==================== obstacle_scroller
Fig. 1: obstacle_scroller, met3 routing
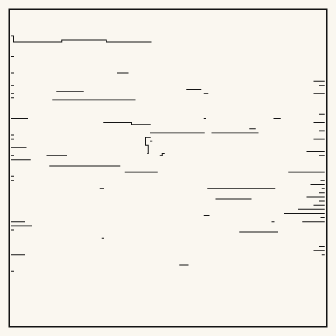

[config.mk]
export PLATFORM = sky130hd
export DESIGN_NAME = obstacle_scroller
export DESIGN_NICKNAME = d
export VERILOG_FILES = /design/src/rtl/obstacle_pkg.sv /design/src/rtl/mod5_counter.sv /design/src/rtl/obstacle_scroller.sv
export SDC_FILE = /design/constraint.sdc
export NUM_CORES = 1
export LEC_CHECK = 0
export ABC_CLOCK_PERIOD_IN_PS = 2900
export CAP_MARGIN = 20
export CORE_UTILIZATION = 40
export DETAILED_ROUTE_END_ITERATION = 10
export GPL_TIMING_DRIVEN = 0
export PLACE_DENSITY_LB_ADDON = 0.05
export REMOVE_ABC_BUFFERS = 1
export SLEW_MARGIN = 20
export SYNTH_ARGS = -nofsm -noshare
export SYNTH_HDL_FRONTEND = slang
export SYNTH_SLANG_ARGS = --single-unit
export TNS_END_PERCENT = 1
[constraint.sdc]
create_clock -name clk -period 2.9 [get_ports clk]
set_input_delay 0.725 -clock clk [delete_from_list [all_inputs] [get_ports clk]]
set_output_delay 0.725 -clock clk [all_outputs]
set_load 0.005 [all_outputs]
[src/rtl/obstacle_pkg.sv]
// Shared constants, state encoding and X-coordinate type for the obstacle scroller.
package obstacle_pkg;

   localparam int NUM_SLOTS  = 5;
   localparam int X_START    = 640;
   localparam int PIPE_WIDTH = 40;
   localparam int SPACING    = 160;
   localparam int SPEED      = 2;
   localparam int XW         = 11;
   localparam int X_MAX      = X_START + PIPE_WIDTH + (NUM_SLOTS - 1) * SPACING;

   typedef logic [XW-1:0] xcoord_t;

   typedef enum logic [1:0] {
      IDLE = 2'b00,
      RUN  = 2'b01,
      OVER = 2'b10
   } state_t;

   // Right edge of slot k at game start.
   function automatic xcoord_t initX(input int k);
      return xcoord_t'(X_START + PIPE_WIDTH + k * SPACING);
   endfunction

endpackage

[src/rtl/mod5_counter.sv]
// Three-bit counter that wraps from 4 back to 0; used for the ROM rotation indices.
module mod5_counter (
   input  logic       clk,
   input  logic       reset,
   input  logic       clear,
   input  logic       en,
   output logic [2:0] count
);

   always_ff @(posedge clk) begin
      if (reset || clear)
         count <= 3'd0;
      else if (en)
         count <= (count == 3'd4) ? 3'd0 : count + 3'd1;
   end

endmodule

[src/rtl/obstacle_scroller.sv]
// Scrolls five pipe slots left once per frame, rotating slots, coins and the
// ROM indices each time the leftmost pipe leaves the screen.
module obstacle_scroller
   import obstacle_pkg::*;
(
   input  logic        clk,
   input  logic        reset,
   input  logic        frame_tick,
   input  logic        start,
   input  logic        crash,
   input  logic        coin_taken,
   input  logic [2:0]  coin_slot,
   output logic [2:0]  I,
   output logic [2:0]  IC,
   output logic [10:0] XR0,
   output logic [10:0] XR1,
   output logic [10:0] XR2,
   output logic [10:0] XR3,
   output logic [10:0] XR4,
   output logic [4:0]  coin_visible,
   output logic [7:0]  score,
   output logic        pipe_passed,
   output logic        running
);

   if (X_MAX >= 2048) begin : g_xmax_check
      $error("obstacle_scroller: rightmost pipe edge does not fit in 11 bits");
   end

   localparam xcoord_t SPEED_X   = xcoord_t'(SPEED);
   localparam xcoord_t SPACING_X = xcoord_t'(SPACING);

   state_t     state;
   state_t     stateNext;
   logic       doInit;
   logic       doScroll;
   logic       rotate;
   logic [4:0] clearMask;
   logic [4:0] coinMasked;
   xcoord_t    xr [NUM_SLOTS];

   always_ff @(posedge clk) begin
      if (reset)
         state <= IDLE;
      else
         state <= stateNext;
   end

   // Crash outranks a coincident frame tick; a start tick only initialises.
   always_comb begin
      stateNext = state;
      doInit    = 1'b0;
      doScroll  = 1'b0;
      clearMask = 5'b00000;
      case (state)
         IDLE, OVER: begin
            if (start) begin
               stateNext = RUN;
               doInit    = 1'b1;
            end
         end
         RUN: begin
            if (coin_taken && coin_slot < 3'd5)
               clearMask = 5'b00001 << coin_slot;
            if (crash)
               stateNext = OVER;
            else if (frame_tick)
               doScroll = 1'b1;
         end
         default: stateNext = IDLE;
      endcase
      rotate     = doScroll && (xr[0] <= SPEED_X);
      coinMasked = coin_visible & ~clearMask;
   end

   // The coin clear uses pre-rotation slot numbering, then the shift applies.
   always_ff @(posedge clk) begin
      if (reset || doInit) begin
         for (int k = 0; k < NUM_SLOTS; k++)
            xr[k] <= initX(k);
         coin_visible <= 5'b11111;
         score        <= 8'd0;
      end else if (rotate) begin
         for (int k = 0; k < NUM_SLOTS - 1; k++)
            xr[k] <= xr[k+1] - SPEED_X;
         xr[NUM_SLOTS-1] <= xr[NUM_SLOTS-1] - SPEED_X + SPACING_X;
         coin_visible    <= {1'b1, coinMasked[4:1]};
         if (score != 8'hFF)
            score <= score + 8'd1;
      end else begin
         if (doScroll)
            for (int k = 0; k < NUM_SLOTS; k++)
               xr[k] <= xr[k] - SPEED_X;
         coin_visible <= coinMasked;
      end
   end

   always_ff @(posedge clk) begin
      if (reset) begin
         pipe_passed <= 1'b0;
         running     <= 1'b0;
      end else begin
         pipe_passed <= rotate;
         running     <= (stateNext == RUN);
      end
   end

   mod5_counter u_pipe_index (
      .clk   (clk),
      .reset (reset),
      .clear (doInit),
      .en    (rotate),
      .count (I)
   );

   mod5_counter u_coin_index (
      .clk   (clk),
      .reset (reset),
      .clear (doInit),
      .en    (rotate),
      .count (IC)
   );

   assign XR0 = xr[0];
   assign XR1 = xr[1];
   assign XR2 = xr[2];
   assign XR3 = xr[3];
   assign XR4 = xr[4];

endmodule

==================== sbox_word_seq
## config.mk

```make
export PLATFORM = sky130hd
export DESIGN_NAME = sbox_word_seq
export DESIGN_NICKNAME = d
export VERILOG_FILES = /design/src/rtl/sbox_word_seq.sv
export SDC_FILE = /design/constraint.sdc
export NUM_CORES = 1
export LEC_CHECK = 0
export ABC_CLOCK_PERIOD_IN_PS = 20600
export CAP_MARGIN = 0
export CORE_MARGIN = 8
export CORE_UTILIZATION = 65
export CTS_CLUSTER_DIAMETER = 200
export DETAILED_ROUTE_END_ITERATION = 10
export PLACE_DENSITY = 0.92
export RECOVER_POWER = 50
export SLEW_MARGIN = 10
export SYNTH_ARGS = -nofsm -noshare
export SYNTH_HDL_FRONTEND = slang
export SYNTH_SLANG_ARGS = --single-unit
```

## constraint.sdc

```tcl
create_clock -name clk -period 20.6 [get_ports clk]
set_clock_uncertainty 0.2 [all_clocks]
set_input_delay 2.06 -clock clk [delete_from_list [all_inputs] [get_ports clk]]
set_output_delay 2.06 -clock clk [all_outputs]
set_load 0.01 [all_outputs]
```

## src/rtl/sbox_word_seq.sv

```systemverilog
// Word-level S-box sequencer: feeds one byte per cycle through a single
// combined forward/inverse S-box core, with optional RotWord on capture.

// Combined AES S-box / inverse S-box: GF(2^8) reciprocal wrapped by the
// forward affine map (after) or the inverse affine map (before).
module sbox_core (
  input  logic [7:0] i_byte,
  input  logic       i_inv,
  output logic [7:0] o_byte
);
  function automatic logic [7:0] gmul(input logic [7:0] a, input logic [7:0] b);
    logic [7:0] p, x;
    p = 8'h00;
    x = a;
    for (int i = 0; i < 8; i++) begin
      if (b[i]) p = p ^ x;
      x = {x[6:0], 1'b0} ^ (x[7] ? 8'h1b : 8'h00);
    end
    return p;
  endfunction

  // a^254 == a^-1 for a != 0, and 0 for a == 0
  function automatic logic [7:0] ginv(input logic [7:0] a);
    logic [7:0] r, s;
    r = 8'h01;
    s = a;
    for (int i = 1; i < 8; i++) begin
      s = gmul(s, s);
      r = gmul(r, s);
    end
    return r;
  endfunction

  function automatic logic [7:0] aff(input logic [7:0] x);
    return x ^ {x[6:0], x[7]} ^ {x[5:0], x[7:6]} ^ {x[4:0], x[7:5]} ^ {x[3:0], x[7:4]} ^ 8'h63;
  endfunction

  function automatic logic [7:0] iaff(input logic [7:0] x);
    return {x[6:0], x[7]} ^ {x[4:0], x[7:5]} ^ {x[1:0], x[7:2]} ^ 8'h05;
  endfunction

  logic [7:0] w_pre, w_rcp;

  assign w_pre  = i_inv ? iaff(i_byte) : i_byte;
  assign w_rcp  = ginv(w_pre);
  assign o_byte = i_inv ? w_rcp : aff(w_rcp);
endmodule

module sbox_word_seq #(
  parameter int NBYTES = 4,
  parameter int PIPE   = 0
) (
  input  logic                  clk,
  input  logic                  rst,
  input  logic                  in_valid,
  output logic                  in_ready,
  input  logic [8*NBYTES-1:0]   in_word,
  input  logic                  in_inv,
  input  logic                  in_rot,
  output logic                  out_valid,
  input  logic                  out_ready,
  output logic [8*NBYTES-1:0]   out_word,
  output logic                  busy
);
  localparam int W  = 8 * NBYTES;
  localparam int CW = $clog2(NBYTES);
  localparam logic [CW-1:0] LAST = CW'(NBYTES - 1);

  typedef enum logic [1:0] {S_IDLE, S_SUB, S_FLUSH, S_DONE} state_t;

  state_t        r_state, w_next;
  logic [W-1:0]  r_word, r_out, w_cap_word;
  logic          r_inv;
  logic [CW-1:0] r_cnt, w_widx;
  logic [7:0]    w_byte, w_core_in, w_core_out;
  logic          w_cap, w_last, w_wen;

  assign in_ready   = !rst && ((r_state == S_IDLE) || ((r_state == S_DONE) && out_ready));
  assign w_cap      = in_valid && in_ready;
  assign out_valid  = (r_state == S_DONE);
  assign busy       = (r_state == S_SUB) || (r_state == S_FLUSH);
  assign out_word   = r_out;
  assign w_last     = (r_cnt == LAST);
  assign w_byte     = r_word[8*r_cnt +: 8];
  assign w_cap_word = in_rot ? {in_word[W-9:0], in_word[W-1:W-8]} : in_word;

  generate
    if (PIPE == 1) begin : g_pipe
      logic [7:0]    r_pbyte;
      logic [CW-1:0] r_pidx;
      logic          r_pvld;

      // Stage the selected byte and its index; the core result lands a cycle later
      always_ff @(posedge clk) begin
        if (rst) begin
          r_pbyte <= '0;
          r_pidx  <= '0;
          r_pvld  <= 1'b0;
        end else begin
          r_pbyte <= w_byte;
          r_pidx  <= r_cnt;
          r_pvld  <= (r_state == S_SUB);
        end
      end

      assign w_core_in = r_pbyte;
      assign w_widx    = r_pidx;
      assign w_wen     = r_pvld;
    end else begin : g_nopipe
      assign w_core_in = w_byte;
      assign w_widx    = r_cnt;
      assign w_wen     = (r_state == S_SUB);
    end
  endgenerate

  sbox_core u_core (
    .i_byte (w_core_in),
    .i_inv  (r_inv),
    .o_byte (w_core_out)
  );

  // Next-state logic
  always_comb begin
    w_next = r_state;
    case (r_state)
      S_IDLE:  if (w_cap) w_next = S_SUB;
      S_SUB:   if (w_last) w_next = (PIPE == 1) ? S_FLUSH : S_DONE;
      S_FLUSH: w_next = S_DONE;
      S_DONE:  if (out_ready) w_next = w_cap ? S_SUB : S_IDLE;
      default: w_next = S_IDLE;
    endcase
  end

  // State, capture registers, byte counter and result assembly
  always_ff @(posedge clk) begin
    if (rst) begin
      r_state <= S_IDLE;
      r_word  <= '0;
      r_inv   <= 1'b0;
      r_cnt   <= '0;
      r_out   <= '0;
    end else begin
      r_state <= w_next;
      if (w_cap) begin
        r_word <= w_cap_word;
        r_inv  <= in_inv;
        r_cnt  <= '0;
      end else if (r_state == S_SUB) begin
        r_cnt <= r_cnt + CW'(1);
      end
      if (w_wen) r_out[8*w_widx +: 8] <= w_core_out;
    end
  end
endmodule

```

==================== fetch_ctrl_flat
===== config.mk =====
export PLATFORM = sky130hd
export DESIGN_NAME = fetch_ctrl_flat
export DESIGN_NICKNAME = d
export VERILOG_FILES = /design/src/rtl/cpu_pkg.sv /design/src/rtl/fetch_ctrl_if.sv /design/src/rtl/sat_counter.sv /design/src/rtl/fetch_ctrl.sv /design/src/flat_wrapper.sv
export SDC_FILE = /design/constraint.sdc
export NUM_CORES = 1
export LEC_CHECK = 0
export ABC_AREA = 0
export CAP_MARGIN = 20
export CORE_UTILIZATION = 47
export DETAILED_ROUTE_END_ITERATION = 6
export HOLD_SLACK_MARGIN = 0.02
export PLACE_DENSITY = 0.81
export SYNTH_ARGS = -nofsm -noshare
export SYNTH_HDL_FRONTEND = slang
export SYNTH_SLANG_ARGS = --single-unit

===== constraint.sdc =====
create_clock -name clk -period 1.95 [get_ports clk]
set_input_delay 0.39 -clock clk [delete_from_list [all_inputs] [get_ports clk]]
set_output_delay 0.39 -clock clk [all_outputs]
set_load 0.01 [all_outputs]

===== src/rtl/cpu_pkg.sv =====
// rtl/cpu_pkg.sv - shared constants and types for the 9-bit core front end
package cpu_pkg;

   localparam int PC_W   = 8;
   localparam int INST_W = 9;

   // Also the imem default, so running off the end of a program stops the core.
   localparam logic [INST_W-1:0] HALT_INST = 9'h1FF;

   typedef enum logic [1:0] {IDLE, RUN, HALT} fetch_state_t;

endpackage


===== src/rtl/fetch_ctrl_if.sv =====
// rtl/fetch_ctrl_if.sv - fetch controller bus: imem/execute inputs, PC and status outputs
interface fetch_ctrl_if #(
   parameter int CNT_W = 16
);
   import cpu_pkg::*;

   logic              start;
   logic [INST_W-1:0] inst;
   logic              stall;
   logic              branch_taken;
   logic [PC_W-1:0]   branch_target;
   logic [PC_W-1:0]   pc;
   logic              inst_valid;
   logic              busy;
   logic              done;
   logic [CNT_W-1:0]  cycle_count;
   logic [CNT_W-1:0]  inst_count;

   modport master (
      output start, inst, stall, branch_taken, branch_target,
      input  pc, inst_valid, busy, done, cycle_count, inst_count
   );

   modport slave (
      input  start, inst, stall, branch_taken, branch_target,
      output pc, inst_valid, busy, done, cycle_count, inst_count
   );

endinterface


===== src/rtl/sat_counter.sv =====
// rtl/sat_counter.sv - up-counter with synchronous clear that sticks at all-ones
module sat_counter #(
   parameter int W = 16
) (
   input  logic         clk,
   input  logic         clr_i,
   input  logic         en_i,
   output logic [W-1:0] count_o
);

   logic [W-1:0] count_q;

   always_ff @(posedge clk) begin
      if (clr_i) begin
         count_q <= '0;
      end else if (en_i && (count_q != '1)) begin
         count_q <= count_q + W'(1);
      end
   end

   assign count_o = count_q;

endmodule


===== src/rtl/fetch_ctrl.sv =====
// rtl/fetch_ctrl.sv - PC sequencer with IDLE/RUN/HALT control and performance counters
module fetch_ctrl
   import cpu_pkg::*;
#(
   parameter int CNT_W = 16
) (
   input  logic        clk,
   input  logic        reset,
   fetch_ctrl_if.slave bus
);

   fetch_state_t    state_q;
   logic [PC_W-1:0] pc_q;
   logic            is_halt;
   logic            issue;
   logic            cnt_clr;

   assign is_halt = (bus.inst == HALT_INST);
   assign issue   = (state_q == RUN) && !bus.stall && !is_halt;

   // Counters restart whenever a run is launched; in IDLE they are already zero.
   assign cnt_clr = reset || (bus.start && (state_q != RUN));

   always_ff @(posedge clk) begin
      if (reset) begin
         state_q <= IDLE;
         pc_q    <= '0;
      end else begin
         case (state_q)
            IDLE, HALT: begin
               if (bus.start) begin
                  state_q <= RUN;
                  pc_q    <= '0;
               end
            end
            RUN: begin
               if (!bus.stall) begin
                  if (is_halt) begin
                     state_q <= HALT;
                  end else if (bus.branch_taken) begin
                     pc_q <= bus.branch_target;
                  end else begin
                     pc_q <= pc_q + PC_W'(1);
                  end
               end
            end
            default: begin
               state_q <= IDLE;
               pc_q    <= '0;
            end
         endcase
      end
   end

   sat_counter #(.W(CNT_W)) u_cycle_cnt (
      .clk     (clk),
      .clr_i   (cnt_clr),
      .en_i    (state_q == RUN),
      .count_o (bus.cycle_count)
   );

   sat_counter #(.W(CNT_W)) u_inst_cnt (
      .clk     (clk),
      .clr_i   (cnt_clr),
      .en_i    (issue),
      .count_o (bus.inst_count)
   );

   assign bus.pc         = pc_q;
   assign bus.inst_valid = issue;
   assign bus.busy       = (state_q == RUN);
   assign bus.done       = (state_q == HALT);

endmodule


===== src/flat_wrapper.sv =====
// flat-port wrapper written by rule: the top's interface ports become plain ports
module fetch_ctrl_flat import cpu_pkg::*;
#(
   parameter int CNT_W = 16
)
  (clk, reset, bus_start, bus_inst, bus_stall, bus_branch_taken, bus_branch_target, bus_pc, bus_inst_valid, bus_busy, bus_done, bus_cycle_count, bus_inst_count);
  fetch_ctrl_if #(.CNT_W(CNT_W)) bus_i ();
  input  logic clk;
  input  logic reset;
  input wire logic [$bits(bus_i.start)-1:0] bus_start;
  input wire logic [$bits(bus_i.inst)-1:0] bus_inst;
  input wire logic [$bits(bus_i.stall)-1:0] bus_stall;
  input wire logic [$bits(bus_i.branch_taken)-1:0] bus_branch_taken;
  input wire logic [$bits(bus_i.branch_target)-1:0] bus_branch_target;
  output wire logic [$bits(bus_i.pc)-1:0] bus_pc;
  output wire logic [$bits(bus_i.inst_valid)-1:0] bus_inst_valid;
  output wire logic [$bits(bus_i.busy)-1:0] bus_busy;
  output wire logic [$bits(bus_i.done)-1:0] bus_done;
  output wire logic [$bits(bus_i.cycle_count)-1:0] bus_cycle_count;
  output wire logic [$bits(bus_i.inst_count)-1:0] bus_inst_count;
  assign bus_i.start = bus_start;
  assign bus_i.inst = bus_inst;
  assign bus_i.stall = bus_stall;
  assign bus_i.branch_taken = bus_branch_taken;
  assign bus_i.branch_target = bus_branch_target;
  assign bus_pc = bus_i.pc;
  assign bus_inst_valid = bus_i.inst_valid;
  assign bus_busy = bus_i.busy;
  assign bus_done = bus_i.done;
  assign bus_cycle_count = bus_i.cycle_count;
  assign bus_inst_count = bus_i.inst_count;
  fetch_ctrl #(.CNT_W(CNT_W)) u_core (.clk(clk), .reset(reset), .bus(bus_i));
endmodule

==================== iq_avg_bram_writer
### src/rtl/iq_avg_bram_writer.sv
// Fabric-side port-A writer for the IQ-average snapshot BRAM: it block-averages
// valid I/Q pairs and writes one packed {I_avg, Q_avg} word per block from address 0 up.
//
// state    | meaning
// ---------+---------------------------------------------------------------
// ST_IDLE  | after reset; waiting for arm, samples ignored
// ST_ACCUM | accumulating blocks and issuing one write per completed block
// ST_DONE  | last address written; samples ignored, done held until arm
module iq_avg_bram_writer #(
    parameter int ADDR_W   = 10,
    parameter int DATA_W   = 16,
    parameter int AVG_LOG2 = 4
) (
    input  logic                  clk,
    input  logic                  rst_n,
    input  logic                  arm,
    input  logic [DATA_W-1:0]     din_i,
    input  logic [DATA_W-1:0]     din_q,
    input  logic                  din_valid,
    output logic                  bram_we,
    output logic                  bram_en_a,
    output logic [ADDR_W-1:0]     bram_addr,
    output logic [2*DATA_W-1:0]   bram_wr_data,
    output logic                  busy,
    output logic                  done,
    output logic [ADDR_W:0]       words_written
);

    localparam int ACC_W = DATA_W + AVG_LOG2;
    localparam int CNT_W = (AVG_LOG2 > 0) ? AVG_LOG2 : 1;
    localparam logic [CNT_W-1:0]  CNT_LAST  = CNT_W'((1 << AVG_LOG2) - 1);
    localparam logic [ADDR_W-1:0] ADDR_LAST = '1;

    typedef enum logic [1:0] {
        ST_IDLE  = 2'd0,
        ST_ACCUM = 2'd1,
        ST_DONE  = 2'd2
    } state_t;

    state_t                    state_q, state_d;
    logic signed [ACC_W-1:0]   acc_i_q, acc_i_d;
    logic signed [ACC_W-1:0]   acc_q_q, acc_q_d;
    logic [CNT_W-1:0]          cnt_q, cnt_d;
    logic [ADDR_W-1:0]         addr_q, addr_d;
    logic                      we_q, we_d;
    logic [2*DATA_W-1:0]       wr_data_q, wr_data_d;
    logic [ADDR_W:0]           words_q, words_d;

    logic signed [ACC_W-1:0]   sample_i_ext, sample_q_ext;
    logic signed [ACC_W-1:0]   sum_i, sum_q;
    logic [DATA_W-1:0]         avg_i, avg_q;
    logic                      last_slot;
    logic                      accept;
    logic                      block_end;

    always_comb begin
        sample_i_ext = ACC_W'($signed(din_i));
        sample_q_ext = ACC_W'($signed(din_q));
        sum_i        = acc_i_q + sample_i_ext;
        sum_q        = acc_q_q + sample_q_ext;
        avg_i        = DATA_W'(sum_i >>> AVG_LOG2);
        avg_q        = DATA_W'(sum_q >>> AVG_LOG2);
        // The final address is being written now: nothing further may be scheduled.
        last_slot    = we_q && (addr_q == ADDR_LAST);
        accept       = (state_q == ST_ACCUM) && !arm && din_valid && !last_slot;
        block_end    = accept && (cnt_q == CNT_LAST);
    end

    always_comb begin
        state_d   = state_q;
        acc_i_d   = acc_i_q;
        acc_q_d   = acc_q_q;
        cnt_d     = cnt_q;
        addr_d    = addr_q;
        we_d      = 1'b0;
        wr_data_d = wr_data_q;
        words_d   = words_q;

        if (we_q) begin
            addr_d  = addr_q + 1'b1;
            words_d = words_q + 1'b1;
        end

        if (accept) begin
            if (block_end) begin
                acc_i_d   = '0;
                acc_q_d   = '0;
                cnt_d     = '0;
                we_d      = 1'b1;
                wr_data_d = {avg_i, avg_q};
            end else begin
                acc_i_d = sum_i;
                acc_q_d = sum_q;
                cnt_d   = cnt_q + 1'b1;
            end
        end

        case (state_q)
            ST_IDLE:  if (arm) state_d = ST_ACCUM;
            ST_ACCUM: if (last_slot) state_d = ST_DONE;
            ST_DONE:  if (arm) state_d = ST_ACCUM;
            default:  state_d = ST_IDLE;
        endcase

        // Arm restarts from any state; a write already registered still goes out.
        if (arm) begin
            state_d = ST_ACCUM;
            acc_i_d = '0;
            acc_q_d = '0;
            cnt_d   = '0;
            addr_d  = '0;
            words_d = '0;
        end
    end

    always_ff @(posedge clk or negedge rst_n) begin
        if (!rst_n) begin
            state_q   <= ST_IDLE;
            acc_i_q   <= '0;
            acc_q_q   <= '0;
            cnt_q     <= '0;
            addr_q    <= '0;
            we_q      <= 1'b0;
            wr_data_q <= '0;
            words_q   <= '0;
        end else begin
            state_q   <= state_d;
            acc_i_q   <= acc_i_d;
            acc_q_q   <= acc_q_d;
            cnt_q     <= cnt_d;
            addr_q    <= addr_d;
            we_q      <= we_d;
            wr_data_q <= wr_data_d;
            words_q   <= words_d;
        end
    end

    assign bram_we       = we_q;
    assign bram_en_a     = we_q;
    assign bram_addr     = addr_q;
    assign bram_wr_data  = wr_data_q;
    assign busy          = (state_q == ST_ACCUM);
    assign done          = (state_q == ST_DONE);
    assign words_written = words_q;

endmodule

### config.mk
export PLATFORM = sky130hd
export DESIGN_NAME = iq_avg_bram_writer
export DESIGN_NICKNAME = d
export VERILOG_FILES = /design/src/rtl/iq_avg_bram_writer.sv
export SDC_FILE = /design/constraint.sdc
export NUM_CORES = 1
export LEC_CHECK = 0
export CORE_ASPECT_RATIO = 1.1
export CORE_UTILIZATION = 24
export CTS_BUF_LIST = sky130_fd_sc_hd__clkbuf_8
export DETAILED_ROUTE_END_ITERATION = 7
export GPL_ROUTABILITY_DRIVEN = 1
export RECOVER_POWER = 50
export REMOVE_ABC_BUFFERS = 1
export SETUP_SLACK_MARGIN = 0.1
export SYNTH_ARGS = -nofsm -noshare
export SYNTH_HDL_FRONTEND = slang
export SYNTH_SLANG_ARGS = --single-unit
### constraint.sdc
create_clock -name clk -period 3.5 [get_ports clk]
set_input_delay 0.7 -clock clk [delete_from_list [all_inputs] [get_ports clk]]
set_output_delay 0.7 -clock clk [all_outputs]
set_load 0.1 [all_outputs]
==================== muldiv_iter
**src/rtl/muldiv_iter.sv**
```systemverilog
// muldiv_iter: iterative RISC-V M-extension multiply/divide unit.
// Radix-2 shift-add multiply and restoring divide, one result bit per cycle.
module muldiv_iter #(
  parameter int unsigned N = 32
) (
  input  logic         clk,
  input  logic         rst_n,
  input  logic         in_valid,
  output logic         in_ready,
  input  logic [2:0]   op,
  input  logic [N-1:0] data_1,
  input  logic [N-1:0] data_2,
  input  logic         flush,
  output logic         out_valid,
  input  logic         out_ready,
  output logic [N-1:0] data_out
);
  localparam int unsigned CW = $clog2(N) + 1;
  localparam int unsigned W2 = 2 * N;
  localparam logic [N-1:0] MIN_NEG = {1'b1, {(N-1){1'b0}}};

  typedef enum logic [1:0] {IDLE, CALC, DONE} state_e;

  state_e        state_q, state_d;
  logic [2:0]    op_q, op_d;
  logic          neg_q, neg_d;
  logic          s1_q, s1_d;
  logic [N-1:0]  opnd_q, opnd_d;
  logic [W2-1:0] acc_q, acc_d;
  logic [N-1:0]  rem_q, rem_d;
  logic [CW-1:0] cnt_q, cnt_d;
  logic          out_valid_q, out_valid_d;
  logic [N-1:0]  data_out_q, data_out_d;

  // Operand sign handling at accept
  logic         signed_1, signed_2, s1_in, s2_in;
  logic [N-1:0] abs_1, abs_2;
  logic         div_zero, div_ovf;
  logic [N-1:0] special_res;

  assign signed_1 = (op == 3'b001) || (op == 3'b010) || (op[2] && !op[0]);
  assign signed_2 = (op == 3'b001) || (op[2] && !op[0]);
  assign s1_in    = signed_1 & data_1[N-1];
  assign s2_in    = signed_2 & data_2[N-1];
  assign abs_1    = s1_in ? (~data_1 + N'(1)) : data_1;
  assign abs_2    = s2_in ? (~data_2 + N'(1)) : data_2;
  assign div_zero = op[2] && (data_2 == '0);
  assign div_ovf  = op[2] && !op[0] && (data_1 == MIN_NEG) && (&data_2);
  assign special_res = div_zero ? (op[1] ? data_1 : '1) : (op[1] ? '0 : data_1);

  // One iteration of each datapath, plus the final sign fix-up
  logic [N:0]    mul_sum, rem_shift, rem_diff;
  logic [W2-1:0] mul_step, prod;
  logic [N-1:0]  rem_step, quot_step, quot_fix, rem_fix, res_final;

  assign mul_sum   = {1'b0, acc_q[W2-1:N]} + {1'b0, opnd_q & {N{acc_q[0]}}};
  assign mul_step  = {mul_sum, acc_q[N-1:1]};
  assign prod      = neg_q ? (~mul_step + W2'(1)) : mul_step;
  assign rem_shift = {rem_q, acc_q[N-1]};
  assign rem_diff  = rem_shift - {1'b0, opnd_q};
  assign rem_step  = rem_diff[N] ? rem_shift[N-1:0] : rem_diff[N-1:0];
  assign quot_step = {acc_q[N-2:0], ~rem_diff[N]};
  assign quot_fix  = neg_q ? (~quot_step + N'(1)) : quot_step;
  assign rem_fix   = s1_q ? (~rem_step + N'(1)) : rem_step;
  assign res_final = op_q[2] ? (op_q[1] ? rem_fix : quot_fix)
                             : ((op_q == 3'b000) ? prod[N-1:0] : prod[W2-1:N]);

  always_comb begin
    state_d     = state_q;
    op_d        = op_q;
    neg_d       = neg_q;
    s1_d        = s1_q;
    opnd_d      = opnd_q;
    acc_d       = acc_q;
    rem_d       = rem_q;
    cnt_d       = cnt_q;
    out_valid_d = out_valid_q;
    data_out_d  = data_out_q;
    case (state_q)
      IDLE: begin
        if (in_valid && !flush) begin
          op_d  = op;
          neg_d = s1_in ^ s2_in;
          s1_d  = s1_in;
          cnt_d = '0;
          rem_d = '0;
          // Multiply: opnd = multiplicand, acc low = multiplier; divide: opnd = divisor
          opnd_d = op[2] ? abs_2 : abs_1;
          acc_d  = {{N{1'b0}}, (op[2] ? abs_1 : abs_2)};
          if (div_zero || div_ovf) begin
            state_d     = DONE;
            out_valid_d = 1'b1;
            data_out_d  = special_res;
          end else begin
            state_d = CALC;
          end
        end
      end
      CALC: begin
        cnt_d = cnt_q + CW'(1);
        if (op_q[2]) begin
          acc_d = {acc_q[W2-1:N], quot_step};
          rem_d = rem_step;
        end else begin
          acc_d = mul_step;
        end
        if (cnt_q == CW'(N - 1)) begin
          state_d     = DONE;
          out_valid_d = 1'b1;
          data_out_d  = res_final;
        end
      end
      DONE: begin
        if (out_ready) begin
          state_d     = IDLE;
          out_valid_d = 1'b0;
        end
      end
      default: state_d = IDLE;
    endcase
    if (flush) begin
      state_d     = IDLE;
      out_valid_d = 1'b0;
      data_out_d  = data_out_q;
    end
  end

  always_ff @(posedge clk) begin
    if (!rst_n) begin
      state_q     <= IDLE;
      op_q        <= '0;
      neg_q       <= 1'b0;
      s1_q        <= 1'b0;
      opnd_q      <= '0;
      acc_q       <= '0;
      rem_q       <= '0;
      cnt_q       <= '0;
      out_valid_q <= 1'b0;
      data_out_q  <= '0;
    end else begin
      state_q     <= state_d;
      op_q        <= op_d;
      neg_q       <= neg_d;
      s1_q        <= s1_d;
      opnd_q      <= opnd_d;
      acc_q       <= acc_d;
      rem_q       <= rem_d;
      cnt_q       <= cnt_d;
      out_valid_q <= out_valid_d;
      data_out_q  <= data_out_d;
    end
  end

  assign in_ready  = (state_q == IDLE);
  assign out_valid = out_valid_q;
  assign data_out  = data_out_q;

endmodule

```
**config.mk**
```make
export PLATFORM = sky130hd
export DESIGN_NAME = muldiv_iter
export DESIGN_NICKNAME = d
export VERILOG_FILES = /design/src/rtl/muldiv_iter.sv
export SDC_FILE = /design/constraint.sdc
export NUM_CORES = 1
export LEC_CHECK = 0
export CAP_MARGIN = 20
export CORE_ASPECT_RATIO = 1.25
export CORE_UTILIZATION = 56
export CTS_CLUSTER_DIAMETER = 60
export DETAILED_ROUTE_END_ITERATION = 10
export PLACE_DENSITY = 0.75
export SLEW_MARGIN = 20
export SYNTH_ARGS = -nofsm -noshare
export SYNTH_HDL_FRONTEND = slang
export SYNTH_SLANG_ARGS = --single-unit
```
**constraint.sdc**
```tcl
create_clock -name clk -period 6.27 [get_ports clk]
set_input_delay 1.881 -clock clk [delete_from_list [all_inputs] [get_ports clk]]
set_output_delay 1.881 -clock clk [all_outputs]
set_load 0.02 [all_outputs]
```

## Gallery

M1 wires.
Supply wires on this layer in grey.
panel A
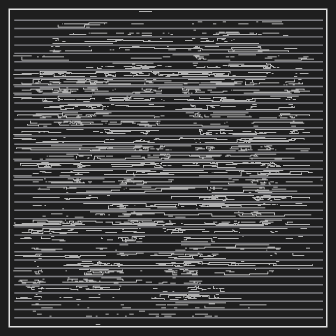
panel B
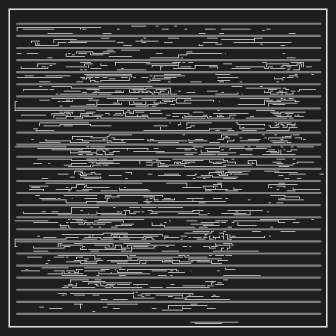
panel C
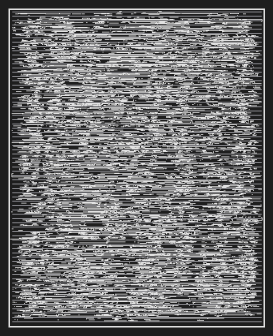
panel D
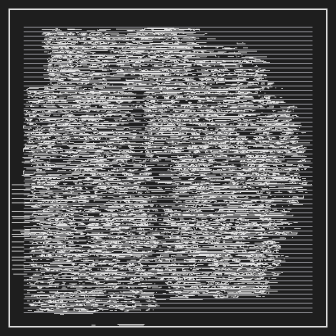
panel E
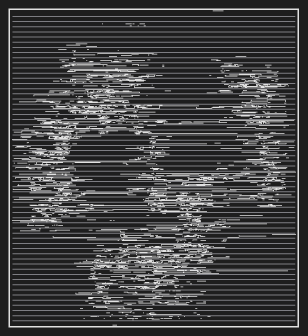
muldiv_iter -> panel C
obstacle_scroller -> panel A
iq_avg_bram_writer -> panel E
sbox_word_seq -> panel D
fetch_ctrl_flat -> panel B

Key to panel A:
main direction: horizontal
share of all routed wire: 48%
wire length on this layer: 4980 microns
nets with wire on the layer: 455

Fig. 2: fetch_ctrl_flat, clock wiring as the flow saved it
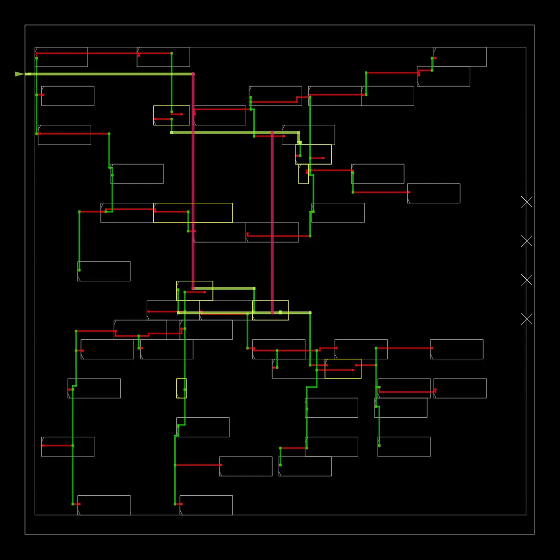
Seq Cell Count: 42
number of buffers added by the clock tree synthesis step: 5

==> run summary, fetch_ctrl_flat <==
State of the implementation.

- The synthesized area divided by synthesized cell count is around 8.3 sq um, for reference.
- The flow ran to the end, but the final reports show violations.
- The kind of cell adding the most delay to the critical path is buffers and inverters, for reference.
- The remaining number of nets flagged by the antenna check after routing is 0, for reference.
- The worst min-delay path category is register to register, for reference.
- The maximum fanout count along the critical path is 6, for reference.
- The pin count of the biggest net entering global routing is 17, for reference.
- In the post-route report, total wirelength is listed as approximately 5.8 mm.
- For this run, design rule violations remaining after detail routing come to 4.
- In this run the deepest clock path goes through 2 buffers.
- The checks that failed: design-rule violations.
- The final hold violation count recorded for this run is 0.
- The synthesized netlist was found by Yosys to have around 270 cells.
==> fetch_ctrl_flat: routing by layer <==
metal / vias up / share of wire / global-route usage
met2: 65 / 0.48 / 0.4028
met5: - / 0 / 0
met3: 4 / 0.053 / 0.04701
li1: 1153 / - / -
met1: 1125 / 0.45 / 0.3049
met4: 0 / 0.0095 / 0.06667
==> fetch_ctrl_flat: area by class of cell <==
class                   count  area [sq um]  area share
multi-input cells         213          1344      0.4223
clock inverters             1         30.03    0.009438
repair buffers             87         805.8      0.2532
well taps                  52         65.06     0.02045
flip-flops and latches     42         840.8      0.2643
clock buffers               7         76.32     0.02399
inverters                   4         20.02    0.006292
==> fetch_ctrl_flat: layout by cell type, fill, tap and decap left out, drive strengths merged, types with 7 or more instances in the layout <==
cell type / count
nand3: 11
buf: 24
dfxtp: 42
a21oi: 14
a31oi: 12
and3: 8
nand2: 27
a21o: 8
clkdlybuf4s50: 58
nand4: 12
nor2: 39
xnor2: 12
clkbuf: 7
==> fetch_ctrl_flat: state kept, by name (all words and copies together) (netlist names) <==
name                        flops
u_core.u_inst_cnt.count_o      16
u_core.state_q                  2
u_core.bus.pc                   8
u_core.u_cycle_cnt.count_o     16
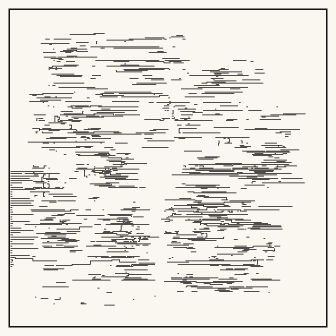
Fig. 3. Met3 routing (sbox_word_seq).
longest straight run: 46.0 microns
wire length on this layer: 6760 microns
nets with wire on the layer: 450

==> run summary, sbox_word_seq <==
State of the implementation.

- Sorting the synthesized cells by area gives the leading types as xnor2_1, xnor3_1, nor2_1, dfxtp_1, mux2i_1.
- The post-synthesis cell type with the largest instance count is nor2_1, for reference.
- The placement summary gives the final routability congestion estimate as about 1.
- Per the run report, area growth between synthesis and finish was 7.339%.
- Derived from the worst setup path, the maximum achievable clock frequency is ~0.051 GHz.
- The startpoint of the worst hold path is out_word[28], for reference.
- The clock-pin slew of the registers on the worst-case setup and hold paths is ~0.060 ns, for reference.
- The detailed router placed roughly 20000 vias in this run.
- The detailed router's first-iteration violation count is about 2900, for reference.
- The total congestion overflow after global routing is 0, for reference.
- The report counts max-capacitance violations totalling 2.
- The via count normalized by instance count is 6.867, for reference.
- The checks that failed: max-capacitance violations, max-slew violations.
- The shortest clock period the worst path allows after layout is just under 20 ns, for reference.
- The final tally of max-slew violations is about 120, for reference.
- Logic depth along the worst register-to-register path is recorded as approximately 54.
- The number of nets produced by synthesis is 2591, for reference.
- The fill cell total of the finished layout is approximately 2200, for reference.
- The clock sink total is 69, for reference.
- For reference, the top logic cell family by area is XOR/XNOR gates.
- The run finished, with violations left.
-- sbox_word_seq: stage by stage --
step	instances	area, sq um	worst slack, ns
floorplan	2538	19640	3.514
global placement	2898	20740	1.320
detailed placement	2898	20740	0.6975
CTS	2914	21040	0.3961
global route	2914	21080	0.001501
finish	2914	21080	0.8406
-- sbox_word_seq: registers in the layout, summed over array words and instances (netlist names) --
| name | count |
|---|---|
| r_state | 2 |
| r_cnt | 2 |
| r_word | 32 |
| r_inv | 1 |
| out_word | 32 |
-- sbox_word_seq: final cells by class --
cell class,instances,area [sq um],share of cell area
Clock buffer,9,225.2,0.01068
Clock inverter,7,82.58,0.003917
Inverter,30,112.6,0.005342
Multi-Input combinational cell,2261,17510,0.8305
Sequential cell,69,1383,0.06558
Tap cell,390,488.0,0.02315
Timing Repair Buffer,148,1282,0.06083
-- sbox_word_seq: layer usage --
metal | wire length [microns] | part of all wire | track usage | vias to the layer above
met1 | 23640 | 0.39 | 0.4269 | 9369
met2 | 28260 | 0.46 | 0.5242 | 1444
met3 | 6761 | 0.11 | 0.04998 | 255
met4 | 2116 | 0.035 | 0.1272 | 0
met5 | 0 | 0 | 0 | -
li1 | - | - | - | 8943
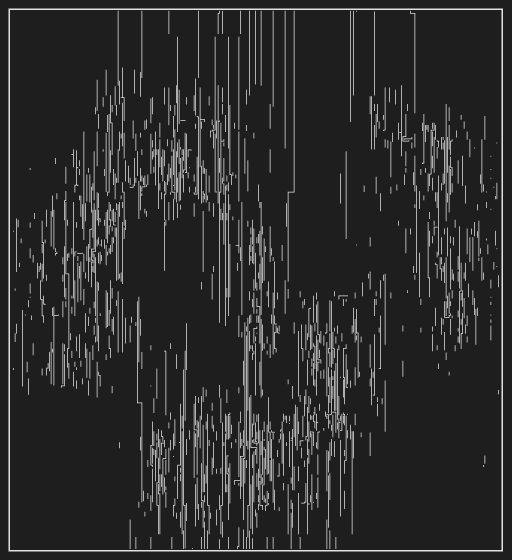
Fig. 4. M2 wires (iq_avg_bram_writer).
share of all routed wire: 46%
longest straight run: 55.9 microns
wire length on this layer: 7030 microns
nets with wire on the layer: 675

==> run summary, iq_avg_bram_writer <==
State of the implementation.

- The number of antenna violations at the first check in global routing is 0, for reference.
- The run finished, with violations left.
- The signed area change from the synthesized netlist to the final layout is 24.24%, for reference.
- The count of hold-fix buffers inserted at cts is 0, for reference.
- The pin slew with the least headroom to its limit is about 2.1 ns, for reference.
- Per the OpenROAD floorplan log, the area of the die is 0.02526 sq mm.
- Entering global routing, the biggest net connects 79 pins.
- The checks that failed: max-capacitance violations, max-slew violations.
- The cell taking the most area after synthesis is dfrtp_1, for reference.
- The global-route wire length before repair is 25.41 mm, for reference.
- The number of maximum-capacitance violations recorded for the run is 1.
- The endpoint of the most critical setup path is acc_q_q[18], for reference.
- For reference, the critical path cell chain is clkdlybuf4s50_1, ha_1, inv_1, fa_1, nor2b_1, o21a_1, o21ai_0, a21oi_1, a21oi_1, or4_1, nand2_1.
- The clock sink total is approximately 100, for reference.
- In this run the cell area of the synthesized design comes to just under 0.006 sq mm.
- The clock H-tree reported by CTS has 3 levels.
- In the final report, the number of pins over their slew limit comes to 79.
- The highest-delay cell along the critical path is or4_1, for reference.
==> iq_avg_bram_writer: kinds of logic after synthesis <==
group	after synthesis	share of synthesized area
AND/OR/NAND/NOR	212	0.1660
AND-OR/OR-AND	171	0.1928
flip-flops	100	0.4234
XOR/XNOR	46	0.06816
adder cells (fa/ha/maj)	43	0.09356
buffers and inverters	40	0.02815
multiplexers	15	0.02794
==> iq_avg_bram_writer: area by class of cell <==
| type | count | area share |
|---|---|---|
| well taps | 305 | 0.05197 |
| multi-input cells | 487 | 0.4403 |
| flip-flops and latches | 100 | 0.3408 |
| repair buffers | 106 | 0.1281 |
| inverters | 15 | 0.007667 |
| clock buffers | 9 | 0.01687 |
| clock inverters | 7 | 0.01431 |
==> iq_avg_bram_writer: worst min-delay path, cell delays in order, from the launching register on <==
cell	delay, ns
dfrtp_1	0.35
nand2_1	0.05
nand2_1	0.05
==> iq_avg_bram_writer: per-layer routing <==
layer  track usage  up-vias  share of wire
met4       0.04003        0          0.014
met1        0.1716     2404           0.48
met5             0        -              0
met2        0.2063       96           0.46
li1              -     2444              -
met3       0.02548       17          0.044
Fig. 5: muldiv_iter, met3 routing
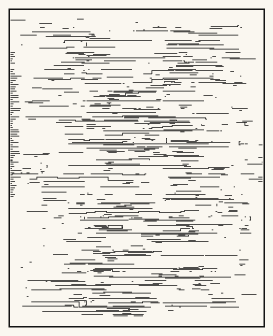
nets with wire on the layer: 383
share of all routed wire: 9.1%
wire length on this layer: 6360 microns
longest straight run: 88.5 microns

==> run summary, muldiv_iter <==
State of the implementation.

- The flow ran to the end, but the final reports show violations.
- The checks that failed: design-rule violations.
- For this run, design rule violations remaining after detail routing come to 1.
- The number of antenna violations at the first check in global routing is 2, for reference.
- Ranking logic cells in the layout by count gives the top entries nor2_1, nand2_1, a21oi_1.
- Clock tree synthesis inserted a total of 17 buffers.
- The report lists the number of standard-cell rows as ~70.
- The core utilization at floorplan is 0.5676, for reference.
- In the synthesized netlist, the cells that appear most often are nor2_1, nand2_1, a21oi_1.
- The count of state elements after synthesis is 174, for reference.
- The placeable core area is a little over 0.03 sq mm, for reference.
- The top cell type's share of synthesized area is 0.1986, for reference.
- The total congestion overflow after global routing is 0, for reference.
- Per the gpl log, the routability congestion estimate is between 0.9 and 1.
- The tally of non-filler cells in the final layout is just under 3000, for reference.
- The arithmetic-cell share of the synthesized area counting full adders, half adders and majority gates is 0.06378, for reference.
- The stat command in Yosys gives a chip area of approximately 0.018 sq mm.
- The clock tree from TritonCTS is done, for reference.
- In the finished design, the share of the clock period the worst path needs comes to 0.9380.
- The clock-pin slew of the registers on the worst-case setup and hold paths is roughly 0.07 ns, for reference.
- The number of maximum-capacitance constraint violations is 0, for reference.
- The count of pins on the block boundary is roughly 110, for reference.
[muldiv_iter: area by class of cell]
type | count | share of cell area
clock buffer | 21 | 0.02376
clock inverter | 10 | 0.006715
sequential | 174 | 0.1799
multi-input combinational | 2094 | 0.6777
inverter | 67 | 0.01311
antenna | 1 | 0.0001291
timing repair buffer | 151 | 0.07244
tap | 407 | 0.02628
[muldiv_iter: routing by layer]
| layer | routed length (microns) | track usage | vias to the layer above | share of wire |
|---|---|---|---|---|
| li1 | - | - | 9154 | - |
| met3 | 6359 | 0.07169 | 223 | 0.091 |
| met2 | 31700 | 0.7074 | 1027 | 0.46 |
| met4 | 4482 | 0.2713 | 2 | 0.064 |
| met1 | 27080 | 0.5237 | 9310 | 0.39 |
| met5 | 13 | 0 | - | 0.00019 |
[muldiv_iter: worst paths after layout]
check	start	to	slack [ns]	depth (start not counted)
worst min-delay path	opnd_q[21]	opnd_q[21]	0.46	2
worst min register to register	opnd_q[21]	opnd_q[21]	0.46	2
worst max-delay path	opnd_q[19]	data_out[30]	0.39	23
worst max register to register	opnd_q[19]	data_out[30]	0.39	23
Fig. 6: obstacle_scroller, M2 wires
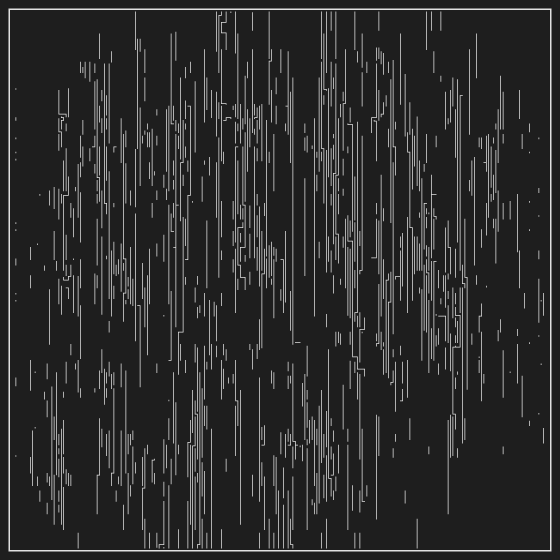
wire length on this layer: 4800 microns
longest straight run: 51.3 microns
main direction: vertical

Fig. 7: obstacle_scroller, metal 4
The bar under the picture is 20 microns long. Supply wires on this layer in grey.
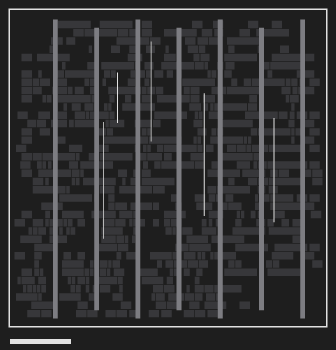
nets with wire on the layer: 3
main direction: vertical

Notes on Fig. 1 above:
share of all routed wire: 3.7%
wire length on this layer: 382 microns

==> run summary, obstacle_scroller <==
State of the implementation.

- The run finished with clean final reports.
- The top achievable clock speed is between 0.3 and 0.4 GHz, for reference.
- The post-route worst setup slack is around 0.19 ns, for reference.
- Dividing the detail-routed wire length by the instance count gives 16.58 microns.
- The worst register-to-register path depth is 9.
- The setup total negative slack is 0 ns, for reference.
- The count of pins on the block boundary is about 85, for reference.
- The count of endpoints failing hold in the final timing report is 0, for reference.
- The clock-pin slew of the registers on the worst-case setup and hold paths is around 0.080 ns, for reference.
- The kind of critical path is register to register, for reference.
- The clock tree from TritonCTS is done, for reference.
- The kind of cell adding the most delay to the critical path is simple AND/OR/NAND/NOR gates, for reference.
- The maximum fanout count along the critical path is 5, for reference.
- The post-synthesis compound-gate area fraction is 0.1175, for reference.
- For the worst reg-to-reg path, the endpoint reported by OpenROAD is xr[0][53].
- The shortest clock period the worst path allows after layout is 2.711 ns, for reference.
- In this run, distinct cell masters in the synthesized netlist total around 60.
- The x dimension of the die is 104.0 microns, for reference.
- The post-synthesis cell type with the largest instance count is edfxtp_1, for reference.
- Hold repair after CTS inserted 0 buffers.
- The detailed-route wire length is between 10 and 15 mm, for reference.
- The clock sink total is around 77, for reference.
- The length of the first detailed-routing pass in iterations is 4, for reference.
- The number of standard cells after synthesis is approximately 400, for reference.
- The number of antenna violations at the first check in global routing is 0, for reference.
- The clock tree buffer depth is 2, for reference.
- The placed standard-cell area is about 0.0051 sq mm, for reference.
- The most frequently used flop master after synthesis is edfxtp_1, for reference.
[obstacle_scroller: routing by layer]
| metal | share of wire | track usage |
|---|---|---|
| met2 | 0.46 | 0.3129 |
| met5 | 0 | 0 |
| met3 | 0.037 | 0.02381 |
| met1 | 0.48 | 0.2711 |
| met4 | 0.016 | 0.07653 |
[obstacle_scroller: state kept, by name, summed over array words and instances (netlist names)]
| name | cells |
|---|---|
| pipe_passed | 1 |
| coin_visible | 5 |
| score | 8 |
| running | 1 |
| u_coin_index.count | 3 |
| state | 2 |
| u_pipe_index.count | 3 |
| xr | 54 |
[obstacle_scroller: kinds of logic (layout without fill, tap and decap cells)]
logic type                 after synthesis  after routing
DFF                                     77             77
buffers and inverters                   37            124
adders and majority gates               11             11
AOI/OAI and AO/OA                       72             72
xor gates and xnor gates                45             45
muxes                                    8              8
and+or+nand+nor                        153            153
[obstacle_scroller: final cells by class]
cell class                 count  area (sq um)
sequential                    77          2082
multi-input combinational    289          1982
clock inverter                 3         15.01
inverter                      21         81.33
timing repair buffer          87         867.1
clock buffer                  13         142.6
fill                         917          4618
tap                          133         166.4

==================== chroma_upsampler
Fig. 8: chroma_upsampler, M2 wires
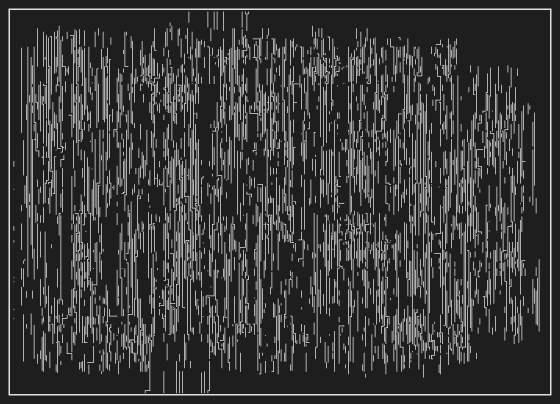

[src/rtl/chroma_upsampler.sv]
// -----------------------------------------------------------------------------
// chroma_upsampler
//
// Horizontal 2:1 chroma interpolation for one chroma plane (U or V). Packed
// sample pairs fetched from SRAM arrive on the input handshake. For every chroma
// sample U[j] of a row, one output pair is produced:
//   out_even = U[j]                        (original sample)
//   out_odd  = U'[2j+1]                    (6-tap FIR, rounded and clipped)
// Rows are processed back to back. Each row starts from an empty window.
//
// Parameters
//   ROW_SAMPLES  chroma samples per row (even, >= 6)
//
// Ports
//   CLOCK_50_I   50 MHz clock, the only clock
//   Resetn       synchronous active-low reset
//   in_valid     in_data holds a valid word
//   in_ready     word accepted on an edge with in_valid && in_ready
//   in_data      [15:8] = U[k] (even k), [7:0] = U[k+1]
//   out_valid    output pair valid
//   out_ready    pair consumed on an edge with out_valid && out_ready
//   out_even     U[j]
//   out_odd      interpolated U'[2j+1]
//   out_last     qualifies the pair with j == ROW_SAMPLES-1
// -----------------------------------------------------------------------------
module chroma_upsampler #(
    parameter int ROW_SAMPLES = 160
) (
    input  logic        CLOCK_50_I,
    input  logic        Resetn,
    input  logic        in_valid,
    output logic        in_ready,
    input  logic [15:0] in_data,
    output logic        out_valid,
    input  logic        out_ready,
    output logic [7:0]  out_even,
    output logic [7:0]  out_odd,
    output logic        out_last
);

    // j runs 0..ROW_SAMPLES (it passes N on the final fire before refilling)
    localparam int J_W = $clog2(ROW_SAMPLES + 1);
    localparam logic [J_W-1:0] J_LAST     = J_W'(ROW_SAMPLES - 1);
    // From this j on, the window shift needs no new sample: j+4 > N-1
    localparam logic [J_W-1:0] J_NO_FETCH = J_W'(ROW_SAMPLES - 4);

    typedef enum logic {
        S_FILL,
        S_RUN
    } state_t;

    state_t         state_reg;
    logic           fill_second_reg;
    logic [J_W-1:0] j_reg;
    logic [7:0]     win_reg [0:5];      // U[j-2] .. U[j+3]
    logic [7:0]     pend_reg;
    logic           pend_valid_reg;

    logic           out_valid_reg;
    logic [7:0]     out_even_reg;
    logic [7:0]     out_odd_reg;
    logic           out_last_reg;

    logic           slot_free;
    logic           no_fetch;
    logic           fire;
    logic [7:0]     next_sample;

    logic signed [17:0] tap_prod [0:5];
    logic signed [17:0] fir_sum;
    logic signed [17:0] fir_shift;
    logic [7:0]         odd_clip;

    function automatic logic signed [17:0] tap_coef(input int idx);
        case (idx)
            0, 5:    return 18'sd21;
            1, 4:    return -18'sd52;
            default: return 18'sd159;
        endcase
    endfunction

    // ------------------------------------------------------------------
    // Handshake / fire decision
    // ------------------------------------------------------------------
    assign slot_free = !out_valid_reg || out_ready;
    assign no_fetch  = (j_reg >= J_NO_FETCH);

    // Outside S_RUN the block is always hungry. In S_RUN a word is only taken
    // when the pending byte has been used and the shift actually needs data.
    assign in_ready = (state_reg == S_FILL) ? 1'b1
                    : (!pend_valid_reg && !no_fetch && slot_free);

    assign fire = (state_reg == S_RUN) && slot_free &&
                  (pend_valid_reg || no_fetch || in_valid);

    // Past the right edge the window keeps replicating U[N-1], which already
    // sits in W5.
    assign next_sample = pend_valid_reg ? pend_reg
                       : no_fetch       ? win_reg[5]
                       : in_data[15:8];

    // ------------------------------------------------------------------
    // 6-tap FIR: samples are unsigned, so zero-extend before the signed MAC
    // ------------------------------------------------------------------
    generate
        for (genvar gi = 0; gi < 6; gi++) begin : g_tap
            assign tap_prod[gi] = $signed({10'd0, win_reg[gi]}) * tap_coef(gi);
        end
    endgenerate

    always_comb begin
        fir_sum = 18'sd128;             // rounding offset before the >>> 8
        for (int i = 0; i < 6; i++) begin
            fir_sum = fir_sum + tap_prod[i];
        end
    end

    assign fir_shift = fir_sum >>> 8;

    always_comb begin
        if (fir_sum[17]) begin
            odd_clip = 8'd0;
        end else if (fir_shift[17:8] != 10'd0) begin
            odd_clip = 8'hFF;
        end else begin
            odd_clip = fir_shift[7:0];
        end
    end

    // ------------------------------------------------------------------
    // Control, window and output registers
    // ------------------------------------------------------------------
    always_ff @(posedge CLOCK_50_I) begin
        if (!Resetn) begin
            state_reg       <= S_FILL;
            fill_second_reg <= 1'b0;
            j_reg           <= '0;
            pend_valid_reg  <= 1'b0;
            out_valid_reg   <= 1'b0;
            out_even_reg    <= 8'd0;
            out_odd_reg     <= 8'd0;
            out_last_reg    <= 1'b0;
        end else begin
            if (state_reg == S_FILL) begin
                if (in_valid) begin
                    if (!fill_second_reg) begin
                        // Left edge clamp: U[-2], U[-1] replicate U[0]
                        win_reg[0]      <= in_data[15:8];
                        win_reg[1]      <= in_data[15:8];
                        win_reg[2]      <= in_data[15:8];
                        win_reg[3]      <= in_data[7:0];
                        fill_second_reg <= 1'b1;
                    end else begin
                        win_reg[4]      <= in_data[15:8];
                        win_reg[5]      <= in_data[7:0];
                        fill_second_reg <= 1'b0;
                        j_reg           <= '0;
                        state_reg       <= S_RUN;
                    end
                end
            end else begin
                if (fire) begin
                    for (int i = 0; i < 5; i++) begin
                        win_reg[i] <= win_reg[i+1];
                    end
                    win_reg[5] <= next_sample;

                    if (pend_valid_reg) begin
                        pend_valid_reg <= 1'b0;
                    end else if (!no_fetch) begin
                        // Hi byte went straight into the window; park the lo byte
                        pend_reg       <= in_data[7:0];
                        pend_valid_reg <= 1'b1;
                    end

                    j_reg <= j_reg + J_W'(1);
                    if (j_reg == J_LAST) begin
                        state_reg <= S_FILL;
                    end
                end
            end

            if (fire) begin
                out_valid_reg <= 1'b1;
                out_even_reg  <= win_reg[2];
                out_odd_reg   <= odd_clip;
                out_last_reg  <= (j_reg == J_LAST);
            end else if (out_ready) begin
                out_valid_reg <= 1'b0;
            end
        end
    end

    assign out_valid = out_valid_reg;
    assign out_even  = out_even_reg;
    assign out_odd   = out_odd_reg;
    assign out_last  = out_last_reg;

endmodule

[config.mk]
export PLATFORM = sky130hd
export DESIGN_NAME = chroma_upsampler
export DESIGN_NICKNAME = d
export VERILOG_FILES = /design/src/rtl/chroma_upsampler.sv
export SDC_FILE = /design/constraint.sdc
export NUM_CORES = 1
export LEC_CHECK = 0
export ABC_AREA = 1
export CAP_MARGIN = 20
export CORE_ASPECT_RATIO = 0.7
export CORE_MARGIN = 3
export CORE_UTILIZATION = 69
export CTS_BUF_LIST = sky130_fd_sc_hd__clkbuf_4 sky130_fd_sc_hd__clkbuf_8 sky130_fd_sc_hd__clkbuf_16
export DETAILED_ROUTE_END_ITERATION = 8
export GPL_ROUTABILITY_DRIVEN = 1
export PLACE_DENSITY_LB_ADDON = 0.12
export SYNTH_ARGS = -nofsm -noshare
export SYNTH_HDL_FRONTEND = slang
export SYNTH_SLANG_ARGS = --single-unit
[constraint.sdc]
create_clock -name CLOCK_50_I -period 18.45 [get_ports CLOCK_50_I]
set_clock_uncertainty 0.05 [all_clocks]
set_input_delay 1.845 -clock CLOCK_50_I [delete_from_list [all_inputs] [get_ports CLOCK_50_I]]
set_output_delay 1.845 -clock CLOCK_50_I [all_outputs]
set_load 0.01 [all_outputs]
==================== riscv_uart_tx
### src/rtl/riscv_io_pkg.sv
// riscv_io_pkg: shared IO address map, status bit positions and UART TX FSM states.
package riscv_io_pkg;
  localparam logic [31:0] UART_TX_ADDR = 32'h8000_0000;
  localparam logic [31:0] UART_STAT_ADDR = 32'h8000_0004;
  localparam int STAT_SHIFTING = 0;
  localparam int STAT_FULL = 1;
  localparam int STAT_EMPTY = 2;
  localparam int STAT_OVERFLOW = 3;
  typedef enum logic [1:0] {IDLE, START, DATA, STOP} tx_state_t;
endpackage

### src/rtl/riscv_sync_fifo.sv
// riscv_sync_fifo: single-clock FIFO; full/empty come from pre-edge count, so a push while full is dropped.
module riscv_sync_fifo #(
  parameter int WIDTH = 8,
  parameter int DEPTH = 4
) (
  input  logic             clk,
  input  logic             reset,
  input  logic             push,
  input  logic             pop,
  input  logic [WIDTH-1:0] din,
  output logic [WIDTH-1:0] dout,
  output logic             full,
  output logic             empty
);
  localparam int AW = $clog2(DEPTH);
  logic [WIDTH-1:0] mem [DEPTH];
  logic [AW-1:0] wptr, rptr;
  logic [AW:0] count;
  logic do_push, do_pop;
  assign full = count == (AW+1)'(DEPTH);
  assign empty = count == '0;
  assign do_push = push && !full;
  assign do_pop = pop && !empty;
  assign dout = mem[rptr];
  always_ff @(posedge clk or posedge reset)
    if (reset) begin
      wptr <= '0;
      rptr <= '0;
      count <= '0;
    end else begin
      if (do_push) wptr <= wptr + 1'b1;
      if (do_pop) rptr <= rptr + 1'b1;
      count <= count + (AW+1)'(do_push) - (AW+1)'(do_pop);
    end
  always_ff @(posedge clk)
    if (do_push) mem[wptr] <= din;
endmodule

### src/rtl/riscv_uart_tx.sv
// riscv_uart_tx: memory-mapped 8N1 console transmitter with byte FIFO and pollable status register.
module riscv_uart_tx
  import riscv_io_pkg::*;
#(
  parameter int          CLKS_PER_BIT = 16,
  parameter int          DEPTH = 4,
  parameter logic [31:0] BASE_ADDR = UART_TX_ADDR
) (
  input  logic        clk,
  input  logic        reset,
  input  logic        we,
  input  logic [31:0] a,
  input  logic [31:0] wd,
  output logic [31:0] rd,
  output logic        tx,
  output logic        busy
);
  localparam logic [31:0] STAT_ADDR = BASE_ADDR + 32'd4;
  localparam int BW = $clog2(CLKS_PER_BIT);
  localparam logic [BW-1:0] BAUD_MAX = BW'(CLKS_PER_BIT - 1);
  tx_state_t state;
  logic [7:0] shift, dout;
  logic [2:0] bit_cnt;
  logic [BW-1:0] baud;
  logic overflow, full, empty, wr_tx, wr_stat, pop, bit_end, unused_wd;
  assign wr_tx = we && a == BASE_ADDR;
  assign wr_stat = we && a == STAT_ADDR;
  assign pop = state == IDLE && !empty;
  assign bit_end = baud == BAUD_MAX;
  assign busy = state != IDLE || !empty;
  assign unused_wd = ^wd[31:8];
  riscv_sync_fifo #(.WIDTH(8), .DEPTH(DEPTH)) u_fifo (
    .clk(clk), .reset(reset), .push(wr_tx), .pop(pop),
    .din(wd[7:0]), .dout(dout), .full(full), .empty(empty)
  );
  always_comb begin
    rd = '0;
    if (a == STAT_ADDR) begin
      rd[STAT_OVERFLOW] = overflow;
      rd[STAT_EMPTY] = empty;
      rd[STAT_FULL] = full;
      rd[STAT_SHIFTING] = state != IDLE;
    end
  end
  // tx is loaded on each transition so it always reflects the state being entered
  always_ff @(posedge clk or posedge reset)
    if (reset) begin
      state <= IDLE;
      tx <= 1'b1;
      shift <= '0;
      bit_cnt <= '0;
      baud <= '0;
      overflow <= 1'b0;
    end else begin
      if (wr_tx && full) overflow <= 1'b1;
      else if (wr_stat && wd[3]) overflow <= 1'b0;
      if (state != IDLE) baud <= bit_end ? '0 : baud + 1'b1;
      case (state)
        IDLE: if (!empty) begin
          shift <= dout;
          bit_cnt <= '0;
          baud <= '0;
          tx <= 1'b0;
          state <= START;
        end
        START: if (bit_end) begin
          tx <= shift[0];
          state <= DATA;
        end
        DATA: if (bit_end) begin
          shift <= shift >> 1;
          bit_cnt <= bit_cnt + 1'b1;
          tx <= bit_cnt == 3'd7 ? 1'b1 : shift[1];
          state <= bit_cnt == 3'd7 ? STOP : DATA;
        end
        STOP: if (bit_end) state <= IDLE;
      endcase
    end
endmodule

### config.mk
export PLATFORM = sky130hd
export DESIGN_NAME = riscv_uart_tx
export DESIGN_NICKNAME = d
export VERILOG_FILES = /design/src/rtl/riscv_io_pkg.sv /design/src/rtl/riscv_sync_fifo.sv /design/src/rtl/riscv_uart_tx.sv
export SDC_FILE = /design/constraint.sdc
export NUM_CORES = 1
export LEC_CHECK = 0
export CAP_MARGIN = 20
export CELL_PAD_IN_SITES_DETAIL_PLACEMENT = 1
export CELL_PAD_IN_SITES_GLOBAL_PLACEMENT = 1
export CORE_MARGIN = 5
export CORE_UTILIZATION = 44
export CTS_CLUSTER_DIAMETER = 200
export CTS_CLUSTER_SIZE = 8
export DETAILED_ROUTE_END_ITERATION = 12
export DONT_BUFFER_PORTS = 1
export GPL_TIMING_DRIVEN = 1
export PLACE_DENSITY_LB_ADDON = 0.3
export SYNTH_ARGS = -nofsm -noshare
export SYNTH_HDL_FRONTEND = slang
export SYNTH_SLANG_ARGS = --single-unit
### constraint.sdc
create_clock -name clk -period 2.5 [get_ports clk]
set_clock_uncertainty 0.2 [all_clocks]
set_input_delay 0.5 -clock clk [delete_from_list [all_inputs] [get_ports clk]]
set_output_delay 0.5 -clock clk [all_outputs]
set_load 0.05 [all_outputs]
==================== bin2bcd_seq
File: src/rtl/bin2bcd_seq.sv
// bin2bcd_seq: multi-cycle shift-add-3 binary to BCD converter with start/valid handshake
module bin2bcd_seq #(
  parameter int BIN_W  = 8,
  parameter int DIGITS = 3
) (
  input  logic                  clk,
  input  logic                  rst_n,
  input  logic                  EN,
  input  logic                  start,
  input  logic [BIN_W-1:0]      bin,
  output logic                  ready,
  output logic                  busy,
  output logic [4*DIGITS-1:0]   bcd,
  output logic                  valid,
  output logic                  overflow
);
  localparam int BW = 4 * DIGITS;
  localparam int CW = $clog2(BIN_W + 1);
  typedef enum logic {IDLE, SHIFT} state_t;
  state_t            state, state_nx;
  logic [BIN_W-1:0]  sh, sh_nx;
  logic [BW-1:0]     scr, scr_nx, adj;
  logic              ovf, ovf_nx, done;
  logic [CW-1:0]     cnt, cnt_nx;
  for (genvar g = 0; g < DIGITS; g++) begin : g_adj
    assign adj[4*g +: 4] = (scr[4*g +: 4] >= 4'd5) ? scr[4*g +: 4] + 4'd3 : scr[4*g +: 4];
  end
  assign busy  = (state == SHIFT);
  assign ready = !busy;
  // next state: load on accepted start, one correct-and-shift iteration per enabled cycle
  always_comb begin
    state_nx = state;
    sh_nx    = sh;
    scr_nx   = scr;
    ovf_nx   = ovf;
    cnt_nx   = cnt;
    done     = 1'b0;
    if (EN && state == IDLE && start) begin
      sh_nx    = bin;
      scr_nx   = '0;
      ovf_nx   = 1'b0;
      cnt_nx   = CW'(BIN_W);
      state_nx = SHIFT;
    end else if (EN && state == SHIFT) begin
      {scr_nx, sh_nx} = {adj[BW-2:0], sh, 1'b0};
      ovf_nx   = ovf | adj[BW-1];
      cnt_nx   = cnt - CW'(1);
      done     = (cnt == CW'(1));
      state_nx = done ? IDLE : SHIFT;
    end
  end
  // state and result registers; valid pulses only on the enabled completion edge
  always_ff @(posedge clk) begin
    if (!rst_n) begin
      state    <= IDLE;
      sh       <= '0;
      scr      <= '0;
      ovf      <= 1'b0;
      cnt      <= '0;
      bcd      <= '0;
      overflow <= 1'b0;
      valid    <= 1'b0;
    end else begin
      state    <= state_nx;
      sh       <= sh_nx;
      scr      <= scr_nx;
      ovf      <= ovf_nx;
      cnt      <= cnt_nx;
      bcd      <= done ? scr_nx : bcd;
      overflow <= done ? ovf_nx : overflow;
      valid    <= done;
    end
  end
endmodule

File: config.mk
export PLATFORM = sky130hd
export DESIGN_NAME = bin2bcd_seq
export DESIGN_NICKNAME = d
export VERILOG_FILES = /design/src/rtl/bin2bcd_seq.sv
export SDC_FILE = /design/constraint.sdc
export NUM_CORES = 1
export LEC_CHECK = 0
export CORE_MARGIN = 2
export CORE_UTILIZATION = 45
export DETAILED_ROUTE_END_ITERATION = 8
export HOLD_SLACK_MARGIN = 0.05
export PLACE_DENSITY = 0.72
export SLEW_MARGIN = 20
export SYNTH_ARGS = -nofsm -noshare
export SYNTH_HDL_FRONTEND = slang
export SYNTH_SLANG_ARGS = --single-unit
export TNS_END_PERCENT = 10
File: constraint.sdc
create_clock -name clk -period 1.5 [get_ports clk]
set_input_delay 0.3 -clock clk [delete_from_list [all_inputs] [get_ports clk]]
set_output_delay 0.3 -clock clk [all_outputs]
set_load 0.05 [all_outputs]
==================== uart_wifi_server
===== config.mk =====
export PLATFORM = sky130hd
export DESIGN_NAME = uart_wifi_server
export DESIGN_NICKNAME = d
export VERILOG_FILES = /design/src/rtl/uart_wifi_pkg.sv /design/src/rtl/uart_tx_8n1.sv /design/src/rtl/uart_wifi_server.sv
export SDC_FILE = /design/constraint.sdc
export NUM_CORES = 1
export LEC_CHECK = 0
export ABC_CLOCK_PERIOD_IN_PS = 5300
export CAP_MARGIN = 15
export CORE_MARGIN = 3
export CORE_UTILIZATION = 39
export DETAILED_ROUTE_END_ITERATION = 7
export PLACE_DENSITY = 0.62
export SLEW_MARGIN = 30
export SYNTH_ARGS = -nofsm -noshare
export SYNTH_HDL_FRONTEND = slang
export SYNTH_SLANG_ARGS = --single-unit

===== constraint.sdc =====
create_clock -name iCLK -period 5.3 [get_ports iCLK]
set_input_delay 0.53 -clock iCLK [delete_from_list [all_inputs] [get_ports iCLK]]
set_output_delay 0.53 -clock iCLK [all_outputs]
set_load 0.01 [all_outputs]

===== src/rtl/uart_wifi_pkg.sv =====
// Shared constants for the UART Wi-Fi server: bit timing, AT command ROM,
// reply match words and controller state encoding.
`timescale 1ns/1ps
package uart_wifi_pkg;

   localparam int CLK_HZ_NOM  = 50_000_000;
   localparam int BAUD_NOM    = 115_200;
   localparam int BIT_CYC     = CLK_HZ_NOM / BAUD_NOM;
   localparam int HALF_CYC    = BIT_CYC / 2;

   localparam int NUM_CMD     = 7;

   localparam logic [31:0] OK_WORD   = {"OK", 8'h0D, 8'h0A};
   localparam logic [31:0] CONN_WORD = {"CT", 8'h0D, 8'h0A};

   localparam logic [2:0] WAIT_START = 3'd0;
   localparam logic [2:0] SEND       = 3'd1;
   localparam logic [2:0] WAIT_OK    = 3'd2;
   localparam logic [2:0] WAIT_CONN  = 3'd3;
   localparam logic [2:0] SERVE      = 3'd4;

   function automatic logic [4:0] cmdLen(input logic [2:0] idx);
      case (idx)
         3'd0:    return 5'd4;
         3'd1:    return 5'd6;
         3'd2:    return 5'd13;
         3'd3:    return 5'd13;
         3'd4:    return 5'd16;
         3'd5:    return 5'd14;
         3'd6:    return 5'd10;
         default: return 5'd0;
      endcase
   endfunction

   // Strings are right-aligned, so byte 0 of a command sits at the top of its length.
   function automatic logic [7:0] cmdByte(input logic [2:0] idx, input logic [4:0] pos);
      logic [127:0] s;
      logic [4:0]   len;
      logic [4:0]   rev;
      logic [6:0]   sh;
      case (idx)
         3'd0:    s = 128'({"AT", 8'h0D, 8'h0A});
         3'd1:    s = 128'({"ATE0", 8'h0D, 8'h0A});
         3'd2:    s = 128'({"AT+CWMODE=2", 8'h0D, 8'h0A});
         3'd3:    s = 128'({"AT+CIPMUX=1", 8'h0D, 8'h0A});
         3'd4:    s = 128'({"AT+CIPSERVER=1", 8'h0D, 8'h0A});
         3'd5:    s = 128'({"AT+CIPSTO=60", 8'h0D, 8'h0A});
         3'd6:    s = 128'({"AT+CIFSR", 8'h0D, 8'h0A});
         default: s = '0;
      endcase
      len = cmdLen(idx);
      if (pos >= len) return 8'h00;
      rev = len - 5'd1 - pos;
      sh  = {rev[3:0], 3'b000};
      return s[sh +: 8];
   endfunction

endpackage


===== src/rtl/uart_tx_8n1.sv =====
// 8N1 serializer: start bit, eight data bits LSB first, stop bit.
`timescale 1ns/1ps
module uart_tx_8n1
   import uart_wifi_pkg::*;
#(
   parameter int CYC_PER_BIT = BIT_CYC
) (
   input  logic       clock,
   input  logic       reset,
   input  logic       load,
   input  logic [7:0] data,
   output logic       busy,
   output logic       txd
);

   localparam int CW = $clog2(CYC_PER_BIT);

   logic [CW-1:0] cycCnt;
   logic [3:0]    bitCnt;
   logic [8:0]    shiftReg;

   // busy covers the whole stop bit, so a new load never shortens it
   always_ff @(posedge clock or posedge reset) begin
      if (reset) begin
         busy     <= 1'b0;
         txd      <= 1'b1;
         cycCnt   <= '0;
         bitCnt   <= '0;
         shiftReg <= '1;
      end else if (!busy) begin
         if (load) begin
            busy     <= 1'b1;
            txd      <= 1'b0;
            shiftReg <= {1'b1, data};
            cycCnt   <= '0;
            bitCnt   <= '0;
         end
      end else if (cycCnt == CW'(CYC_PER_BIT - 1)) begin
         cycCnt <= '0;
         if (bitCnt == 4'd9) begin
            busy <= 1'b0;
         end else begin
            txd      <= shiftReg[0];
            shiftReg <= {1'b1, shiftReg[8:1]};
            bitCnt   <= bitCnt + 4'd1;
         end
      end else begin
         cycCnt <= cycCnt + CW'(1);
      end
   end

endmodule


===== src/rtl/uart_wifi_server.sv =====
// ESP8266-style AT server controller: sends the startup command list, waits for
// OK after each, then shows client data bytes on LED and echoes rx on tx.
`timescale 1ns/1ps
module uart_wifi_server
   import uart_wifi_pkg::*;
#(
   parameter int CLK_HZ      = 50_000_000,
   parameter int BAUD        = 115_200,
   parameter int STARTUP_CYC = 5000
) (
   input  logic       iCLK,
   input  logic       RST_n,
   input  logic       tx_en,
   input  logic       rx,
   output logic       tx,
   output logic [7:0] LED,
   output logic       Server_wifi_txd
);

   localparam int BIT_PERIOD  = CLK_HZ / BAUD;
   localparam int HALF_PERIOD = BIT_PERIOD / 2;
   localparam int RCW         = $clog2(BIT_PERIOD);
   localparam int SCW         = $clog2(STARTUP_CYC + 1);

   logic [1:0]     rxSync;
   logic           rxPrev;
   logic           rxBusy;
   logic [RCW-1:0] rxCyc;
   logic [3:0]     rxBit;
   logic [7:0]     rxShift;
   logic           rxValid;
   logic [7:0]     rxData;

   logic [31:0]    window;
   logic [2:0]     state;
   logic [2:0]     cmdIdx;
   logic [4:0]     cmdPos;
   logic [SCW-1:0] startCnt;
   logic [4:0]     curLen;
   logic [7:0]     curByte;
   logic           cmdLoad, cmdDone, cmdBusy;
   logic           echoLoad, echoBusy;
   logic           okHit, connHit;

   // Receiver: start bit re-checked at half period, then every bit sampled mid-cell
   always_ff @(posedge iCLK or posedge RST_n) begin
      if (RST_n) begin
         rxSync  <= 2'b11;
         rxPrev  <= 1'b1;
         rxBusy  <= 1'b0;
         rxCyc   <= '0;
         rxBit   <= '0;
         rxShift <= '0;
         rxValid <= 1'b0;
         rxData  <= '0;
      end else begin
         rxSync  <= {rxSync[0], rx};
         rxPrev  <= rxSync[1];
         rxValid <= 1'b0;
         if (!rxBusy) begin
            if (rxPrev && !rxSync[1]) begin
               rxBusy <= 1'b1;
               rxCyc  <= '0;
               rxBit  <= '0;
            end
         end else if (rxBit == 4'd0) begin
            if (rxCyc == RCW'(HALF_PERIOD - 1)) begin
               rxCyc <= '0;
               if (rxSync[1]) rxBusy <= 1'b0;
               else           rxBit  <= 4'd1;
            end else begin
               rxCyc <= rxCyc + RCW'(1);
            end
         end else if (rxCyc == RCW'(BIT_PERIOD - 1)) begin
            rxCyc <= '0;
            if (rxBit == 4'd9) begin
               rxBusy <= 1'b0;
               if (rxSync[1]) begin
                  rxValid <= 1'b1;
                  rxData  <= rxShift;
               end
            end else begin
               rxShift <= {rxSync[1], rxShift[7:1]};
               rxBit   <= rxBit + 4'd1;
            end
         end else begin
            rxCyc <= rxCyc + RCW'(1);
         end
      end
   end

   assign okHit    = (window == OK_WORD);
   assign connHit  = (window == CONN_WORD);
   assign curLen   = cmdLen(cmdIdx);
   assign curByte  = cmdByte(cmdIdx, cmdPos);
   assign cmdLoad  = (state == SEND) && !cmdBusy && (cmdPos < curLen);
   assign cmdDone  = (state == SEND) && !cmdBusy && (cmdPos == curLen);
   assign echoLoad = rxValid && tx_en && !echoBusy;

   // Window is wiped when a command completes so replies seen mid-send never count
   always_ff @(posedge iCLK or posedge RST_n) begin
      if (RST_n) begin
         state    <= WAIT_START;
         cmdIdx   <= '0;
         cmdPos   <= '0;
         startCnt <= '0;
         window   <= '0;
         LED      <= 8'h00;
      end else begin
         if (rxValid) window <= {window[23:0], rxData};
         case (state)
            WAIT_START: begin
               if (startCnt == SCW'(STARTUP_CYC - 1)) state <= SEND;
               else                                   startCnt <= startCnt + SCW'(1);
            end
            SEND: begin
               if (cmdLoad) begin
                  cmdPos <= cmdPos + 5'd1;
               end else if (cmdDone) begin
                  cmdPos <= '0;
                  window <= '0;
                  state  <= WAIT_OK;
               end
            end
            WAIT_OK: begin
               if (okHit) begin
                  cmdIdx <= cmdIdx + 3'd1;
                  state  <= (cmdIdx == 3'(NUM_CMD - 1)) ? WAIT_CONN : SEND;
               end
            end
            WAIT_CONN: begin
               if (connHit) state <= SERVE;
            end
            SERVE: begin
               if (rxValid && rxData != 8'h0D && rxData != 8'h0A) LED <= rxData;
            end
            default: state <= WAIT_START;
         endcase
      end
   end

   uart_tx_8n1 #(.CYC_PER_BIT(BIT_PERIOD)) cmdTx (
      .clock (iCLK),
      .reset (RST_n),
      .load  (cmdLoad),
      .data  (curByte),
      .busy  (cmdBusy),
      .txd   (Server_wifi_txd)
   );

   uart_tx_8n1 #(.CYC_PER_BIT(BIT_PERIOD)) echoTx (
      .clock (iCLK),
      .reset (RST_n),
      .load  (echoLoad),
      .data  (rxData),
      .busy  (echoBusy),
      .txd   (tx)
   );

endmodule


Fig. 9: riscv_uart_tx, M2 wires
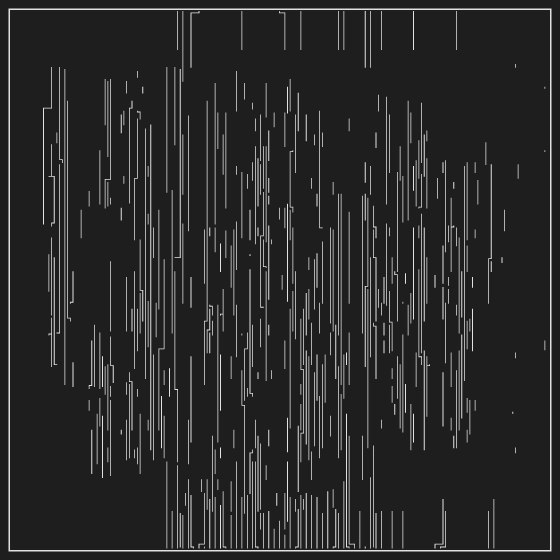
wire length on this layer: 3460 microns
nets with wire on the layer: 284
main direction: vertical
longest straight run: 55.8 microns
share of all routed wire: 58%

==> run summary, riscv_uart_tx <==
State of the implementation.

- The later-pin clock latency in the skew report is 0.33 ns, for reference.
- The detailed placement HPWL is approximately 4.3 mm, for reference.
- The final tally of setup violations is 0, for reference.
- The x dimension of the die is about 93 microns, for reference.
- For the worst reg-to-reg path, the startpoint reported by OpenROAD is u_fifo.count[0].
- The length of the first detailed-routing pass in iterations is 4, for reference.
- The number of vias after detailed routing is 1752, for reference.
- The flow ran to the end, and the final reports show no timing, DRC or antenna violations.
- The data arrival time of the worst path is around 2.5 ns, for reference.
- The core region is ~0.0067 sq mm.
- The final-layout non-clock buffer area share is 0.05292, for reference.
- The top cell type's share of synthesized area is 0.3197, for reference.
- The overall die size recorded for this design is around 0.0086 sq mm.
- The flow measured a signed area growth from synthesis to layout of 13.28%.
- For the final routed database, the setup TNS stands at 0 ns.
- The cell total in the yosys stat output is between 200 and 250, for reference.
- In the final layout, the fill cell count is 681.
- The report lists the cells along the critical path as or3_4, and2_4, ha_1, inv_1, ha_1, fa_2, xnor2_1, xnor2_1.
- For the worst setup path, the data required time is around 2.6 ns.
- The routed length on met3 is roughly 230 microns, for reference.
- The clock H-tree reported by CTS has 3 levels.
- Routability-driven placement finished with a final weighted congestion of around 0.73.
- The registers of the reported paths see a clock transition of about 0.060 ns.
- All stages included, the depth of the critical timing path comes to 8.
- The synthesized area divided by synthesized cell count is ~13 sq um, for reference.
- The worst slack at placement is around 0.018 ns, for reference.
- The core utilization at floorplan is 0.4473, for reference.
[riscv_uart_tx: stage by stage]
| step | instances | util |
|---|---|---|
| after floorplan | 260 | - |
| after global placement | 321 | 0.4663 |
| after detailed placement | 321 | 0.4663 |
| after CTS | 338 | 0.5011 |
| after global routing | 339 | 0.5067 |
| final | 339 | 0.5067 |
[riscv_uart_tx: per-layer routing]
| layer | vias to the layer above | GRT usage |
|---|---|---|
| met5 | - | 0 |
| met4 | 0 | 0.05495 |
| met3 | 9 | 0.04630 |
| met2 | 28 | 0.2659 |
| met1 | 887 | 0.1439 |
| li1 | 828 | - |
[riscv_uart_tx: kinds of logic (layout without fill, tap and decap cells)]
kind of cell               count (synthesis)  count (layout)  synth area share
and+or+nand+nor                           59              59            0.1299
DFF                                       58              58            0.5366
buffers and inverters                     47              46           0.09492
AOI/OAI and AO/OA                         30              30           0.06328
muxes                                     18              18           0.09575
adders and majority gates                 14              14           0.06078
xor gates and xnor gates                   6               6           0.01749
other                                      1              28          0.001248
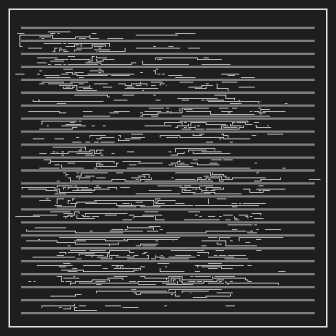
Fig. 10. M1 wires (bin2bcd_seq).
Supply wires on this layer in grey.
longest straight run: 25.8 microns
wire length on this layer: 1800 microns

Fig. 11: bin2bcd_seq, routed metal per tile
The bar under the picture is 20 microns long. 13 x 13 tiles, from dark purple (low) to yellow (high), scaled to the fullest tile. Values are wire area over tile area, all layers added.
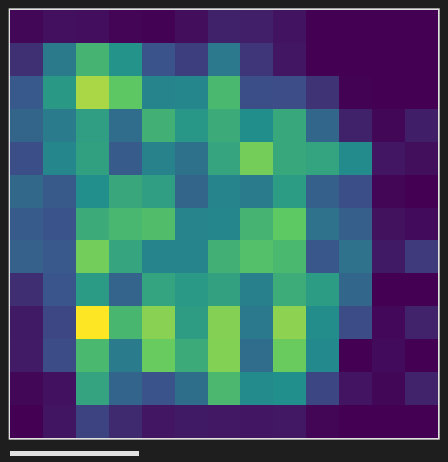
fullest tile: 0.47
tiles over half the peak: 28%
densest ninth of the die: centre
mean over tiles: 0.15
nearly empty tiles: 17%
emptiest ninth of the die: north-east

==> run summary, bin2bcd_seq <==
State of the implementation.

- met1 track demand over resource after global routing is 0.2550.
- The multi-input gate share of total cell area is 0.3493, for reference.
- The core utilization at floorplan is 0.4739, for reference.
- Per the layout area report, the combinational gate area comes to ~900 sq um.
- The initialized floorplan defines 22 standard-cell rows.
- The run finished with clean final reports.
- The routed design could run at a clock period as short as roughly 1.5 ns.
- In the final routing, the length of wire on met1 measures approximately 1.8 mm.
- In the finished design, the share of the clock period the worst path needs comes to 0.9772.
- Once synthesis finished, the tally of register bits stood at around 40.
- The post-synthesis compound-gate area fraction is 0.2448, for reference.
- The top layer reached by signal wires is met4, for reference.
- Per Yosys stat, the portion of area used by sequential elements is 0.4581.
- The finished design was reported to have a net count of ~270.
- The layout clock buffer count is 7, for reference.
- Per the final report, the share of cell area in non-clock buffers is 0.2473.
- After the first detailed-routing iteration, the DRC count stood at 63.
- After detailed routing, the number of vias per cell comes to approximately 5.5.
- The fill cell total of the finished layout is between 200 and 300, for reference.
- The setup fix buffers added after clock tree synthesis is 0, for reference.
- The nature of the critical path startpoint is a register, for reference.
- The count of pins on the block boundary is 28, for reference.
- The count of flip-flops with a built-in enable after synthesis is 0, for reference.
- For this run the aggregate overflow at the end of global routing stands at 0.
- The number of nets produced by synthesis is between 200 and 250, for reference.
- The most frequently used flop master after synthesis is dfxtp_1, for reference.
- After layout, the buffer instance count without clock buffers stands at approximately 53.
bin2bcd_seq: state kept, by name, summed over array words and instances (netlist names):
register  flops
overflow      1
ovf           1
sh            8
busy          1
valid         1
bcd          12
scr          12
cnt           4
bin2bcd_seq: worst max-delay path, stage by stage (launching register included):
cell,delay [ns]
dfxtp_2,0.35
inv_1,0.07
ha_2,0.20
nor2b_1,0.16
or4_1,0.49
a21oi_2,0.13
bin2bcd_seq: final timing paths:
kind,startpoint,slack (ns),to,cells after the start
setup reg to reg,scr[4],0.03,scr[8],5
setup / recovery,scr[4],0.03,scr[8],5
hold / removal,EN,0.46,sh[6],3
hold reg to reg,ovf,0.47,overflow,2
bin2bcd_seq: repair_timing:
item / in CTS / in global routing
pin swaps: 1 / 3
gates cloned: 0 / 0
setup endpoints to repair: 10 / 23
resized: 8 / 18
Fig. 12: chroma_upsampler, M1 wires
Supply wires on this layer in grey.
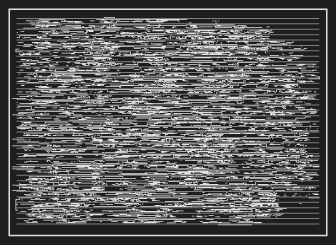
share of all routed wire: 46%
main direction: horizontal

## Picture notes: Fig. 8
share of all routed wire: 42%
longest straight run: 67.7 microns
wire length on this layer: 11600 microns
main direction: vertical
nets with wire on the layer: 1407

==> run summary, chroma_upsampler <==
State of the implementation.

- The flow ran to the end, and the final reports show no timing, DRC or antenna violations.
- Per the post-run analysis, buffers plus inverters along the critical path come to 4.
- Recorded from the global router log, the overflow total was 0.
- The commonest non-fill, non-tap cell in the layout is inv_1, for reference.
- After layout, the buffer instance count without clock buffers stands at ~40.
- The highest cell delay on the worst timing path is 0.57 ns, for reference.
- The worst setup path is launched from a register.
- The routed length on met3 is between 2 and 3 mm, for reference.
- Counting along the longest clock path gives a buffer depth of 2.
- The number of antenna violations at the first check in global routing came to 0.
- The routed length on met2 is 11.61 mm, for reference.
- The top layer reached by signal wires is met4, for reference.
- The count of antenna diodes in the layout is 0, for reference.
- The maximum fanout count along the critical path is 8, for reference.
- In the routed layout, each cell is associated on average with a via count of around 5.6.
- For met3 alone, demand over resource in global routing was 0.07977.
chroma_upsampler: synthesized netlist by cell type, drive strengths merged:
cell     count  area share
a21o         4      0.0027
a21oi       71       0.033
a221oi       1     0.00078
a31o         1     0.00078
a31oi        3      0.0017
and2         1     0.00055
buf          9      0.0048
clkbuf       2     0.00067
clkinv       3      0.0010
dfxtp       29       0.051
edfxtp      56        0.15
fa         119        0.21
ha         187        0.21
inv        356        0.12
nand2      234       0.078
nand3       36       0.016
nand3b       8      0.0053
nand4       13      0.0072
nor2        52       0.018
nor3         7      0.0031
nor3b        2      0.0013
nor4         4      0.0022
o2111ai      1     0.00078
o211ai       6      0.0040
o21ai       68       0.030
o21bai       5      0.0033
o221ai       1     0.00078
o22ai        1     0.00055
o311ai       2      0.0016
o31ai        2      0.0013
or2          1     0.00055
xnor2       16       0.012
xor2        39       0.030
chroma_upsampler: cells by family after synthesis:
group	share of synthesized area
xor gates and xnor gates	0.04266
buffers and inverters	0.1248
and+or+nand+nor	0.1329
DFF	0.2004
adders and majority gates	0.4182
AOI/OAI and AO/OA	0.08112
Fig. 13: uart_wifi_server, met3 routing
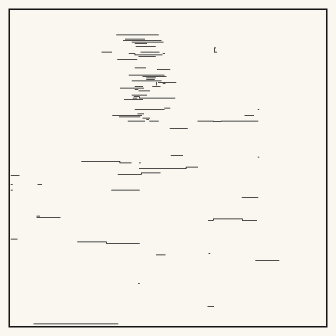
nets with wire on the layer: 48
share of all routed wire: 3.6%
wire length on this layer: 595 microns

==> run summary, uart_wifi_server <==
State of the implementation.

- The number of vias after detailed routing is between 5000 and 6000, for reference.
- The clock sink total is roughly 140, for reference.
- The run finished with clean final reports.
- The largest registers in the layout are window (32), startCnt (13).
- The most numerous cell on the critical path is inv_1, for reference.
- In the synthesized netlist the async set-or-reset flop fraction comes to 1.000.
- The commonest non-fill, non-tap cell in the layout is dfrtp_1, for reference.
- In this run, the synthesized area fraction spent on adder and majority cells is recorded as 0.04615.
- Per the synthesis report, the XOR/XNOR share of the synthesized area is 0.02292.
- Warnings reported by Yosys during synthesis add up to 0.
- The share of the Yosys chip area taken by registers is 0.4523.
- The required time of the worst setup path is between 5 and 6 ns, for reference.
- The synthesized area divided by synthesized cell count is ~9.9 sq um, for reference.
- The maximum fanout count along the critical path is 21, for reference.
- The number of gates resized after CTS is 0, for reference.
- The net count after synthesis is approximately 850.
- The count of port buffers added during placement is 13, for reference.
- The total number of warnings across the stage logs is 39, for reference.
- The vertical extent of the die is 149.5 microns, for reference.
[uart_wifi_server: per-layer routing]
layer	global-route usage	up-vias	wire length, microns
met5	0	-	0
met4	0.05812	0	232
met3	0.03452	17	595
met2	0.2317	130	7542
met1	0.2275	2877	8306
li1	-	2973	-
[uart_wifi_server: synthesized netlist by cell type, types with 13 or more instances]
cell type | number | share of area
nor2_1 | 72 | 0.034
o21ai_0 | 62 | 0.039
a31oi_1 | 14 | 0.011
clkbuf_1 | 31 | 0.014
ha_1 | 28 | 0.044
o31ai_1 | 13 | 0.012
nand2_1 | 64 | 0.030
dfrtp_1 | 123 | 0.38
inv_1 | 29 | 0.014
mux2i_1 | 42 | 0.052
dfstp_2 | 21 | 0.069
nand3_1 | 28 | 0.017
mux2_2 | 27 | 0.038
nor2b_1 | 16 | 0.012
and3_1 | 16 | 0.012
a21oi_1 | 39 | 0.024
[uart_wifi_server: layout make-up]
cell class | instances | area (sq um)
fill | 1844 | 10860
multi-input combinational | 599 | 4119
sequential | 144 | 3631
clock buffer | 18 | 439.2
tap | 265 | 331.6
timing repair buffer | 26 | 227.7
clock inverter | 14 | 121.4
inverter | 29 | 113.9

==================== ins_queue_flat
Fig. 14: ins_queue_flat, metal 4
The bar under the picture is 100 microns long. Supply wires on this layer in grey.
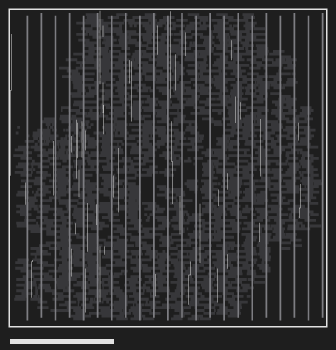

--- src/rtl/ins_queue_pkg.sv ---
// Shared types and sizing for the instruction queue between IFetcher and Issue.
package ins_queue_pkg;
  localparam int XLEN       = 32;
  localparam int INSQ_SIZE  = 16;
  localparam int INSQ_SLACK = 2;

  typedef struct packed {
    logic [XLEN-1:0] ins;
    logic            jump_flag;
    logic [XLEN-1:0] jump_pc;
  } insq_entry_t;
endpackage

--- src/rtl/ins_queue_if.sv ---
// IFetcher-push / Issue-pop signal bundle for ins_queue.
interface ins_queue_if;
  import ins_queue_pkg::*;

  logic            IF_sgn;
  logic [XLEN-1:0] IF_ins;
  logic            IF_jump_flag;
  logic [XLEN-1:0] IF_jump_pc;
  logic            IF_full;
  logic            IS_sgn;
  logic [XLEN-1:0] IS_ins;
  logic            IS_jump_flag;
  logic [XLEN-1:0] IS_jump_pc;
  logic            IS_pop;

  modport master (
    output IF_sgn, IF_ins, IF_jump_flag, IF_jump_pc, IS_pop,
    input  IF_full, IS_sgn, IS_ins, IS_jump_flag, IS_jump_pc
  );

  modport slave (
    input  IF_sgn, IF_ins, IF_jump_flag, IF_jump_pc, IS_pop,
    output IF_full, IS_sgn, IS_ins, IS_jump_flag, IS_jump_pc
  );
endinterface

--- src/rtl/ins_queue.sv ---
// Instruction FIFO with misprediction flush and almost-full backpressure.
// Head outputs are read straight from storage; no write-through on empty.
module ins_queue
  import ins_queue_pkg::*;
#(
  parameter int DEPTH = INSQ_SIZE,
  parameter int SLACK = INSQ_SLACK
) (
  input  logic       clk,
  input  logic       rst,
  input  logic       rdy,
  input  logic       jp_wrong,
  ins_queue_if.slave q
);
  localparam int PW = $clog2(DEPTH);
  localparam int CW = PW + 1;
  localparam logic [CW-1:0] FULL_CNT = CW'(DEPTH);
  localparam logic [CW-1:0] HIWAT    = CW'(DEPTH - SLACK);

  insq_entry_t   mem_q [DEPTH];
  insq_entry_t   wr_ent, head_ent;
  logic [PW-1:0] head_q, head_d, tail_q, tail_d;
  logic [CW-1:0] count_q, count_d;
  logic          empty, push, pop;

  assign empty = (count_q == '0);
  // Full check uses registered count only: a pop in the same cycle does not free a slot.
  assign push  = rdy && !jp_wrong && q.IF_sgn && (count_q != FULL_CNT);
  assign pop   = rdy && !jp_wrong && q.IS_pop && !empty;

  always_comb begin
    head_d  = head_q;
    tail_d  = tail_q;
    count_d = count_q;
    if (rdy) begin
      if (jp_wrong) begin
        head_d  = '0;
        tail_d  = '0;
        count_d = '0;
      end else begin
        if (push) tail_d = tail_q + PW'(1);
        if (pop)  head_d = head_q + PW'(1);
        count_d = count_q + CW'(push) - CW'(pop);
      end
    end
  end

  always_ff @(posedge clk or posedge rst) begin
    if (rst) begin
      head_q  <= '0;
      tail_q  <= '0;
      count_q <= '0;
    end else begin
      head_q  <= head_d;
      tail_q  <= tail_d;
      count_q <= count_d;
    end
  end

  always_comb begin
    wr_ent           = '0;
    wr_ent.ins       = q.IF_ins;
    wr_ent.jump_flag = q.IF_jump_flag;
    wr_ent.jump_pc   = q.IF_jump_pc;
  end

  // Storage is deliberately left uncleared on reset; the pointers define validity.
  always_ff @(posedge clk) begin
    if (push) mem_q[tail_q] <= wr_ent;
  end

  assign head_ent       = mem_q[head_q];
  assign q.IS_sgn       = !empty;
  assign q.IS_ins       = empty ? '0   : head_ent.ins;
  assign q.IS_jump_flag = empty ? 1'b0 : head_ent.jump_flag;
  assign q.IS_jump_pc   = empty ? '0   : head_ent.jump_pc;
  assign q.IF_full      = (count_q >= HIWAT);
endmodule

--- src/flat_wrapper.sv ---
// flat-port wrapper written by rule: the top's interface ports become plain ports
module ins_queue_flat import ins_queue_pkg::*;
#(
  parameter int DEPTH = INSQ_SIZE,
  parameter int SLACK = INSQ_SLACK
)
  (clk, rst, rdy, jp_wrong, q_IF_sgn, q_IF_ins, q_IF_jump_flag, q_IF_jump_pc, q_IS_pop, q_IF_full, q_IS_sgn, q_IS_ins, q_IS_jump_flag, q_IS_jump_pc);
  ins_queue_if q_i ();
  input  logic clk;
  input  logic rst;
  input  logic rdy;
  input  logic jp_wrong;
  input wire logic [$bits(q_i.IF_sgn)-1:0] q_IF_sgn;
  input wire logic [$bits(q_i.IF_ins)-1:0] q_IF_ins;
  input wire logic [$bits(q_i.IF_jump_flag)-1:0] q_IF_jump_flag;
  input wire logic [$bits(q_i.IF_jump_pc)-1:0] q_IF_jump_pc;
  input wire logic [$bits(q_i.IS_pop)-1:0] q_IS_pop;
  output wire logic [$bits(q_i.IF_full)-1:0] q_IF_full;
  output wire logic [$bits(q_i.IS_sgn)-1:0] q_IS_sgn;
  output wire logic [$bits(q_i.IS_ins)-1:0] q_IS_ins;
  output wire logic [$bits(q_i.IS_jump_flag)-1:0] q_IS_jump_flag;
  output wire logic [$bits(q_i.IS_jump_pc)-1:0] q_IS_jump_pc;
  assign q_i.IF_sgn = q_IF_sgn;
  assign q_i.IF_ins = q_IF_ins;
  assign q_i.IF_jump_flag = q_IF_jump_flag;
  assign q_i.IF_jump_pc = q_IF_jump_pc;
  assign q_i.IS_pop = q_IS_pop;
  assign q_IF_full = q_i.IF_full;
  assign q_IS_sgn = q_i.IS_sgn;
  assign q_IS_ins = q_i.IS_ins;
  assign q_IS_jump_flag = q_i.IS_jump_flag;
  assign q_IS_jump_pc = q_i.IS_jump_pc;
  ins_queue #(.DEPTH(DEPTH), .SLACK(SLACK)) u_core (.clk(clk), .rst(rst), .rdy(rdy), .jp_wrong(jp_wrong), .q(q_i));
endmodule
--- config.mk ---
export PLATFORM = sky130hd
export DESIGN_NAME = ins_queue_flat
export DESIGN_NICKNAME = d
export VERILOG_FILES = /design/src/rtl/ins_queue_pkg.sv /design/src/rtl/ins_queue_if.sv /design/src/rtl/ins_queue.sv /design/src/flat_wrapper.sv
export SDC_FILE = /design/constraint.sdc
export NUM_CORES = 1
export LEC_CHECK = 0
export CORE_MARGIN = 3
export CORE_UTILIZATION = 45
export DETAILED_ROUTE_END_ITERATION = 12
export DONT_BUFFER_PORTS = 1
export SYNTH_ARGS = -nofsm -noshare
export SYNTH_HDL_FRONTEND = slang
export SYNTH_SLANG_ARGS = --single-unit
--- constraint.sdc ---
create_clock -name clk -period 6.45 [get_ports clk]
set_clock_uncertainty 0.1 [all_clocks]
set_input_delay 1.29 -clock clk [delete_from_list [all_inputs] [get_ports clk]]
set_output_delay 1.29 -clock clk [all_outputs]
set_load 0.02 [all_outputs]
==================== bit_serial_adder_ctrl
==> config.mk <==
export PLATFORM = sky130hd
export DESIGN_NAME = bit_serial_adder_ctrl
export DESIGN_NICKNAME = d
export VERILOG_FILES = /design/src/rtl/bit_serial_adder_ctrl_pkg.sv /design/src/rtl/bit_serial_adder_ctrl_fa.sv /design/src/rtl/bit_serial_adder_ctrl.sv
export SDC_FILE = /design/constraint.sdc
export NUM_CORES = 1
export LEC_CHECK = 0
export CAP_MARGIN = 20
export CORE_ASPECT_RATIO = 1.75
export CORE_MARGIN = 2
export CORE_UTILIZATION = 46
export CTS_BUF_LIST = sky130_fd_sc_hd__clkbuf_16
export DETAILED_ROUTE_END_ITERATION = 7
export PLACE_DENSITY = 0.72
export SYNTH_ARGS = -nofsm -noshare
export SYNTH_HDL_FRONTEND = slang
export SYNTH_HIERARCHICAL = 1
export SYNTH_SLANG_ARGS = --single-unit
==> constraint.sdc <==
create_clock -name clk -period 1.3 [get_ports clk]
set_clock_uncertainty 0.05 [all_clocks]
set_input_delay 0.13 -clock clk [delete_from_list [all_inputs] [get_ports clk]]
set_output_delay 0.13 -clock clk [all_outputs]
set_load 0.03 [all_outputs]
==> src/rtl/bit_serial_adder_ctrl_pkg.sv <==
// Shared encodings for the bit-serial adder/subtractor sequencer.
package bit_serial_adder_ctrl_pkg;

    typedef enum logic [1:0] {
        ST_IDLE = 2'd0,
        ST_RUN  = 2'd1,
        ST_DONE = 2'd2
    } state_t;

    localparam logic OP_ADD = 1'b0;
    localparam logic OP_SUB = 1'b1;

endpackage

==> src/rtl/bit_serial_adder_ctrl_fa.sv <==
// Single-bit full-adder cell, time-shared by the serial controller.
module bit_serial_adder_ctrl_fa (
    input  logic i_a,
    input  logic i_b,
    input  logic i_cin,
    output logic o_sum,
    output logic o_cout
);

    assign o_sum  = i_a ^ i_b ^ i_cin;
    assign o_cout = (i_a & i_b) | (i_a & i_cin) | (i_b & i_cin);

endmodule

==> src/rtl/bit_serial_adder_ctrl.sv <==
// Sequencer adding or subtracting two WIDTH-bit operands LSB first, one bit per clock,
// through one shared full-adder cell; start/busy/done handshake to the neuron controller.
module bit_serial_adder_ctrl
    import bit_serial_adder_ctrl_pkg::*;
#(
    parameter int WIDTH = 8
) (
    input  logic             clk,
    input  logic             rst_n,
    input  logic             start,
    input  logic             sub,
    input  logic [WIDTH-1:0] op_a,
    input  logic [WIDTH-1:0] op_b,
    output logic             busy,
    output logic             done,
    output logic [WIDTH-1:0] result,
    output logic             carry_out,
    output logic             overflow
);

    localparam int CNT_W = $clog2(WIDTH);
    localparam logic [CNT_W-1:0] CNT_LAST = CNT_W'(WIDTH - 1);

    state_t           r_state;
    logic [WIDTH-1:0] r_sh_a;
    logic [WIDTH-1:0] r_sh_b;
    logic [WIDTH-1:0] r_sh_r;
    logic             r_carry;
    logic [CNT_W-1:0] r_cnt;
    logic             r_busy;
    logic             r_done;
    logic [WIDTH-1:0] r_result;
    logic             r_carry_out;
    logic             r_overflow;

    logic             w_sum;
    logic             w_cout;
    logic [WIDTH-1:0] w_sh_r_next;

    bit_serial_adder_ctrl_fa u_fa (
        .i_a    (r_sh_a[0]),
        .i_b    (r_sh_b[0]),
        .i_cin  (r_carry),
        .o_sum  (w_sum),
        .o_cout (w_cout)
    );

    assign w_sh_r_next = {w_sum, r_sh_r[WIDTH-1:1]};

    // Controller FSM: owns every register; subtraction is A + ~B + 1 via the carry seed.
    always_ff @(posedge clk) begin
        if (!rst_n) begin
            r_state     <= ST_IDLE;
            r_sh_a      <= '0;
            r_sh_b      <= '0;
            r_sh_r      <= '0;
            r_carry     <= 1'b0;
            r_cnt       <= '0;
            r_busy      <= 1'b0;
            r_done      <= 1'b0;
            r_result    <= '0;
            r_carry_out <= 1'b0;
            r_overflow  <= 1'b0;
        end else begin
            case (r_state)
                ST_IDLE: begin
                    r_done <= 1'b0;
                    if (start) begin
                        r_sh_a  <= op_a;
                        r_sh_b  <= (sub == OP_SUB) ? ~op_b : op_b;
                        r_sh_r  <= '0;
                        r_carry <= sub;
                        r_cnt   <= '0;
                        r_busy  <= 1'b1;
                        r_state <= ST_RUN;
                    end else begin
                        r_state <= ST_IDLE;
                    end
                end
                ST_RUN: begin
                    r_sh_a  <= {1'b0, r_sh_a[WIDTH-1:1]};
                    r_sh_b  <= {1'b0, r_sh_b[WIDTH-1:1]};
                    r_sh_r  <= w_sh_r_next;
                    r_carry <= w_cout;
                    r_cnt   <= r_cnt + CNT_W'(1);
                    // On the MSB step r_carry is the carry into the MSB.
                    if (r_cnt == CNT_LAST) begin
                        r_result    <= w_sh_r_next;
                        r_carry_out <= w_cout;
                        r_overflow  <= r_carry ^ w_cout;
                        r_busy      <= 1'b0;
                        r_done      <= 1'b1;
                        r_state     <= ST_DONE;
                    end else begin
                        r_state <= ST_RUN;
                    end
                end
                ST_DONE: begin
                    r_done  <= 1'b0;
                    r_state <= ST_IDLE;
                end
                default: begin
                    r_busy  <= 1'b0;
                    r_done  <= 1'b0;
                    r_state <= ST_IDLE;
                end
            endcase
        end
    end

    assign busy      = r_busy;
    assign done      = r_done;
    assign result    = r_result;
    assign carry_out = r_carry_out;
    assign overflow  = r_overflow;

endmodule


==> notes/layouts.md <==
Pictures saved along the way, in no particular order.

M1 wires.
Supply wires on this layer in grey.
(a)
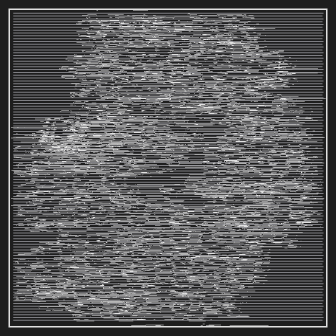
(b)
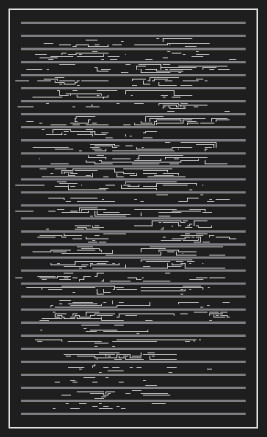
(a) -> ins_queue_flat
(b) -> bit_serial_adder_ctrl

Key to (a):
wire length on this layer: 37.1 mm
share of all routed wire: 42%
longest straight run: 75.0 microns
main direction: horizontal
nets with wire on the layer: 1796

Fig. 15: ins_queue_flat, met3 routing
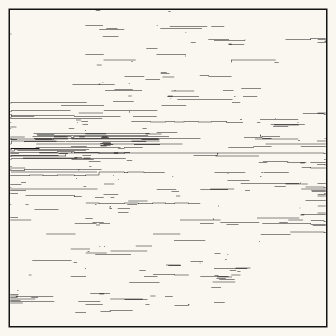
wire length on this layer: 6720 microns
share of all routed wire: 7.5%
longest straight run: 193 microns
nets with wire on the layer: 164
main direction: horizontal

## Picture notes: Fig. 14
nets with wire on the layer: 18
share of all routed wire: 1.8%
wire length on this layer: 1610 microns

==> run summary, ins_queue_flat <==
State of the implementation.

- According to the timing report, the data required time at the worst endpoint equals a little over 5 ns.
- The number of buffers and inverters on the critical path is 2, for reference.
- In the final layout, the share of cells above drive strength 1 is 0.2581.
- The run finished with clean final reports.
- In this run the power density over the cells is 357.7 mW/mm^2.
- The count of hold-fix buffers inserted at cts is 0, for reference.
- The share of the core area taken by cells at floorplan is 0.4548.
- The post-placement cell area is roughly 0.042 sq mm.
- For this block, the via count after detailed routing is 18020.
- The detailed placement HPWL is 47.96 mm, for reference.
- The synthesized area divided by synthesized cell count is approximately 24 sq um, for reference.
- The clock tree from TritonCTS is done, for reference.
- The proportion of synthesized chip area in sequential cells is 0.7839, for reference.
- The final net count is 1856, for reference.
- The worst setup path is of the register to output port kind.
- The power drawn by the clock network is between 5 and 6 mW, for reference.
==> ins_queue_flat: final cells by class <==
type / count / area share
clock buffers: 132 / 0.06147
clock inverters: 66 / 0.01291
inverters: 14 / 0.001166
multi-input cells: 546 / 0.1824
flip-flops and latches: 1053 / 0.7002
well taps: 1165 / 0.03233
repair buffers: 49 / 0.009547
==> ins_queue_flat: worst reg2reg max path, delay by kind of cell (launching register included) <==
kind | cells | cell delay, ns
fa+ha+maj | 1 | 0.22
buf+inv | 3 | 1.20
flops | 1 | 0.41
simple gates | 4 | 1.00
==> ins_queue_flat: cells in the mapped netlist (all sizes together), types with 3 or more instances <==
cell	number
dfrtp	13
buf	75
and3b	4
mux4	259
inv	14
a21oi	3
edfxtp	1040
and2	6
ha	14
nand2	7
o22ai	3
mux2i	67
a22oi	64
clkbuf	21
o31ai	44
and3	8
o21ai	28
nor3b	6
==> ins_queue_flat: layer usage <==
metal  wire length (microns)  up-vias  part of all wire  track usage
met4                    1611        0             0.018      0.04574
li1                        -     7503                 -            -
met3                    6723      112             0.075      0.05691
met2                   43750      502              0.49       0.3156
met5                       0        -                 0            0
met1                   37120     9903              0.42       0.2611
Fig. 16: bit_serial_adder_ctrl, M2 wires
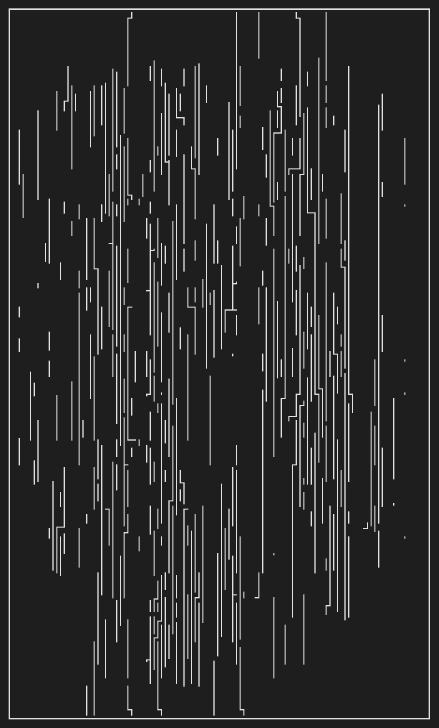
share of all routed wire: 56%
main direction: vertical
wire length on this layer: 2230 microns
longest straight run: 51.3 microns

==> run summary, bit_serial_adder_ctrl <==
State of the implementation.

- The count of port buffers added during placement is 31, for reference.
- The power report lists the combinational group at 0.405 mW.
- The number of clock buffers inserted by TritonCTS is 5, for reference.
- At the placement stage, the worst setup path has a slack of -0.1597 ns.
- According to the timing report, the critical path is launched from r_state[0].
- The later-pin clock latency in the skew report is between 0.2 and 0.3 ns, for reference.
- The number of placed instances, taps included, is around 260.
- Detailed-route iteration 0 reported a violation count of 30.
- Of all the cell area in the finished design, non-clock buffers hold 0.1975.
- The power share of the clock group is 0.397, for reference.
- Per the layout area report, the register area comes to roughly 800 sq um.
- The layout cell share with drive strength beyond 1 is 0.1802, for reference.
- Sequential cells placed in the final layout were counted as 41.
- The post-synthesis compound-gate area fraction is 0.2086, for reference.
- The total number of warnings across the stage logs is 26, for reference.
- Along the worst hold path, the cell count comes to 2.
- The power drawn by the clock network is around 1.2 mW, for reference.
- For reference, the final report shows the max-slew violation count at 0.
- The vertical extent of the die is slightly below 90 microns, for reference.
- The global-route wire length before repair is between 6 and 7 mm, for reference.
- The DRC violation count after routing is 0, for reference.
- The H-tree depth reported by CTS is 2, for reference.
- Synthesis inferred just over 40 register bits.
- The CTS log lists the clock sinks for this run as 41.
- The synthesis run identifies the leading combinational cell family as AND-OR/OR-AND gates.
- The run finished with clean final reports.
- Summed over all cells, the static leakage comes to around 1.1 nW.
- The number of core rows is 30, for reference.
- The switching power of the nets is 0.6794 mW, for reference.
- For this floorplan the total number of well-tap instances is between 40 and 50.
bit_serial_adder_ctrl: worst max-delay path, stage by stage (launching register included):
cell and delay (ns):
dfxtp_1 0.36, buf_12 0.16, or2b_4 0.30, o21ai_0 0.19
a211oi_1 0.08
bit_serial_adder_ctrl: state kept, by name, indices dropped and copies added, names as in the netlist:
name / flops
r_sh_r: 7
busy: 1
done: 1
r_state: 2
overflow: 1
r_sh_b: 8
result: 8
carry_out: 1
r_sh_a: 8
r_cnt: 3
r_carry: 1
bit_serial_adder_ctrl: routing by layer:
layer | GRT usage | up-vias | wire [microns]
met2 | 0.3368 | 32 | 2226
li1 | - | 718 | -
met3 | 0.03608 | 9 | 117
met1 | 0.1843 | 704 | 1516
met5 | 0 | - | 0
met4 | 0.07895 | 0 | 89
bit_serial_adder_ctrl: timing repair:
item	4_1_cts	5_1_grt
endpoints found under the setup margin	24	36
pin swaps	0	3
gates resized	18	13
gates cloned	0	2

==================== ped_signal
### src/rtl/traffic_pkg.sv
// traffic_pkg: lamp encodings and pedestrian FSM state type shared by the ped_signal slice
package traffic_pkg;
   localparam logic [2:0] RED    = 3'b100;
   localparam logic [2:0] YELLOW = 3'b010;
   localparam logic [2:0] GREEN  = 3'b001;
   typedef enum logic [2:0] {IDLE, WAIT, WALK, CLEAR, FAULT} ped_state_t;
   function automatic logic lamp_ok(input logic [2:0] l);
      return l == RED || l == YELLOW || l == GREEN;
   endfunction
endpackage

### src/rtl/ped_debounce.sv
// ped_debounce: 2-flop synchronizer plus debouncer that accepts a level after DEBOUNCE_CYCLES equal samples
module ped_debounce #(
   parameter int unsigned DEBOUNCE_CYCLES = 20
) (
   input  logic clk,
   input  logic rst,
   input  logic din,
   output logic dout
);
   localparam int CW = $clog2(DEBOUNCE_CYCLES + 1);
   logic s1, s2;
   logic [CW-1:0] cnt;
   always_ff @(posedge clk or negedge rst)
      if (!rst) begin
         s1   <= 1'b0;
         s2   <= 1'b0;
         cnt  <= '0;
         dout <= 1'b0;
      end else begin
         s1 <= din;
         s2 <= s1;
         if (s2 == dout)
            cnt <= '0;
         else if (cnt == CW'(DEBOUNCE_CYCLES - 1)) begin
            cnt  <= '0;
            dout <= s2;
         end else
            cnt <= cnt + CW'(1);
      end
endmodule

### src/rtl/ped_signal.sv
// ped_signal: pedestrian crossing controller slaved to the road-A red phase of traffic_light
module ped_signal
   import traffic_pkg::*;
#(
   parameter int unsigned DEBOUNCE_CYCLES = 20,
   parameter int unsigned WALK_CYCLES     = 10,
   parameter int unsigned CLEAR_CYCLES    = 8,
   parameter int unsigned FLASH_HALF      = 1
) (
   input  logic       clk,
   input  logic       rst,
   input  logic       btn,
   input  logic [2:0] light_A,
   input  logic [2:0] light_B,
   output logic       walk,
   output logic       dont_walk,
   output logic [7:0] countdown,
   output logic       req_pending,
   output logic       abort,
   output logic       fault
);
   localparam int WW = $clog2(WALK_CYCLES + 1);
   localparam int FW = $clog2(FLASH_HALF + 1);
   ped_state_t state, nxt;
   logic db, db_q, a_red_q, flash;
   logic [WW-1:0] tmr;
   logic [FW-1:0] fcnt;
   logic [7:0] cd;
   logic a_red, illegal, red_rise, db_rise, cut;
   ped_debounce #(.DEBOUNCE_CYCLES(DEBOUNCE_CYCLES)) u_db (
      .clk (clk),
      .rst (rst),
      .din (btn),
      .dout(db)
   );
   assign a_red    = light_A == RED;
   assign illegal  = !lamp_ok(light_A) || !lamp_ok(light_B) || (!a_red && light_B != RED);
   assign red_rise = a_red && !a_red_q;
   assign db_rise  = db && !db_q;
   assign cut      = (state == WALK || state == CLEAR) && !a_red;
   always_comb begin
      nxt = state;
      if (illegal)
         nxt = FAULT;
      else
         case (state)
            IDLE:    nxt = req_pending ? WAIT : IDLE;
            WAIT:    nxt = red_rise ? WALK : WAIT;
            WALK:    nxt = !a_red ? IDLE : tmr == WW'(WALK_CYCLES - 1) ? CLEAR : WALK;
            CLEAR:   nxt = !a_red ? IDLE : cd == 8'd1 ? (req_pending ? WAIT : IDLE) : CLEAR;
            default: nxt = FAULT;
         endcase
   end
   // a fresh press wins over the clear-on-service so it is never lost
   always_ff @(posedge clk or negedge rst)
      if (!rst) begin
         state       <= IDLE;
         db_q        <= 1'b0;
         a_red_q     <= 1'b0;
         req_pending <= 1'b0;
         abort       <= 1'b0;
         tmr         <= '0;
         cd          <= '0;
         fcnt        <= '0;
         flash       <= 1'b1;
      end else begin
         state       <= nxt;
         db_q        <= db;
         a_red_q     <= a_red;
         abort       <= cut && !illegal;
         req_pending <= db_rise || (req_pending && !(state == WAIT && nxt == WALK));
         tmr         <= state == WALK ? tmr + WW'(1) : '0;
         cd          <= nxt == CLEAR ? (state == CLEAR ? cd - 8'd1 : 8'(CLEAR_CYCLES)) : 8'd0;
         if (state != CLEAR) begin
            fcnt  <= '0;
            flash <= 1'b1;
         end else if (fcnt == FW'(FLASH_HALF - 1)) begin
            fcnt  <= '0;
            flash <= !flash;
         end else
            fcnt <= fcnt + FW'(1);
      end
   assign walk      = state == WALK;
   assign dont_walk = state == WALK ? 1'b0 : state == CLEAR ? flash : 1'b1;
   assign countdown = cd;
   assign fault     = state == FAULT;
endmodule

### config.mk
export PLATFORM = sky130hd
export DESIGN_NAME = ped_signal
export DESIGN_NICKNAME = d
export VERILOG_FILES = /design/src/rtl/traffic_pkg.sv /design/src/rtl/ped_debounce.sv /design/src/rtl/ped_signal.sv
export SDC_FILE = /design/constraint.sdc
export NUM_CORES = 1
export LEC_CHECK = 0
export CORE_MARGIN = 3
export CORE_UTILIZATION = 35
export DETAILED_ROUTE_END_ITERATION = 16
export SYNTH_ARGS = -nofsm -noshare
export SYNTH_HDL_FRONTEND = slang
export SYNTH_SLANG_ARGS = --single-unit
### constraint.sdc
create_clock -name clk -period 5.3 [get_ports clk]
set_clock_uncertainty 0.05 [all_clocks]
set_input_delay 1.06 -clock clk [delete_from_list [all_inputs] [get_ports clk]]
set_output_delay 1.06 -clock clk [all_outputs]
set_load 0.05 [all_outputs]
==================== mux2_stim_gen
### src/rtl/mux2_stim_pkg.sv
// Purpose : shared types, constants and the LFSR step function for the Mux_2 stimulus stage.
// Latency : n/a (declarations only).
// Backpressure: n/a.
//
// Contents:
//   stim_state_t  - generator FSM states IDLE / RUN / DONE
//   LFSR_W        - LFSR width (8)
//   LFSR_TAPS     - feedback tap mask, bits 7,5,4,3 (x^8+x^6+x^5+x^4+1)
//   DEFAULT_SEED  - reset value of the LFSR and fallback for a zero seed
//   lfsr_step()   - one Fibonacci shift; also usable by a checker to predict vectors
package mux2_stim_pkg;

    typedef enum logic [1:0] {
        IDLE = 2'd0,
        RUN  = 2'd1,
        DONE = 2'd2
    } stim_state_t;

    localparam int               LFSR_W       = 8;
    localparam logic [LFSR_W-1:0] LFSR_TAPS    = 8'hB8;
    localparam logic [LFSR_W-1:0] DEFAULT_SEED = 8'h01;

    // Shift left, feedback (XOR of the tapped bits) enters at bit 0.
    function automatic logic [LFSR_W-1:0] lfsr_step(input logic [LFSR_W-1:0] cur);
        return {cur[LFSR_W-2:0], ^(cur & LFSR_TAPS)};
    endfunction

endpackage

### src/rtl/mux2_lfsr.sv
// Purpose : 8-bit Fibonacci LFSR register with synchronous load and advance.
// Latency : load/advance take effect on the next rising edge of clk.
// Backpressure: none; the caller holds the state by keeping advance low.
//
// Ports:
//   clk     - rising-edge clock
//   rst     - synchronous active-high reset, state returns to DEFAULT_SEED
//   load    - load seed (wins over advance)
//   seed    - value loaded on load
//   advance - step the sequence by one
//   state   - current LFSR contents (registered)
module mux2_lfsr
    import mux2_stim_pkg::*;
(
    input  logic              clk,
    input  logic              rst,
    input  logic              load,
    input  logic [LFSR_W-1:0] seed,
    input  logic              advance,
    output logic [LFSR_W-1:0] state
);

    logic [LFSR_W-1:0] state_q;
    logic [LFSR_W-1:0] state_d;

    always_comb begin
        state_d = state_q;
        if (load) begin
            state_d = seed;
        end else if (advance) begin
            state_d = lfsr_step(state_q);
        end
    end

    always_ff @(posedge clk) begin
        if (rst) begin
            state_q <= DEFAULT_SEED;
        end else begin
            state_q <= state_d;
        end
    end

    assign state = state_q;

endmodule

### src/rtl/mux2_stim_gen.sv
// Purpose : emits a bounded run of 3-bit (A,B,C) vectors for Mux_2 from an 8-bit LFSR.
// Latency : start sampled at edge t -> vector 0 valid after edge t; Out_Done after the last accept.
// Backpressure: In_Ready low holds vector, Out_Iter and LFSR; start ignored outside IDLE.
//
// Optional feature: define MUX2_STIM_EXHAUSTIVE_EN to prepend a binary sweep
// 000..111 (taken from Out_Iter[2:0]) to every run; the LFSR stays at its seed
// during the sweep and supplies vectors from iteration 8 onward.
//
// Ports:
//   In_Clk, In_Rst        - clock, synchronous active-high reset
//   In_Start              - start pulse, honoured only in IDLE
//   In_Num_Iter           - vectors in the run, latched at start (0 -> straight to DONE)
//   In_Ready              - downstream accepts the current vector
//   Out_A/Out_B/Out_C     - vector bits 2/1/0
//   Out_Valid             - vector valid (RUN only)
//   Out_Iter              - 0-based index of the current vector
//   Out_Busy              - FSM not in IDLE
//   Out_Done              - single-cycle pulse after the final acceptance
module mux2_stim_gen
    import mux2_stim_pkg::*;
#(
    parameter int                ITER_W = 8,
    parameter logic [LFSR_W-1:0] SEED   = DEFAULT_SEED
) (
    input  logic              In_Clk,
    input  logic              In_Rst,
    input  logic              In_Start,
    input  logic [ITER_W-1:0] In_Num_Iter,
    input  logic              In_Ready,
    output logic              Out_A,
    output logic              Out_B,
    output logic              Out_C,
    output logic              Out_Valid,
    output logic [ITER_W-1:0] Out_Iter,
    output logic              Out_Busy,
    output logic              Out_Done
);

    // An all-zero seed would lock the LFSR, so it is swapped for the default.
    localparam logic [LFSR_W-1:0] SEED_EFF = (SEED == '0) ? DEFAULT_SEED : SEED;

    stim_state_t       state_q, state_d;
    logic [ITER_W-1:0] rem_q, rem_d;
    logic [ITER_W-1:0] iter_q, iter_d;
    logic              valid_q, valid_d;
    logic              busy_q, busy_d;
    logic              done_q, done_d;
    logic [2:0]        vec_q, vec_d;

    logic              lfsr_load;
    logic              lfsr_adv;
    logic [LFSR_W-1:0] lfsr_cur;
    logic [LFSR_W-1:0] lfsr_nxt;
    logic [2:0]        vec_sel;

`ifdef MUX2_STIM_EXHAUSTIVE_EN
    // Indices 0..7 belong to the binary sweep.
    function automatic logic in_sweep(input logic [ITER_W-1:0] idx);
        return (32'(idx) < 32'd8);
    endfunction
`endif

    mux2_lfsr u_lfsr (
        .clk     (In_Clk),
        .rst     (In_Rst),
        .load    (lfsr_load),
        .seed    (SEED_EFF),
        .advance (lfsr_adv),
        .state   (lfsr_cur)
    );

    always_comb begin
        state_d   = state_q;
        rem_d     = rem_q;
        iter_d    = iter_q;
        lfsr_load = 1'b0;
        lfsr_adv  = 1'b0;

        unique case (state_q)
            IDLE: begin
                if (In_Start) begin
                    rem_d     = In_Num_Iter;
                    iter_d    = '0;
                    lfsr_load = 1'b1;
                    state_d   = (In_Num_Iter != '0) ? RUN : DONE;
                end
            end
            RUN: begin
                // Out_Valid is always high in RUN, so In_Ready alone is the accept.
                if (In_Ready) begin
                    iter_d = iter_q + ITER_W'(1);
                    rem_d  = rem_q - ITER_W'(1);
`ifdef MUX2_STIM_EXHAUSTIVE_EN
                    // Sweep vectors do not consume LFSR states.
                    lfsr_adv = !in_sweep(iter_q);
`else
                    lfsr_adv = 1'b1;
`endif
                    if (rem_q == ITER_W'(1)) begin
                        state_d = DONE;
                    end
                end
            end
            DONE: begin
                state_d = IDLE;
            end
            default: begin
                state_d = IDLE;
            end
        endcase

        // The vector register is loaded with what the LFSR will hold after
        // this edge, so vector and LFSR stay aligned without an extra cycle.
        if (lfsr_load) begin
            lfsr_nxt = SEED_EFF;
        end else if (lfsr_adv) begin
            lfsr_nxt = lfsr_step(lfsr_cur);
        end else begin
            lfsr_nxt = lfsr_cur;
        end

        vec_sel = lfsr_nxt[2:0];
`ifdef MUX2_STIM_EXHAUSTIVE_EN
        if (in_sweep(iter_d)) begin
            vec_sel = iter_d[2:0];
        end
`endif

        // Outputs are a registered image of the next state.
        valid_d = (state_d == RUN);
        busy_d  = (state_d != IDLE);
        done_d  = (state_d == DONE);
        vec_d   = valid_d ? vec_sel : 3'b000;
    end

    // Upper LFSR bits steer the sequence but never reach the vector.
    logic unused_lfsr_hi;
    assign unused_lfsr_hi = ^lfsr_nxt[LFSR_W-1:3];

    always_ff @(posedge In_Clk) begin
        if (In_Rst) begin
            state_q <= IDLE;
            rem_q   <= '0;
            iter_q  <= '0;
            valid_q <= 1'b0;
            busy_q  <= 1'b0;
            done_q  <= 1'b0;
            vec_q   <= 3'b000;
        end else begin
            state_q <= state_d;
            rem_q   <= rem_d;
            iter_q  <= iter_d;
            valid_q <= valid_d;
            busy_q  <= busy_d;
            done_q  <= done_d;
            vec_q   <= vec_d;
        end
    end

    assign Out_A     = vec_q[2];
    assign Out_B     = vec_q[1];
    assign Out_C     = vec_q[0];
    assign Out_Valid = valid_q;
    assign Out_Iter  = iter_q;
    assign Out_Busy  = busy_q;
    assign Out_Done  = done_q;

endmodule

### config.mk
export PLATFORM = sky130hd
export DESIGN_NAME = mux2_stim_gen
export DESIGN_NICKNAME = d
export VERILOG_FILES = /design/src/rtl/mux2_stim_pkg.sv /design/src/rtl/mux2_lfsr.sv /design/src/rtl/mux2_stim_gen.sv
export SDC_FILE = /design/constraint.sdc
export NUM_CORES = 1
export LEC_CHECK = 0
export CAP_MARGIN = 20
export CORE_ASPECT_RATIO = 1.1
export CORE_MARGIN = 2
export CORE_UTILIZATION = 53
export CTS_BUF_LIST = sky130_fd_sc_hd__clkbuf_2 sky130_fd_sc_hd__clkbuf_4 sky130_fd_sc_hd__clkbuf_8
export CTS_CLUSTER_DIAMETER = 120
export DETAILED_ROUTE_END_ITERATION = 6
export PLACE_DENSITY = 0.79
export REMOVE_ABC_BUFFERS = 1
export SLEW_MARGIN = 15
export SYNTH_ARGS = -nofsm -noshare
export SYNTH_HDL_FRONTEND = slang
export SYNTH_SLANG_ARGS = --single-unit
### constraint.sdc
create_clock -name In_Clk -period 1.69 [get_ports In_Clk]
set_input_delay 0.169 -clock In_Clk [delete_from_list [all_inputs] [get_ports In_Clk]]
set_output_delay 0.169 -clock In_Clk [all_outputs]
set_load 0.01 [all_outputs]
Fig. 17: ped_signal, M2 wires
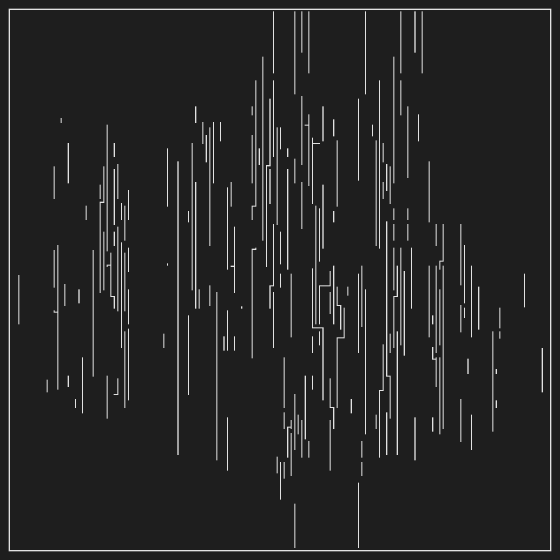
longest straight run: 38.1 microns
wire length on this layer: 1280 microns

Fig. 18: ped_signal, routed metal per tile
The bar under the picture is 20 microns long. 14 x 14 tiles, from dark purple (low) to yellow (high), scaled to the fullest tile. Values are wire area over tile area, all layers added.
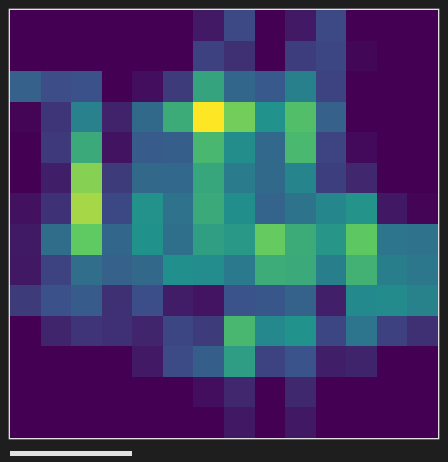
fullest tile: 0.37
nearly empty tiles: 33%
tiles over half the peak: 14%

==> run summary, ped_signal <==
State of the implementation.

- In this run the number of H-tree levels came out at 1.
- The synthesized instance count is 123.
- The layout summary lists the proportion of cells stronger than drive strength 1 as 0.1724.
- The most used flip-flop cell after synthesis is dfrtp_1.
- Per the run report, area growth between synthesis and finish was 21.75%.
- The final routed wire length divided by cell count is around 13 microns, for reference.
- The synth_stat.txt file lists the number of cells as roughly 120.
- According to the CTS report, the clock sink count is 28.
- The worst min-delay path endpoint is u_db.s2, for reference.
- The violation tally recorded at the end of detailed-routing iteration 0 is 29.
- Averaged over all synthesized cells, the footprint is approximately 12 sq um.
- The startpoint of the lowest-slack register-to-register path is countdown[4], for reference.
- 22 I/O pins were placed.
- The commonest non-fill, non-tap cell in the layout is dfrtp_1, for reference.
- The first global-routing pass estimated approximately 4.8 mm of wire.
- The share of the core area taken by cells at floorplan is 0.3774.
- Per the detailed-route log, wirelength across all metal layers totals about 2.6 mm.
- Recorded from the global router log, the overflow total was 0.
- The fill cell total of the finished layout is about 350, for reference.
- Per the post-route antenna check, the number of violating nets is 0.
- The maximum ir drop on the vdd rail is ~0.15 mV, for reference.
- The run finished with clean final reports.
- After legalization and detailed placement, the total HPWL measured 1.940 mm.
- Entering global routing, the biggest net connects 29 pins.
- The core region is between 0.003 and 0.004 sq mm.
- The maximum fanout count along the critical path is 5, for reference.
- Per the final report, max-transition violations number 0.
[ped_signal: cell type report]
class                   count  area share
clock buffers               3     0.02349
flip-flops and latches     28      0.3993
well taps                  48     0.03416
clock inverters             1     0.01708
multi-input cells          82      0.3801
repair buffers             22      0.1238
inverters                   9     0.02206
[ped_signal: layer usage]
layer	global-route usage	vias up	wire (microns)
li1	-	470	-
met1	0.1429	446	1163
met2	0.2027	15	1281
met3	0.03309	5	103
met4	0.03830	0	33
met5	0	-	0
[ped_signal: power breakdown]
part | internal, mW | switching [mW]
combinational | 0.0103 | 0.0115
sequential | 0.216 | 0.00185
clock | 0.101 | 0.0635
[ped_signal: cell usage after synthesis, types with 2 or more instances]
master     n  area (sq um)
nor3_1     4         20.02
xor2_1     5         43.79
nor2_1    12         45.04
nand3_1    4         20.02
nor4_2     6         75.07
inv_1      8         30.03
o211ai_2   2         25.02
nand2b_1   4         25.02
nor4_1     2         12.51
or3b_1     2         17.52
dfrtp_1   27         675.7
xnor2_1    8         70.07
ha_1       5         62.56
o22ai_2    2         25.02
buf_6      2         22.52
nand2_1    5         18.77
[ped_signal: sequential cells by signal, summed over array words and instances (netlist names), 3 cells and up]
register,cells
countdown,8
state,3
u_db.cnt,5
tmr,4
Fig. 19: mux2_stim_gen, M2 wires
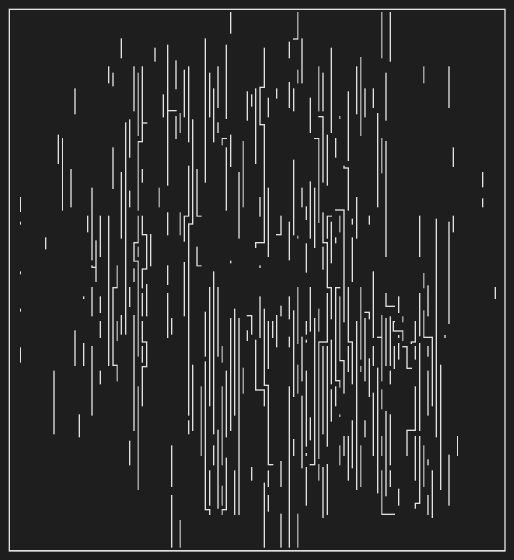
share of all routed wire: 46%
main direction: vertical
nets with wire on the layer: 190

Fig. 20: mux2_stim_gen, M1 wires
Supply wires on this layer in grey.
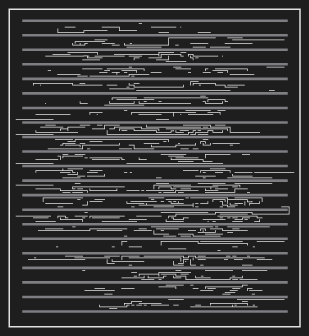
nets with wire on the layer: 194
wire length on this layer: 1460 microns
longest straight run: 17.9 microns
main direction: horizontal

==> run summary, mux2_stim_gen <==
State of the implementation.

- Looking at the clock tree report, the maximum root-to-sink buffer count equals 2.
- The sum of internal, switching and leakage power is roughly 1.6 mW, for reference.
- The number of maximum-capacitance constraint violations is 0, for reference.
- The worst min-delay path category is register to register, for reference.
- The placeable core area is between 0.002 and 0.003 sq mm, for reference.
- The slowest stage of the critical path is the clkdlybuf4s50_1 cell.
- The run finished with clean final reports.
- Sorting the synthesized cells by how often they occur yields dfxtp_1, nor2_1, a21oi_1.
- Once detail routing completed, the nets flagged for antenna violations numbered 0.
- The detailed placement HPWL is between 2 and 2.5 mm, for reference.
- The most common logic cells in the final layout are dfxtp_1, clkdlybuf4s50_1, nor2_1.
- The length of the first detailed-routing pass in iterations is 4, for reference.
- The synthesized instance count is between 150 and 200.
- The synthesis stat section lists a flop and latch total of 32.
- The via count normalized by instance count is around 5.6, for reference.
- The count of hold-fix buffers inserted at cts is 0, for reference.
- The worst min-delay path endpoint is u_lfsr.state[7], for reference.
- The chip occupies approximately 0.0032 sq mm.
- Buffers added to address setup during post-CTS repair amount to 0.
- The portion of netlist area occupied by mux cells is 0.04359, for reference.
- The endpoint of the most critical register-to-register path is rem_q[6], for reference.
- The clock tree root driver cell is clkbuf_4, for reference.
- The simple-gate area share of the yosys netlist is 0.2513, for reference.
- Counting tap cells, the placed design contains a total of approximately 220 instances.
- The worst hold path was traced through 2 stages.
- The pre-CTS setup check shows a worst slack of -0.03190 ns.
- STA lists the startpoint of the worst hold path as u_lfsr.state[6].
- Per the Yosys statistics, synthesis produced 166 cells.
- The final report gives the standard cell area, fillers excluded, as about 0.0018 sq mm.
- The worst VDD IR drop from the latest analysis is between 0.7 and 0.8 mV.
[mux2_stim_gen: report_power, final]
part,leakage [nW],switching [mW],internal (mW)
clock network,0.0349,0.276,0.159
logic,0.376,0.179,0.152
registers,0.261,0.0445,0.798
total,0.672,0.500,1.11
[mux2_stim_gen: metal layers]
| metal | wire, microns | vias up | global-route usage |
|---|---|---|---|
| li1 | - | 658 | - |
| met1 | 1458 | 593 | 0.2900 |
| met2 | 1443 | 38 | 0.3711 |
| met3 | 159 | 13 | 0.08586 |
| met4 | 109 | 0 | 0.1393 |
| met5 | 0 | - | 0 |
[mux2_stim_gen: final cells by class]
type / instances / area share
inverters: 2 / 0.004135
well taps: 33 / 0.02274
flip-flops and latches: 32 / 0.3529
clock inverters: 3 / 0.01034
repair buffers: 31 / 0.1626
clock buffers: 5 / 0.02068
multi-input cells: 125 / 0.4266
[mux2_stim_gen: registers in the layout, summed over array words and instances, names as in the netlist]
name and cells:
Out_Busy 1, Out_Done 1, Out_Iter 8, Out_Valid 1, rem_q 8, state_q 2, u_lfsr.state 8, vec_q 3
[mux2_stim_gen: worst min-delay path, cell delays in order, from the launching register on]
cell and delay [ns]:
dfxtp_1 0.32, nand3_1 0.06, a21oi_1 0.05

==================== cnt_seq_ctrl
Fig. 21: cnt_seq_ctrl, routed metal per tile
The bar under the picture is 20 microns long. 14 x 14 tiles, from dark purple (low) to yellow (high), scaled to the fullest tile. Values are wire area over tile area, all layers added.
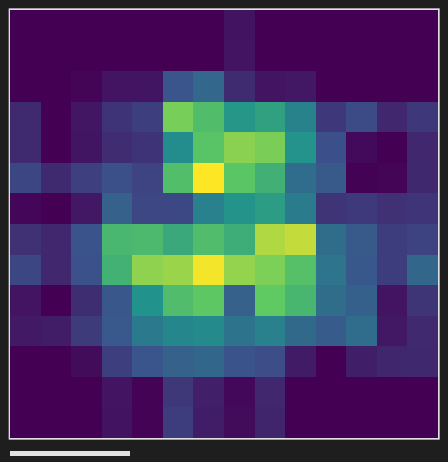

**config.mk**
```make
export PLATFORM = sky130hd
export DESIGN_NAME = cnt_seq_ctrl
export DESIGN_NICKNAME = d
export VERILOG_FILES = /design/src/rtl/cnt_seq_ctrl.sv
export SDC_FILE = /design/constraint.sdc
export NUM_CORES = 1
export LEC_CHECK = 0
export CAP_MARGIN = 20
export CORE_MARGIN = 10
export CORE_UTILIZATION = 51
export CTS_CLUSTER_SIZE = 25
export DETAILED_ROUTE_END_ITERATION = 8
export PLACE_DENSITY = 0.78
export RECOVER_POWER = 50
export SETUP_SLACK_MARGIN = 0.5
export SLEW_MARGIN = 15
export SYNTH_ARGS = -nofsm -noshare
export SYNTH_HDL_FRONTEND = slang
export SYNTH_SLANG_ARGS = --single-unit
```
**constraint.sdc**
```tcl
create_clock -name clk -period 2.22 [get_ports clk]
set_input_delay 0.444 -clock clk [delete_from_list [all_inputs] [get_ports clk]]
set_output_delay 0.444 -clock clk [all_outputs]
set_load 0.02 [all_outputs]
```
**src/rtl/cnt_seq_ctrl.sv**
```systemverilog
// Run/pause/load sequencer for a WIDTH-bit counter, stepped by a single-clock prescaler tick.
// Optional CNT_CTRL_DIR_EN adds a dir input for down counting.
module cnt_seq_ctrl #(
  parameter int DIV   = 500,
  parameter int WIDTH = 4
) (
  input  logic             clk,
  input  logic             rst,
  input  logic             start,
  input  logic             stop,
  input  logic             clear,
  input  logic             load,
  input  logic [WIDTH-1:0] load_val,
  input  logic [WIDTH-1:0] limit,
  input  logic             oneshot,
`ifdef CNT_CTRL_DIR_EN
  input  logic             dir,
`endif
  output logic [WIDTH-1:0] cnt,
  output logic             tick,
  output logic             wrap,
  output logic             done,
  output logic             busy,
  output logic [1:0]       state
);

  localparam int PW = (DIV > 1) ? $clog2(DIV) : 1;
  localparam logic [PW-1:0] PRE_MAX = PW'(DIV - 1);

  typedef enum logic [1:0] {
    IDLE = 2'd0,
    RUN  = 2'd1,
    HOLD = 2'd2,
    DONE = 2'd3
  } state_t;

  state_t           st_q, st_d;
  logic [PW-1:0]    pre_q, pre_d;
  logic [WIDTH-1:0] cnt_d, lim_q, lim_d;
  logic             os_q, os_d;
  logic             tick_d, wrap_d, done_d;
  logic             down;

`ifdef CNT_CTRL_DIR_EN
  assign down = dir;
`else
  assign down = 1'b0;
`endif

  always_comb begin
    st_d   = st_q;
    pre_d  = pre_q;
    cnt_d  = cnt;
    lim_d  = lim_q;
    os_d   = os_q;
    tick_d = 1'b0;
    wrap_d = 1'b0;
    done_d = 1'b0;
    if (clear) begin
      cnt_d = '0;
      pre_d = '0;
      st_d  = IDLE;
    end else if (load) begin
      cnt_d = load_val;
      pre_d = '0;
      st_d  = IDLE;
    end else begin
      unique case (st_q)
        IDLE: begin
          if (start) begin
            st_d  = RUN;
            lim_d = limit;
            os_d  = oneshot;
            pre_d = '0;
          end
        end
        RUN: begin
          if (pre_q == PRE_MAX) begin
            pre_d  = '0;
            tick_d = 1'b1;
            // Terminal value is lim_q going up and zero going down.
            if (down ? (cnt == '0) : (cnt == lim_q)) begin
              if (os_q) begin
                done_d = 1'b1;
                st_d   = DONE;
              end else begin
                cnt_d  = down ? lim_q : '0;
                wrap_d = 1'b1;
              end
            end else begin
              cnt_d = down ? (cnt - WIDTH'(1)) : (cnt + WIDTH'(1));
            end
          end else begin
            pre_d = pre_q + PW'(1);
          end
          if (stop && st_d == RUN) st_d = HOLD;
        end
        HOLD: begin
          if (start) st_d = RUN;
        end
        DONE: begin
          if (start) begin
            st_d  = RUN;
            lim_d = limit;
            os_d  = oneshot;
            pre_d = '0;
            cnt_d = down ? limit : '0;
          end
        end
      endcase
    end
  end

  always_ff @(posedge clk or negedge rst) begin
    if (!rst) begin
      st_q  <= IDLE;
      pre_q <= '0;
      cnt   <= '0;
      lim_q <= '0;
      os_q  <= 1'b0;
      tick  <= 1'b0;
      wrap  <= 1'b0;
      done  <= 1'b0;
    end else begin
      st_q  <= st_d;
      pre_q <= pre_d;
      cnt   <= cnt_d;
      lim_q <= lim_d;
      os_q  <= os_d;
      tick  <= tick_d;
      wrap  <= wrap_d;
      done  <= done_d;
    end
  end

  assign busy  = (st_q == RUN) || (st_q == HOLD);
  assign state = st_q;

endmodule

```
==================== mips_instr_encoder
===== src/rtl/mips_instr_encoder_pkg.sv =====
// Shared mnemonic ids, opcode/funct codes and load-FSM states for the MIPS instruction encoder.
// Opcode/funct values match the ones the control decoder consumes.
package mips_instr_encoder_pkg;

   typedef enum logic [4:0] {
      ID_ADD  = 5'd0,
      ID_SUB  = 5'd1,
      ID_AND  = 5'd2,
      ID_OR   = 5'd3,
      ID_XOR  = 5'd4,
      ID_SLT  = 5'd5,
      ID_JR   = 5'd6,
      ID_LW   = 5'd7,
      ID_SW   = 5'd8,
      ID_BEQ  = 5'd9,
      ID_BNE  = 5'd10,
      ID_ADDI = 5'd11,
      ID_ANDI = 5'd12,
      ID_ORI  = 5'd13,
      ID_XORI = 5'd14,
      ID_J    = 5'd15,
      ID_JAL  = 5'd16,
      ID_LUI  = 5'd17
   } mnem_t;

   localparam logic [5:0] MIPS_RTYPE = 6'h00;
   localparam logic [5:0] MIPS_J     = 6'h02;
   localparam logic [5:0] MIPS_JAL   = 6'h03;
   localparam logic [5:0] MIPS_BEQ   = 6'h04;
   localparam logic [5:0] MIPS_BNE   = 6'h05;
   localparam logic [5:0] MIPS_ADDI  = 6'h08;
   localparam logic [5:0] MIPS_ANDI  = 6'h0C;
   localparam logic [5:0] MIPS_ORI   = 6'h0D;
   localparam logic [5:0] MIPS_XORI  = 6'h0E;
   localparam logic [5:0] MIPS_LUI   = 6'h0F;
   localparam logic [5:0] MIPS_LW    = 6'h23;
   localparam logic [5:0] MIPS_SW    = 6'h2B;

   localparam logic [5:0] ADD_FUNCT_CODE = 6'h20;
   localparam logic [5:0] SUB_FUNCT_CODE = 6'h22;
   localparam logic [5:0] AND_FUNCT_CODE = 6'h24;
   localparam logic [5:0] OR_FUNCT_CODE  = 6'h25;
   localparam logic [5:0] XOR_FUNCT_CODE = 6'h26;
   localparam logic [5:0] SLT_FUNCT_CODE = 6'h2A;
   localparam logic [5:0] JR_FUNCT_CODE  = 6'h08;

   typedef enum logic [1:0] {
      S_IDLE = 2'd0,
      S_LOAD = 2'd1,
      S_FULL = 2'd2
   } state_t;

   function automatic logic [31:0] r_word(input logic [4:0] rs, input logic [4:0] rt,
                                          input logic [4:0] rd, input logic [5:0] funct);
      return {MIPS_RTYPE, rs, rt, rd, 5'd0, funct};
   endfunction

   function automatic logic [31:0] i_word(input logic [5:0] op, input logic [4:0] rs,
                                          input logic [4:0] rt, input logic [15:0] imm);
      return {op, rs, rt, imm};
   endfunction

endpackage


===== src/rtl/mips_word_pack.sv =====
// Combinational packer: mnemonic id plus register/immediate/target fields -> 32-bit MIPS word.
// legal is low for ids outside the mnemonic table; word is then zero.
module mips_word_pack
   import mips_instr_encoder_pkg::*;
(
   input  logic [4:0]  id,
   input  logic [4:0]  rs,
   input  logic [4:0]  rt,
   input  logic [4:0]  rd,
   input  logic [15:0] imm,
   input  logic [25:0] target,
   output logic [31:0] word,
   output logic        legal
);

   always_comb begin
      word  = '0;
      legal = 1'b1;
      case (id)
         ID_ADD:  word = r_word(rs, rt, rd, ADD_FUNCT_CODE);
         ID_SUB:  word = r_word(rs, rt, rd, SUB_FUNCT_CODE);
         ID_AND:  word = r_word(rs, rt, rd, AND_FUNCT_CODE);
         ID_OR:   word = r_word(rs, rt, rd, OR_FUNCT_CODE);
         ID_XOR:  word = r_word(rs, rt, rd, XOR_FUNCT_CODE);
         ID_SLT:  word = r_word(rs, rt, rd, SLT_FUNCT_CODE);
         ID_JR:   word = r_word(rs, 5'd0, 5'd0, JR_FUNCT_CODE);
         ID_LW:   word = i_word(MIPS_LW, rs, rt, imm);
         ID_SW:   word = i_word(MIPS_SW, rs, rt, imm);
         ID_BEQ:  word = i_word(MIPS_BEQ, rs, rt, imm);
         ID_BNE:  word = i_word(MIPS_BNE, rs, rt, imm);
         ID_ADDI: word = i_word(MIPS_ADDI, rs, rt, imm);
         ID_ANDI: word = i_word(MIPS_ANDI, rs, rt, imm);
         ID_ORI:  word = i_word(MIPS_ORI, rs, rt, imm);
         ID_XORI: word = i_word(MIPS_XORI, rs, rt, imm);
         ID_J:    word = {MIPS_J, target};
         ID_JAL:  word = {MIPS_JAL, target};
         ID_LUI:  word = i_word(MIPS_LUI, 5'd0, rt, imm);
         default: legal = 1'b0;
      endcase
   end

endmodule


===== src/rtl/mips_instr_encoder.sv =====
// Load-session controller: accepts mnemonic requests, packs them and writes them sequentially
// into instruction memory through a registered write port.
module mips_instr_encoder
   import mips_instr_encoder_pkg::*;
#(
   parameter int ADDR_W = 6,
   parameter int DEPTH  = 64
) (
   input  logic              clk,
   input  logic              rst,
   input  logic              start,
   input  logic              finish,
   input  logic              in_valid,
   output logic              in_ready,
   input  logic [4:0]        in_id,
   input  logic [4:0]        in_rs,
   input  logic [4:0]        in_rt,
   input  logic [4:0]        in_rd,
   input  logic [15:0]       in_imm,
   input  logic [25:0]       in_target,
   output logic              imem_we,
   output logic [ADDR_W-1:0] imem_addr,
   output logic [31:0]       imem_wdata,
   output logic [ADDR_W:0]   count,
   output logic              full,
   output logic              done,
   output logic              err_illegal,
   output logic              err_sticky
);

   localparam logic [ADDR_W:0] PTR_MAX = (ADDR_W+1)'(DEPTH);

   state_t          state;
   logic [ADDR_W:0] ptr;
   logic [ADDR_W:0] base;
   logic [ADDR_W:0] next_ptr;
   logic [31:0]     word;
   logic            legal;
   logic            accept;

   mips_word_pack u_pack (
      .id     (in_id),
      .rs     (in_rs),
      .rt     (in_rt),
      .rd     (in_rd),
      .imm    (in_imm),
      .target (in_target),
      .word   (word),
      .legal  (legal)
   );

   assign in_ready = (state == S_LOAD);
   assign accept   = in_valid & in_ready;
   // A request accepted alongside start becomes the first word of the restarted session.
   assign base     = start ? '0 : ptr;
   assign next_ptr = base + 1'b1;
   assign count    = ptr;
   assign full     = (ptr == PTR_MAX);

   always_ff @(posedge clk) begin
      if (rst) begin
         state       <= S_IDLE;
         ptr         <= '0;
         imem_we     <= 1'b0;
         imem_addr   <= '0;
         imem_wdata  <= '0;
         done        <= 1'b0;
         err_illegal <= 1'b0;
         err_sticky  <= 1'b0;
      end else begin
         imem_we     <= 1'b0;
         done        <= 1'b0;
         err_illegal <= 1'b0;

         if (start) begin
            ptr        <= '0;
            err_sticky <= 1'b0;
         end

         if (accept) begin
            if (legal) begin
               imem_we    <= 1'b1;
               imem_addr  <= base[ADDR_W-1:0];
               imem_wdata <= word;
               ptr        <= next_ptr;
            end else begin
               err_illegal <= 1'b1;
               err_sticky  <= 1'b1;
            end
         end

         case (state)
            S_IDLE: if (start) state <= S_LOAD;
            S_LOAD: begin
               if (start) begin
                  state <= S_LOAD;
               end else if (finish) begin
                  state <= S_IDLE;
                  done  <= 1'b1;
               end else if (accept && legal && next_ptr == PTR_MAX) begin
                  state <= S_FULL;
               end
            end
            S_FULL: begin
               if (start) begin
                  state <= S_LOAD;
               end else if (finish) begin
                  state <= S_IDLE;
                  done  <= 1'b1;
               end
            end
            default: state <= S_IDLE;
         endcase
      end
   end

endmodule


===== config.mk =====
export PLATFORM = sky130hd
export DESIGN_NAME = mips_instr_encoder
export DESIGN_NICKNAME = d
export VERILOG_FILES = /design/src/rtl/mips_instr_encoder_pkg.sv /design/src/rtl/mips_word_pack.sv /design/src/rtl/mips_instr_encoder.sv
export SDC_FILE = /design/constraint.sdc
export NUM_CORES = 1
export LEC_CHECK = 0
export CORE_MARGIN = 2
export CORE_UTILIZATION = 45
export DETAILED_ROUTE_END_ITERATION = 7
export PLACE_DENSITY = 0.85
export SYNTH_ARGS = -nofsm -noshare
export SYNTH_HDL_FRONTEND = slang
export SYNTH_SLANG_ARGS = --single-unit
export TNS_END_PERCENT = 100

===== constraint.sdc =====
create_clock -name clk -period 3.31 [get_ports clk]
set_input_delay 0.4965 -clock clk [delete_from_list [all_inputs] [get_ports clk]]
set_output_delay 0.4965 -clock clk [all_outputs]
set_load 0.005 [all_outputs]

Fig. 22: mips_instr_encoder, M1 wires
Supply wires on this layer in grey.
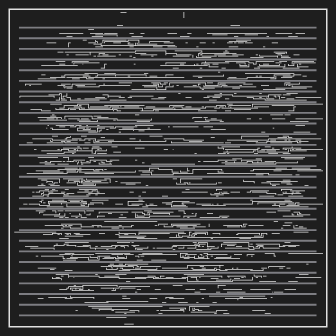
wire length on this layer: 3250 microns
main direction: horizontal
share of all routed wire: 42%
nets with wire on the layer: 435

==> run summary, mips_instr_encoder <==
State of the implementation.

- The cell leakage power is between 1 and 1.5 nW, for reference.
- The relative slew slack is 0.3328, for reference.
- Once iteration 0 of detailed routing completed, the report listed 120 DRC markers.
- The post-synthesis compound-gate area fraction is 0.2437, for reference.
- The detailed router placed roughly 2800 vias in this run.
- The maximum clock skew at final layout is about 0.006 ns, for reference.
- The most frequently used flop master after synthesis is dfxtp_1, for reference.
- The count of state elements after synthesis is approximately 50, for reference.
- The maximum ir drop on the vdd rail is between 0.15 and 0.2 mV, for reference.
- The placed standard-cell area is 0.003821 sq mm, for reference.
- The synthesis report lists the Yosys warning total as 0.
- Counting only logic cells after layout, the most numerous master is clkdlybuf4s50_1.
- Per the post-CTS timing run, clock transition at the registers of the reported paths is 0.09 ns.
- The setup total negative slack is 0 ns, for reference.
- The run finished with clean final reports.
- At the floorplan stage, the core utilization is reported as 0.4743.
- The combinational power reported by the tool is 0.263 mW.
- The number of antenna violations at the first check in global routing came to 0.
- After the flow finishes, the layout carries non-filler instances totaling around 500.
- The part of the cycle the worst path needs is 0.8069, for reference.
- The fraction of the core area covered by cells at the end of the flow is 0.7019, for reference.
- The overall fraction of global-route tracks in use is 0.2374, for reference.
-- mips_instr_encoder: layout make-up --
| class | instances | area [sq um] | share of cell area |
|---|---|---|---|
| sequential | 50 | 1001 | 0.2558 |
| timing repair buffer | 127 | 1239 | 0.3166 |
| multi-input combinational | 236 | 1461 | 0.3735 |
| inverter | 8 | 30.03 | 0.007675 |
| tap | 72 | 90.09 | 0.02303 |
| clock buffer | 7 | 86.33 | 0.02207 |
| clock inverter | 1 | 5.005 | 0.001279 |
-- mips_instr_encoder: how the worst max path moves through the flow --
stage / from / to / slack [ns] / cells after the start
6_report: start / state[0] / 0.64 / 8
5_1_grt: start / state[0] / 0.54 / 8
4_1_cts: start / state[0] / 0.67 / 8
3_5_place_dp: start / state[1] / 0.37 / 8
3_3_place_gp: start / state[1] / 0.49 / 8
2_1_floorplan: start / state[1] / 0.93 / 8
-- mips_instr_encoder: kinds of logic (layout without fill, tap and decap cells) --
family          after synthesis  after routing
flops                        50             50
compound gates               90             90
buf+inv                      41            143
fa+ha+maj                     7              7
simple gates                130            130
xor+xnor                      8              8
other cells                   1              1
Fig. 23: cnt_seq_ctrl, M1 wires
Supply wires on this layer in grey.
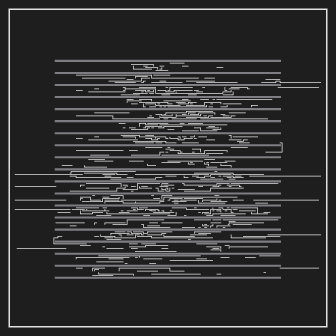
nets with wire on the layer: 170
share of all routed wire: 47%
wire length on this layer: 1620 microns
main direction: horizontal

About Fig. 21:
emptiest ninth of the die: north-west
densest ninth of the die: centre
mean over tiles: 0.11
nearly empty tiles: 32%

==> run summary, cnt_seq_ctrl <==
State of the implementation.

- The final tally of setup violations is 0, for reference.
- The number of clock buffers inserted by TritonCTS is 3, for reference.
- The startpoint of the worst hold path is lim_q[1], for reference.
- The post-synthesis xor/xnor area fraction is 0.06518, for reference.
- The simple-gate area share of the yosys netlist is 0.1937, for reference.
- The setup fix buffers added after clock tree synthesis is 5, for reference.
- The clock sink total is 23, for reference.
- The post-synth count of flops with an enable pin is 0.
- Setup slack on the critical path of the routed design comes to ~0.42 ns.
- The shortest clock period the worst path allows after layout is 1.804 ns, for reference.
- STA shows the worst min-delay path finishing at lim_q[1].
- The maximum fanout count along the critical path is 4, for reference.
- The vertical extent of the die is 71.33 microns, for reference.
- For this design the ratio of total power to cell area is approximately 520 mW/mm^2.
- The total area of multi-input combinational cells is about 820 sq um, for reference.
- The final timing summary puts the cycle share of the worst path at 0.8125.
- The routed length on met3 is 150 microns, for reference.
- The layout summary lists the proportion of cells stronger than drive strength 1 as 0.2901.
- The cell leakage power is roughly 0.75 nW, for reference.
- The global-route track usage on met2 is 0.2196, for reference.
- TritonCTS built the clock tree.
- Summed over all layers, the routed wires come to around 3.4 mm.
- The number of global-route vias before repair is ~1200, for reference.
- The flow ran to the end, and the final reports show no timing, DRC or antenna violations.
- The remaining number of nets flagged by the antenna check after routing is 0, for reference.
- The sum of internal, switching and leakage power is just over 0.9 mW, for reference.
- The count of cells in the finished layout, fillers not included, comes to around 190.
- In the synthesized netlist the async set-or-reset flop fraction comes to 1.000.
- The maximum ir drop on the vdd rail is 0.4517 mV, for reference.
[cnt_seq_ctrl: cell usage in the layout, fill, tap and decap left out, drive strengths merged, types with 2 or more instances in the layout]
cell type	instances
clkdlybuf4s50	12
dlygate4sd2	9
xnor2	5
nor3	2
nand4	5
a311oi	2
buf	10
o211ai	4
a21oi	2
ha	4
and3	2
nand2	5
nand3	4
nor2b	3
nor2	9
o21ai	6
xor2	5
and4	4
mux2	10
o2111ai	2
clkbuf	6
or2	2
and2	2
dfrtp	23
inv	4
[cnt_seq_ctrl: power breakdown]
group	switching (mW)	internal, mW
logic	0.111	0.122
registers	0.0412	0.451
clock network	0.133	0.0674
total	0.285	0.640
[cnt_seq_ctrl: layout make-up]
class                      instances  area share
tap                               30     0.02117
timing repair buffer              35      0.1673
sequential                        23      0.3260
multi-input combinational         96      0.4615
inverter                           4    0.008469
clock inverter                     1    0.002823
clock buffer                       3     0.01270
[cnt_seq_ctrl: critical path, delay by kind of cell (launching register included)]
kind,cells,cell delay [ns]
flops,1,0.43
fa+ha+maj,1,0.13
simple gates,1,0.40
compound gates,2,0.38
buf+inv,1,0.07
mux,1,0.30

==> layout pictures side by side <==
Clock wiring as the flow saved it.
picture 1
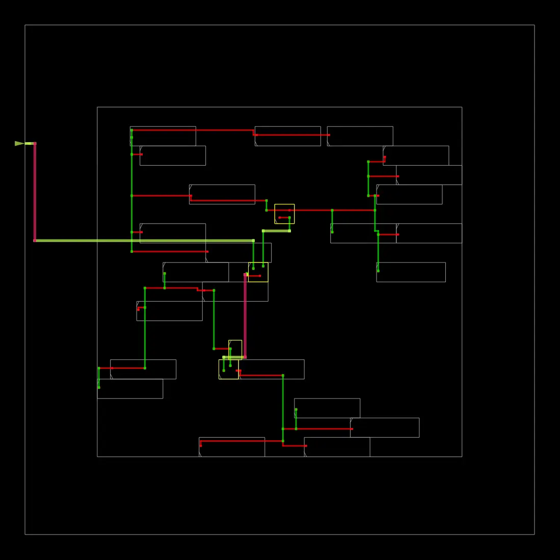
picture 2
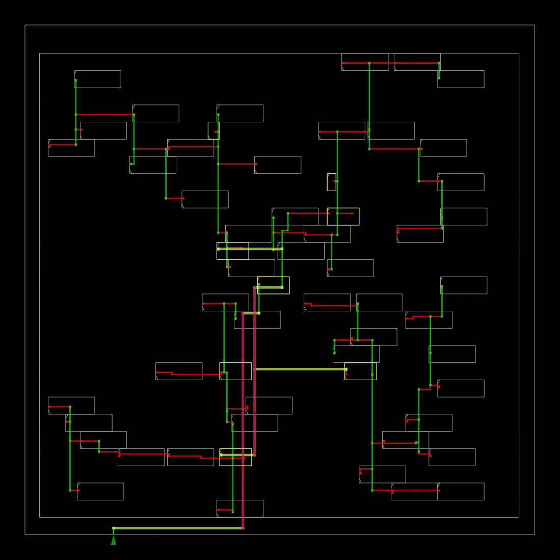
- most sequential cells: picture 2
- most clock buffers: picture 2
picture 2: mips_instr_encoder
picture 1: cnt_seq_ctrl


==================== lcd_disp_arbiter_flat
Fig. 24: lcd_disp_arbiter_flat, M1 wires
Supply wires on this layer in grey.
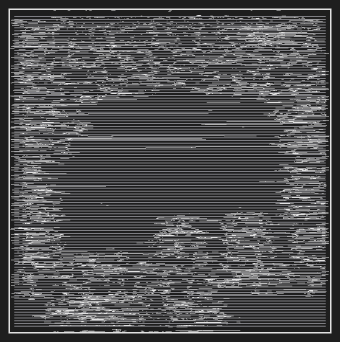
Fig. 25: lcd_disp_arbiter_flat, M2 wires
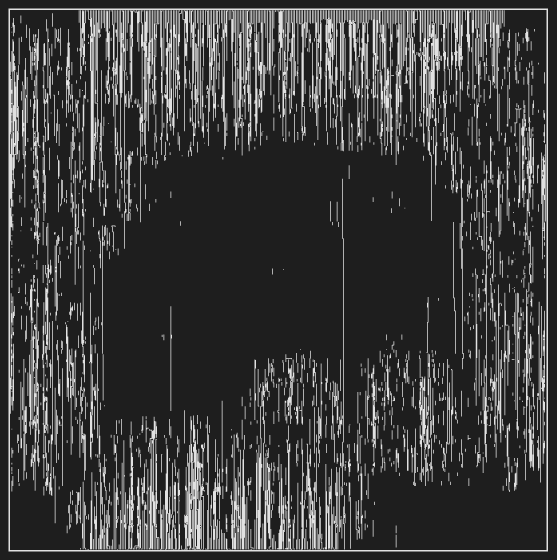
Fig. 26: lcd_disp_arbiter_flat, met3 routing
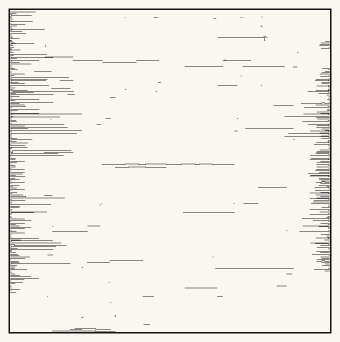
File: config.mk
export PLATFORM = sky130hd
export DESIGN_NAME = lcd_disp_arbiter_flat
export DESIGN_NICKNAME = d
export VERILOG_FILES = /design/src/rtl/lcd_disp_arbiter_if.sv /design/src/rtl/lcd_disp_arbiter.sv /design/src/flat_wrapper.sv
export SDC_FILE = /design/constraint.sdc
export NUM_CORES = 1
export LEC_CHECK = 0
export ABC_AREA = 1
export ABC_CLOCK_PERIOD_IN_PS = 4400
export CAP_MARGIN = 20
export CELL_PAD_IN_SITES_DETAIL_PLACEMENT = 1
export CELL_PAD_IN_SITES_GLOBAL_PLACEMENT = 2
export CORE_AREA = 4 4 305 307
export DETAILED_ROUTE_END_ITERATION = 10
export DIE_AREA = 0 0 309 311
export PLACE_DENSITY = 0.58
export SETUP_SLACK_MARGIN = 0.05
export SYNTH_ARGS = -nofsm -noshare
export SYNTH_HDL_FRONTEND = slang
export SYNTH_SLANG_ARGS = --single-unit
File: constraint.sdc
create_clock -name clk -period 4.4 [get_ports clk]
set_input_delay 1.32 -clock clk [delete_from_list [all_inputs] [get_ports clk]]
set_output_delay 1.32 -clock clk [all_outputs]
set_load 0.01 [all_outputs]
File: src/rtl/lcd_disp_arbiter_if.sv
// Source-side bundle of the LCD display arbiter: per-source requests and rows in,
// per-source ack plus status out.
interface lcd_disp_arbiter_if;
  localparam int unsigned ROW_W = 128;

  logic [1:0]       req;
  logic [ROW_W-1:0] row1_a;
  logic [ROW_W-1:0] row2_a;
  logic [ROW_W-1:0] row1_b;
  logic [ROW_W-1:0] row2_b;
  logic [1:0]       ack;
  logic             err;
  logic             busy;
  logic             owner;

  modport master (
    output req, row1_a, row2_a, row1_b, row2_b,
    input  ack, err, busy, owner
  );

  modport slave (
    input  req, row1_a, row2_a, row1_b, row2_b,
    output ack, err, busy, owner
  );
endinterface

File: src/rtl/lcd_disp_arbiter.sv
// Round-robin arbiter sharing one 16x2 LCD driver between sources A and B: latches the
// winner's rows, launches a show, follows the driver's no-busy flag and acks the source.
module lcd_disp_arbiter #(
  parameter int unsigned HOLDOFF_CYC = 50_000,
  parameter int unsigned TIMEOUT_CYC = 200_000
) (
  input  logic                clk,
  input  logic                rst_n,
  lcd_disp_arbiter_if.slave   src,
  input  logic                drv_no_busy,
  output logic                drv_start_show,
  output logic [127:0]        drv_row_1,
  output logic [127:0]        drv_row_2
);

  localparam int unsigned HW = (HOLDOFF_CYC > 1) ? $clog2(HOLDOFF_CYC) : 1;
  localparam int unsigned TW = (TIMEOUT_CYC > 2) ? $clog2(TIMEOUT_CYC) : 1;
  localparam logic [HW-1:0] HOLD_MAX = HW'(HOLDOFF_CYC - 1);
  localparam logic [TW-1:0] TOUT_PRE = TW'(TIMEOUT_CYC - 2);

  typedef enum logic [1:0] {S_IDLE, S_LAUNCH, S_WAIT_LO, S_WAIT_HI} state_t;

  state_t        state, state_n;
  logic [HW-1:0] hcnt, hcnt_n;
  logic [TW-1:0] tcnt, tcnt_n;
  logic          last;
  logic          grant;
  logic          launch;
  logic [1:0]    ack_n;
  logic          err_n;

  always_ff @(posedge clk or negedge rst_n) begin
    if (!rst_n) begin
      state <= S_IDLE;
      hcnt  <= HOLD_MAX;
      tcnt  <= '0;
    end else begin
      state <= state_n;
      hcnt  <= hcnt_n;
      tcnt  <= tcnt_n;
    end
  end

  // Tie goes to the source that was not served last.
  always_comb begin
    unique case (src.req)
      2'b01:   grant = 1'b0;
      2'b10:   grant = 1'b1;
      2'b11:   grant = ~last;
      default: grant = 1'b0;
    endcase
  end

  always_comb begin
    state_n = state;
    hcnt_n  = (hcnt == HOLD_MAX) ? hcnt : hcnt + HW'(1);
    tcnt_n  = tcnt;
    launch  = 1'b0;
    ack_n   = 2'b00;
    err_n   = 1'b0;
    unique case (state)
      S_IDLE: begin
        if ((|src.req) && drv_no_busy && (hcnt == HOLD_MAX)) begin
          state_n = S_LAUNCH;
          launch  = 1'b1;
        end
      end
      S_LAUNCH: begin
        state_n = S_WAIT_LO;
        tcnt_n  = '0;
      end
      // Timeout fires as the counter reaches TIMEOUT_CYC-1 with the driver still idle.
      S_WAIT_LO: begin
        if (!drv_no_busy) begin
          state_n = S_WAIT_HI;
        end else if (tcnt == TOUT_PRE) begin
          state_n = S_IDLE;
          err_n   = 1'b1;
          hcnt_n  = '0;
        end else begin
          tcnt_n  = tcnt + TW'(1);
        end
      end
      S_WAIT_HI: begin
        if (drv_no_busy) begin
          state_n = S_IDLE;
          ack_n   = src.owner ? 2'b10 : 2'b01;
          hcnt_n  = '0;
        end
      end
      default: state_n = S_IDLE;
    endcase
  end

  // Registered outputs; rows and owner change only on a launch.
  always_ff @(posedge clk or negedge rst_n) begin
    if (!rst_n) begin
      drv_start_show <= 1'b0;
      drv_row_1      <= '0;
      drv_row_2      <= '0;
      src.owner      <= 1'b0;
      src.ack        <= 2'b00;
      src.err        <= 1'b0;
      src.busy       <= 1'b0;
      last           <= 1'b1;
    end else begin
      drv_start_show <= launch;
      src.ack        <= ack_n;
      src.err        <= err_n;
      src.busy       <= (state_n != S_IDLE);
      if (launch) begin
        drv_row_1 <= grant ? src.row1_b : src.row1_a;
        drv_row_2 <= grant ? src.row2_b : src.row2_a;
        src.owner <= grant;
        last      <= grant;
      end
    end
  end

endmodule

File: src/flat_wrapper.sv
// flat-port wrapper written by rule: the top's interface ports become plain ports
module lcd_disp_arbiter_flat 
#(
  parameter int unsigned HOLDOFF_CYC = 50_000,
  parameter int unsigned TIMEOUT_CYC = 200_000
)
  (clk, rst_n, drv_no_busy, drv_start_show, drv_row_1, drv_row_2, src_req, src_row1_a, src_row2_a, src_row1_b, src_row2_b, src_ack, src_err, src_busy, src_owner);
  lcd_disp_arbiter_if src_i ();
  input  logic clk;
  input  logic rst_n;
  input  logic drv_no_busy;
  output logic drv_start_show;
  output logic [127:0] drv_row_1;
  output logic [127:0] drv_row_2;
  input wire logic [$bits(src_i.req)-1:0] src_req;
  input wire logic [$bits(src_i.row1_a)-1:0] src_row1_a;
  input wire logic [$bits(src_i.row2_a)-1:0] src_row2_a;
  input wire logic [$bits(src_i.row1_b)-1:0] src_row1_b;
  input wire logic [$bits(src_i.row2_b)-1:0] src_row2_b;
  output wire logic [$bits(src_i.ack)-1:0] src_ack;
  output wire logic [$bits(src_i.err)-1:0] src_err;
  output wire logic [$bits(src_i.busy)-1:0] src_busy;
  output wire logic [$bits(src_i.owner)-1:0] src_owner;
  assign src_i.req = src_req;
  assign src_i.row1_a = src_row1_a;
  assign src_i.row2_a = src_row2_a;
  assign src_i.row1_b = src_row1_b;
  assign src_i.row2_b = src_row2_b;
  assign src_ack = src_i.ack;
  assign src_err = src_i.err;
  assign src_busy = src_i.busy;
  assign src_owner = src_i.owner;
  lcd_disp_arbiter #(.HOLDOFF_CYC(HOLDOFF_CYC), .TIMEOUT_CYC(TIMEOUT_CYC)) u_core (.clk(clk), .rst_n(rst_n), .src(src_i), .drv_no_busy(drv_no_busy), .drv_start_show(drv_start_show), .drv_row_1(drv_row_1), .drv_row_2(drv_row_2));
endmodule
==> run summary <==
State of the implementation.

- The flow ran to the end, and the final reports show no timing, DRC or antenna violations.
- The signed area change from the synthesized netlist to the final layout is 74.02%, for reference.
- The vertical extent of the die is around 310 microns, for reference.
- The warning tally printed by Yosys for this design is 0.
- The remaining number of nets flagged by the antenna check after routing is 0, for reference.
- Setup slack on the worst reg-to-reg path comes out at 2.04 ns.
- For the pin with the worst max-slew slack, the measured transition is 0.8953 ns.
- The via count normalized by instance count is between 3 and 4, for reference.
- Setup repair after global routing left no endpoint under its margin.
- Hold timing on the final database bottoms out at a slack of around 0.48 ns.
- In this run, post-CTS repair resized a total of 0 instances.
- Looking at the clock tree report, the maximum root-to-sink buffer count equals 3.
- The slowest stage of the critical path is the clkdlybuf4s50_1 cell.
- The global-route wire length before repair is 99.88 mm, for reference.
- The power dissipated in sequential cells is roughly 2.9 mW, for reference.
- The power share of the clock group is 0.445, for reference.
- The number of buffers and inverters on the critical path is 1, for reference.
- Per the OpenROAD floorplan log, the area of the core is around 0.09 sq mm.
- The tap cell instance count is 1176, for reference.
- The final-layout non-clock buffer area share is 0.3372, for reference.
- Once synthesis finished, the tally of register bits stood at ~300.
- The worst slack at placement is between 0.7 and 0.8 ns, for reference.
Notes on Fig. 24 above:
main direction: horizontal
share of all routed wire: 38%
longest straight run: 131 microns

Notes on Fig. 25 above:
nets with wire on the layer: 2378
wire length on this layer: 36.0 mm
share of all routed wire: 53%

Notes on Fig. 26 above:
longest straight run: 75.4 microns
nets with wire on the layer: 373
main direction: horizontal
wire length on this layer: 5240 microns
share of all routed wire: 7.7%

[Yosys cell counts (all sizes together)]
library cell	count	area, sq um
a21oi	6	45.05
nor2	62	237.7
buf	62	488.0
inv	35	131.4
xnor2	3	26.28
o211a	1	10.01
nand2	347	1305
dfrtp	289	7232
nor3	16	80.08
mux2i	256	2562
nand3	26	140.1
o21ai	270	1363
clkbuf	27	101.4
or2	1	6.260
xor2	15	131.4
ha	3	37.54
dfstp	10	262.8
and2	2	12.51
o21bai	1	7.510
nand4	6	37.54
nor3b	1	7.510
[logic make-up (layout without fill, tap and decap cells)]
kind of cell / after synthesis / in the layout / synth area share
DFF: 299 / 299 / 0.5269
muxes: 256 / 256 / 0.1801
adders and majority gates: 3 / 3 / 0.002639
buffers and inverters: 124 / 939 / 0.05066
and+or+nand+nor: 461 / 461 / 0.1284
other: 0 / 6 / 0
xor gates and xnor gates: 18 / 18 / 0.01108
AOI/OAI and AO/OA: 278 / 278 / 0.1002
[per-layer routing]
layer / routed length, microns / part of all wire / global-route usage
met5: 27 / 0.00039 / 0
met2: 36000 / 0.53 / 0.2557
met3: 5244 / 0.077 / 0.04288
met4: 1437 / 0.021 / 0.03986
met1: 25770 / 0.38 / 0.1487


==> notes/layouts.md <==
Pictures saved along the way, in no particular order.

Routed metal per tile.
Plate I
The bar under the picture is 20 microns long. 10 x 17 tiles, from dark purple (low) to yellow (high), scaled to the fullest tile. Values are wire area over tile area, all layers added.
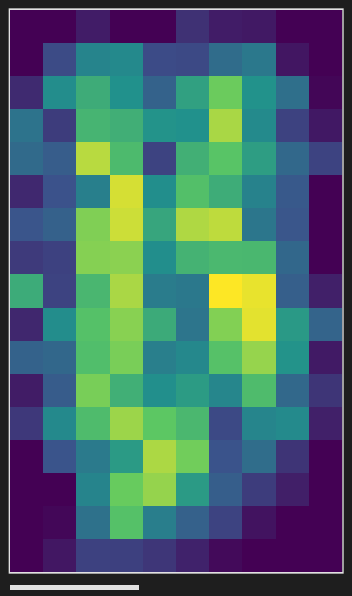
Plate II
The bar under the picture is 20 microns long. 19 x 19 tiles, from dark purple (low) to yellow (high), scaled to the fullest tile. Values are wire area over tile area, all layers added.
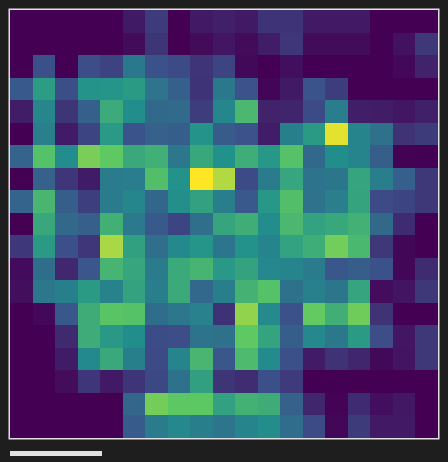
Plate III
The bar under the picture is 20 microns long. 16 x 16 tiles, from dark purple (low) to yellow (high), scaled to the fullest tile. Values are wire area over tile area, all layers added.
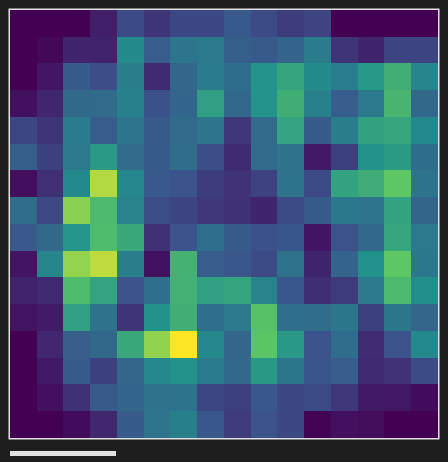
Plate IV
The bar under the picture is 20 microns long. 14 x 14 tiles, from dark purple (low) to yellow (high), scaled to the fullest tile. Values are wire area over tile area, all layers added.
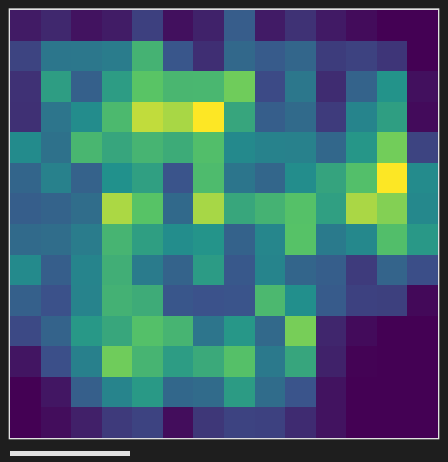
Of these, largest die: Plate II
riscv_uart_tx: Plate II
fetch_ctrl_flat: Plate IV
bit_serial_adder_ctrl: Plate I
mips_instr_encoder: Plate III

Key to Plate IV:
tiles over half the peak: 31%
fullest tile: 0.49
emptiest ninth of the die: south-east
nearly empty tiles: 8.2%
mean over tiles: 0.18


## Gallery

Met3 routing.
image #1
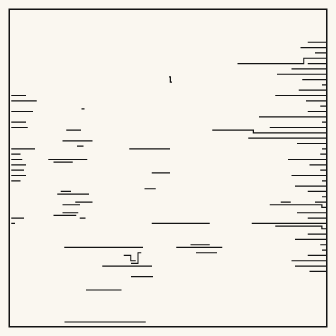
image #2
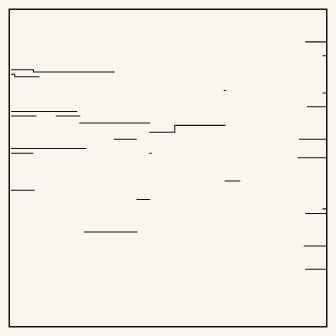
image #3
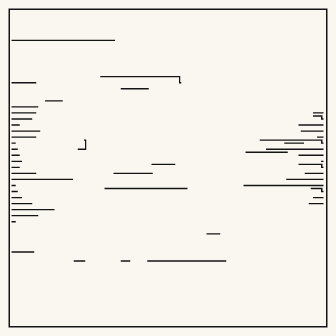
image #4
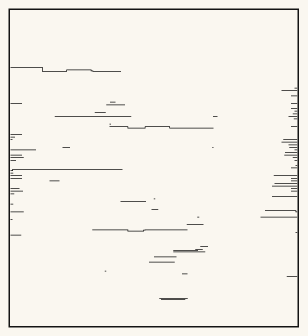
image #5
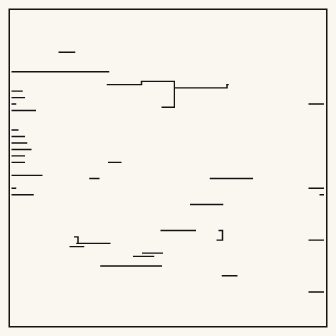
image #6
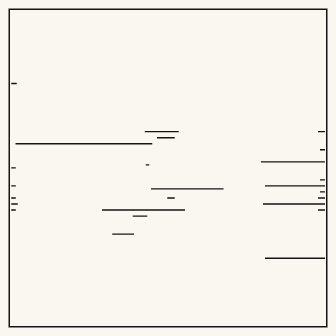
For iq_avg_bram_writer, see image #4.
For riscv_uart_tx, see image #2.
For cnt_seq_ctrl, see image #6.
For mips_instr_encoder, see image #1.
For bin2bcd_seq, see image #5.
For fetch_ctrl_flat, see image #3.

Power figures rest on the tool's default switching activity, not on a simulated workload.
